# ---- block 1 ----
block_1/clocks.png
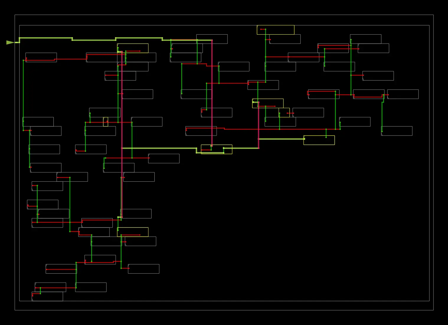

### src/rtl/pc_stack_param.sv
// Program-counter stack: serially increments the top PC over the fetch cycles, then applies push/pop.
// Single-cycle state update; halt freezes all state, and outputs are combinational from the top slot.
module pc_stack_param #(
  parameter int WORD_W     = 4,
  parameter int ADDR_WORDS = 3,
  parameter int DEPTH      = 4,
  parameter int SATURATE   = 0,
  parameter int CYCLE_W    = 3
) (
  input  logic                          clock,
  input  logic                          reset_n,
  input  logic                          halt,
  input  logic [CYCLE_W-1:0]            cycle,
  input  logic [1:0]                    control,
  input  logic [1:0]                    pc_next_sel,
  input  logic [WORD_W-1:0]             data,
  input  logic [WORD_W-1:0]             regval,
  input  logic [WORD_W-1:0]             inst_operand,
  input  logic [ADDR_WORDS-1:0]         pc_write_enable,
  input  logic                          load_en,
  input  logic [WORD_W*ADDR_WORDS-1:0]  target,
  input  logic                          error_clear,
  output logic [WORD_W*ADDR_WORDS-1:0]  pc,
  output logic                          pc_enable,
  output logic [WORD_W-1:0]             pc_word,
  output logic [$clog2(DEPTH+1)-1:0]    depth,
  output logic                          overflow,
  output logic                          underflow
);

  localparam int PC_W  = WORD_W * ADDR_WORDS;
  localparam int IDX_W = $clog2(DEPTH);
  localparam int CNT_W = $clog2(DEPTH + 1);
  localparam logic [CNT_W-1:0]   FULL = CNT_W'(DEPTH);
  localparam logic [CYCLE_W-1:0] LAST = CYCLE_W'(ADDR_WORDS - 1);

  logic [PC_W-1:0]   slots [DEPTH];
  logic [IDX_W-1:0]  idx;
  logic              carry;
  logic [CNT_W-1:0]  count;
  logic              ovf;
  logic              unf;

  logic              fetch;
  logic              last;
  logic [PC_W-1:0]   top;
  logic [PC_W-1:0]   top_nxt;
  logic              carry_nxt;
  logic [WORD_W-1:0] src;
  logic [WORD_W:0]   sum;
  logic              found;

  assign fetch     = cycle < CYCLE_W'(ADDR_WORDS);
  assign last      = cycle == LAST;
  assign top       = slots[idx];
  assign pc        = top;
  assign pc_enable = fetch;
  assign depth     = count;
  assign overflow  = ovf;
  assign underflow = unf;

  always_comb begin
    case (pc_next_sel)
      2'b00:   src = data;
      2'b01:   src = regval;
      2'b10:   src = inst_operand;
      default: src = '0;
    endcase
  end

  // Next value of the top slot: serial increment while fetching, word write or full load otherwise.
  always_comb begin
    top_nxt   = top;
    carry_nxt = carry;
    sum       = '0;
    found     = 1'b0;
    pc_word   = '0;
    if (fetch) begin
      for (int k = 0; k < ADDR_WORDS; k++) begin
        if (cycle == CYCLE_W'(k)) begin
          pc_word = top[k*WORD_W +: WORD_W];
          sum = {1'b0, top[k*WORD_W +: WORD_W]} +
                ((k == 0) ? (WORD_W+1)'(1) : (WORD_W+1)'(carry));
          top_nxt[k*WORD_W +: WORD_W] = sum[WORD_W-1:0];
          carry_nxt = sum[WORD_W];
        end
      end
    end else if ((|pc_write_enable) && (pc_next_sel != 2'b11)) begin
      for (int k = 0; k < ADDR_WORDS; k++) begin
        if (pc_write_enable[k] && !found) begin
          found = 1'b1;
          top_nxt[k*WORD_W +: WORD_W] = src;
        end
      end
    end else if (load_en) begin
      top_nxt = target;
    end
  end

  always_ff @(posedge clock or negedge reset_n) begin
    if (!reset_n) begin
      for (int s = 0; s < DEPTH; s++) slots[s] <= '0;
      idx   <= '0;
      carry <= 1'b0;
      count <= '0;
      ovf   <= 1'b0;
      unf   <= 1'b0;
    end else if (!halt) begin
      slots[idx] <= top_nxt;
      carry      <= carry_nxt;
      if (error_clear) begin
        ovf <= 1'b0;
        unf <= 1'b0;
      end
      // Stack op lands after the final increment; the increment above still targets the pre-op slot.
      if (last) begin
        case (control)
          2'b01: begin
            if (count != FULL) begin
              idx   <= idx + 1'b1;
              count <= count + 1'b1;
            end else begin
              ovf <= 1'b1;
              if (SATURATE == 0) idx <= idx + 1'b1;
            end
          end
          2'b10: begin
            if (count != '0) begin
              idx   <= idx - 1'b1;
              count <= count - 1'b1;
            end else begin
              unf <= 1'b1;
              if (SATURATE == 0) idx <= idx - 1'b1;
            end
          end
          2'b11:   unf <= 1'b1;
          default: ;
        endcase
      end
    end
  end

endmodule

### config.mk
export PLATFORM = sky130hd
export DESIGN_NAME = pc_stack_param
export DESIGN_NICKNAME = d
export VERILOG_FILES = /design/src/rtl/pc_stack_param.sv
export SDC_FILE = /design/constraint.sdc
export NUM_CORES = 1
export LEC_CHECK = 0
export CAP_MARGIN = 20
export CELL_PAD_IN_SITES_DETAIL_PLACEMENT = 1
export CELL_PAD_IN_SITES_GLOBAL_PLACEMENT = 2
export CORE_ASPECT_RATIO = 0.7
export CORE_UTILIZATION = 35
export CTS_CLUSTER_DIAMETER = 80
export CTS_CLUSTER_SIZE = 28
export DETAILED_ROUTE_END_ITERATION = 8
export HOLD_SLACK_MARGIN = 0.12
export PLACE_DENSITY_LB_ADDON = 0.2
export SLEW_MARGIN = 20
export SYNTH_ARGS = -nofsm -noshare
export SYNTH_HDL_FRONTEND = slang
export SYNTH_SLANG_ARGS = --single-unit
export TNS_END_PERCENT = 30
### constraint.sdc
create_clock -name clock -period 5.2 [get_ports clock]
set_clock_uncertainty 0.2 [all_clocks]
set_input_delay 1.04 -clock clock [delete_from_list [all_inputs] [get_ports clock]]
set_output_delay 1.04 -clock clock [all_outputs]
set_load 0.01 [all_outputs]
# ---- block 2 ----
**src/rtl/mips_multicycle_ctrl.sv**
```systemverilog
// Multicycle MIPS control FSM: decodes opcode/funct and sequences the datapath enables and selects.
// Define MIPS_CTRL_IMM_LOGIC_EN to route andi/ori through the IMMEX/IMMWB states.
module mips_multicycle_ctrl #(
    parameter int TIMEOUT_CYCLES = 15,
    parameter int CNT_W          = 4
) (
    input  logic       clk,
    input  logic       rst,
    input  logic [5:0] opcode,
    input  logic [5:0] funct,
    input  logic       zero,
    input  logic       mem_ready,
    output logic [3:0] alu_control,
    output logic       alu_src_a,
    output logic [1:0] alu_src_b,
    output logic [1:0] pc_src,
    output logic       pc_write,
    output logic       ir_write,
    output logic       mem_read,
    output logic       mem_write,
    output logic       reg_write,
    output logic       i_or_d,
    output logic       reg_dst,
    output logic       mem_to_reg,
    output logic       trap,
    output logic [3:0] state
);

    typedef enum logic [3:0] {
        FETCH  = 4'd0,  DECODE = 4'd1,  MEMADR = 4'd2,  MEMRD  = 4'd3,
        MEMWB  = 4'd4,  MEMWR  = 4'd5,  EXEC   = 4'd6,  ALUWB  = 4'd7,
        BRANCH = 4'd8,  ADDIEX = 4'd9,  ADDIWB = 4'd10, JUMP   = 4'd11,
        TRAP   = 4'd12, IMMEX  = 4'd13, IMMWB  = 4'd14
    } state_t;

    typedef struct packed {
        logic [3:0] alu;
        logic       src_a;
        logic [1:0] src_b;
        logic [1:0] pc_src;
        logic       pc_write;
        logic       mem_read;
        logic       mem_write;
        logic       reg_write;
        logic       i_or_d;
        logic       reg_dst;
        logic       mem_to_reg;
        logic       trap;
    } ctrl_t;

    // ALU operation implied by the instruction held in IR (R-type funct or immediate logic op).
    function automatic logic [3:0] alu_of(input logic [5:0] op, input logic [5:0] fn);
        logic [3:0] a;
        a = 4'b0010;
        if (op == 6'h00) begin
            case (fn)
                6'h20:   a = 4'b0010;
                6'h22:   a = 4'b0110;
                6'h24:   a = 4'b0000;
                6'h25:   a = 4'b0001;
                6'h2A:   a = 4'b0111;
                default: a = 4'b0010;
            endcase
        end else if (op == 6'h0C) begin
            a = 4'b0000;
        end else if (op == 6'h0D) begin
            a = 4'b0001;
        end else begin
            a = 4'b0010;
        end
        return a;
    endfunction

    // Moore control word for a state; registered so outputs follow the state register.
    function automatic ctrl_t decode_ctrl(input state_t s, input logic [3:0] op_alu);
        ctrl_t c;
        c     = '0;
        c.alu = 4'b0010;
        case (s)
            FETCH:  begin c.mem_read = 1'b1; c.src_b = 2'b01; end
            DECODE: c.src_b = 2'b11;
            MEMADR: begin c.src_a = 1'b1; c.src_b = 2'b10; end
            MEMRD:  begin c.mem_read = 1'b1; c.i_or_d = 1'b1; end
            MEMWB:  begin c.reg_write = 1'b1; c.mem_to_reg = 1'b1; end
            MEMWR:  begin c.mem_write = 1'b1; c.i_or_d = 1'b1; end
            EXEC:   begin c.src_a = 1'b1; c.alu = op_alu; end
            ALUWB:  begin c.reg_write = 1'b1; c.reg_dst = 1'b1; end
            BRANCH: begin c.src_a = 1'b1; c.alu = 4'b0110; c.pc_src = 2'b01; end
            ADDIEX: begin c.src_a = 1'b1; c.src_b = 2'b10; end
            ADDIWB: c.reg_write = 1'b1;
            JUMP:   begin c.pc_src = 2'b10; c.pc_write = 1'b1; end
            TRAP:   c.trap = 1'b1;
`ifdef MIPS_CTRL_IMM_LOGIC_EN
            IMMEX:  begin c.src_a = 1'b1; c.src_b = 2'b10; c.alu = op_alu; end
            IMMWB:  c.reg_write = 1'b1;
`endif
            default: c.alu = 4'b0010;
        endcase
        return c;
    endfunction

    state_t           state_r;
    state_t           next_state_s;
    logic [CNT_W-1:0] wait_cnt_r;
    logic [CNT_W-1:0] next_cnt_s;
    ctrl_t            ctrl_r;
    logic             timeout_s;
    logic             rtype_ok_s;

    assign timeout_s  = (wait_cnt_r == CNT_W'(TIMEOUT_CYCLES - 1));
    assign rtype_ok_s = (funct == 6'h20) || (funct == 6'h22) || (funct == 6'h24) ||
                        (funct == 6'h25) || (funct == 6'h2A);

    // Next-state and wait-counter logic; the counter only survives while a state keeps waiting.
    always_comb begin
        next_state_s = state_r;
        next_cnt_s   = '0;
        case (state_r)
            FETCH, MEMRD, MEMWR: begin
                if (mem_ready) begin
                    if (state_r == FETCH) begin
                        next_state_s = DECODE;
                    end else if (state_r == MEMRD) begin
                        next_state_s = MEMWB;
                    end else begin
                        next_state_s = FETCH;
                    end
                end else if (timeout_s) begin
                    next_state_s = TRAP;
                end else begin
                    next_state_s = state_r;
                    next_cnt_s   = wait_cnt_r + CNT_W'(1);
                end
            end
            DECODE: begin
                case (opcode)
                    6'h23, 6'h2B: next_state_s = MEMADR;
                    6'h00:        next_state_s = rtype_ok_s ? EXEC : TRAP;
                    6'h04:        next_state_s = BRANCH;
                    6'h08:        next_state_s = ADDIEX;
                    6'h02:        next_state_s = JUMP;
`ifdef MIPS_CTRL_IMM_LOGIC_EN
                    6'h0C, 6'h0D: next_state_s = IMMEX;
`endif
                    default:      next_state_s = TRAP;
                endcase
            end
            MEMADR: begin
                if (opcode == 6'h23) begin
                    next_state_s = MEMRD;
                end else if (opcode == 6'h2B) begin
                    next_state_s = MEMWR;
                end else begin
                    next_state_s = TRAP;
                end
            end
            EXEC:   next_state_s = ALUWB;
            ADDIEX: next_state_s = ADDIWB;
            MEMWB, ALUWB, BRANCH, ADDIWB, JUMP: next_state_s = FETCH;
            TRAP:   next_state_s = TRAP;
`ifdef MIPS_CTRL_IMM_LOGIC_EN
            IMMEX:  next_state_s = IMMWB;
            IMMWB:  next_state_s = FETCH;
`endif
            default: next_state_s = TRAP;
        endcase
    end

    // State, wait counter and registered control word.
    always_ff @(posedge clk or posedge rst) begin
        if (rst) begin
            state_r    <= FETCH;
            wait_cnt_r <= '0;
            ctrl_r     <= decode_ctrl(FETCH, 4'b0010);
        end else begin
            state_r    <= next_state_s;
            wait_cnt_r <= next_cnt_s;
            ctrl_r     <= decode_ctrl(next_state_s, alu_of(opcode, funct));
        end
    end

    assign alu_control = ctrl_r.alu;
    assign alu_src_a   = ctrl_r.src_a;
    assign alu_src_b   = ctrl_r.src_b;
    assign pc_src      = ctrl_r.pc_src;
    assign i_or_d      = ctrl_r.i_or_d;
    assign reg_dst     = ctrl_r.reg_dst;
    assign mem_to_reg  = ctrl_r.mem_to_reg;
    assign trap        = ctrl_r.trap;
    assign state       = state_r;

    // Enables are held low for the whole reset window, including the Mealy fetch/branch terms.
    assign mem_read  = ctrl_r.mem_read  & ~rst;
    assign mem_write = ctrl_r.mem_write & ~rst;
    assign reg_write = ctrl_r.reg_write & ~rst;
    assign ir_write  = ~rst & (state_r == FETCH) & mem_ready;
    assign pc_write  = ~rst & (ctrl_r.pc_write |
                               ((state_r == FETCH) & mem_ready) |
                               ((state_r == BRANCH) & zero));

endmodule

```
**config.mk**
```make
export PLATFORM = sky130hd
export DESIGN_NAME = mips_multicycle_ctrl
export DESIGN_NICKNAME = d
export VERILOG_FILES = /design/src/rtl/mips_multicycle_ctrl.sv
export SDC_FILE = /design/constraint.sdc
export NUM_CORES = 1
export LEC_CHECK = 0
export CAP_MARGIN = 10
export CORE_UTILIZATION = 49
export DETAILED_ROUTE_END_ITERATION = 12
export PLACE_DENSITY = 0.88
export SLEW_MARGIN = 25
export SYNTH_ARGS = -nofsm -noshare
export SYNTH_HDL_FRONTEND = slang
export SYNTH_SLANG_ARGS = --single-unit
```
**constraint.sdc**
```tcl
create_clock -name clk -period 2.4 [get_ports clk]
set_input_delay 0.24 -clock clk [delete_from_list [all_inputs] [get_ports clk]]
set_output_delay 0.24 -clock clk [all_outputs]
set_load 0.03 [all_outputs]
```
# ---- block 3 ----
$ cat src/rtl/buffered_data_out_pkg.sv
// buffered_data_out_pkg
// Shared definitions for the buffered parallel-bus writer: the bus-cycle
// state encoding and a constant-evaluable ceil(log2) helper used to size
// pointers, occupancy counters and the phase counter.
// Ports: none (package).
package buffered_data_out_pkg;

  typedef enum logic [1:0] {
    IDLE   = 2'd0,
    SETUP  = 2'd1,
    STROBE = 2'd2,
    HOLD   = 2'd3
  } bus_state_t;

  // Returns ceil(log2(value)); 0 for value <= 1.
  function automatic int clog2(input int value);
    int result;
    int remaining;
    result = 0;
    remaining = value - 1;
    while (remaining > 0) begin
      result++;
      remaining = remaining >> 1;
    end
    return result;
  endfunction

endpackage

$ cat src/rtl/buffered_data_out_if.sv
// buffered_data_out_if
// Bundles the enqueue handshake, FIFO status and the external parallel-bus
// pins of buffered_data_out.
// Signals:
//   DATA_IN   word to enqueue            WR_EN     enqueue request
//   FULL      FIFO holds DEPTH words     EMPTY     FIFO holds no words
//   COUNT     FIFO occupancy             OVERFLOW  sticky dropped-write flag
//   DEV_READY peripheral ready           DB        data pins
//   DB_OE     pad output enable          WR_STB    active-high write strobe
//   DONE      one-cycle pulse per completed bus write
// Modports: slave = the writer block, master = the logic feeding it.
interface buffered_data_out_if
  import buffered_data_out_pkg::*;
#(
  parameter int WIDTH = 8,
  parameter int DEPTH = 16
);

  localparam int COUNT_W = clog2(DEPTH) + 1;

  logic [WIDTH-1:0]   DATA_IN;
  logic               WR_EN;
  logic               FULL;
  logic               EMPTY;
  logic [COUNT_W-1:0] COUNT;
  logic               OVERFLOW;
  logic               DEV_READY;
  logic [WIDTH-1:0]   DB;
  logic               DB_OE;
  logic               WR_STB;
  logic               DONE;

  modport slave (
    input  DATA_IN, WR_EN, DEV_READY,
    output FULL, EMPTY, COUNT, OVERFLOW, DB, DB_OE, WR_STB, DONE
  );

  modport master (
    output DATA_IN, WR_EN, DEV_READY,
    input  FULL, EMPTY, COUNT, OVERFLOW, DB, DB_OE, WR_STB, DONE
  );

endinterface

$ cat src/rtl/buffered_data_out_sync_fifo.sv
// sync_fifo
// Single-clock FIFO with registered occupancy. FULL and EMPTY decode the
// occupancy register, so they never depend combinationally on the inputs.
// DOUT always shows the head word; RD_EN advances past it.
// Ports:
//   CLK, RESET  clock and synchronous active-high reset
//   DATA_IN     word to store            WR_EN  store request (ignored when FULL)
//   RD_EN       pop request (ignored when EMPTY)
//   DOUT        head word                FULL, EMPTY, COUNT  occupancy status
module sync_fifo
  import buffered_data_out_pkg::*;
#(
  parameter int WIDTH = 8,
  parameter int DEPTH = 16
) (
  input  logic                    CLK,
  input  logic                    RESET,
  input  logic [WIDTH-1:0]        DATA_IN,
  input  logic                    WR_EN,
  input  logic                    RD_EN,
  output logic [WIDTH-1:0]        DOUT,
  output logic                    FULL,
  output logic                    EMPTY,
  output logic [clog2(DEPTH):0]   COUNT
);

  localparam int PTR_W   = clog2(DEPTH);
  localparam int COUNT_W = PTR_W + 1;

  logic [WIDTH-1:0] mem [DEPTH];
  logic [PTR_W-1:0] wr_ptr;
  logic [PTR_W-1:0] rd_ptr;
  logic             wr_ok;
  logic             rd_ok;

  // FULL is judged on the occupancy before this edge's pop, so a write into
  // a full FIFO is refused even when a word leaves on the same edge.
  assign FULL  = (COUNT == COUNT_W'(DEPTH));
  assign EMPTY = (COUNT == '0);
  assign wr_ok = WR_EN && !FULL;
  assign rd_ok = RD_EN && !EMPTY;
  assign DOUT  = mem[rd_ptr];

  // Storage array carries no reset so it can map onto RAM.
  always_ff @(posedge CLK) begin
    if (wr_ok) begin
      mem[wr_ptr] <= DATA_IN;
    end
  end

  // Pointers wrap naturally because DEPTH is a power of two.
  always_ff @(posedge CLK) begin
    if (RESET) begin
      wr_ptr <= '0;
      rd_ptr <= '0;
      COUNT  <= '0;
    end else begin
      if (wr_ok) begin
        wr_ptr <= wr_ptr + PTR_W'(1);
      end
      if (rd_ok) begin
        rd_ptr <= rd_ptr + PTR_W'(1);
      end
      case ({wr_ok, rd_ok})
        2'b10:   COUNT <= COUNT + COUNT_W'(1);
        2'b01:   COUNT <= COUNT - COUNT_W'(1);
        default: COUNT <= COUNT;
      endcase
    end
  end

endmodule

$ cat src/rtl/buffered_data_out.sv
// buffered_data_out
// FIFO-buffered parallel data-bus writer. Words queued through the write
// handshake are driven onto DB with SETUP_CYC cycles of setup, STROBE_CYC
// cycles of WR_STB and HOLD_CYC cycles of hold, one at a time, whenever the
// peripheral reports DEV_READY while the bus is idle.
// Ports:
//   CLK, RESET  clock and synchronous active-high reset
//   bus         buffered_data_out_if.slave (handshake, status and bus pins)
module buffered_data_out
  import buffered_data_out_pkg::*;
#(
  parameter int WIDTH      = 8,
  parameter int DEPTH      = 16,
  parameter int SETUP_CYC  = 1,
  parameter int STROBE_CYC = 2,
  parameter int HOLD_CYC   = 1
) (
  input  logic                CLK,
  input  logic                RESET,
  buffered_data_out_if.slave  bus
);

  localparam int COUNT_W = clog2(DEPTH) + 1;
  localparam int MAX_CYC = (SETUP_CYC > STROBE_CYC)
                           ? ((SETUP_CYC > HOLD_CYC) ? SETUP_CYC : HOLD_CYC)
                           : ((STROBE_CYC > HOLD_CYC) ? STROBE_CYC : HOLD_CYC);
  localparam int CYC_W   = (clog2(MAX_CYC) < 1) ? 1 : clog2(MAX_CYC);

  bus_state_t         state;
  bus_state_t         state_next;
  logic [CYC_W-1:0]   cyc_cnt;
  logic [CYC_W-1:0]   cyc_next;
  logic [WIDTH-1:0]   db_q;
  logic [WIDTH-1:0]   db_next;
  logic               db_oe_q;
  logic               db_oe_next;
  logic               wr_stb_q;
  logic               wr_stb_next;
  logic               done_q;
  logic               done_next;
  logic               overflow_q;
  logic               rd_en;
  logic [WIDTH-1:0]   fifo_dout;
  logic               fifo_full;
  logic               fifo_empty;
  logic [COUNT_W-1:0] fifo_count;

  sync_fifo #(
    .WIDTH (WIDTH),
    .DEPTH (DEPTH)
  ) u_fifo (
    .CLK     (CLK),
    .RESET   (RESET),
    .DATA_IN (bus.DATA_IN),
    .WR_EN   (bus.WR_EN),
    .RD_EN   (rd_en),
    .DOUT    (fifo_dout),
    .FULL    (fifo_full),
    .EMPTY   (fifo_empty),
    .COUNT   (fifo_count)
  );

  assign bus.FULL     = fifo_full;
  assign bus.EMPTY    = fifo_empty;
  assign bus.COUNT    = fifo_count;
  assign bus.OVERFLOW = overflow_q;
  assign bus.DB       = db_q;
  assign bus.DB_OE    = db_oe_q;
  assign bus.WR_STB   = wr_stb_q;
  assign bus.DONE     = done_q;

  // Bus-cycle sequencing. Each phase loads the counter with its length minus
  // one and leaves when it reaches zero. Pin values are computed here one
  // cycle ahead so the pins themselves come straight from flops. DEV_READY
  // only matters in IDLE; once a word is popped its cycle always completes.
  always_comb begin
    state_next  = state;
    cyc_next    = cyc_cnt;
    db_next     = db_q;
    db_oe_next  = db_oe_q;
    wr_stb_next = wr_stb_q;
    done_next   = 1'b0;
    rd_en       = 1'b0;

    case (state)
      IDLE: begin
        if (!fifo_empty && bus.DEV_READY) begin
          rd_en      = 1'b1;
          db_next    = fifo_dout;
          db_oe_next = 1'b1;
          cyc_next   = CYC_W'(SETUP_CYC - 1);
          state_next = SETUP;
        end
      end
      SETUP: begin
        if (cyc_cnt == '0) begin
          wr_stb_next = 1'b1;
          cyc_next    = CYC_W'(STROBE_CYC - 1);
          state_next  = STROBE;
        end else begin
          cyc_next = cyc_cnt - CYC_W'(1);
        end
      end
      STROBE: begin
        if (cyc_cnt == '0) begin
          wr_stb_next = 1'b0;
          cyc_next    = CYC_W'(HOLD_CYC - 1);
          state_next  = HOLD;
        end else begin
          cyc_next = cyc_cnt - CYC_W'(1);
        end
      end
      HOLD: begin
        if (cyc_cnt == '0) begin
          db_oe_next = 1'b0;
          done_next  = 1'b1;
          state_next = IDLE;
        end else begin
          cyc_next = cyc_cnt - CYC_W'(1);
        end
      end
      default: begin
        state_next = IDLE;
      end
    endcase
  end

  // State, phase counter and pin registers. Reset aborts any bus cycle in
  // progress; DB keeps its last word after a normal completion.
  always_ff @(posedge CLK) begin
    if (RESET) begin
      state      <= IDLE;
      cyc_cnt    <= '0;
      db_q       <= '0;
      db_oe_q    <= 1'b0;
      wr_stb_q   <= 1'b0;
      done_q     <= 1'b0;
      overflow_q <= 1'b0;
    end else begin
      state      <= state_next;
      cyc_cnt    <= cyc_next;
      db_q       <= db_next;
      db_oe_q    <= db_oe_next;
      wr_stb_q   <= wr_stb_next;
      done_q     <= done_next;
      overflow_q <= overflow_q | (bus.WR_EN & fifo_full);
    end
  end

endmodule

$ cat src/flat_wrapper.sv
// flat-port wrapper written by rule: the top's interface ports become plain ports
module buffered_data_out_flat import buffered_data_out_pkg::*;
#(
  parameter int WIDTH      = 8,
  parameter int DEPTH      = 16,
  parameter int SETUP_CYC  = 1,
  parameter int STROBE_CYC = 2,
  parameter int HOLD_CYC   = 1
)
  (CLK, RESET, bus_DATA_IN, bus_WR_EN, bus_DEV_READY, bus_FULL, bus_EMPTY, bus_COUNT, bus_OVERFLOW, bus_DB, bus_DB_OE, bus_WR_STB, bus_DONE);
  buffered_data_out_if #(.WIDTH(WIDTH), .DEPTH(DEPTH)) bus_i ();
  input  logic CLK;
  input  logic RESET;
  input wire logic [$bits(bus_i.DATA_IN)-1:0] bus_DATA_IN;
  input wire logic [$bits(bus_i.WR_EN)-1:0] bus_WR_EN;
  input wire logic [$bits(bus_i.DEV_READY)-1:0] bus_DEV_READY;
  output wire logic [$bits(bus_i.FULL)-1:0] bus_FULL;
  output wire logic [$bits(bus_i.EMPTY)-1:0] bus_EMPTY;
  output wire logic [$bits(bus_i.COUNT)-1:0] bus_COUNT;
  output wire logic [$bits(bus_i.OVERFLOW)-1:0] bus_OVERFLOW;
  output wire logic [$bits(bus_i.DB)-1:0] bus_DB;
  output wire logic [$bits(bus_i.DB_OE)-1:0] bus_DB_OE;
  output wire logic [$bits(bus_i.WR_STB)-1:0] bus_WR_STB;
  output wire logic [$bits(bus_i.DONE)-1:0] bus_DONE;
  assign bus_i.DATA_IN = bus_DATA_IN;
  assign bus_i.WR_EN = bus_WR_EN;
  assign bus_i.DEV_READY = bus_DEV_READY;
  assign bus_FULL = bus_i.FULL;
  assign bus_EMPTY = bus_i.EMPTY;
  assign bus_COUNT = bus_i.COUNT;
  assign bus_OVERFLOW = bus_i.OVERFLOW;
  assign bus_DB = bus_i.DB;
  assign bus_DB_OE = bus_i.DB_OE;
  assign bus_WR_STB = bus_i.WR_STB;
  assign bus_DONE = bus_i.DONE;
  buffered_data_out #(.WIDTH(WIDTH), .DEPTH(DEPTH), .SETUP_CYC(SETUP_CYC), .STROBE_CYC(STROBE_CYC), .HOLD_CYC(HOLD_CYC)) u_core (.CLK(CLK), .RESET(RESET), .bus(bus_i));
endmodule
$ cat config.mk
export PLATFORM = sky130hd
export DESIGN_NAME = buffered_data_out_flat
export DESIGN_NICKNAME = d
export VERILOG_FILES = /design/src/rtl/buffered_data_out_pkg.sv /design/src/rtl/buffered_data_out_if.sv /design/src/rtl/buffered_data_out_sync_fifo.sv /design/src/rtl/buffered_data_out.sv /design/src/flat_wrapper.sv
export SDC_FILE = /design/constraint.sdc
export NUM_CORES = 1
export LEC_CHECK = 0
export CAP_MARGIN = 15
export CORE_MARGIN = 2
export CORE_UTILIZATION = 35
export CTS_BUF_LIST = sky130_fd_sc_hd__clkbuf_8
export DETAILED_ROUTE_END_ITERATION = 10
export GPL_TIMING_DRIVEN = 1
export PLACE_DENSITY = 0.53
export SKIP_CTS_REPAIR_TIMING = 1
export SYNTH_ARGS = -nofsm -noshare
export SYNTH_HDL_FRONTEND = slang
export SYNTH_SLANG_ARGS = --single-unit
$ cat constraint.sdc
create_clock -name CLK -period 3.5 [get_ports CLK]
set_input_delay 0.35 -clock CLK [delete_from_list [all_inputs] [get_ports CLK]]
set_output_delay 0.35 -clock CLK [all_outputs]
set_load 0.01 [all_outputs]
# ---- block 4 ----
<file path="src/rtl/fifo_uart_tx.sv">
// Read-domain consumer of the async FIFO: pops a word when allowed and
// shifts it out as a UART frame (start, data LSB first, optional parity, stop).
module fifo_uart_tx #(
  parameter int DATA_WIDTH     = 8,
  parameter int PRESCALE_WIDTH = 8
) (
  input  logic                      R_CLK,
  input  logic                      R_rst,
  input  logic                      Empty,
  input  logic [DATA_WIDTH-1:0]     R_Data,
  output logic                      R_inc,
  input  logic                      tx_en,
  input  logic                      par_en,
  input  logic                      par_odd,
  input  logic [PRESCALE_WIDTH-1:0] prescale,
  output logic                      tx_out,
  output logic                      busy,
  output logic                      frame_done
);

  localparam int IDX_W = (DATA_WIDTH > 1) ? $clog2(DATA_WIDTH) : 1;
  localparam logic [IDX_W-1:0] LAST_IDX = IDX_W'(DATA_WIDTH - 1);

  typedef enum logic [2:0] {IDLE, START, DATA, PARITY, STOP} state_t;

  state_t                    state, state_n;
  logic [DATA_WIDTH-1:0]     shift_q, shift_n;
  logic                      par_bit_q, par_bit_n;
  logic                      par_en_q, par_en_n;
  logic [PRESCALE_WIDTH-1:0] prescale_q, prescale_n;
  logic [PRESCALE_WIDTH-1:0] timer_q, timer_n;
  logic [IDX_W-1:0]          idx_q, idx_n;
  logic                      tx_n, busy_n, done_n;
  logic                      bit_end;

  assign bit_end = (timer_q == prescale_q);

  always_comb begin
    R_inc = (state == IDLE) & tx_en & ~Empty & ~R_rst;
  end

  // Outputs are registered from the next-state values so they line up with
  // the state that will be occupied after the edge.
  always_comb begin
    state_n    = state;
    shift_n    = shift_q;
    par_bit_n  = par_bit_q;
    par_en_n   = par_en_q;
    prescale_n = prescale_q;
    timer_n    = bit_end ? '0 : timer_q + PRESCALE_WIDTH'(1);
    idx_n      = idx_q;
    done_n     = 1'b0;

    case (state)
      IDLE: begin
        timer_n = '0;
        if (R_inc) begin
          state_n    = START;
          shift_n    = R_Data;
          par_bit_n  = par_odd ? ~^R_Data : ^R_Data;
          par_en_n   = par_en;
          prescale_n = prescale;
        end
      end
      START: begin
        if (bit_end) state_n = DATA;
      end
      DATA: begin
        if (bit_end) begin
          shift_n = shift_q >> 1;
          if (idx_q == LAST_IDX) begin
            idx_n   = '0;
            state_n = par_en_q ? PARITY : STOP;
          end else begin
            idx_n = idx_q + IDX_W'(1);
          end
        end
      end
      PARITY: begin
        if (bit_end) state_n = STOP;
      end
      STOP: begin
        if (bit_end) begin
          state_n = IDLE;
          done_n  = 1'b1;
        end
      end
      default: state_n = IDLE;
    endcase

    case (state_n)
      START:   tx_n = 1'b0;
      DATA:    tx_n = shift_n[0];
      PARITY:  tx_n = par_bit_n;
      default: tx_n = 1'b1;
    endcase
    busy_n = (state_n != IDLE);
  end

  always_ff @(posedge R_CLK) begin
    if (R_rst) begin
      state      <= IDLE;
      shift_q    <= '0;
      par_bit_q  <= 1'b0;
      par_en_q   <= 1'b0;
      prescale_q <= '0;
      timer_q    <= '0;
      idx_q      <= '0;
      tx_out     <= 1'b1;
      busy       <= 1'b0;
      frame_done <= 1'b0;
    end else begin
      state      <= state_n;
      shift_q    <= shift_n;
      par_bit_q  <= par_bit_n;
      par_en_q   <= par_en_n;
      prescale_q <= prescale_n;
      timer_q    <= timer_n;
      idx_q      <= idx_n;
      tx_out     <= tx_n;
      busy       <= busy_n;
      frame_done <= done_n;
    end
  end

endmodule

</file>
<file path="config.mk">
export PLATFORM = sky130hd
export DESIGN_NAME = fifo_uart_tx
export DESIGN_NICKNAME = d
export VERILOG_FILES = /design/src/rtl/fifo_uart_tx.sv
export SDC_FILE = /design/constraint.sdc
export NUM_CORES = 1
export LEC_CHECK = 0
export ABC_AREA = 1
export CORE_ASPECT_RATIO = 1.25
export CORE_MARGIN = 4
export CORE_UTILIZATION = 57
export CTS_BUF_LIST = sky130_fd_sc_hd__clkbuf_16
export DETAILED_ROUTE_END_ITERATION = 12
export PLACE_DENSITY = 0.9
export SYNTH_ARGS = -nofsm -noshare
export SYNTH_HDL_FRONTEND = slang
export SYNTH_SLANG_ARGS = --single-unit
</file>
<file path="constraint.sdc">
create_clock -name R_CLK -period 3.3 [get_ports R_CLK]
set_input_delay 0.495 -clock R_CLK [delete_from_list [all_inputs] [get_ports R_CLK]]
set_output_delay 0.495 -clock R_CLK [all_outputs]
set_load 0.005 [all_outputs]
</file>
block_4/clocks.png
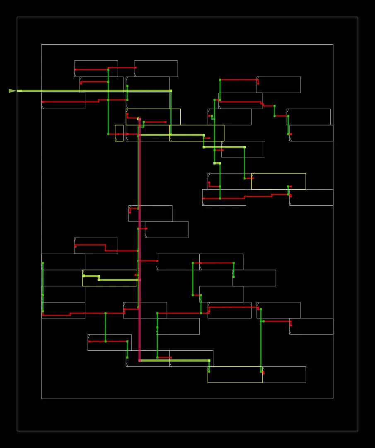
clk latency late pin: 270 ps
P_clk: 0.422 mW
clkbuf count: 5
Flops: 35
Clock Skews: 2.64 ps

==> flow_summary.yaml, block 4 <==
# generated from flow reports
worst_setup_path:
  slowest_stage: "clkdlybuf4s50_1"
  cp.depth: 5
  timing.rr.start: "state[2]"
  start_kind: "input pin"
  r2r_end: "tx_out"
  reg2reg_slack_ps: 1550
clock_network:
  cts_tree: "built"
  root_buffer: "clkbuf_16"
  numCtsBuffers: 5
sta:
  timing.final.crit_share_pct: 75.7
status:
  status: "finished clean"
route:
  viasPerCell: 5.00
  drtIter0Drc: 69
  wl_um: 3590
cells_and_area:
  final_layout_size_suffix_gt1_share_pct: 6.99
place:
  post-place-cells: 316
global_route:
  antenna_found_initial: 0
block 4: layout make-up:
| cell class | count | area share, % |
|---|---|---|
| multi-input combinational | 182 | 40.8 |
| timing repair buffer | 28 | 12.6 |
| clock inverter | 1 | 0.174 |
| inverter | 35 | 6.08 |
| tap | 36 | 2.08 |
| clock buffer | 5 | 5.79 |
| sequential | 35 | 32.4 |
block 4: metal layers:
layer	GRT usage (%)	wire [um]	vias to the layer above
met2	34.7	1850	37
met5	0	0	-
met4	5.93	40	0
li1	-	-	870
met1	20.3	1530	700
met3	6.10	162	4
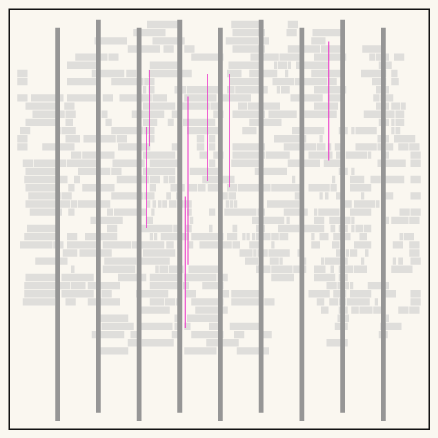
block_3/layer_met4.png
(3 px per um) Supply wires on this layer in grey.
longest straight run: 55.8 um
main direction: vertical
share of all routed wire: 2.1%

==> flow_summary.yaml, block 3 <==
# generated from flow reports
status:
  status: "finished clean"
cells_and_area:
  nets: 476
  seq_share_pct: 59.7
  signal_buffers: 42
  area.growth.synth_to_final_pct: 14.9
  ff_count: 156
  postLayoutCellArea_um2: 7380
  buf_share_pct: 5.46
  n_clock_buffer: 17
  area_share_clock_buf_inv_pct: 5.19
  num_antenna_cells: 0
sta:
  slew_violations: 0
  fmax_mhz: 364
  maxSlewHeadroom_pct: 45.0
  rsz0062_at_grt: "no"
logic_synthesis:
  synth_area_um2: 6420
  syn_nets: 435
  ys_sh_mux_pct: 11.9
  ys_cells: 408
  common_cells: "128 x edfxtp_1, 48 x mux2i_1, 38 x nor2_1"
  syn_area_per_cell_um2: 15.7
floorplan:
  die-area_um2: 19500
  fp_util_pct: 35.8
  core_area_um2: 18000
  nWellTaps: 229
worst_setup_path:
  worstSetupPathType: "flop to flop"
  startpoint: "u_core.state[0]"
  cp-end-kind: "flop"
  r2r_end: "u_core.u_fifo.COUNT[4]"
  cp.depth: 10
  path_delay_family: "adder cells"
global_route:
  grt_max_degree: 25
  gr-usage-all-layers_pct: 14.2
  grt_pass1_vias: 3496
place:
  gp_congestion: 0.805
route:
  first_pass_iters: 4
  ant_nets: 0
clock_network:
  root_buffer: "clkbuf_8"
## block 3: metal layers
layer | GRT usage [%] | share of wire, % | routed length [um]
met1 | 19.6 | 49 | 6410
met5 | 0 | 0 | 0
met4 | 5.64 | 2.0 | 269
met3 | 4.30 | 4.3 | 569
met2 | 21.1 | 45 | 5950
## block 3: power by group
part,internal (mW),leakage (nW),switching [mW]
combinational,0.535,0.768,0.614
clock,0.630,0.183,0.663
sequential,2.14,1.39,0.125
total,3.31,2.34,1.40
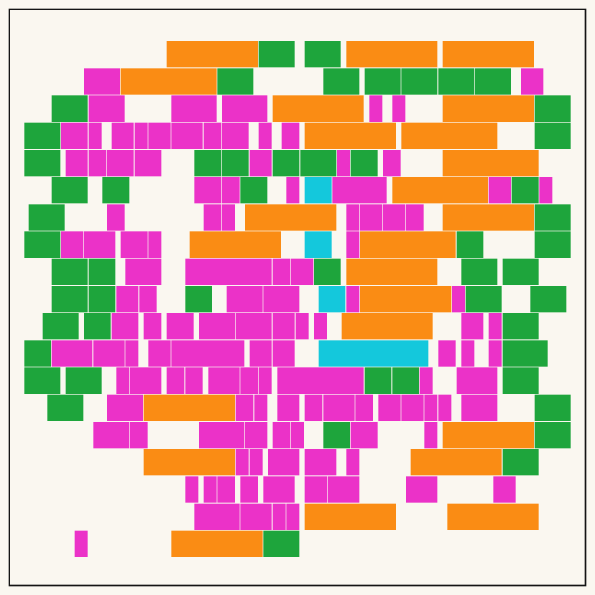
block_2/placement_by_type.png
(10 px per um)
legend:
  sequential cells:
    colour: orange
    cells: 24
  remaining buffers and delay cells:
    colour: green
    cells: 53
  combinational and other logic:
    colour: magenta
    cells: 121
  clock drivers and dummy loads:
    colour: cyan
    cells: 4

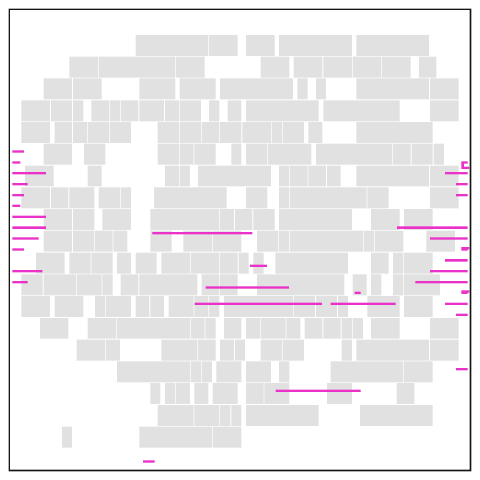
block_2/layer_met3.png
(8 px per um)
share of all routed wire: 4.0%
main direction: horizontal
wire length on this layer: 126 um
nets with wire on the layer: 32

==> flow_summary.yaml, block 2 <==
# generated from flow reports
status:
  status: "finished with violations"
  violations: "design-rule violations"
route:
  drtIter0Drc: 29
  num_vias: 1314
  routedLengthMet1_um: 1360
  drc: 3
cells_and_area:
  n_clock_buffer: 3
  lay_top_cells: "35 x clkdlybuf4s50_1, 19 x dfrtp_1, 18 x nor2_1, 17 x buf_4, 11 x nand2_1"
  postLayoutCellArea_um2: 2000
  comb_area_um2: 788
worst_setup_path:
  slowest_stage: "clkdlybuf4s50_1"
  start_kind: "flop"
  r2r_end: "alu_control[2]"
  reg2reg_slack_ps: 250
  worst-path-buf-inv: 2
power_and_ir_drop:
  powerDensity_nw_per_um2: 383
  peakVddDrop_uv: 182
sta:
  finalClockSkew_ps: 11.3
  fmax_mhz: 439
logic_synthesis:
  synthTopCellsByArea: "dfrtp_1 35%, dfstp_2 5.2%, nor2_1 4.5%"
global_route:
  grtUsageMet1_pct: 25.7
  grt_pass1_wl_um: 5350
min_path:
  hold_class: "input pin to async pin"
clock_network:
  cts_buffer_depth: 2
  clock_latency_ps: 310
floorplan:
  die-area_um2: 3300
  chipWidth_um: 57.5
[block 2: through the flow]
| stage | hold WS, ps | util (%) | worst slack, ps | total power, mW |
|---|---|---|---|---|
| after floorplan | 252 | - | 173 | 0.441 |
| after detailed placement | 475 | 68.6 | -51.7 | 0.486 |
| after global placement | 465 | 68.6 | 1.46 | 0.482 |
| after global routing | 454 | 70.7 | 9.39 | 0.803 |
| after CTS | 448 | 70.5 | 8.35 | 0.771 |
| final | 426 | 70.7 | 124 | 0.765 |
[block 2: timing repair]
item | in CTS | in global routing
endpoints found under the setup margin | 0 | 2
endpoints found under the hold margin | 0 | 0
resized | 0 | 3
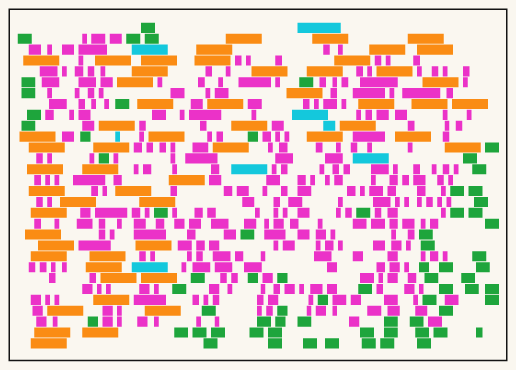
block_1/placement_by_type.png
(4 px per um)
legend:
  sequential cells:
    colour: orange
    cells: 56
  remaining buffers and delay cells:
    colour: green
    cells: 70
  combinational and other logic:
    colour: magenta
    cells: 318
  clock drivers and dummy loads:
    colour: cyan
    cells: 8

About block_1/clocks.png:
Flops: 56
clk latency late pin: 300 ps

==> flow_summary.yaml, block 1 <==
# generated from flow reports
global_route:
  grt_overflow: 0
  gr-usage-all-layers_pct: 23.1
worst_setup_path:
  max_stage_delay_ps: 540
  cp-endpoint: "pc_word[0]"
  cp-end-kind: "primary output"
  worstSetupPathType: "input pin to primary output"
  startpoint: "cycle[0]"
  start_kind: "input pin"
cells_and_area:
  postLayoutCellArea_um2: 4510
  seq_share_pct: 31.1
  final_cells: 580
  comb_cells: 310
  regMostFlops: "slots"
  comb_area_share_pct: 46.1
floorplan:
  io_pins: 61
  die-area_um2: 10800
  core_area_um2: 9910
sta:
  finalCriticalPeriod_ps: 4350
  timing.final.crit_share_pct: 83.7
  finalSetupViolCount: 0
  slew_violations: 0
  maxSlewHeadroom_pct: 42.3
  fmax_mhz: 230
logic_synthesis:
  flop_cell: "dfrtp_1"
  xor_area_share_pct: 2.16
  edf_count: 0
  synth_area_um2: 3650
  ys_sh_mux_pct: 11.0
  fa_ha_area_share_pct: 3.64
  yosys.area_share.aoi_pct: 20.5
  synth_warnings: 0
  yosys.area_share.simple_pct: 19.7
  common_cells: "62 x nand2_1, 56 x dfrtp_1, 50 x nor2_1"
clock_network:
  cts_resized: 0
  cts_buffer_depth: 2
  cts_hold_buffers: 0
  h-tree-depth: 2
flow_run:
  log.warning_count: 28
route:
  drc: 0
status:
  status: "finished clean"
min_path:
  hold_start: "slots[36]"
place:
  gp_congestion: 0.797
  placed_area_um2: 4340
power_and_ir_drop:
  sequentialPowerShare_pct: 29.3
  powerDensity_nw_per_um2: 603
block 1: routing by layer:
| layer | vias up | part of all wire (%) | track usage (%) |
|---|---|---|---|
| li1 | 1546 | - | - |
| met1 | 1604 | 50 | 34.4 |
| met2 | 75 | 44 | 35.2 |
| met3 | 8 | 5.7 | 3.47 |
| met4 | 0 | 0.82 | 4.87 |
| met5 | - | 0 | 0 |
block 1: critical path, delay by kind of cell:
family	cells	cell delay [ps]
buffers and inverters	4	1300
and+or+nand+nor	3	440
adders and majority gates	1	190
muxes	1	80
AOI/OAI and AO/OA	1	60

## Gallery

Pin placement.
shot_01.png
(3 px per um) Pins as bars across the die edge, other pins in grey.
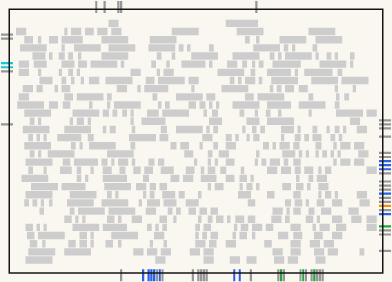
shot_02.png
(6 px per um) Pins as bars across the die edge, other pins in grey.
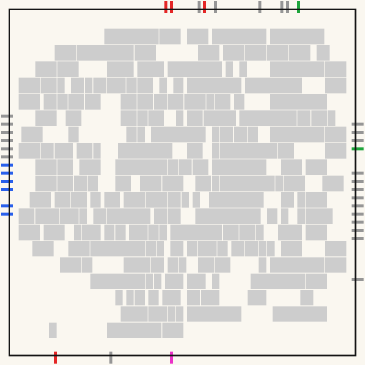
shot_03.png
(3 px per um) Pins as bars across the die edge, other pins in grey.
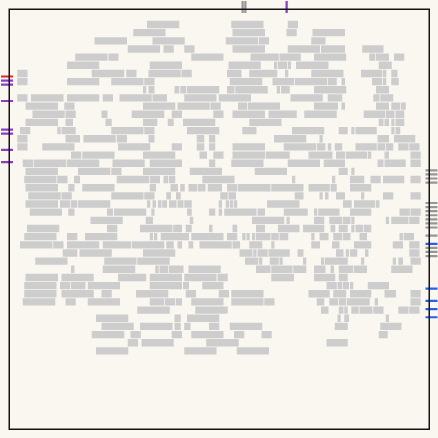
shot_04.png
(6 px per um) Pins as bars across the die edge, other pins in grey.
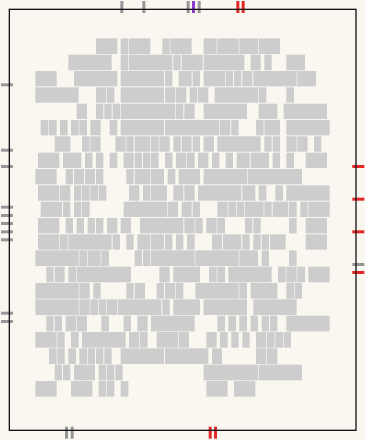
- shot_01.png = block 1
- shot_03.png = block 3
- shot_04.png = block 4
- shot_02.png = block 2
Of these, largest die: shot_03.png
Of these, smallest die: shot_02.png


# ---- block 5 ----
block_5/detail.png
Window x 93 to 143, y 93 to 143 um. Cells in grey, sequential cells in the stronger grey; small squares are vias.
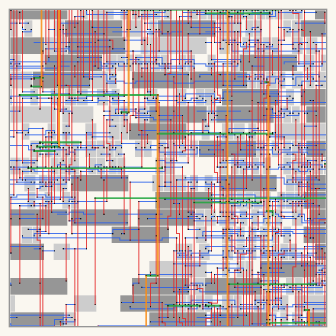

**src/rtl/pipe_stage_reg.sv**
```systemverilog
// Parametrised pipeline stage register with a main + skid entry on a valid/ready handshake.
// Optional stall/flush statistics counters are enabled by defining PIPE_STAGE_STATS_EN.
module pipe_stage_reg #(
    parameter int WIDTH  = 128,
    parameter int PC_LSB = 0,
    parameter int PC_W   = 32
) (
    input  logic             clk,
    input  logic             reset,
    input  logic             in_valid,
    output logic             in_ready,
    input  logic [WIDTH-1:0] in_msg,
    output logic             out_valid,
    input  logic             out_ready,
    output logic [WIDTH-1:0] out_msg,
    input  logic             flush,
    input  logic [PC_W-1:0]  flush_pc,
    output logic [1:0]       occupancy,
    output logic [31:0]      stall_cycles,
    output logic [31:0]      flush_count
);

    logic             main_v;
    logic             skid_v;
    logic [WIDTH-1:0] main_msg;
    logic [WIDTH-1:0] skid_msg;
    logic [WIDTH-1:0] bubble_msg;
    logic             acc;
    logic             dep;

    assign in_ready  = !skid_v;
    assign out_valid = main_v;
    assign out_msg   = main_msg;
    assign occupancy = {1'b0, main_v} + {1'b0, skid_v};

    assign acc = in_valid & in_ready;
    assign dep = main_v & out_ready;

    // A flushed stage is an all-zero bubble that still carries the PC for EPC tracking.
    always_comb begin
        bubble_msg                   = '0;
        bubble_msg[PC_LSB +: PC_W]   = flush_pc;
    end

    always_ff @(posedge clk or posedge reset) begin
        if (reset) begin
            main_v   <= 1'b0;
            skid_v   <= 1'b0;
            main_msg <= '0;
            skid_msg <= '0;
        end else if (flush) begin
            main_v   <= 1'b0;
            skid_v   <= 1'b0;
            main_msg <= bubble_msg;
        end else if (!main_v || dep) begin
            if (skid_v) begin
                main_msg <= skid_msg;
                main_v   <= 1'b1;
                skid_v   <= 1'b0;
            end else if (acc) begin
                main_msg <= in_msg;
                main_v   <= 1'b1;
            end else begin
                // main_msg deliberately held so the last PC stays visible in the bubble
                main_v   <= 1'b0;
            end
        end else if (acc) begin
            skid_msg <= in_msg;
            skid_v   <= 1'b1;
        end
    end

`ifdef PIPE_STAGE_STATS_EN
    logic [31:0] stall_q;
    logic [31:0] flush_q;

    always_ff @(posedge clk or posedge reset) begin
        if (reset) begin
            stall_q <= 32'h0;
            flush_q <= 32'h0;
        end else begin
            if (in_valid && !in_ready && !flush)
                stall_q <= stall_q + 32'd1;
            if (flush)
                flush_q <= flush_q + 32'd1;
        end
    end

    assign stall_cycles = stall_q;
    assign flush_count  = flush_q;
`else
    assign stall_cycles = 32'h0;
    assign flush_count  = 32'h0;
`endif

endmodule

```
**config.mk**
```make
export PLATFORM = sky130hd
export DESIGN_NAME = pipe_stage_reg
export DESIGN_NICKNAME = d
export VERILOG_FILES = /design/src/rtl/pipe_stage_reg.sv
export SDC_FILE = /design/constraint.sdc
export NUM_CORES = 1
export LEC_CHECK = 0
export ABC_AREA = 1
export ABC_CLOCK_PERIOD_IN_PS = 16900
export CAP_MARGIN = 20
export CORE_UTILIZATION = 52
export CTS_CLUSTER_SIZE = 10
export DETAILED_ROUTE_END_ITERATION = 12
export GPL_ROUTABILITY_DRIVEN = 1
export GPL_TIMING_DRIVEN = 0
export PLACE_DENSITY = 0.86
export SYNTH_ARGS = -nofsm -noshare
export SYNTH_HDL_FRONTEND = slang
export SYNTH_SLANG_ARGS = --single-unit
```
**constraint.sdc**
```tcl
create_clock -name clk -period 16.9 [get_ports clk]
set_clock_uncertainty 0.15 [all_clocks]
set_input_delay 2.535 -clock clk [delete_from_list [all_inputs] [get_ports clk]]
set_output_delay 2.535 -clock clk [all_outputs]
set_load 0.02 [all_outputs]
```
# ---- block 6 ----
File: config.mk
export PLATFORM = sky130hd
export DESIGN_NAME = clk_en_nco_bank
export DESIGN_NICKNAME = d
export VERILOG_FILES = /design/src/rtl/clk_en_nco_pkg.sv /design/src/rtl/nco_channel.sv /design/src/rtl/clk_en_nco_bank.sv
export SDC_FILE = /design/constraint.sdc
export NUM_CORES = 1
export LEC_CHECK = 0
export ABC_AREA = 1
export CORE_UTILIZATION = 25
export DETAILED_ROUTE_END_ITERATION = 6
export GPL_TIMING_DRIVEN = 0
export PLACE_DENSITY_LB_ADDON = 0.05
export REMOVE_ABC_BUFFERS = 1
export SYNTH_ARGS = -nofsm -noshare
export SYNTH_HDL_FRONTEND = slang
export SYNTH_SLANG_ARGS = --single-unit
File: constraint.sdc
create_clock -name clk -period 3.7 [get_ports clk]
set_clock_uncertainty 0.15 [all_clocks]
set_input_delay 0.555 -clock clk [delete_from_list [all_inputs] [get_ports clk]]
set_output_delay 0.555 -clock clk [all_outputs]
set_load 0.005 [all_outputs]
File: src/rtl/clk_en_nco_pkg.sv
// Shared types and constants for the clock-enable NCO bank.
// Includes a helper for deriving phase increments from target/clock frequencies.
package clk_en_nco_pkg;

    typedef enum logic [1:0] {
        ST_WAIT_LOCK,
        ST_HOLDOFF,
        ST_RUN
    } nco_state_e;

    localparam int unsigned AccWDefault  = 32;
    localparam int unsigned HoldWDefault = 16;

    // floor(f_target * 2^acc_w / f_clk) by long division, so no 64-bit overflow for wide acc_w.
    function automatic longint unsigned nco_inc(input longint unsigned f_target_hz,
                                                input longint unsigned f_clk_hz,
                                                input int unsigned     acc_w);
        longint unsigned q;
        longint unsigned r;
        q = f_target_hz / f_clk_hz;
        r = f_target_hz % f_clk_hz;
        for (int unsigned b = 0; b < acc_w; b++) begin
            q = q << 1;
            r = r << 1;
            if (r >= f_clk_hz) begin
                r = r - f_clk_hz;
                q = q | 64'd1;
            end
        end
        return q;
    endfunction

endpackage

File: src/rtl/nco_channel.sv
// One NCO channel: increment/phase config registers, phase accumulator, and
// registered carry strobe plus accumulator-MSB square output.
module nco_channel
    import clk_en_nco_pkg::*;
#(
    parameter int unsigned ACC_W = AccWDefault
) (
    input  logic             clk_i,
    input  logic             rst_ni,
    input  logic             cfg_we_i,
    input  logic [ACC_W-1:0] cfg_inc_i,
    input  logic [ACC_W-1:0] cfg_phase_i,
    input  logic             load_i,
    input  logic             run_i,
    output logic             ce_o,
    output logic             sq_o
);

    logic [ACC_W-1:0] inc_q, phase_q, acc_q, acc_d;
    logic             ce_q, ce_d, sq_q, sq_d;
    logic [ACC_W:0]   sum;

    assign sum = {1'b0, acc_q} + {1'b0, inc_q};

    // Load takes priority; the square output holds across a reload.
    always_comb begin
        acc_d = acc_q;
        ce_d  = 1'b0;
        sq_d  = 1'b0;
        if (load_i) begin
            acc_d = phase_q;
            sq_d  = sq_q;
        end else if (run_i) begin
            acc_d = sum[ACC_W-1:0];
            ce_d  = sum[ACC_W];
            sq_d  = sum[ACC_W-1];
        end
    end

    always_ff @(posedge clk_i or negedge rst_ni) begin
        if (!rst_ni) begin
            inc_q   <= '0;
            phase_q <= '0;
            acc_q   <= '0;
            ce_q    <= 1'b0;
            sq_q    <= 1'b0;
        end else begin
            if (cfg_we_i) begin
                inc_q   <= cfg_inc_i;
                phase_q <= cfg_phase_i;
            end
            acc_q <= acc_d;
            ce_q  <= ce_d;
            sq_q  <= sq_d;
        end
    end

    assign ce_o = ce_q;
    assign sq_o = sq_q;

endmodule

File: src/rtl/clk_en_nco_bank.sv
// Bank of NCO clock-enable generators gated on a synchronised, held-off PLL lock.
// Holds the lock synchroniser, the run-control FSM and the per-channel config decode.
module clk_en_nco_bank
    import clk_en_nco_pkg::*;
#(
    parameter int unsigned NUM_CH      = 4,
    parameter int unsigned ACC_W       = AccWDefault,
    parameter int unsigned HOLD_W      = HoldWDefault,
    parameter int unsigned HOLD_CYCLES = 1024,
    parameter int unsigned CH_W        = (NUM_CH > 1) ? $clog2(NUM_CH) : 1
) (
    input  logic              clk,
    input  logic              reset_n,
    input  logic              pll_locked,
    input  logic              cfg_we,
    input  logic [CH_W-1:0]   cfg_ch,
    input  logic [ACC_W-1:0]  cfg_inc,
    input  logic [ACC_W-1:0]  cfg_phase,
    input  logic              align,
    output logic [NUM_CH-1:0] ce_out,
    output logic [NUM_CH-1:0] sq_out,
    output logic              running
);

    logic              lock_meta_q, lock_s_q;
    nco_state_e        state_q;
    logic [HOLD_W-1:0] hold_cnt_q;
    logic              running_q;
    logic              hold_done, entry_load, align_load, run_now;

    always_ff @(posedge clk or negedge reset_n) begin
        if (!reset_n) begin
            lock_meta_q <= 1'b0;
            lock_s_q    <= 1'b0;
        end else begin
            lock_meta_q <= pll_locked;
            lock_s_q    <= lock_meta_q;
        end
    end

    assign hold_done  = (hold_cnt_q == HOLD_W'(HOLD_CYCLES - 1));
    assign entry_load = (state_q == ST_HOLDOFF) && lock_s_q && hold_done;
    assign run_now    = (state_q == ST_RUN);
    assign align_load = run_now && align;

    always_ff @(posedge clk or negedge reset_n) begin
        if (!reset_n) begin
            state_q    <= ST_WAIT_LOCK;
            hold_cnt_q <= '0;
            running_q  <= 1'b0;
        end else begin
            unique case (state_q)
                ST_WAIT_LOCK: begin
                    if (lock_s_q) begin
                        hold_cnt_q <= '0;
                        state_q    <= ST_HOLDOFF;
                    end
                end
                ST_HOLDOFF: begin
                    if (!lock_s_q) begin
                        state_q <= ST_WAIT_LOCK;
                    end else if (hold_done) begin
                        state_q   <= ST_RUN;
                        running_q <= 1'b1;
                    end else begin
                        hold_cnt_q <= hold_cnt_q + 1'b1;
                    end
                end
                ST_RUN: begin
                    if (!lock_s_q) begin
                        state_q   <= ST_WAIT_LOCK;
                        running_q <= 1'b0;
                    end
                end
                default: begin
                    state_q   <= ST_WAIT_LOCK;
                    running_q <= 1'b0;
                end
            endcase
        end
    end

    assign running = running_q;

    // Out-of-range channel indices match no instance, so such writes are dropped.
    for (genvar i = 0; i < NUM_CH; i++) begin : g_ch
        nco_channel #(
            .ACC_W(ACC_W)
        ) u_ch (
            .clk_i      (clk),
            .rst_ni     (reset_n),
            .cfg_we_i   (cfg_we && (cfg_ch == CH_W'(i))),
            .cfg_inc_i  (cfg_inc),
            .cfg_phase_i(cfg_phase),
            .load_i     (entry_load || align_load),
            .run_i      (run_now),
            .ce_o       (ce_out[i]),
            .sq_o       (sq_out[i])
        );
    end

endmodule

block_6/layer_met3.png
(1.5 px per um)
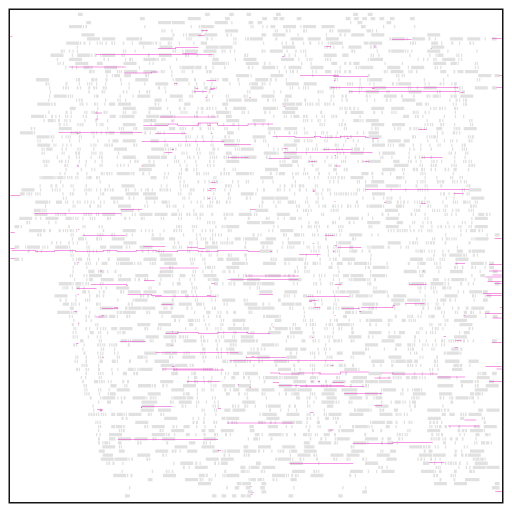
wire length on this layer: 2780 um
main direction: horizontal
share of all routed wire: 2.9%
longest straight run: 84.9 um
nets with wire on the layer: 109

==> flow_summary.yaml, block 6 <==
# generated from flow reports
route:
  wl_um: 95100
  drt-wirelength-per-cell_um: 17.3
floorplan:
  io_pins: 80
cells_and_area:
  final_cells: 5494
  final_layout_size_suffix_gt1_share_pct: 3.25
clock_network:
  cts.sinks: 413
  h-tree-depth: 2
worst_setup_path:
  r2r_cells: 14
global_route:
  grt_pass1_vias: 23900
logic_synthesis:
  common_cells: "1655 x nand2_1, 696 x inv_1, 413 x dfrtp_1"
  yosys.area_share.simple_pct: 32.1
  synth_warnings: 0
  xor_area_share_pct: 1.88
  async_flop_share_pct: 100
  yosys.area_share.aoi_pct: 8.79
sta:
  tightest_slew_ps: 804
status:
  status: "finished clean"
power_and_ir_drop:
  power_mw: 14.5
[block 6: per-layer routing]
metal	vias up	global-route usage (%)	share of wire, %
li1	12400	-	-
met1	10900	24.0	48
met3	128	2.23	2.9
met5	-	0	0
met4	0	5.40	3.1
met2	285	29.5	46
[block 6: final cells by class]
| class | instances | area share (%) |
|---|---|---|
| repair buffers | 97 | 3.97 |
| inverters | 700 | 8.50 |
| clock inverters | 22 | 0.932 |
| clock buffers | 80 | 5.19 |
| well taps | 1391 | 5.61 |
| flip-flops and latches | 413 | 33.3 |
| multi-input cells | 2785 | 42.4 |
| diodes | 6 | 0.0484 |
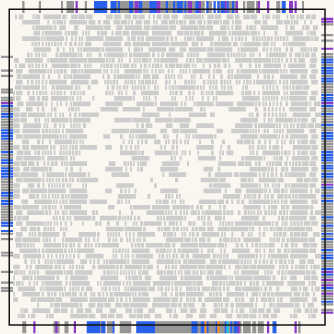
block_5/io_placement.png
(2 px per um) Pins as bars across the die edge, other pins in grey.
legend:
  `out_ready`:
    colour: cyan
    pins: 1
    direction: input
    edge: bottom
  `stall_cycles`:
    colour: purple
    pins: 32
    direction: output
    edge: 15 top, 10 right, 6 bottom, 1 left
  `out_msg`:
    colour: blue
    pins: 128
    direction: output
    edge: 38 right, 36 top, 33 bottom, 21 left
  `occupancy`:
    colour: orange
    pins: 2
    direction: output
    edge: bottom
all pins by edge: 101 right, 100 bottom, 98 top, 62 left

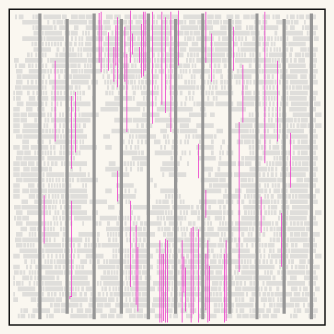
block_5/layer_met4.png
(2 px per um) Supply wires on this layer in grey.
longest straight run: 75.5 um
wire length on this layer: 1860 um
main direction: vertical
share of all routed wire: 5.0%

About block_5/detail.png:
legend:
  metal 1:
    colour: blue
  metal 2:
    colour: red
  metal 3:
    colour: green
  metal 4:
    colour: orange
netlist names of flops here include: `skid_msg` (22), `out_msg` (9)
sequential cells in the window: 31
cells with their middle in the window: 245
most frequent: nand2_1 (145), nand3_1 (39), dfrtp_1 (31)

==> flow_summary.yaml, block 5 <==
# generated from flow reports
logic_synthesis:
  edf_count: 0
  ys_seq_share_pct: 51.6
  top_area_cell: "dfrtp_1"
  yosys.area_share.aoi_pct: 0.0400
  yosys_area_um2: 12500
  most_common_cell: "nand2_1"
route:
  viasPerCell: 5.15
  routedLengthMet1_um: 14500
  route.met2.wl_um: 18100
cells_and_area:
  comb_area_um2: 5230
  seq_share_pct: 38.0
  area.growth.synth_to_final_pct: 35.8
  comb_cells: 1261
  layout_top_cell: "nand2_1"
  largest_class: "sequential cells"
  non_clock_inverter_count: 6
  ff_count: 258
  final_layout_size_suffix_gt1_share_pct: 10.5
  finish.utilization_pct: 72.1
  num_antenna_cells: 3
worst_setup_path:
  slowest_stage: "clkbuf_1"
  r2r_end: "out_msg[17]"
  timing.rr.start: "skid_v"
  critical_path_arrival_ps: 2780
  crit_chain: "inv_2, clkbuf_1, buf_2, clkdlybuf4s50_1"
clock_network:
  cts_buffer_depth: 3
  h-tree-depth: 1
  root_buffer: "clkbuf_16"
  clock_latency_ps: 540
floorplan:
  dieHeight_um: 157
  io_pins: 361
  die-area_um2: 24700
  fp_util_pct: 53.1
  chipWidth_um: 157
flow_run:
  log.warning_count: 29
  drv_cap: 0
place:
  dp_hpwl_um: 26700
sta:
  fin_ws_ps: 11430
  rsz0062_at_grt: "no"
  tns_ps: 0
global_route:
  met2_usage_pct: 51.6
  grtUsageMet1_pct: 36.5
  grtUsageMet3_pct: 5.40
  grt_max_degree: 115
  gr-usage-all-layers_pct: 30.0
  busiest_layer: "met2"
status:
  status: "finished clean"
-- block 5: report_power, final --
| group | switching (mW) | internal (mW) |
|---|---|---|
| Sequential | 0.0557 | 0.715 |
| Combinational | 0.189 | 0.146 |
| Clock | 0.237 | 0.330 |
| Total | 0.481 | 1.19 |
-- block 5: worst max-delay path by stage --
stage,start,to,slack (ps),cells after the start
3_3_place_gp,reset,out_msg[15],4110,2
5_1_grt,skid_v,in_ready,11370,4
6_report,skid_v,in_ready,11430,4
4_1_cts,skid_v,in_ready,11480,4
2_1_floorplan,reset,out_msg[0],7120,1
3_5_place_dp,skid_v,in_ready,12060,4

# ---- block 7 ----
block_7/detail.png
Window x 84 to 134, y 192 to 242 um. Cells in grey, sequential cells in the stronger grey; small squares are vias.
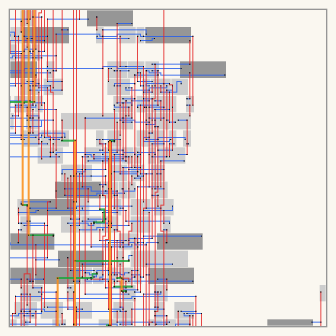

$ cat config.mk
export PLATFORM = sky130hd
export DESIGN_NAME = rx_dma_chan_ctrl
export DESIGN_NICKNAME = d
export VERILOG_FILES = /design/src/rtl/rx_dma_chan_ctrl_pkg.sv /design/src/rtl/rx_dma_chan_ctrl_fsm.sv /design/src/rtl/rx_dma_chan_ctrl.sv
export SDC_FILE = /design/constraint.sdc
export NUM_CORES = 1
export LEC_CHECK = 0
export ABC_CLOCK_PERIOD_IN_PS = 3700
export CORE_AREA = 2 2 144 287
export DETAILED_ROUTE_END_ITERATION = 16
export DIE_AREA = 0 0 146 289
export PLACE_DENSITY_LB_ADDON = 0.3
export SETUP_SLACK_MARGIN = 0.15
export SKIP_LAST_GASP = 1
export SYNTH_ARGS = -nofsm -noshare
export SYNTH_HDL_FRONTEND = slang
export SYNTH_SLANG_ARGS = --single-unit
$ cat constraint.sdc
create_clock -name CLK -period 3.7 [get_ports CLK]
set_input_delay 0.925 -clock CLK [delete_from_list [all_inputs] [get_ports CLK]]
set_output_delay 0.925 -clock CLK [all_outputs]
set_load 0.01 [all_outputs]
$ cat src/rtl/rx_dma_chan_ctrl_pkg.sv
// Shared types and helpers for the RX DMA per-channel start/stop controller.
package rx_dma_chan_ctrl_pkg;

  localparam logic [1:0] CODE_STOPPED  = 2'b00;
  localparam logic [1:0] CODE_RUNNING  = 2'b01;
  localparam logic [1:0] CODE_STOPPING = 2'b10;

  typedef enum logic [1:0] {
    ST_STOPPED  = CODE_STOPPED,
    ST_RUNNING  = CODE_RUNNING,
    ST_STOPPING = CODE_STOPPING
  } chan_state_e;

  function automatic int chan_idx_width(input int channels);
    return (channels > 1) ? $clog2(channels) : 1;
  endfunction

endpackage

$ cat src/rtl/rx_dma_chan_ctrl_fsm.sv
// One channel: state register, in-flight packet counter, STOP_DONE pulse and,
// with RX_DMA_CHAN_CTRL_TIMEOUT_EN defined, a stop-drain timeout timer.
module rx_dma_chan_ctrl_fsm
  import rx_dma_chan_ctrl_pkg::*;
#(
  parameter int INFLIGHT_WIDTH = 8
`ifdef RX_DMA_CHAN_CTRL_TIMEOUT_EN
  ,
  parameter int TIMEOUT_CYCLES = 1024
`endif
) (
  input  logic        clk,
  input  logic        srst,
  input  logic        cmd_acc,
  input  logic        cmd_start,
  input  logic        acpt,
  input  logic        done,
  output chan_state_e state,
  output logic        chan_en,
  output logic        stop_done,
  output logic        timeout_err,
  output logic        stopping
);

  chan_state_e               state_q, state_d;
  logic [INFLIGHT_WIDTH-1:0] cnt_q, cnt_d;
  logic                      stop_done_q, stop_done_d;
  logic                      chan_en_q, chan_en_d;

`ifdef RX_DMA_CHAN_CTRL_TIMEOUT_EN
  localparam int TW = $clog2(TIMEOUT_CYCLES + 1);
  localparam logic [TW-1:0] TIMEOUT_VAL = TW'(TIMEOUT_CYCLES);
  logic [TW-1:0] timer_q, timer_d;
  logic          terr_q, terr_d;
`endif

  always_comb begin
    cnt_d       = cnt_q;
    state_d     = state_q;
    stop_done_d = 1'b0;

    // Saturate at all-ones on overflow, hold at zero on a spurious DONE.
    if (acpt && !done && cnt_q != '1) begin
      cnt_d = cnt_q + 1'b1;
    end else if (done && !acpt && cnt_q != '0) begin
      cnt_d = cnt_q - 1'b1;
    end

    case (state_q)
      ST_STOPPED: begin
        if (cmd_acc) begin
          if (cmd_start) state_d = ST_RUNNING;
          else           stop_done_d = 1'b1;
        end
      end
      ST_RUNNING: begin
        if (cmd_acc && !cmd_start) state_d = ST_STOPPING;
      end
      ST_STOPPING: begin
        if (cnt_d == '0) begin
          state_d     = ST_STOPPED;
          stop_done_d = 1'b1;
        end
      end
      default: state_d = ST_STOPPED;
    endcase

`ifdef RX_DMA_CHAN_CTRL_TIMEOUT_EN
    terr_d  = terr_q;
    timer_d = (state_q == ST_STOPPING && timer_q != TIMEOUT_VAL) ? timer_q + 1'b1 :
              (state_q == ST_STOPPING) ? timer_q : '0;
    if (cmd_acc && cmd_start) terr_d = 1'b0;
    // Forced stop abandons outstanding packets; late DONEs then hit a zero counter.
    if (state_q == ST_STOPPING && timer_q == TIMEOUT_VAL && cnt_d != '0) begin
      state_d     = ST_STOPPED;
      cnt_d       = '0;
      stop_done_d = 1'b1;
      terr_d      = 1'b1;
    end
`endif

    chan_en_d = (state_d == ST_RUNNING);
  end

  always_ff @(posedge clk) begin
    if (srst) begin
      state_q     <= ST_STOPPED;
      cnt_q       <= '0;
      stop_done_q <= 1'b0;
      chan_en_q   <= 1'b0;
`ifdef RX_DMA_CHAN_CTRL_TIMEOUT_EN
      timer_q     <= '0;
      terr_q      <= 1'b0;
`endif
    end else begin
      state_q     <= state_d;
      cnt_q       <= cnt_d;
      stop_done_q <= stop_done_d;
      chan_en_q   <= chan_en_d;
`ifdef RX_DMA_CHAN_CTRL_TIMEOUT_EN
      timer_q     <= timer_d;
      terr_q      <= terr_d;
`endif
    end
  end

  assign state     = state_q;
  assign chan_en   = chan_en_q;
  assign stop_done = stop_done_q;
  assign stopping  = (state_q == ST_STOPPING);
`ifdef RX_DMA_CHAN_CTRL_TIMEOUT_EN
  assign timeout_err = terr_q;
`else
  assign timeout_err = 1'b0;
`endif

endmodule

$ cat src/rtl/rx_dma_chan_ctrl.sv
// RX DMA per-channel start/stop controller top: decodes channel indices and
// instantiates one channel FSM each. Optional macro: RX_DMA_CHAN_CTRL_TIMEOUT_EN.
module rx_dma_chan_ctrl
  import rx_dma_chan_ctrl_pkg::*;
#(
  parameter int CHANNELS       = 16,
  parameter int INFLIGHT_WIDTH = 8,
  parameter int TIMEOUT_CYCLES = 1024,
  localparam int CW            = chan_idx_width(CHANNELS)
) (
  input  logic                  CLK,
  input  logic                  RESET,
  input  logic                  CMD_VLD,
  input  logic [CW-1:0]         CMD_CHAN,
  input  logic                  CMD_START,
  output logic                  CMD_RDY,
  input  logic                  PKT_ACPT_VLD,
  input  logic [CW-1:0]         PKT_ACPT_CHAN,
  input  logic                  PKT_DONE_VLD,
  input  logic [CW-1:0]         PKT_DONE_CHAN,
  output logic [CHANNELS-1:0]   CHAN_EN,
  output logic [2*CHANNELS-1:0] CHAN_STATUS,
  output logic [CHANNELS-1:0]   STOP_DONE,
  output logic [CHANNELS-1:0]   TIMEOUT_ERR
);

  if (CHANNELS < 2 || (CHANNELS & (CHANNELS - 1)) != 0 || TIMEOUT_CYCLES < 1) begin : g_bad_cfg
    $error("rx_dma_chan_ctrl: CHANNELS must be a power of two >= 2, TIMEOUT_CYCLES >= 1");
  end

  logic [CHANNELS-1:0] stopping_vec;
  logic [CHANNELS-1:0] cmd_sel;
  logic [CHANNELS-1:0] acpt_sel;
  logic [CHANNELS-1:0] done_sel;
  logic                cmd_acc;

  // A STOPPING channel refuses commands so a stop is never re-issued mid-drain.
  assign CMD_RDY = !RESET && !stopping_vec[CMD_CHAN];
  assign cmd_acc = CMD_VLD && CMD_RDY;

  genvar gi;
  generate
    for (gi = 0; gi < CHANNELS; gi++) begin : g_chan
      chan_state_e state_w;

      assign cmd_sel[gi]  = cmd_acc && (CMD_CHAN == CW'(gi));
      assign acpt_sel[gi] = PKT_ACPT_VLD && (PKT_ACPT_CHAN == CW'(gi));
      assign done_sel[gi] = PKT_DONE_VLD && (PKT_DONE_CHAN == CW'(gi));

      rx_dma_chan_ctrl_fsm #(
        .INFLIGHT_WIDTH (INFLIGHT_WIDTH)
`ifdef RX_DMA_CHAN_CTRL_TIMEOUT_EN
        ,
        .TIMEOUT_CYCLES (TIMEOUT_CYCLES)
`endif
      ) u_fsm (
        .clk         (CLK),
        .srst        (RESET),
        .cmd_acc     (cmd_sel[gi]),
        .cmd_start   (CMD_START),
        .acpt        (acpt_sel[gi]),
        .done        (done_sel[gi]),
        .state       (state_w),
        .chan_en     (CHAN_EN[gi]),
        .stop_done   (STOP_DONE[gi]),
        .timeout_err (TIMEOUT_ERR[gi]),
        .stopping    (stopping_vec[gi])
      );

      assign CHAN_STATUS[2*gi +: 2] = state_w;
    end
  endgenerate

endmodule

# ---- block 8 ----
--- src/rtl/fsm_stim_driver.sv ---
// fsm_stim_driver
//   Initiator-side sequencer for the k/m/l decision FSM. It accepts a target
//   state command and drives the FSM's a/b/c inputs through the step pattern
//   that reaches that state. It holds for SETTLE_CYCLES cycles, then samples
//   {k,m,l} and returns a pass/fail response.
//
//   Optional feature: define FSM_STIM_ERRCNT_EN to add err_count. This is a
//   saturating count of accepted responses that have resp_ok=0.
//
// Ports
//   clk, rst_n           clock (rising edge), asynchronous active-low reset
//   cmd_valid/cmd_ready  command handshake; cmd_target 0=IDLE 1=K 2=ML 3=M 4=L
//   resp_valid/ready     response handshake; resp_ok, resp_klm (sampled k,m,l)
//   a, b, c              registered drive to the FSM inputs
//   k, m, l              FSM outputs
//   err_count            (FSM_STIM_ERRCNT_EN only) failed-response count
module fsm_stim_driver #(
  parameter int unsigned SETTLE_CYCLES = 1
) (
  input  logic       clk,
  input  logic       rst_n,
  input  logic       cmd_valid,
  output logic       cmd_ready,
  input  logic [2:0] cmd_target,
  output logic       resp_valid,
  input  logic       resp_ready,
  output logic       resp_ok,
  output logic [2:0] resp_klm,
  output logic       a,
  output logic       b,
  output logic       c,
  input  logic       k,
  input  logic       m,
  input  logic       l
`ifdef FSM_STIM_ERRCNT_EN
  ,
  output logic [7:0] err_count
`endif
);

  typedef enum logic [2:0] {
    S_IDLE, S_CLR, S_STEP1, S_STEP2, S_SETTLE, S_RESP
  } state_t;

  localparam logic [2:0] T_IDLE = 3'd0;
  localparam logic [2:0] T_K    = 3'd1;
  localparam logic [2:0] T_ML   = 3'd2;
  localparam logic [2:0] T_M    = 3'd3;
  localparam logic [2:0] T_L    = 3'd4;

  localparam logic [2:0] P_CLR  = 3'b000;
  localparam logic [2:0] P_HOLD = 3'b001;  // no FSM transition from any state

  // The counter is loaded on entry to S_SETTLE and leaves at zero.
  localparam logic [7:0] SETTLE_LAST = 8'(SETTLE_CYCLES - 1);

  state_t     state_q, state_d;
  logic [2:0] target_q, target_d;
  logic [2:0] abc_q, abc_d;
  logic [7:0] settle_cnt_q, settle_cnt_d;
  logic       resp_valid_q, resp_valid_d;
  logic       resp_ok_q, resp_ok_d;
  logic [2:0] resp_klm_q, resp_klm_d;
  logic [2:0] exp_klm;
`ifdef FSM_STIM_ERRCNT_EN
  logic [7:0] err_count_q, err_count_d;
`endif

  always_comb begin
    exp_klm = 3'b000;
    case (target_q)
      T_K:     exp_klm = 3'b100;
      T_M:     exp_klm = 3'b010;
      T_L:     exp_klm = 3'b001;
      default: exp_klm = 3'b000;
    endcase
  end

  always_comb begin
    state_d      = state_q;
    target_d     = target_q;
    abc_d        = abc_q;
    settle_cnt_d = settle_cnt_q;
    resp_valid_d = resp_valid_q;
    resp_ok_d    = resp_ok_q;
    resp_klm_d   = resp_klm_q;
`ifdef FSM_STIM_ERRCNT_EN
    err_count_d  = err_count_q;
`endif

    case (state_q)
      S_IDLE: begin
        abc_d = P_HOLD;
        // cmd_ready is high throughout S_IDLE while out of reset.
        if (cmd_valid) begin
          target_d = cmd_target;
          if (cmd_target > T_L) begin
            // Illegal target: answer immediately and leave the FSM untouched.
            state_d      = S_RESP;
            resp_valid_d = 1'b1;
            resp_ok_d    = 1'b0;
            resp_klm_d   = 3'b000;
          end else begin
            state_d = S_CLR;
            abc_d   = P_CLR;
          end
        end
      end

      S_CLR: begin
        if (target_q == T_IDLE) begin
          state_d      = S_SETTLE;
          abc_d        = P_HOLD;
          settle_cnt_d = SETTLE_LAST;
        end else begin
          state_d = S_STEP1;
          abc_d   = (target_q == T_K) ? 3'b010 : 3'b110;
        end
      end

      S_STEP1: begin
        if (target_q == T_K || target_q == T_ML) begin
          state_d      = S_SETTLE;
          abc_d        = P_HOLD;
          settle_cnt_d = SETTLE_LAST;
        end else begin
          state_d = S_STEP2;
          abc_d   = (target_q == T_M) ? 3'b011 : 3'b111;
        end
      end

      S_STEP2: begin
        state_d      = S_SETTLE;
        abc_d        = P_HOLD;
        settle_cnt_d = SETTLE_LAST;
      end

      S_SETTLE: begin
        abc_d = P_HOLD;
        if (settle_cnt_q == 8'd0) begin
          // Sample on the edge that ends the last hold cycle.
          state_d      = S_RESP;
          resp_valid_d = 1'b1;
          resp_klm_d   = {k, m, l};
          resp_ok_d    = ({k, m, l} == exp_klm);
        end else begin
          settle_cnt_d = settle_cnt_q - 8'd1;
        end
      end

      S_RESP: begin
        abc_d = P_HOLD;
        if (resp_ready) begin
          state_d      = S_IDLE;
          resp_valid_d = 1'b0;
`ifdef FSM_STIM_ERRCNT_EN
          if (!resp_ok_q && err_count_q != 8'hFF)
            err_count_d = err_count_q + 8'd1;
`endif
        end
      end

      default: state_d = S_IDLE;
    endcase
  end

  always_ff @(posedge clk or negedge rst_n) begin
    if (!rst_n) begin
      state_q      <= S_IDLE;
      target_q     <= 3'd0;
      abc_q        <= P_CLR;  // forces the FSM to IDLE while in reset
      settle_cnt_q <= 8'd0;
      resp_valid_q <= 1'b0;
      resp_ok_q    <= 1'b0;
      resp_klm_q   <= 3'b000;
`ifdef FSM_STIM_ERRCNT_EN
      err_count_q  <= 8'd0;
`endif
    end else begin
      state_q      <= state_d;
      target_q     <= target_d;
      abc_q        <= abc_d;
      settle_cnt_q <= settle_cnt_d;
      resp_valid_q <= resp_valid_d;
      resp_ok_q    <= resp_ok_d;
      resp_klm_q   <= resp_klm_d;
`ifdef FSM_STIM_ERRCNT_EN
      err_count_q  <= err_count_d;
`endif
    end
  end

  assign cmd_ready  = (state_q == S_IDLE) && rst_n;
  assign resp_valid = resp_valid_q;
  assign resp_ok    = resp_ok_q;
  assign resp_klm   = resp_klm_q;
  assign {a, b, c}  = abc_q;
`ifdef FSM_STIM_ERRCNT_EN
  assign err_count  = err_count_q;
`endif

endmodule

--- config.mk ---
export PLATFORM = sky130hd
export DESIGN_NAME = fsm_stim_driver
export DESIGN_NICKNAME = d
export VERILOG_FILES = /design/src/rtl/fsm_stim_driver.sv
export SDC_FILE = /design/constraint.sdc
export NUM_CORES = 1
export LEC_CHECK = 0
export ABC_AREA = 1
export ABC_CLOCK_PERIOD_IN_PS = 1830
export CORE_ASPECT_RATIO = 0.5
export CORE_MARGIN = 5
export CORE_UTILIZATION = 54
export CTS_CLUSTER_DIAMETER = 200
export DETAILED_ROUTE_END_ITERATION = 8
export PLACE_DENSITY = 0.84
export SLEW_MARGIN = 15
export SYNTH_ARGS = -nofsm -noshare
export SYNTH_HDL_FRONTEND = slang
export SYNTH_SLANG_ARGS = --single-unit
--- constraint.sdc ---
create_clock -name clk -period 1.83 [get_ports clk]
set_clock_uncertainty 0.15 [all_clocks]
set_input_delay 0.183 -clock clk [delete_from_list [all_inputs] [get_ports clk]]
set_output_delay 0.183 -clock clk [all_outputs]
set_load 0.01 [all_outputs]
# ---- block 9 ----
$ cat src/rtl/fir_ctrl_pkg.sv
// fir_ctrl_pkg: shared state type and tap-select width helper for the FIR sequencer
package fir_ctrl_pkg;

    typedef enum logic [1:0] {IDLE, MAC, DONE} seq_state_t;

    function automatic int addr_w(input int taps);
        return (taps > 1) ? $clog2(taps) : 1;
    endfunction

endpackage

$ cat src/rtl/tap_counter.sv
// tap_counter: counts taps 0..TAPS-1 and flags the last one
module tap_counter
    import fir_ctrl_pkg::*;
#(
    parameter int TAPS = 8,
    parameter int W    = addr_w(TAPS)
) (
    input  logic         clk,
    input  logic         rst,
    input  logic         clr,
    input  logic         en,
    output logic [W-1:0] count,
    output logic         last
);

    logic [W-1:0] r_count;

    assign count = r_count;
    assign last  = (r_count == W'(TAPS - 1));

    // Wraps to zero after the last tap, so a non-power-of-2 TAPS never overruns
    always_ff @(posedge clk or negedge rst) begin
        if (!rst)
            r_count <= '0;
        else if (clr)
            r_count <= '0;
        else if (en)
            r_count <= last ? '0 : r_count + 1'b1;
    end

endmodule

$ cat src/rtl/fir_tap_sequencer.sv
// fir_tap_sequencer: shifts the delay line, then drives one MAC tap per cycle, then loads the output
module fir_tap_sequencer
    import fir_ctrl_pkg::*;
#(
    parameter int TAPS   = 8,
    parameter int ADDR_W = addr_w(TAPS)
) (
    input  logic              clk,
    input  logic              rst,
    input  logic              in_valid,
    output logic              in_ready,
    output logic              shift_en,
    output logic [ADDR_W-1:0] tap_sel,
    output logic              acc_clr,
    output logic              acc_en,
    output logic              out_en,
    output logic              out_valid,
    output logic              busy
);

    seq_state_t        r_state;
    seq_state_t        w_next;
    logic [ADDR_W-1:0] w_count;
    logic              w_last;
    logic              r_out_valid;

    tap_counter #(.TAPS(TAPS), .W(ADDR_W)) u_tap_counter (
        .clk   (clk),
        .rst   (rst),
        .clr   (r_state != MAC),
        .en    (r_state == MAC),
        .count (w_count),
        .last  (w_last)
    );

    assign busy      = (r_state != IDLE);
    assign out_valid = r_out_valid;

    // State register and the one-cycle output-valid pulse following DONE
    always_ff @(posedge clk or negedge rst) begin
        if (!rst) begin
            r_state     <= IDLE;
            r_out_valid <= 1'b0;
        end else begin
            r_state     <= w_next;
            r_out_valid <= (r_state == DONE);
        end
    end

    // Next state and datapath enables; every enable is gated by rst so reset forces them low
    always_comb begin
        w_next   = r_state;
        in_ready = 1'b0;
        shift_en = 1'b0;
        tap_sel  = '0;
        acc_clr  = 1'b0;
        acc_en   = 1'b0;
        out_en   = 1'b0;
        case (r_state)
            IDLE: begin
                in_ready = rst;
                shift_en = rst & in_valid;
                if (in_valid)
                    w_next = MAC;
            end
            MAC: begin
                tap_sel = w_count;
                acc_en  = rst;
                acc_clr = rst & (w_count == '0);
                if (w_last)
                    w_next = DONE;
            end
            DONE: begin
                out_en = rst;
                w_next = IDLE;
            end
            default: w_next = IDLE;
        endcase
    end

endmodule

$ cat config.mk
export PLATFORM = sky130hd
export DESIGN_NAME = fir_tap_sequencer
export DESIGN_NICKNAME = d
export VERILOG_FILES = /design/src/rtl/fir_ctrl_pkg.sv /design/src/rtl/tap_counter.sv /design/src/rtl/fir_tap_sequencer.sv
export SDC_FILE = /design/constraint.sdc
export NUM_CORES = 1
export LEC_CHECK = 0
export CORE_AREA = 8 8 45 47
export DETAILED_ROUTE_END_ITERATION = 10
export DIE_AREA = 0 0 53 55
export GPL_ROUTABILITY_DRIVEN = 1
export PLACE_DENSITY_LB_ADDON = 0.08
export RECOVER_POWER = 100
export SYNTH_ARGS = -nofsm -noshare
export SYNTH_HDL_FRONTEND = slang
export SYNTH_HIERARCHICAL = 1
export SYNTH_SLANG_ARGS = --single-unit
$ cat constraint.sdc
create_clock -name clk -period 3.8 [get_ports clk]
set_input_delay 0.38 -clock clk [delete_from_list [all_inputs] [get_ports clk]]
set_output_delay 0.38 -clock clk [all_outputs]
set_load 0.02 [all_outputs]
block_7/clocks.png
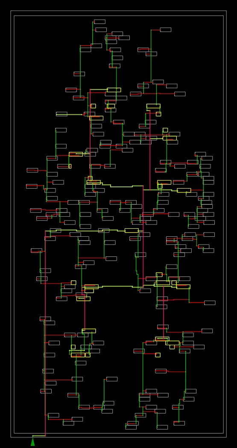
clk latency late pin: 460 ps
clkbuf count: 19
Clock Skews: 15.7 ps
Flops: 192
# clock sinks: 192

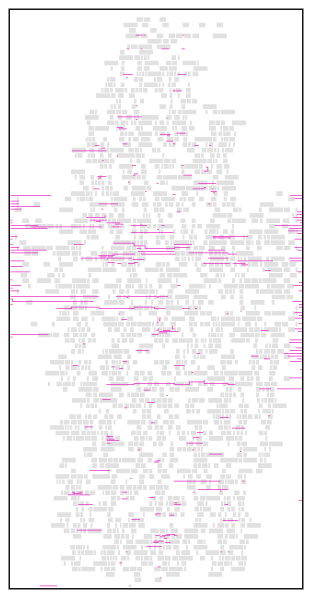
block_7/layer_met3.png
(2 px per um)
nets with wire on the layer: 187
wire length on this layer: 1380 um
share of all routed wire: 3.5%
longest straight run: 43.9 um

Notes on block_7/detail.png above:
legend:
  metal 2:
    colour: red
  metal 1:
    colour: blue
  metal 4:
    colour: orange
  metal 3:
    colour: green
cells with their middle in the window: 96
most frequent: nor2_1 (15), dfxtp_1 (13), nor3_1 (6)
sequential cells in the window: 13
netlist names of flops here include: `g_chan.u_fsm.cnt_q` (9), `g_chan.u_fsm.state` (2)

==> flow_summary.yaml, block 7 <==
# generated from flow reports
power_and_ir_drop:
  power_frac_comb_pct: 8.8
  switching_power_mw: 1.17
  pwr-share-clk_pct: 42.6
  powerDensity_nw_per_um2: 277
  power.leakage_nw: 5.82
  power_leader: "sequential cells"
  swShare_pct: 27.1
  p_seq_mw: 2.09
  intPower_mw: 3.14
min_path:
  hold_start: "g_chan[6].u_fsm.cnt_q[1]"
floorplan:
  die-area_um2: 42200
  chipWidth_um: 146
  fp_util_pct: 31.6
  dieHeight_um: 289
  nWellTaps: 530
  io_pins: 99
  rows: 104
route:
  first_pass_iters: 5
  top_layer: "met4"
  wl_met3_um: 1380
  routedLengthMet1_um: 14900
  viasPerCell: 5.45
  wl_um: 39600
  drc: 0
clock_network:
  cts_hold_buffers: 0
  cts_buffer_depth: 2
  root_buffer: "clkbuf_16"
  cts_tree: "built"
worst_setup_path:
  cp-endpoint: "g_chan[0].u_fsm.stop_done"
  cp_max_fo: 6
  startpoint: "PKT_ACPT_CHAN[3]"
  critPathRequiredTime_ps: 4030
  start_kind: "input pin"
logic_synthesis:
  async_flop_share_pct: 0
  flop_cell: "dfxtp_1"
  top_area_cell: "dfxtp_1"
  synth.top_cell.area_share_pct: 30.4
  ys_cells: 1615
  ys.flops: 192
  most_common_cell: "nor2_1"
  netlist_instances: 1615
  synth.distinct_cells: 86
cells_and_area:
  comb_area_share_pct: 51.5
  buf_share_pct: 14.6
  non_clock_inverter_count: 52
  area_share_clock_buf_inv_pct: 3.63
  layout_top_cell: "nor2_1"
  final_layout_size_suffix_gt1_share_pct: 14.6
  n_fill_cell: 4216
  nets: 1843
place:
  placed_area_um2: 14900
  io_buffers: 82
status:
  status: "finished clean"
global_route:
  antenna_found_initial: 1
  met2_usage_pct: 35.2
  grtUsageMet3_pct: 2.54
flow_run:
  drv_cap: 0
  log.warning_count: 44
sta:
  finalSetupViolCount: 0
  timing.final.crit_share_pct: 93.3
## block 7: critical path, stage by stage
cell and delay [ps]:
clkdlybuf4s50_1 510, buf_4 190, nor3b_1 300, o211ai_1 190
a31oi_1 380, buf_4 220, nand4_1 100, nand2_1 100
xnor2_1 170, nand4_1 200, buf_4 200, o31ai_1 300
## block 7: logic make-up after synthesis
kind of cell	Yosys count	synth area share, %
simple gates	778	32.6
compound gates	305	17.4
flops	192	30.4
buf+inv	179	6.98
xor+xnor	92	6.37
mux	36	3.11
fa+ha+maj	32	3.17
other cells	1	0.0296
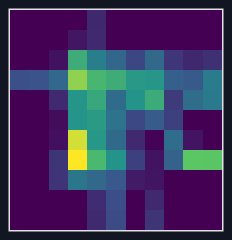
block_9/metal_density.png
(4 px per um) The die is cut into 11 by 11 equal tiles; dark purple is low, yellow is high, scaled to the fullest tile. Values are wire area over tile area, all layers added.
densest ninth of the die: centre
mean over tiles: 0.044
emptiest ninth of the die: lower left
nearly empty tiles: 45%
tiles over half the peak: 16%
fullest tile: 0.23

==> flow_summary.yaml, block 9 <==
# generated from flow reports
power_and_ir_drop:
  power_leader: "combinational logic"
  power_frac_comb_pct: 55.8
status:
  status: "finished clean"
floorplan:
  rows: 14
logic_synthesis:
  synth.top_cell.area_share_pct: 44.4
  async_flop_share_pct: 100
  edf_count: 0
  syn_area_per_cell_um2: 10.6
  syn_nets: 37
sta:
  fin_ws_ps: 1230
  finalSetupViolCount: 0
  fmax_mhz: 389
  finalCriticalPeriod_ps: 2570
clock_network:
  cts_buffer_depth: 2
  cts.sinks: 6
  cts_tree: "built"
  root_buffer: "clkbuf_4"
place:
  placed_area_um2: 478
  gp_congestion: 0.582
worst_setup_path:
  r2r_cells: 4
  worstSetupPathType: "input pin to primary output"
  critical_path_arrival_ps: 2190
  cp-endpoint: "shift_en"
min_path:
  hold_class: "flop to flop"
  hold_start: "r_state[1]"
cells_and_area:
  area.growth.synth_to_final_pct: 45.9
  n_fill_cell: 151
global_route:
  grt_pass1_vias: 292
  grtUsageMet1_pct: 5.24
route:
  drt-wirelength-per-cell_um: 12.4
  drtIter0Drc: 3
-- block 9: per-layer routing --
| layer | up-vias | routed length, um |
|---|---|---|
| met1 | 135 | 313 |
| met4 | 0 | 0 |
| met5 | - | 0 |
| met3 | 0 | 77 |
| met2 | 8 | 393 |
| li1 | 137 | - |
-- block 9: final cells by class --
cell class	instances	area, um^2	share of cell area [%]
timing repair buffer	12	120	24.4
tap	16	20.0	4.06
inverter	1	3.75	0.761
clock buffer	3	22.5	4.57
multi-input combinational	25	176	35.8
sequential	6	150	30.5
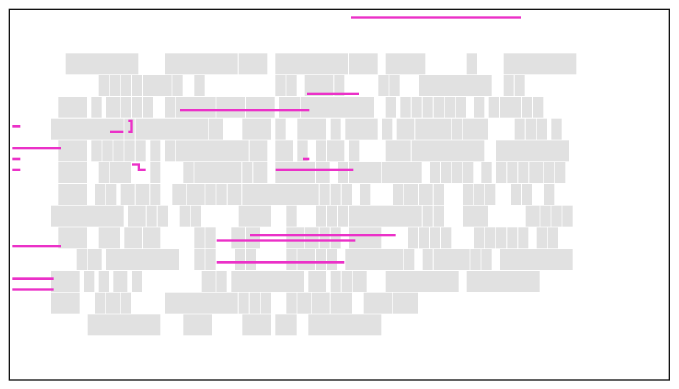
block_8/layer_met3.png
(8 px per um)
share of all routed wire: 4.5%
longest straight run: 20.9 um

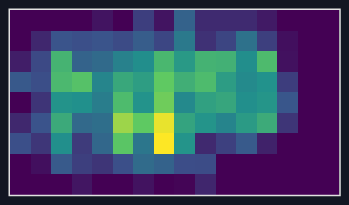
block_8/metal_density.png
(4 px per um) The die is cut into 16 by 9 equal tiles; dark purple is low, yellow is high, scaled to the fullest tile. Values are wire area over tile area, all layers added.
nearly empty tiles: 30%
densest ninth of the die: centre
emptiest ninth of the die: lower right
mean over tiles: 0.12

==> flow_summary.yaml, block 8 <==
# generated from flow reports
power_and_ir_drop:
  power_frac_comb_pct: 59.3
  pwr-share-clk_pct: 11.7
  powerClk_mw: 0.360
  peakVddDrop_uv: 745
  sequentialPowerShare_pct: 29.0
  power.leakage_nw: 0.930
  switching_power_mw: 1.48
logic_synthesis:
  synth.distinct_cells: 30
  synth.top_cell.area_share_pct: 39.0
  synthTopCellsByArea: "dfrtp_1 39%, nand2_1 22%, nor2_1 6.9%"
  yosys.area_share.simple_pct: 44.5
  netlist_instances: 205
  ys_cells: 205
  top_area_cell: "dfrtp_1"
  most_common_cell: "nand2_1"
place:
  dp_hpwl_um: 2190
  post-place-cells: 260
  io_buffers: 18
worst_setup_path:
  cp_common_cell: "nand2_1"
  critical_path_arrival_ps: 1690
  cp_max_fo: 6
  timing.rr.start: "state_q[2]"
  cp.depth: 7
  r2r_cells: 7
  startpoint: "state_q[2]"
  path_delay_family: "simple AND/OR/NAND/NOR gates"
floorplan:
  io_pins: 19
  core_area_um2: 2550
  fp_util_pct: 55.3
  rows: 13
  dieHeight_um: 46.2
  die-area_um2: 3800
sta:
  hold_slack_ps: 158
  tns_ps: 0
  timing.final.crit_share_pct: 89.6
  tightest_slew_ps: 300
  slew_violations: 0
  finalCriticalPeriod_ps: 1640
route:
  drc: 0
  viasPerCell: 4.85
  drtIter0Drc: 52
  top_layer: "met4"
  drt-wirelength-per-cell_um: 11.1
  first_pass_iters: 4
global_route:
  grt_pass1_wl_um: 4810
  grt_pass1_vias: 1106
  grtUsageMet1_pct: 21.4
  antenna_found_initial: 0
  met2_usage_pct: 29.3
cells_and_area:
  area.growth.synth_to_final_pct: 20.3
  num_antenna_cells: 0
  finish.utilization_pct: 66.5
flow_run:
  log.warning_count: 27
  drv_cap: 0
status:
  status: "finished clean"
clock_network:
  path_clk_slew_ps: 80
## block 8: sequential cells by signal (all words and copies together) (netlist names)
name / flops
abc_q: 3
resp_klm: 3
resp_ok: 1
resp_valid: 1
settle_cnt_q: 8
state_q: 3
target_q: 3
## block 8: timing repair
action,in CTS,in global routing
setup endpoints to repair,1,0
gates resized,3,0
setup buffers,1,0
hold buffers,0,0
## block 8: final cells by class
cell class	instances	area, um^2
fillers	213	855
multi-input cells	157	752
flip-flops and latches	22	552
repair buffers	21	201
inverters	24	92.6
clock buffers	4	55.1
well taps	37	46.3

# ---- block 10 ----
block_10/layer_met3.png
(3 px per um)
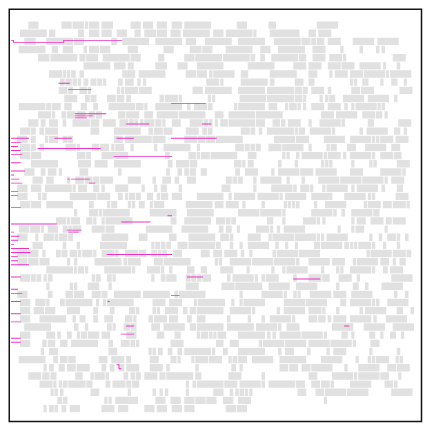

`src/rtl/sprite_pkg.sv`:
```
// Shared types for the procedural circle sprite engine.
package sprite_pkg;

    // Sprite motion mode; changes only at the start of vertical blank.
    typedef enum logic {
        S_STATIC = 1'b0,
        S_BOUNCE = 1'b1
    } spr_state_t;

    // RGB332 colour word: rrr_ggg_bb.
    typedef logic [7:0] rgb332_t;

endpackage

```
`src/rtl/circle_mask.sv`:
```
// Two-stage circle coverage test for a SIZE x SIZE box.
// Takes in-box pixel coordinates, and produces a registered hit after two clocks.
// The test is done in doubled coordinates, so the centre sits on an integer.
// A filled disc needs d2 <= SIZE^2. A ring of RING_W pixels also needs
// d2 >= (SIZE-2*RING_W)^2.
module circle_mask #(
    parameter int SIZE   = 64,
    parameter int RING_W = 4
) (
    input  logic                      clk,
    input  logic                      rst_n,
    input  logic [$clog2(SIZE)-1:0]   col,
    input  logic [$clog2(SIZE)-1:0]   row,
    input  logic                      valid,
    input  logic                      ring,
    output logic                      hit
);
    localparam int AW   = $clog2(SIZE);
    localparam int DW   = AW + 2;
    localparam int D2_W = 2 * DW;
    localparam logic [D2_W-1:0] OUTER = D2_W'(SIZE * SIZE);
    localparam logic [D2_W-1:0] INNER = D2_W'((SIZE - 2 * RING_W) * (SIZE - 2 * RING_W));

    logic signed [DW-1:0]   dx, dy;
    logic signed [D2_W-1:0] dx2, dy2;
    logic [D2_W-1:0]        d2_c, d2_q;
    logic                   valid_q, ring_q;

    // Signed offsets from the doubled centre, and the squared distance
    always_comb begin
        dx   = $signed({1'b0, col, 1'b0}) - $signed(DW'(SIZE - 1));
        dy   = $signed({1'b0, row, 1'b0}) - $signed(DW'(SIZE - 1));
        dx2  = D2_W'(dx) * D2_W'(dx);
        dy2  = D2_W'(dy) * D2_W'(dy);
        d2_c = dx2 + dy2;
    end

    // S2: register the squared distance next to its qualifiers
    // NOTE: clocked state uses non-blocking (<=) so every register samples pre-edge values.
    always_ff @(posedge clk or negedge rst_n) begin
        if (!rst_n) begin
            d2_q    <= '0;
            valid_q <= 1'b0;
            ring_q  <= 1'b0;
        end else begin
            d2_q    <= d2_c;
            valid_q <= valid;
            ring_q  <= ring;
        end
    end

    // S3: compare against the outer radius, and the inner radius in ring mode
    always_ff @(posedge clk or negedge rst_n) begin
        if (!rst_n) begin
            hit <= 1'b0;
        end else begin
            hit <= valid_q && (d2_q <= OUTER) && (!ring_q || (d2_q >= INNER));
        end
    end

endmodule

```
`src/rtl/sprite_circle_engine.sv`:
```
// Procedural circle sprite. It sits between the VGA timing generator and the RGB mux.
// Position, ring mode and colour are shadowed, and they change only on frame_start_i.
// In bounce mode the sprite moves by its velocity once per frame. It reflects off
// the visible-area edges. Every output has exactly 3 cycles of latency from the raster inputs.
module sprite_circle_engine
    import sprite_pkg::*;
#(
    parameter int SIZE    = 64,
    parameter int RING_W  = 4,
    parameter int X_W     = 10,
    parameter int Y_W     = 10,
    parameter int H_RES   = 640,
    parameter int V_RES   = 480,
    parameter int COLOR_W = 8,
    parameter int VEL_W   = 4
) (
    input  logic               clk,
    input  logic               rst_n,
    input  logic [X_W-1:0]     hcount_i,
    input  logic [Y_W-1:0]     vcount_i,
    input  logic               de_i,
    input  logic               hsync_i,
    input  logic               vsync_i,
    input  logic               frame_start_i,
    input  logic [X_W-1:0]     pos_x_i,
    input  logic [Y_W-1:0]     pos_y_i,
    input  logic [VEL_W-1:0]   vel_x_i,
    input  logic [VEL_W-1:0]   vel_y_i,
    input  logic               bounce_i,
    input  logic               ring_i,
    input  logic [COLOR_W-1:0] color_i,
    output logic               pix_on_o,
    output logic [COLOR_W-1:0] pix_rgb_o,
    output logic               de_o,
    output logic               hsync_o,
    output logic               vsync_o
);
    localparam int AW   = $clog2(SIZE);
    localparam int PX_W = X_W + 2;  // headroom: pos + vel is clamped before truncation
    localparam int PY_W = Y_W + 2;

    spr_state_t             state_q, state_d;
    logic [X_W-1:0]         pos_x_q, pos_x_d;
    logic [Y_W-1:0]         pos_y_q, pos_y_d;
    logic [VEL_W-1:0]       vel_x_q, vel_x_d, vel_y_q, vel_y_d;
    logic                   ring_q;
    logic [COLOR_W-1:0]     color_q;
    logic signed [PX_W-1:0] nx;
    logic signed [PY_W-1:0] ny;

    // FSM state register, advanced only at the start of vertical blank
    always_ff @(posedge clk or negedge rst_n) begin
        if (!rst_n)             state_q <= S_STATIC;
        else if (frame_start_i) state_q <= state_d;
    end

    // Next state follows the bounce request
    always_comb begin
        state_d = state_q;
        case (state_q)
            S_STATIC: if (bounce_i)  state_d = S_BOUNCE;
            S_BOUNCE: if (!bounce_i) state_d = S_STATIC;
            default:                 state_d = S_STATIC;
        endcase
    end

    // Next position/velocity: follow the inputs, or step and reflect at the edges
    // NOTE: every combinational output gets a default first, so no path infers a latch.
    always_comb begin
        pos_x_d = pos_x_i;
        pos_y_d = pos_y_i;
        vel_x_d = vel_x_q;
        vel_y_d = vel_y_q;
        nx      = $signed({2'b00, pos_x_q}) + PX_W'($signed(vel_x_q));
        ny      = $signed({2'b00, pos_y_q}) + PY_W'($signed(vel_y_q));
        case (state_q)
            S_STATIC: begin
                if (bounce_i) begin
                    vel_x_d = vel_x_i;
                    vel_y_d = vel_y_i;
                end
            end
            S_BOUNCE: begin
                if (bounce_i) begin
                    if (nx[PX_W-1]) begin
                        pos_x_d = '0;
                        vel_x_d = -vel_x_q;
                    end else if (nx > $signed(PX_W'(H_RES - SIZE))) begin
                        pos_x_d = X_W'(H_RES - SIZE);
                        vel_x_d = -vel_x_q;
                    end else begin
                        pos_x_d = nx[X_W-1:0];
                    end
                    if (ny[PY_W-1]) begin
                        pos_y_d = '0;
                        vel_y_d = -vel_y_q;
                    end else if (ny > $signed(PY_W'(V_RES - SIZE))) begin
                        pos_y_d = Y_W'(V_RES - SIZE);
                        vel_y_d = -vel_y_q;
                    end else begin
                        pos_y_d = ny[Y_W-1:0];
                    end
                end
            end
            default: ;
        endcase
    end

    // Shadow registers: no tearing, because they change only during blanking
    always_ff @(posedge clk or negedge rst_n) begin
        if (!rst_n) begin
            pos_x_q <= '0;
            pos_y_q <= '0;
            vel_x_q <= '0;
            vel_y_q <= '0;
            ring_q  <= 1'b0;
            color_q <= '0;
        end else if (frame_start_i) begin
            pos_x_q <= pos_x_d;
            pos_y_q <= pos_y_d;
            vel_x_q <= vel_x_d;
            vel_y_q <= vel_y_d;
            ring_q  <= ring_i;
            color_q <= color_i;
        end
    end

    logic signed [X_W:0] col_c;
    logic signed [Y_W:0] row_c;
    logic                inbox_c;
    logic [AW-1:0]       col_s1, row_s1;
    logic                valid_s1;
    logic [2:0]          de_p, hs_p, vs_p;

    // S1 arithmetic: sprite-relative coordinates and the bounding-box test (no wrap)
    always_comb begin
        col_c   = $signed({1'b0, hcount_i}) - $signed({1'b0, pos_x_q});
        row_c   = $signed({1'b0, vcount_i}) - $signed({1'b0, pos_y_q});
        inbox_c = !col_c[X_W] && (col_c[X_W-1:0] < X_W'(SIZE)) &&
                  !row_c[Y_W] && (row_c[Y_W-1:0] < Y_W'(SIZE));
    end

    // S1 registers, plus a 3-deep delay of the sync/enable strobes
    always_ff @(posedge clk or negedge rst_n) begin
        if (!rst_n) begin
            col_s1   <= '0;
            row_s1   <= '0;
            valid_s1 <= 1'b0;
            de_p     <= '0;
            hs_p     <= '0;
            vs_p     <= '0;
        end else begin
            col_s1   <= col_c[AW-1:0];
            row_s1   <= row_c[AW-1:0];
            valid_s1 <= inbox_c && de_i;
            de_p     <= {de_p[1:0], de_i};
            hs_p     <= {hs_p[1:0], hsync_i};
            vs_p     <= {vs_p[1:0], vsync_i};
        end
    end

    circle_mask #(
        .SIZE   (SIZE),
        .RING_W (RING_W)
    ) u_mask (
        .clk   (clk),
        .rst_n (rst_n),
        .col   (col_s1),
        .row   (row_s1),
        .valid (valid_s1),
        .ring  (ring_q),
        .hit   (pix_on_o)
    );

    assign pix_rgb_o = pix_on_o ? color_q : '0;
    assign de_o      = de_p[2];
    assign hsync_o   = hs_p[2];
    assign vsync_o   = vs_p[2];

endmodule
```
`config.mk`:
```
export PLATFORM = sky130hd
export DESIGN_NAME = sprite_circle_engine
export DESIGN_NICKNAME = d
export VERILOG_FILES = /design/src/rtl/sprite_pkg.sv /design/src/rtl/circle_mask.sv /design/src/rtl/sprite_circle_engine.sv
export SDC_FILE = /design/constraint.sdc
export NUM_CORES = 1
export LEC_CHECK = 0
export CAP_MARGIN = 15
export CELL_PAD_IN_SITES_DETAIL_PLACEMENT = 0
export CELL_PAD_IN_SITES_GLOBAL_PLACEMENT = 1
export CORE_MARGIN = 2
export CORE_UTILIZATION = 50
export DETAILED_ROUTE_END_ITERATION = 16
export GPL_TIMING_DRIVEN = 0
export PLACE_DENSITY_LB_ADDON = 0.1
export SLEW_MARGIN = 20
export SYNTH_ARGS = -nofsm -noshare
export SYNTH_HDL_FRONTEND = slang
export SYNTH_SLANG_ARGS = --single-unit
```
`constraint.sdc`:
```
create_clock -name clk -period 10.85 [get_ports clk]
set_input_delay 2.17 -clock clk [delete_from_list [all_inputs] [get_ports clk]]
set_output_delay 2.17 -clock clk [all_outputs]
set_load 0.02 [all_outputs]
```
# ---- block 11 ----
File: src/rtl/log_mult_pkg.sv
`default_nettype none
// +----------------------------------------------------------------------+
// | log_mult_pkg : shared constants and width helper for log_mult_pipe   |
// | Revision     : 1.0                                                   |
// +----------------------------------------------------------------------+
package log_mult_pkg;

  localparam logic MODE_EXACT    = 1'b0;
  localparam logic MODE_MITCHELL = 1'b1;

  // Width of a bit index into a WIDTH-bit word (at least 1 bit).
  function automatic int lod_idx_w(input int width);
    return (width <= 2) ? 1 : $clog2(width);
  endfunction

endpackage
`default_nettype wire

File: src/rtl/log_mult_pipe_lod.sv
`default_nettype none
// +----------------------------------------------------------------------+
// | lod      : leading-one detector, returns MSB index and a zero flag   |
// | Revision : 1.0                                                       |
// +----------------------------------------------------------------------+
module lod
  import log_mult_pkg::*;
#(
  parameter int WIDTH = 8,
  parameter int IDX_W = lod_idx_w(WIDTH)
) (
  input  logic [WIDTH-1:0] value,
  output logic [IDX_W-1:0] idx,
  output logic             zero
);

  // Later (higher) set bits overwrite earlier ones, leaving the MSB index.
  always_comb begin
    idx = '0;
    for (int i = 0; i < WIDTH; i++) begin
      if (value[i]) idx = IDX_W'(i);
    end
  end

  assign zero = (value == '0);

endmodule
`default_nettype wire

File: src/rtl/log_mult_pipe.sv
`default_nettype none
// +----------------------------------------------------------------------+
// | log_mult_pipe : 3-stage unsigned multiplier, exact or Mitchell mode  |
// | Revision      : 1.0                                                  |
// +----------------------------------------------------------------------+
module log_mult_pipe
  import log_mult_pkg::*;
#(
  parameter int WIDTH = 8,
  parameter int TAG_W = 4
) (
  input  logic               clk,
  input  logic               rst_n,
  input  logic               in_valid,
  output logic               in_ready,
  input  logic [WIDTH-1:0]   in_a,
  input  logic [WIDTH-1:0]   in_b,
  input  logic               in_mode,
  input  logic [TAG_W-1:0]   in_tag,
  output logic               out_valid,
  input  logic               out_ready,
  output logic [2*WIDTH-1:0] out_result,
  output logic               out_mode,
  output logic [TAG_W-1:0]   out_tag
);

  localparam int F   = WIDTH - 1;
  localparam int P_W = 2 * WIDTH;
  localparam int L_W = 3 * WIDTH - 1;
  localparam int IW  = lod_idx_w(WIDTH);
  localparam int K_W = IW + 1;
  localparam logic [K_W-1:0] c_k_one = K_W'(1);

  logic w_advance;
  assign w_advance = !(out_valid && !out_ready);
  assign in_ready  = w_advance;

  // Stage 1 combinational: leading-one positions and normalised fractions.
  logic [IW-1:0] w_ka, w_kb;
  logic          w_za, w_zb;
  logic [F-1:0]  w_xa, w_xb;

  lod #(.WIDTH(WIDTH)) u_lod_a (.value(in_a), .idx(w_ka), .zero(w_za));
  lod #(.WIDTH(WIDTH)) u_lod_b (.value(in_b), .idx(w_kb), .zero(w_zb));

  assign w_xa = F'(in_a << (IW'(F) - w_ka));
  assign w_xb = F'(in_b << (IW'(F) - w_kb));

  logic               r_s1_valid, r_s1_mode, r_s1_zero;
  logic [TAG_W-1:0]   r_s1_tag;
  logic [WIDTH-1:0]   r_s1_a, r_s1_b;
  logic [IW-1:0]      r_s1_ka, r_s1_kb;
  logic [F-1:0]       r_s1_xa, r_s1_xb;

  // Stage 2 combinational: exact product and log-domain sum.
  logic [P_W-1:0]   w_prod;
  logic [K_W-1:0]   w_k;
  logic [WIDTH-1:0] w_x;

  assign w_prod = P_W'(r_s1_a) * P_W'(r_s1_b);
  assign w_k    = K_W'(r_s1_ka) + K_W'(r_s1_kb);
  assign w_x    = WIDTH'(r_s1_xa) + WIDTH'(r_s1_xb);

  logic               r_s2_valid, r_s2_mode, r_s2_zero;
  logic [TAG_W-1:0]   r_s2_tag;
  logic [P_W-1:0]     r_s2_prod;
  logic [K_W-1:0]     r_s2_k;
  logic [WIDTH-1:0]   r_s2_x;

  // Stage 3 combinational: antilog; a fraction carry doubles the mantissa.
  logic [L_W-1:0] w_lin;
  logic [P_W-1:0] w_result;

  always_comb begin
    if (r_s2_x[F]) w_lin = L_W'(r_s2_x) << (r_s2_k + c_k_one);
    else           w_lin = L_W'({1'b1, r_s2_x[F-1:0]}) << r_s2_k;
    if (r_s2_mode == MODE_EXACT) w_result = r_s2_prod;
    else if (r_s2_zero)          w_result = '0;
    else                         w_result = P_W'(w_lin >> F);
  end

  always_ff @(posedge clk or negedge rst_n) begin
    if (!rst_n) begin
      r_s1_valid <= 1'b0;
      r_s1_mode  <= 1'b0;
      r_s1_zero  <= 1'b0;
      r_s1_tag   <= '0;
      r_s1_a     <= '0;
      r_s1_b     <= '0;
      r_s1_ka    <= '0;
      r_s1_kb    <= '0;
      r_s1_xa    <= '0;
      r_s1_xb    <= '0;
      r_s2_valid <= 1'b0;
      r_s2_mode  <= 1'b0;
      r_s2_zero  <= 1'b0;
      r_s2_tag   <= '0;
      r_s2_prod  <= '0;
      r_s2_k     <= '0;
      r_s2_x     <= '0;
      out_valid  <= 1'b0;
      out_result <= '0;
      out_mode   <= 1'b0;
      out_tag    <= '0;
    end else if (w_advance) begin
      r_s1_valid <= in_valid;
      r_s1_mode  <= in_mode;
      r_s1_zero  <= w_za | w_zb;
      r_s1_tag   <= in_tag;
      r_s1_a     <= in_a;
      r_s1_b     <= in_b;
      r_s1_ka    <= w_ka;
      r_s1_kb    <= w_kb;
      r_s1_xa    <= w_xa;
      r_s1_xb    <= w_xb;
      r_s2_valid <= r_s1_valid;
      r_s2_mode  <= r_s1_mode;
      r_s2_zero  <= r_s1_zero;
      r_s2_tag   <= r_s1_tag;
      r_s2_prod  <= w_prod;
      r_s2_k     <= w_k;
      r_s2_x     <= w_x;
      out_valid  <= r_s2_valid;
      out_result <= w_result;
      out_mode   <= r_s2_mode;
      out_tag    <= r_s2_tag;
    end
  end

endmodule
`default_nettype wire

File: config.mk
export PLATFORM = sky130hd
export DESIGN_NAME = log_mult_pipe
export DESIGN_NICKNAME = d
export VERILOG_FILES = /design/src/rtl/log_mult_pkg.sv /design/src/rtl/log_mult_pipe_lod.sv /design/src/rtl/log_mult_pipe.sv
export SDC_FILE = /design/constraint.sdc
export NUM_CORES = 1
export LEC_CHECK = 0
export CAP_MARGIN = 10
export CORE_ASPECT_RATIO = 0.6
export CORE_MARGIN = 1.5
export CORE_UTILIZATION = 50
export CTS_BUF_LIST = sky130_fd_sc_hd__clkbuf_4 sky130_fd_sc_hd__clkbuf_8
export DETAILED_ROUTE_END_ITERATION = 7
export PLACE_DENSITY = 0.69
export SYNTH_ARGS = -nofsm -noshare
export SYNTH_HDL_FRONTEND = slang
export SYNTH_SLANG_ARGS = --single-unit
File: constraint.sdc
create_clock -name clk -period 5 [get_ports clk]
set_clock_uncertainty 0.15 [all_clocks]
set_input_delay 1.5 -clock clk [delete_from_list [all_inputs] [get_ports clk]]
set_output_delay 1.5 -clock clk [all_outputs]
set_load 0.005 [all_outputs]
# ---- block 12 ----
==> config.mk <==
export PLATFORM = sky130hd
export DESIGN_NAME = pixel_frame_writer
export DESIGN_NICKNAME = d
export VERILOG_FILES = /design/src/rtl/pixel_frame_writer.sv
export SDC_FILE = /design/constraint.sdc
export NUM_CORES = 1
export LEC_CHECK = 0
export CAP_MARGIN = 20
export CORE_AREA = 2 2 135 71
export CTS_CLUSTER_SIZE = 24
export DETAILED_ROUTE_END_ITERATION = 10
export DIE_AREA = 0 0 137 73
export MAX_ROUTING_LAYER = met4
export SYNTH_ARGS = -nofsm -noshare
export SYNTH_HDL_FRONTEND = slang
export SYNTH_SLANG_ARGS = --single-unit
==> constraint.sdc <==
create_clock -name clk0 -period 1.9 [get_ports clk0]
set_input_delay 0.38 -clock clk0 [delete_from_list [all_inputs] [get_ports clk0]]
set_output_delay 0.38 -clock clk0 [all_outputs]
set_load 0.03 [all_outputs]
==> src/rtl/pixel_frame_writer.sv <==
// Camera-stream to frame-buffer write converter: exactly IMG_W*IMG_H raster-order beats per accepted frame.
// Build option LINE_PAD_EN: short lines are completed with PAD_VALUE beats instead of being truncated.
module pixel_frame_writer #(
   parameter int           IMG_W     = 640,
   parameter int           IMG_H     = 400,
   parameter logic [7:0]   PAD_VALUE = 8'h00
) (
   input  logic        clk0,
   input  logic        rst,
   input  logic        frame_en,
   input  logic        cam_vsync,
   input  logic        cam_href,
   input  logic        cam_de,
   input  logic [7:0]  cam_data,
   output logic [7:0]  dIn,
   output logic        dInValid,
   output logic        busy,
   output logic        frame_done,
   output logic        frame_err,
   output logic [17:0] pix_cnt
);

   localparam int CW = $clog2(IMG_W + 1);
   localparam int RW = (IMG_H > 1) ? $clog2(IMG_H) : 1;
   localparam logic [CW-1:0] COL_FULL = CW'(IMG_W);
   localparam logic [RW-1:0] ROW_LAST = RW'(IMG_H - 1);
`ifdef LINE_PAD_EN
   localparam logic [CW-1:0] COL_PAD_LAST = CW'(IMG_W - 1);
`endif

   typedef enum logic [1:0] {
      IDLE,
      ACTIVE,
      DONE
`ifdef LINE_PAD_EN
      , PAD
`endif
   } state_t;

   state_t          state, state_nxt;
   logic            vsync_d, href_d;
   logic [CW-1:0]   col;
   logic [RW-1:0]   row;

   logic vs_fall, vs_rise, hr_fall, px, col_full, row_last;
   logic start, wr_px, wr_pad, line_adv, err_evt;

   assign vs_fall  = vsync_d & ~cam_vsync;
   assign vs_rise  = ~vsync_d & cam_vsync;
   assign hr_fall  = href_d & ~cam_href;
   assign px       = cam_href & cam_de;
   assign col_full = (col == COL_FULL);
   assign row_last = (row == ROW_LAST);

   always_ff @(posedge clk0 or posedge rst) begin
      if (rst) begin
         state   <= IDLE;
         vsync_d <= 1'b0;
         href_d  <= 1'b0;
      end else begin
         state   <= state_nxt;
         vsync_d <= cam_vsync;
         href_d  <= cam_href;
      end
   end

   always_comb begin
      state_nxt = state;
      case (state)
         IDLE:
            if (vs_fall && frame_en) state_nxt = ACTIVE;
         ACTIVE:
            if (vs_rise) state_nxt = DONE;
            else if (hr_fall) begin
`ifdef LINE_PAD_EN
               if (!col_full)     state_nxt = PAD;
               else if (row_last) state_nxt = DONE;
`else
               if (row_last) state_nxt = DONE;
`endif
            end
`ifdef LINE_PAD_EN
         PAD:
            if (vs_rise) state_nxt = DONE;
            else if (col == COL_PAD_LAST) state_nxt = row_last ? DONE : ACTIVE;
`endif
         DONE:
            state_nxt = IDLE;
         default:
            state_nxt = IDLE;
      endcase
   end

   // Per-cycle action strobes; vsync rise preempts everything else in a capture state.
   always_comb begin
      busy       = 1'b0;
      frame_done = 1'b0;
      start      = 1'b0;
      wr_px      = 1'b0;
      wr_pad     = 1'b0;
      line_adv   = 1'b0;
      err_evt    = 1'b0;
      case (state)
         IDLE:
            start = vs_fall & frame_en;
         ACTIVE: begin
            busy = 1'b1;
            if (vs_rise) err_evt = 1'b1;
            else begin
               wr_px = px & ~col_full;
               if (px && col_full) err_evt = 1'b1;
               if (hr_fall) begin
                  if (!col_full) err_evt = 1'b1;
`ifdef LINE_PAD_EN
                  line_adv = col_full;
`else
                  line_adv = 1'b1;
`endif
               end
            end
         end
`ifdef LINE_PAD_EN
         PAD: begin
            busy = 1'b1;
            if (vs_rise) err_evt = 1'b1;
            else begin
               wr_pad   = 1'b1;
               line_adv = (col == COL_PAD_LAST);
               if (px) err_evt = 1'b1;
            end
         end
`endif
         DONE: begin
            busy       = 1'b1;
            frame_done = 1'b1;
         end
         default: ;
      endcase
   end

   always_ff @(posedge clk0 or posedge rst) begin
      if (rst) begin
         dIn       <= 8'h00;
         dInValid  <= 1'b0;
         frame_err <= 1'b0;
         pix_cnt   <= 18'd0;
         col       <= '0;
         row       <= '0;
      end else begin
         dInValid <= 1'b0;
         if (start) begin
            col       <= '0;
            row       <= '0;
            pix_cnt   <= 18'd0;
            frame_err <= 1'b0;
         end
         if (wr_px) begin
            dIn      <= cam_data;
            dInValid <= 1'b1;
            col      <= col + 1'b1;
            pix_cnt  <= pix_cnt + 18'd1;
         end
         if (wr_pad) begin
            dIn      <= PAD_VALUE;
            dInValid <= 1'b1;
            col      <= col + 1'b1;
            pix_cnt  <= pix_cnt + 18'd1;
         end
         // Line advance overrides the column increment of the final pad beat.
         if (line_adv) begin
            col <= '0;
            row <= row + 1'b1;
         end
         if (err_evt) frame_err <= 1'b1;
      end
   end

endmodule

# ---- block 13 ----
`src/rtl/decode_pkg.sv`:
```
// decode_pkg
//   Shared definitions for the instruction decode stage: datapath widths,
//   opcode encodings, the decoded bundle presented to execute, the
//   decode FSM state type and immediate sign-extension helpers.
package decode_pkg;

  localparam int DEC_PC_W    = 12;
  localparam int DEC_INSTR_W = 16;

  localparam logic [3:0] OP_NOP  = 4'h0;
  localparam logic [3:0] OP_ADD  = 4'h1;
  localparam logic [3:0] OP_SUB  = 4'h2;
  localparam logic [3:0] OP_AND  = 4'h3;
  localparam logic [3:0] OP_OR   = 4'h4;
  localparam logic [3:0] OP_ADDI = 4'h5;
  localparam logic [3:0] OP_LD   = 4'h6;
  localparam logic [3:0] OP_ST   = 4'h7;
  localparam logic [3:0] OP_BEQ  = 4'h8;
  localparam logic [3:0] OP_JMP  = 4'hC;
  localparam logic [3:0] OP_HALT = 4'hF;

  typedef struct packed {
    logic                valid;
    logic [3:0]          opcode;
    logic [3:0]          rd;
    logic [3:0]          rs1;
    logic [3:0]          rs2;
    logic [15:0]         imm;
    logic [DEC_PC_W-1:0] pc;
  } decoded_t;

  typedef enum logic {
    RUN  = 1'b0,
    HALT = 1'b1
  } dec_state_t;

  function automatic logic [15:0] sext4(input logic [3:0] v);
    return {{12{v[3]}}, v};
  endfunction

  function automatic logic [15:0] sext8(input logic [7:0] v);
    return {{8{v[7]}}, v};
  endfunction

endpackage

```
`src/rtl/decode_fields.sv`:
```
// decode_fields
//   Purely combinational field extraction for one instruction word.
//   fields.valid is set only for opcodes that execute acts on
//   (ALU, memory, branch). NOP, JMP and HALT are defined but produce no
//   bundle; anything else raises illegal. Unused fields are driven to 0
//   and fields.pc is always 0 (the caller supplies the word address).
// Ports
//   instruction  in   16-bit instruction word
//   fields       out  decoded_t bundle (pc = 0)
//   illegal      out  opcode is undefined
module decode_fields
  import decode_pkg::*;
(
  input  logic [DEC_INSTR_W-1:0] instruction,
  output decoded_t               fields,
  output logic                   illegal
);

  logic [3:0] op;

  assign op = instruction[15:12];

  always_comb begin
    fields        = '0;
    illegal       = 1'b0;
    fields.opcode = op;
    case (op)
      OP_ADD, OP_SUB, OP_AND, OP_OR: begin
        fields.valid = 1'b1;
        fields.rd    = instruction[11:8];
        fields.rs1   = instruction[7:4];
        fields.rs2   = instruction[3:0];
      end
      OP_ADDI: begin
        fields.valid = 1'b1;
        fields.rd    = instruction[11:8];
        fields.imm   = sext8(instruction[7:0]);
      end
      OP_LD: begin
        fields.valid = 1'b1;
        fields.rd    = instruction[11:8];
        fields.rs1   = instruction[7:4];
        fields.imm   = sext4(instruction[3:0]);
      end
      OP_ST: begin
        // store data register sits in the rd slot of the encoding
        fields.valid = 1'b1;
        fields.rs2   = instruction[11:8];
        fields.rs1   = instruction[7:4];
        fields.imm   = sext4(instruction[3:0]);
      end
      OP_BEQ: begin
        fields.valid = 1'b1;
        fields.rs1   = instruction[11:8];
        fields.rs2   = instruction[7:4];
        fields.imm   = sext4(instruction[3:0]);
      end
      OP_NOP, OP_JMP, OP_HALT: begin
        fields.valid = 1'b0;
      end
      default: begin
        illegal = 1'b1;
      end
    endcase
  end

endmodule

```
`src/rtl/decode_unit.sv`:
```
// decode_unit
//   Decode stage behind the 16-bit fetch stage. Drives the fetch
//   advance/redirect controls, resolves JMP and HALT locally, squashes
//   the stale word fetched on every redirect, and registers a decoded
//   bundle for execute with stall/flush handshake.
//
//   state | meaning
//   ------+-----------------------------------------------------------
//   RUN   | fetching and decoding normally
//   HALT  | HALT decoded; fetch frozen until flush_in (or reset)
//
// Ports
//   clk, reset          clock, synchronous active-high reset
//   instruction         registered word from fetch
//   en_pc               fetch advance (load mem[pc], pc+1)
//   en_new_pc, new_pc   fetch redirect and its target
//   stall_in            execute not ready; hold the bundle
//   flush_in, flush_pc  execute-resolved taken branch and its target
//   d_*                 registered decoded bundle
//   illegal             one-cycle pulse on an undefined opcode
//   halted              FSM is in HALT
module decode_unit
  import decode_pkg::*;
#(
  parameter int PC_W    = DEC_PC_W,
  parameter int INSTR_W = DEC_INSTR_W
) (
  input  logic               clk,
  input  logic               reset,
  input  logic [INSTR_W-1:0] instruction,
  output logic               en_pc,
  output logic               en_new_pc,
  output logic [PC_W-1:0]    new_pc,
  input  logic               stall_in,
  input  logic               flush_in,
  input  logic [PC_W-1:0]    flush_pc,
  output logic               d_valid,
  output logic [3:0]         d_opcode,
  output logic [3:0]         d_rd,
  output logic [3:0]         d_rs1,
  output logic [3:0]         d_rs2,
  output logic [15:0]        d_imm,
  output logic [PC_W-1:0]    d_pc,
  output logic               illegal,
  output logic               halted
);

  dec_state_t      state_q, state_d;
  logic [PC_W-1:0] shadow_pc_q, shadow_pc_d;
  logic [PC_W-1:0] word_pc_q, word_pc_d;
  logic            word_valid_q, word_valid_d;
  decoded_t        bundle_q, bundle_d;
  logic            illegal_q, illegal_d;

  decoded_t        fields;
  logic            fields_illegal;
  logic [3:0]      opcode;
  logic            run;

  assign opcode = instruction[INSTR_W-1:INSTR_W-4];
  assign run    = (state_q == RUN);

  decode_fields u_fields (
    .instruction (instruction),
    .fields      (fields),
    .illegal     (fields_illegal)
  );

  // Fetch control. A held HALT word must not advance fetch, otherwise the
  // word after HALT would be loaded before the FSM leaves RUN.
  always_comb begin
    en_pc     = 1'b0;
    en_new_pc = 1'b0;
    new_pc    = '0;
    if (flush_in) begin
      en_new_pc = 1'b1;
      new_pc    = flush_pc;
    end else if (run && word_valid_q && !stall_in && opcode == OP_JMP) begin
      en_new_pc = 1'b1;
      new_pc    = instruction[PC_W-1:0];
    end else begin
      en_pc = run && !stall_in && !(word_valid_q && opcode == OP_HALT);
    end
  end

  // Mirror of the fetch pc so each word carries its own address.
  always_comb begin
    shadow_pc_d  = shadow_pc_q;
    word_pc_d    = word_pc_q;
    word_valid_d = word_valid_q;
    if (en_new_pc) begin
      shadow_pc_d  = new_pc;
      word_valid_d = 1'b0;
    end else if (en_pc) begin
      word_pc_d    = shadow_pc_q;
      shadow_pc_d  = shadow_pc_q + 1'b1;
      word_valid_d = 1'b1;
    end
  end

  always_comb begin
    state_d   = state_q;
    bundle_d  = bundle_q;
    illegal_d = 1'b0;
    if (flush_in) begin
      bundle_d.valid = 1'b0;
      state_d        = RUN;
    end else if (stall_in) begin
      bundle_d = bundle_q;
    end else if (word_valid_q && run) begin
      if (fields_illegal) begin
        bundle_d.valid = 1'b0;
        illegal_d      = 1'b1;
      end else if (fields.valid) begin
        bundle_d    = fields;
        bundle_d.pc = word_pc_q;
      end else begin
        bundle_d.valid = 1'b0;
        if (opcode == OP_HALT) begin
          state_d = HALT;
        end
      end
    end else begin
      bundle_d.valid = 1'b0;
    end
  end

  always_ff @(posedge clk) begin
    if (reset) begin
      state_q      <= RUN;
      shadow_pc_q  <= '0;
      word_pc_q    <= '0;
      word_valid_q <= 1'b0;
      bundle_q     <= '0;
      illegal_q    <= 1'b0;
    end else begin
      state_q      <= state_d;
      shadow_pc_q  <= shadow_pc_d;
      word_pc_q    <= word_pc_d;
      word_valid_q <= word_valid_d;
      bundle_q     <= bundle_d;
      illegal_q    <= illegal_d;
    end
  end

  assign d_valid  = bundle_q.valid;
  assign d_opcode = bundle_q.opcode;
  assign d_rd     = bundle_q.rd;
  assign d_rs1    = bundle_q.rs1;
  assign d_rs2    = bundle_q.rs2;
  assign d_imm    = bundle_q.imm;
  assign d_pc     = bundle_q.pc;
  assign illegal  = illegal_q;
  assign halted   = (state_q == HALT);

endmodule
```
`config.mk`:
```
export PLATFORM = sky130hd
export DESIGN_NAME = decode_unit
export DESIGN_NICKNAME = d
export VERILOG_FILES = /design/src/rtl/decode_pkg.sv /design/src/rtl/decode_fields.sv /design/src/rtl/decode_unit.sv
export SDC_FILE = /design/constraint.sdc
export NUM_CORES = 1
export LEC_CHECK = 0
export ABC_CLOCK_PERIOD_IN_PS = 2400
export CAP_MARGIN = 20
export CORE_ASPECT_RATIO = 1.2
export CORE_MARGIN = 5
export CORE_UTILIZATION = 30
export DETAILED_ROUTE_END_ITERATION = 8
export SYNTH_ARGS = -nofsm -noshare
export SYNTH_HDL_FRONTEND = slang
export SYNTH_HIERARCHICAL = 1
export SYNTH_SLANG_ARGS = --single-unit
```
`constraint.sdc`:
```
create_clock -name clk -period 2.4 [get_ports clk]
set_clock_uncertainty 0.15 [all_clocks]
set_input_delay 0.36 -clock clk [delete_from_list [all_inputs] [get_ports clk]]
set_output_delay 0.36 -clock clk [all_outputs]
set_load 0.02 [all_outputs]
```
block_11/detail.png
Window x 98 to 148, y 50 to 100 um. Cells in grey, sequential cells in the stronger grey; small squares are vias.
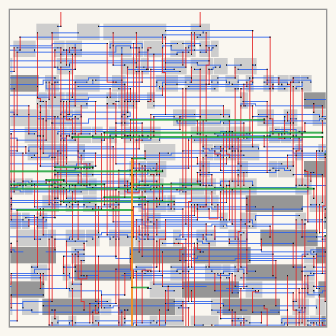
legend:
  metal 3:
    colour: green
  metal 2:
    colour: red
  metal 1:
    colour: blue
  metal 4:
    colour: orange
most frequent: nand2_1 (20), nor2_1 (15)
netlist names of flops here include: `out_result` (6), `r_s2_prod` (5)
sequential cells in the window: 12
cells with their middle in the window: 165

==> flow_summary.yaml, block 11 <==
# generated from flow reports
place:
  gp_congestion: 0.900
  post-place-cells: 1101
  dp_hpwl_um: 14300
min_path:
  hold_start: "r_s2_prod[2]"
  hold_class: "flop to flop"
logic_synthesis:
  xor_area_share_pct: 1.58
  common_cells: "158 x nand2_1, 100 x dfrtp_1, 68 x inv_1"
  synth_area_um2: 7830
  ys_top_logic_family: "simple AND/OR/NAND/NOR gates"
  flop_cell: "dfrtp_1"
  ys_cells: 886
  netlist_instances: 886
  ys_seq_share_pct: 32.0
  yosys.area_share.aoi_pct: 17.4
  syn_area_per_cell_um2: 8.83
  synthTopCellsByArea: "dfrtp_1 32%, fa_1 9.7%, ha_1 7.7%"
  yosys_area_um2: 7830
  edf_count: 0
route:
  drt-wirelength-per-cell_um: 17.2
  routedLengthMet1_um: 10500
  viasPerCell: 5.66
  ant_nets: 0
floorplan:
  chipWidth_um: 165
  dieHeight_um: 99.9
  die-area_um2: 16400
  nWellTaps: 203
cells_and_area:
  ff_count: 100
  layout_top_cell: "nand2_1"
  comb_area_share_pct: 56.4
  largest_class: "combinational gates"
  n_fill_cell: 1446
  register_area_um2: 2500
  final_layout_size_suffix_gt1_share_pct: 5.25
  nets: 1020
  lay_top_cells: "158 x nand2_1, 100 x dfrtp_1, 68 x inv_1, 51 x and2_1"
clock_network:
  cts_resized: 0
  cts_buffer_depth: 2
  post_cts_buffers: 0
  cts_tree: "built"
  cts_hold_buffers: 0
worst_setup_path:
  critical_path_arrival_ps: 4660
sta:
  slew_violations: 0
  hold_slack_ps: 322
  tightest_slew_ps: 875
  maxSlewHeadroom_pct: 41.1
  fmax_mhz: 223
  timing.final.crit_share_pct: 89.9
  fin_ws_ps: 507
  rsz0062_at_grt: "no"
global_route:
  grtUsageMet1_pct: 42.3
  gr-usage-all-layers_pct: 25.0
  grt_pass1_wl_um: 31900
status:
  status: "finished clean"
flow_run:
  log.warning_count: 28
block 11: worst min-delay path, stage by stage (launching register included):
cell and delay (ps):
dfrtp_1 350, nand2_1 50, nand2_1 50
block 11: worst paths after layout:
path                                      end  cells past startpoint  slack, ps
worst max-delay path            r_s2_prod[15]                     14        510
worst min-delay path             r_s2_prod[2]                      2        320
worst max register to register  r_s2_prod[15]                     14        510
worst min register to register   r_s2_prod[2]                      2        320
max in group asynchronous        r_s2_prod[1]                      2       2880
min in group asynchronous       r_s2_prod[13]                      1        960
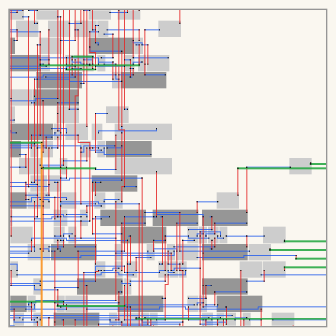
block_13/detail.png
Window x 58 to 108, y 74 to 124 um. Cells in grey, sequential cells in the stronger grey; small squares are vias.
legend:
  metal 2:
    colour: red
  metal 4:
    colour: orange
  metal 1:
    colour: blue
  metal 3:
    colour: green
netlist names of flops here include: `d_imm` (8), `d_rd` (3), `word_pc_q` (3)
most frequent: nand2_1 (35), clkdlybuf4s50_1 (26), dfxtp_1 (19)
sequential cells in the window: 19
cells with their middle in the window: 106

==> flow_summary.yaml, block 13 <==
# generated from flow reports
floorplan:
  rows: 44
  nWellTaps: 161
  fp_util_pct: 30.6
  dieHeight_um: 131
cells_and_area:
  num_antenna_cells: 0
  register_area_um2: 1440
  final_layout_size_suffix_gt1_share_pct: 18.7
  n_clock_buffer: 11
  signal_buffers: 148
  ff_count: 72
  buf_share_pct: 25.4
  n_fill_cell: 1216
  non_clock_inverter_count: 14
  largest_class: "combinational gates"
  comb_area_share_pct: 36.9
  finish.utilization_pct: 43.9
clock_network:
  root_buffer: "clkbuf_16"
  clock_latency_ps: 320
  numCtsBuffers: 9
  cts_resized: 46
  cts_buffer_depth: 2
  h-tree-depth: 3
  cts.sinks: 72
  cts_tree: "built"
min_path:
  min_delay_worst_endpoint: "d_imm[15]"
sta:
  hold_slack_ps: 301
  tns_ps: 0
  finalCriticalPeriod_ps: 2330
  fmax_mhz: 430
  fin_ws_ps: 74.0
worst_setup_path:
  start_kind: "input pin"
  r2r_cells: 6
route:
  num_vias: 3657
  wl_um: 11800
  drt-wirelength-per-cell_um: 15.8
logic_synthesis:
  syn_nets: 498
  netlist_instances: 465
  synth_area_um2: 3690
global_route:
  grt_overflow: 0
status:
  status: "finished clean"
place:
  io_buffers: 92
==> block 13: metal layers <==
layer	part of all wire [%]	wire length, um	GRT usage (%)	vias up
met1	45	5330	20.0	1716
met3	4.5	536	2.99	11
met5	0	0	0	-
met4	1.4	171	4.60	0
met2	49	5760	27.1	84
li1	-	-	-	1846
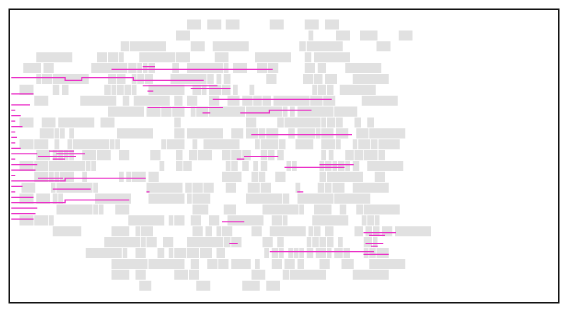
block_12/layer_met3.png
(4 px per um)
wire length on this layer: 474 um
nets with wire on the layer: 45
longest straight run: 40.0 um
share of all routed wire: 7.0%

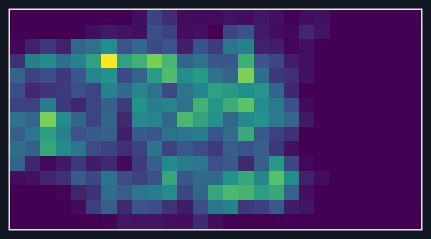
block_12/metal_density.png
(3 px per um) The die is cut into 27 by 15 equal tiles; dark purple is low, yellow is high, scaled to the fullest tile. Values are wire area over tile area, all layers added.
nearly empty tiles: 35%
mean over tiles: 0.11
fullest tile: 0.58
densest ninth of the die: centre
emptiest ninth of the die: upper right
tiles over half the peak: 9.4%

==> flow_summary.yaml, block 12 <==
# generated from flow reports
worst_setup_path:
  critical_path_arrival_ps: 2020
  reg2reg_slack_ps: 90
  timing.rr.start: "state[1]"
  cp_max_fo: 7
  critPathRequiredTime_ps: 2080
logic_synthesis:
  synth_area_um2: 2600
  netlist_instances: 284
  ys_cells: 284
  ys_sh_mux_pct: 1.16
  flop_cell: "dfrtp_1"
  top_area_cell: "dfrtp_1"
  synthTopCellsByArea: "dfrtp_1 49%, nand2_1 9.2%, o21ai_0 4.6%"
  synth_warnings: 0
  yosys.area_share.simple_pct: 24.1
  syn_area_per_cell_um2: 9.15
  yosys.area_share.aoi_pct: 17.0
  async_flop_share_pct: 100
  common_cells: "64 x nand2_1, 51 x dfrtp_1, 24 x o21ai_0"
sta:
  maxSlewHeadroom_pct: 70.6
  fmax_mhz: 541
  rsz0062_at_grt: "yes"
  hold_slack_ps: 351
  timing.final.crit_share_pct: 97.3
  slew_violations: 0
  fin_ws_ps: 51.0
cells_and_area:
  n_fill_cell: 886
  comb_cells: 216
  area_share_clock_buf_inv_pct: 3.95
  final_cells: 479
  buf_share_pct: 18.6
  ff_count: 51
  largest_class: "combinational gates"
  area.growth.synth_to_final_pct: 37.8
  postLayoutCellArea_um2: 3580
  register_area_um2: 1280
  regMostFlops: "pix_cnt"
global_route:
  antenna_found_initial: 0
  grt_max_degree: 42
  grt_pass1_vias: 2188
  grt_pass1_wl_um: 11000
status:
  status: "finished clean"
flow_run:
  drv_cap: 0
place:
  place_ws_ps: -324
  gp_congestion: 0.849
  post-place-cells: 465
  placed_area_um2: 3330
route:
  num_vias: 2410
  drtIter0Drc: 149
clock_network:
  cts_buffer_depth: 2
  h-tree-depth: 2
  cts_hold_buffers: 0
  root_buffer: "clkbuf_16"
floorplan:
  nWellTaps: 121
  chipWidth_um: 137
min_path:
  hold_class: "input pin to async pin"
-- block 12: routing by layer --
metal | share of wire (%) | vias up
li1 | - | 1171
met1 | 51 | 1146
met2 | 41 | 84
met3 | 7.0 | 9
met4 | 1.0 | 0
met5 | 0 | -
-- block 12: worst max-delay path, cell delays in order --
cell	delay, ps
clkdlybuf4s50_1	410
nor2b_2	180
or3_4	400
buf_4	150
o21a_2	250
o21ai_0	160
o21ai_1	80
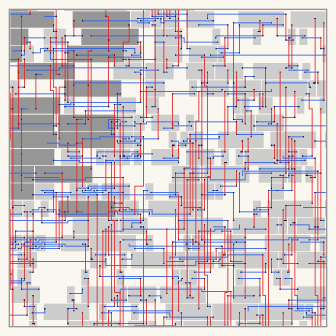
block_10/detail.png
Window x 78 to 128, y 78 to 128 um. Cells in grey, sequential cells in the stronger grey; small squares are vias.
legend:
  metal 2:
    colour: red
  metal 1:
    colour: blue
sequential cells in the window: 14
netlist names of flops here include: `u_mask.d2_q` (11), `col_s1` (2)
cells with their middle in the window: 151
most frequent: inv_1 (44), fa_1 (25), ha_1 (25)

Notes on block_10/layer_met3.png above:
wire length on this layer: 335 um
main direction: horizontal
nets with wire on the layer: 53
longest straight run: 21.4 um
share of all routed wire: 1.8%

==> flow_summary.yaml, block 10 <==
# generated from flow reports
status:
  status: "finished clean"
sta:
  finalCriticalPeriod_ps: 6160
  slew_violations: 0
  tns_ps: 0
  timing.final.crit_share_pct: 56.7
  maxSlewHeadroom_pct: 56.1
  hold_viol: 0
place:
  io_buffers: 74
route:
  drt-wirelength-per-cell_um: 15.2
  ant_nets: 0
  viasPerCell: 5.14
  first_pass_iters: 5
  top_layer: "met4"
  drtIter0Drc: 305
  num_vias: 6432
  wl_met3_um: 334
global_route:
  gr-usage-all-layers_pct: 22.3
  met2_usage_pct: 39.0
  busiest_layer: "met2"
  antenna_found_initial: 0
  grtUsageMet3_pct: 2.33
  grtUsageMet1_pct: 30.4
  grt_overflow: 0
cells_and_area:
  comb_cells: 653
  buf_share_pct: 8.40
  area.growth.synth_to_final_pct: 15.1
  area_share_clock_buf_inv_pct: 2.82
  signal_buffers: 96
  lay_top_cells: "184 x inv_1, 102 x ha_1, 99 x fa_1, 78 x dfrtp_1, 73 x clkdlybuf4s50_1"
  regMostFlops: "u_mask.d2_q"
  finish.utilization_pct: 58.8
logic_synthesis:
  ys.flops: 78
  async_flop_share_pct: 100
  ys_cells: 936
  flop_cell: "dfrtp_1"
  synth.top_cell.area_share_pct: 22.4
  synth_warnings: 0
  netlist_instances: 936
  ys_sh_mux_pct: 2.28
floorplan:
  fp_util_pct: 51.1
  core_area_um2: 17300
  die-area_um2: 18800
  nWellTaps: 225
  rows: 48
  io_pins: 76
clock_network:
  path_clk_slew_ps: 70
  root_buffer: "clkbuf_16"
  numCtsBuffers: 9
  cts.sinks: 78
  cts_buffer_depth: 2
worst_setup_path:
  worst-path-buf-inv: 5
  crit_chain: "clkbuf_1, nor2_1, fa_1, inv_1, fa_1, inv_1, fa_1, fa_1, fa_1, inv_1, fa_1, inv_1, ha_1, nand3_1, a21oi_1, a311oi_1, nor2b_1, xnor2_1"
  reg2reg_slack_ps: 4690
min_path:
  hold_depth: 0
[block 10: cell usage after synthesis, types with 4 or more instances]
cell type  instances
inv_1            184
ha_1             102
fa_1              99
dfrtp_1           78
nor2_1            66
nand2_1           46
a21oi_1           40
xnor2_1           38
nand3_1           26
o21ai_0           22
xor2_1            21
and2_1            20
clkbuf_1          17
nor3_1            17
a31oi_1           13
a21o_1            11
nor2b_1           11
mux2i_1           10
mux2_2             9
or2_2              8
o221ai_1           7
a211oi_1           6
o211ai_1           6
o21bai_1           6
nand4_1            5
o21ai_1            5
a211oi_2           4
or3_1              4
or4_1              4


==> gallery <==
Cell classes on the final placement.
image #1
(4 px per um)
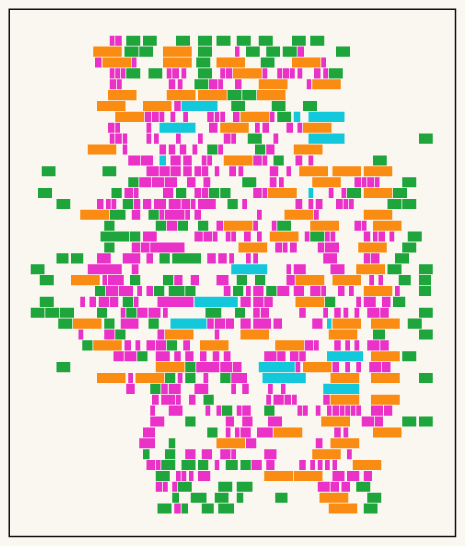
image #2
(6 px per um)
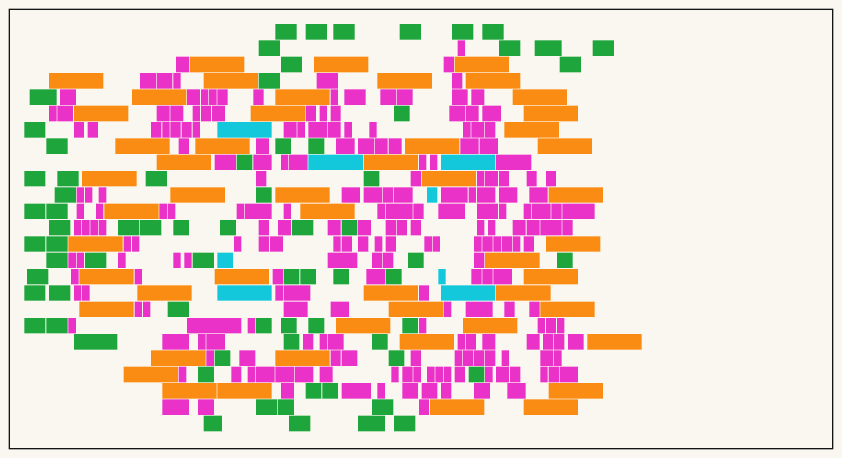
image #3
(10 px per um)
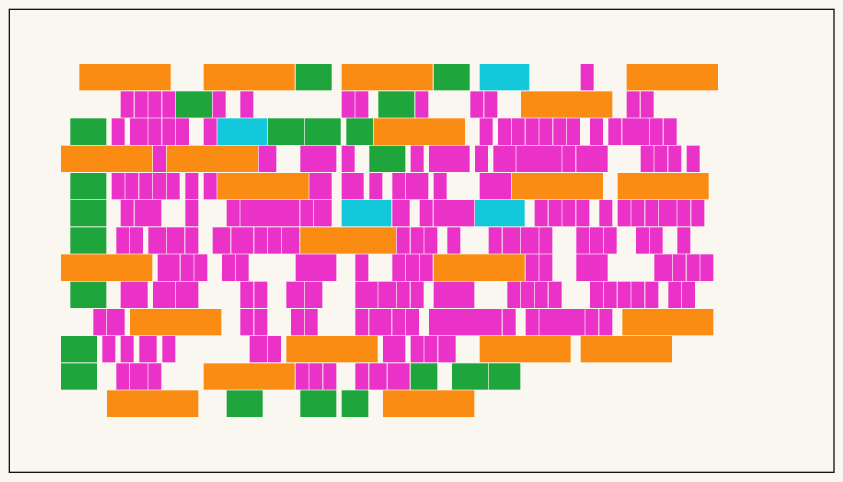
image #4
(8 px per um)
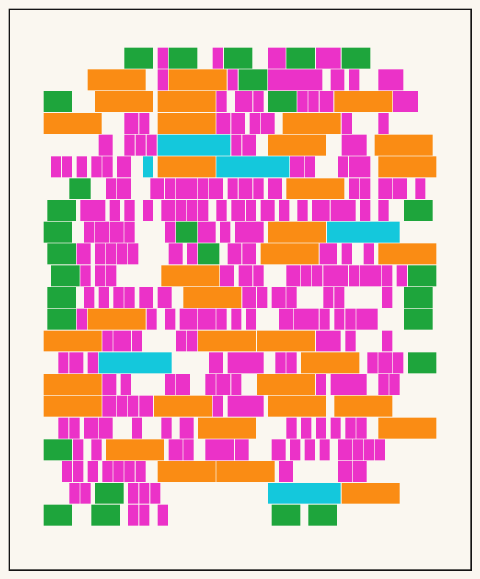
image #5
(10 px per um)
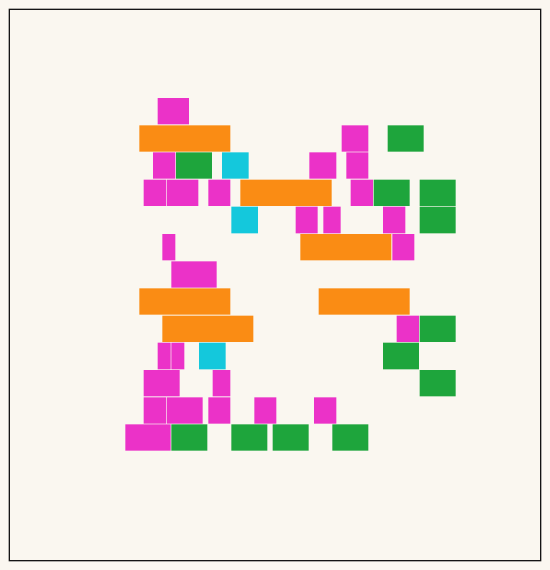
- block 12 = image #2
- block 4 = image #4
- block 8 = image #3
- block 9 = image #5
- block 13 = image #1
The one with the most cells is image #1.
The one with the fewest cells is image #5.


## Gallery

Clock routing.
panel A
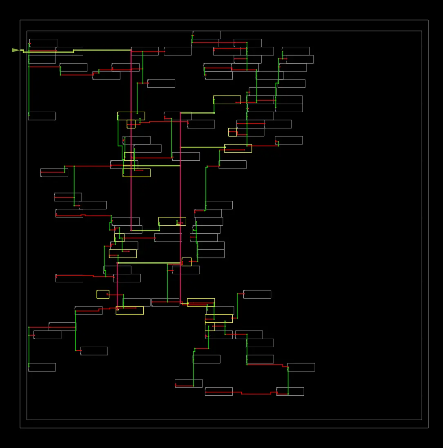
panel B
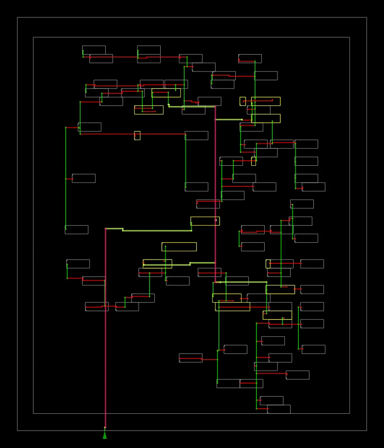
panel C
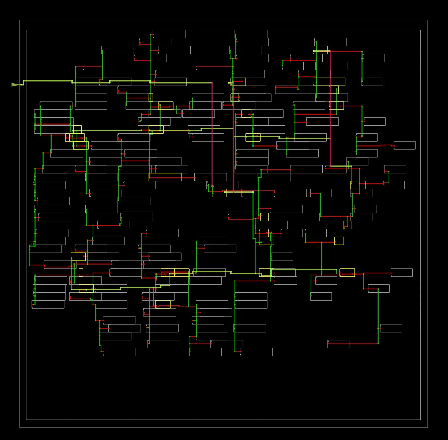
panel D
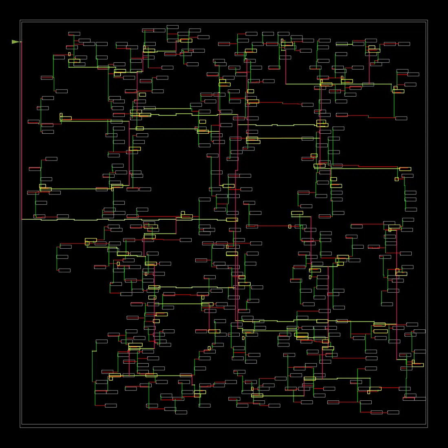
panel E
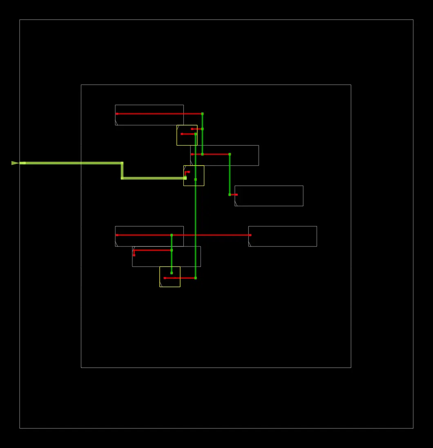
panel F
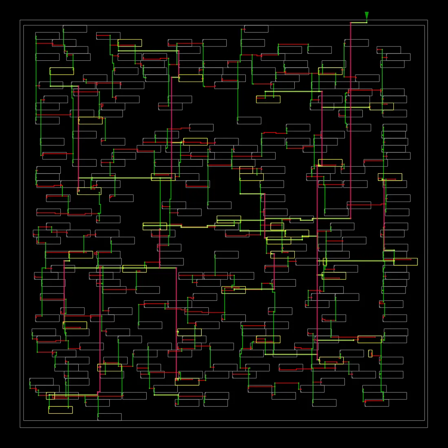
- most clock buffers: panel D
- most sequential cells: panel D
For block 3, see panel C.
For block 9, see panel E.
For block 5, see panel F.
For block 10, see panel A.
For block 13, see panel B.
For block 6, see panel D.

Power is estimated from default activity; no workload was simulated.
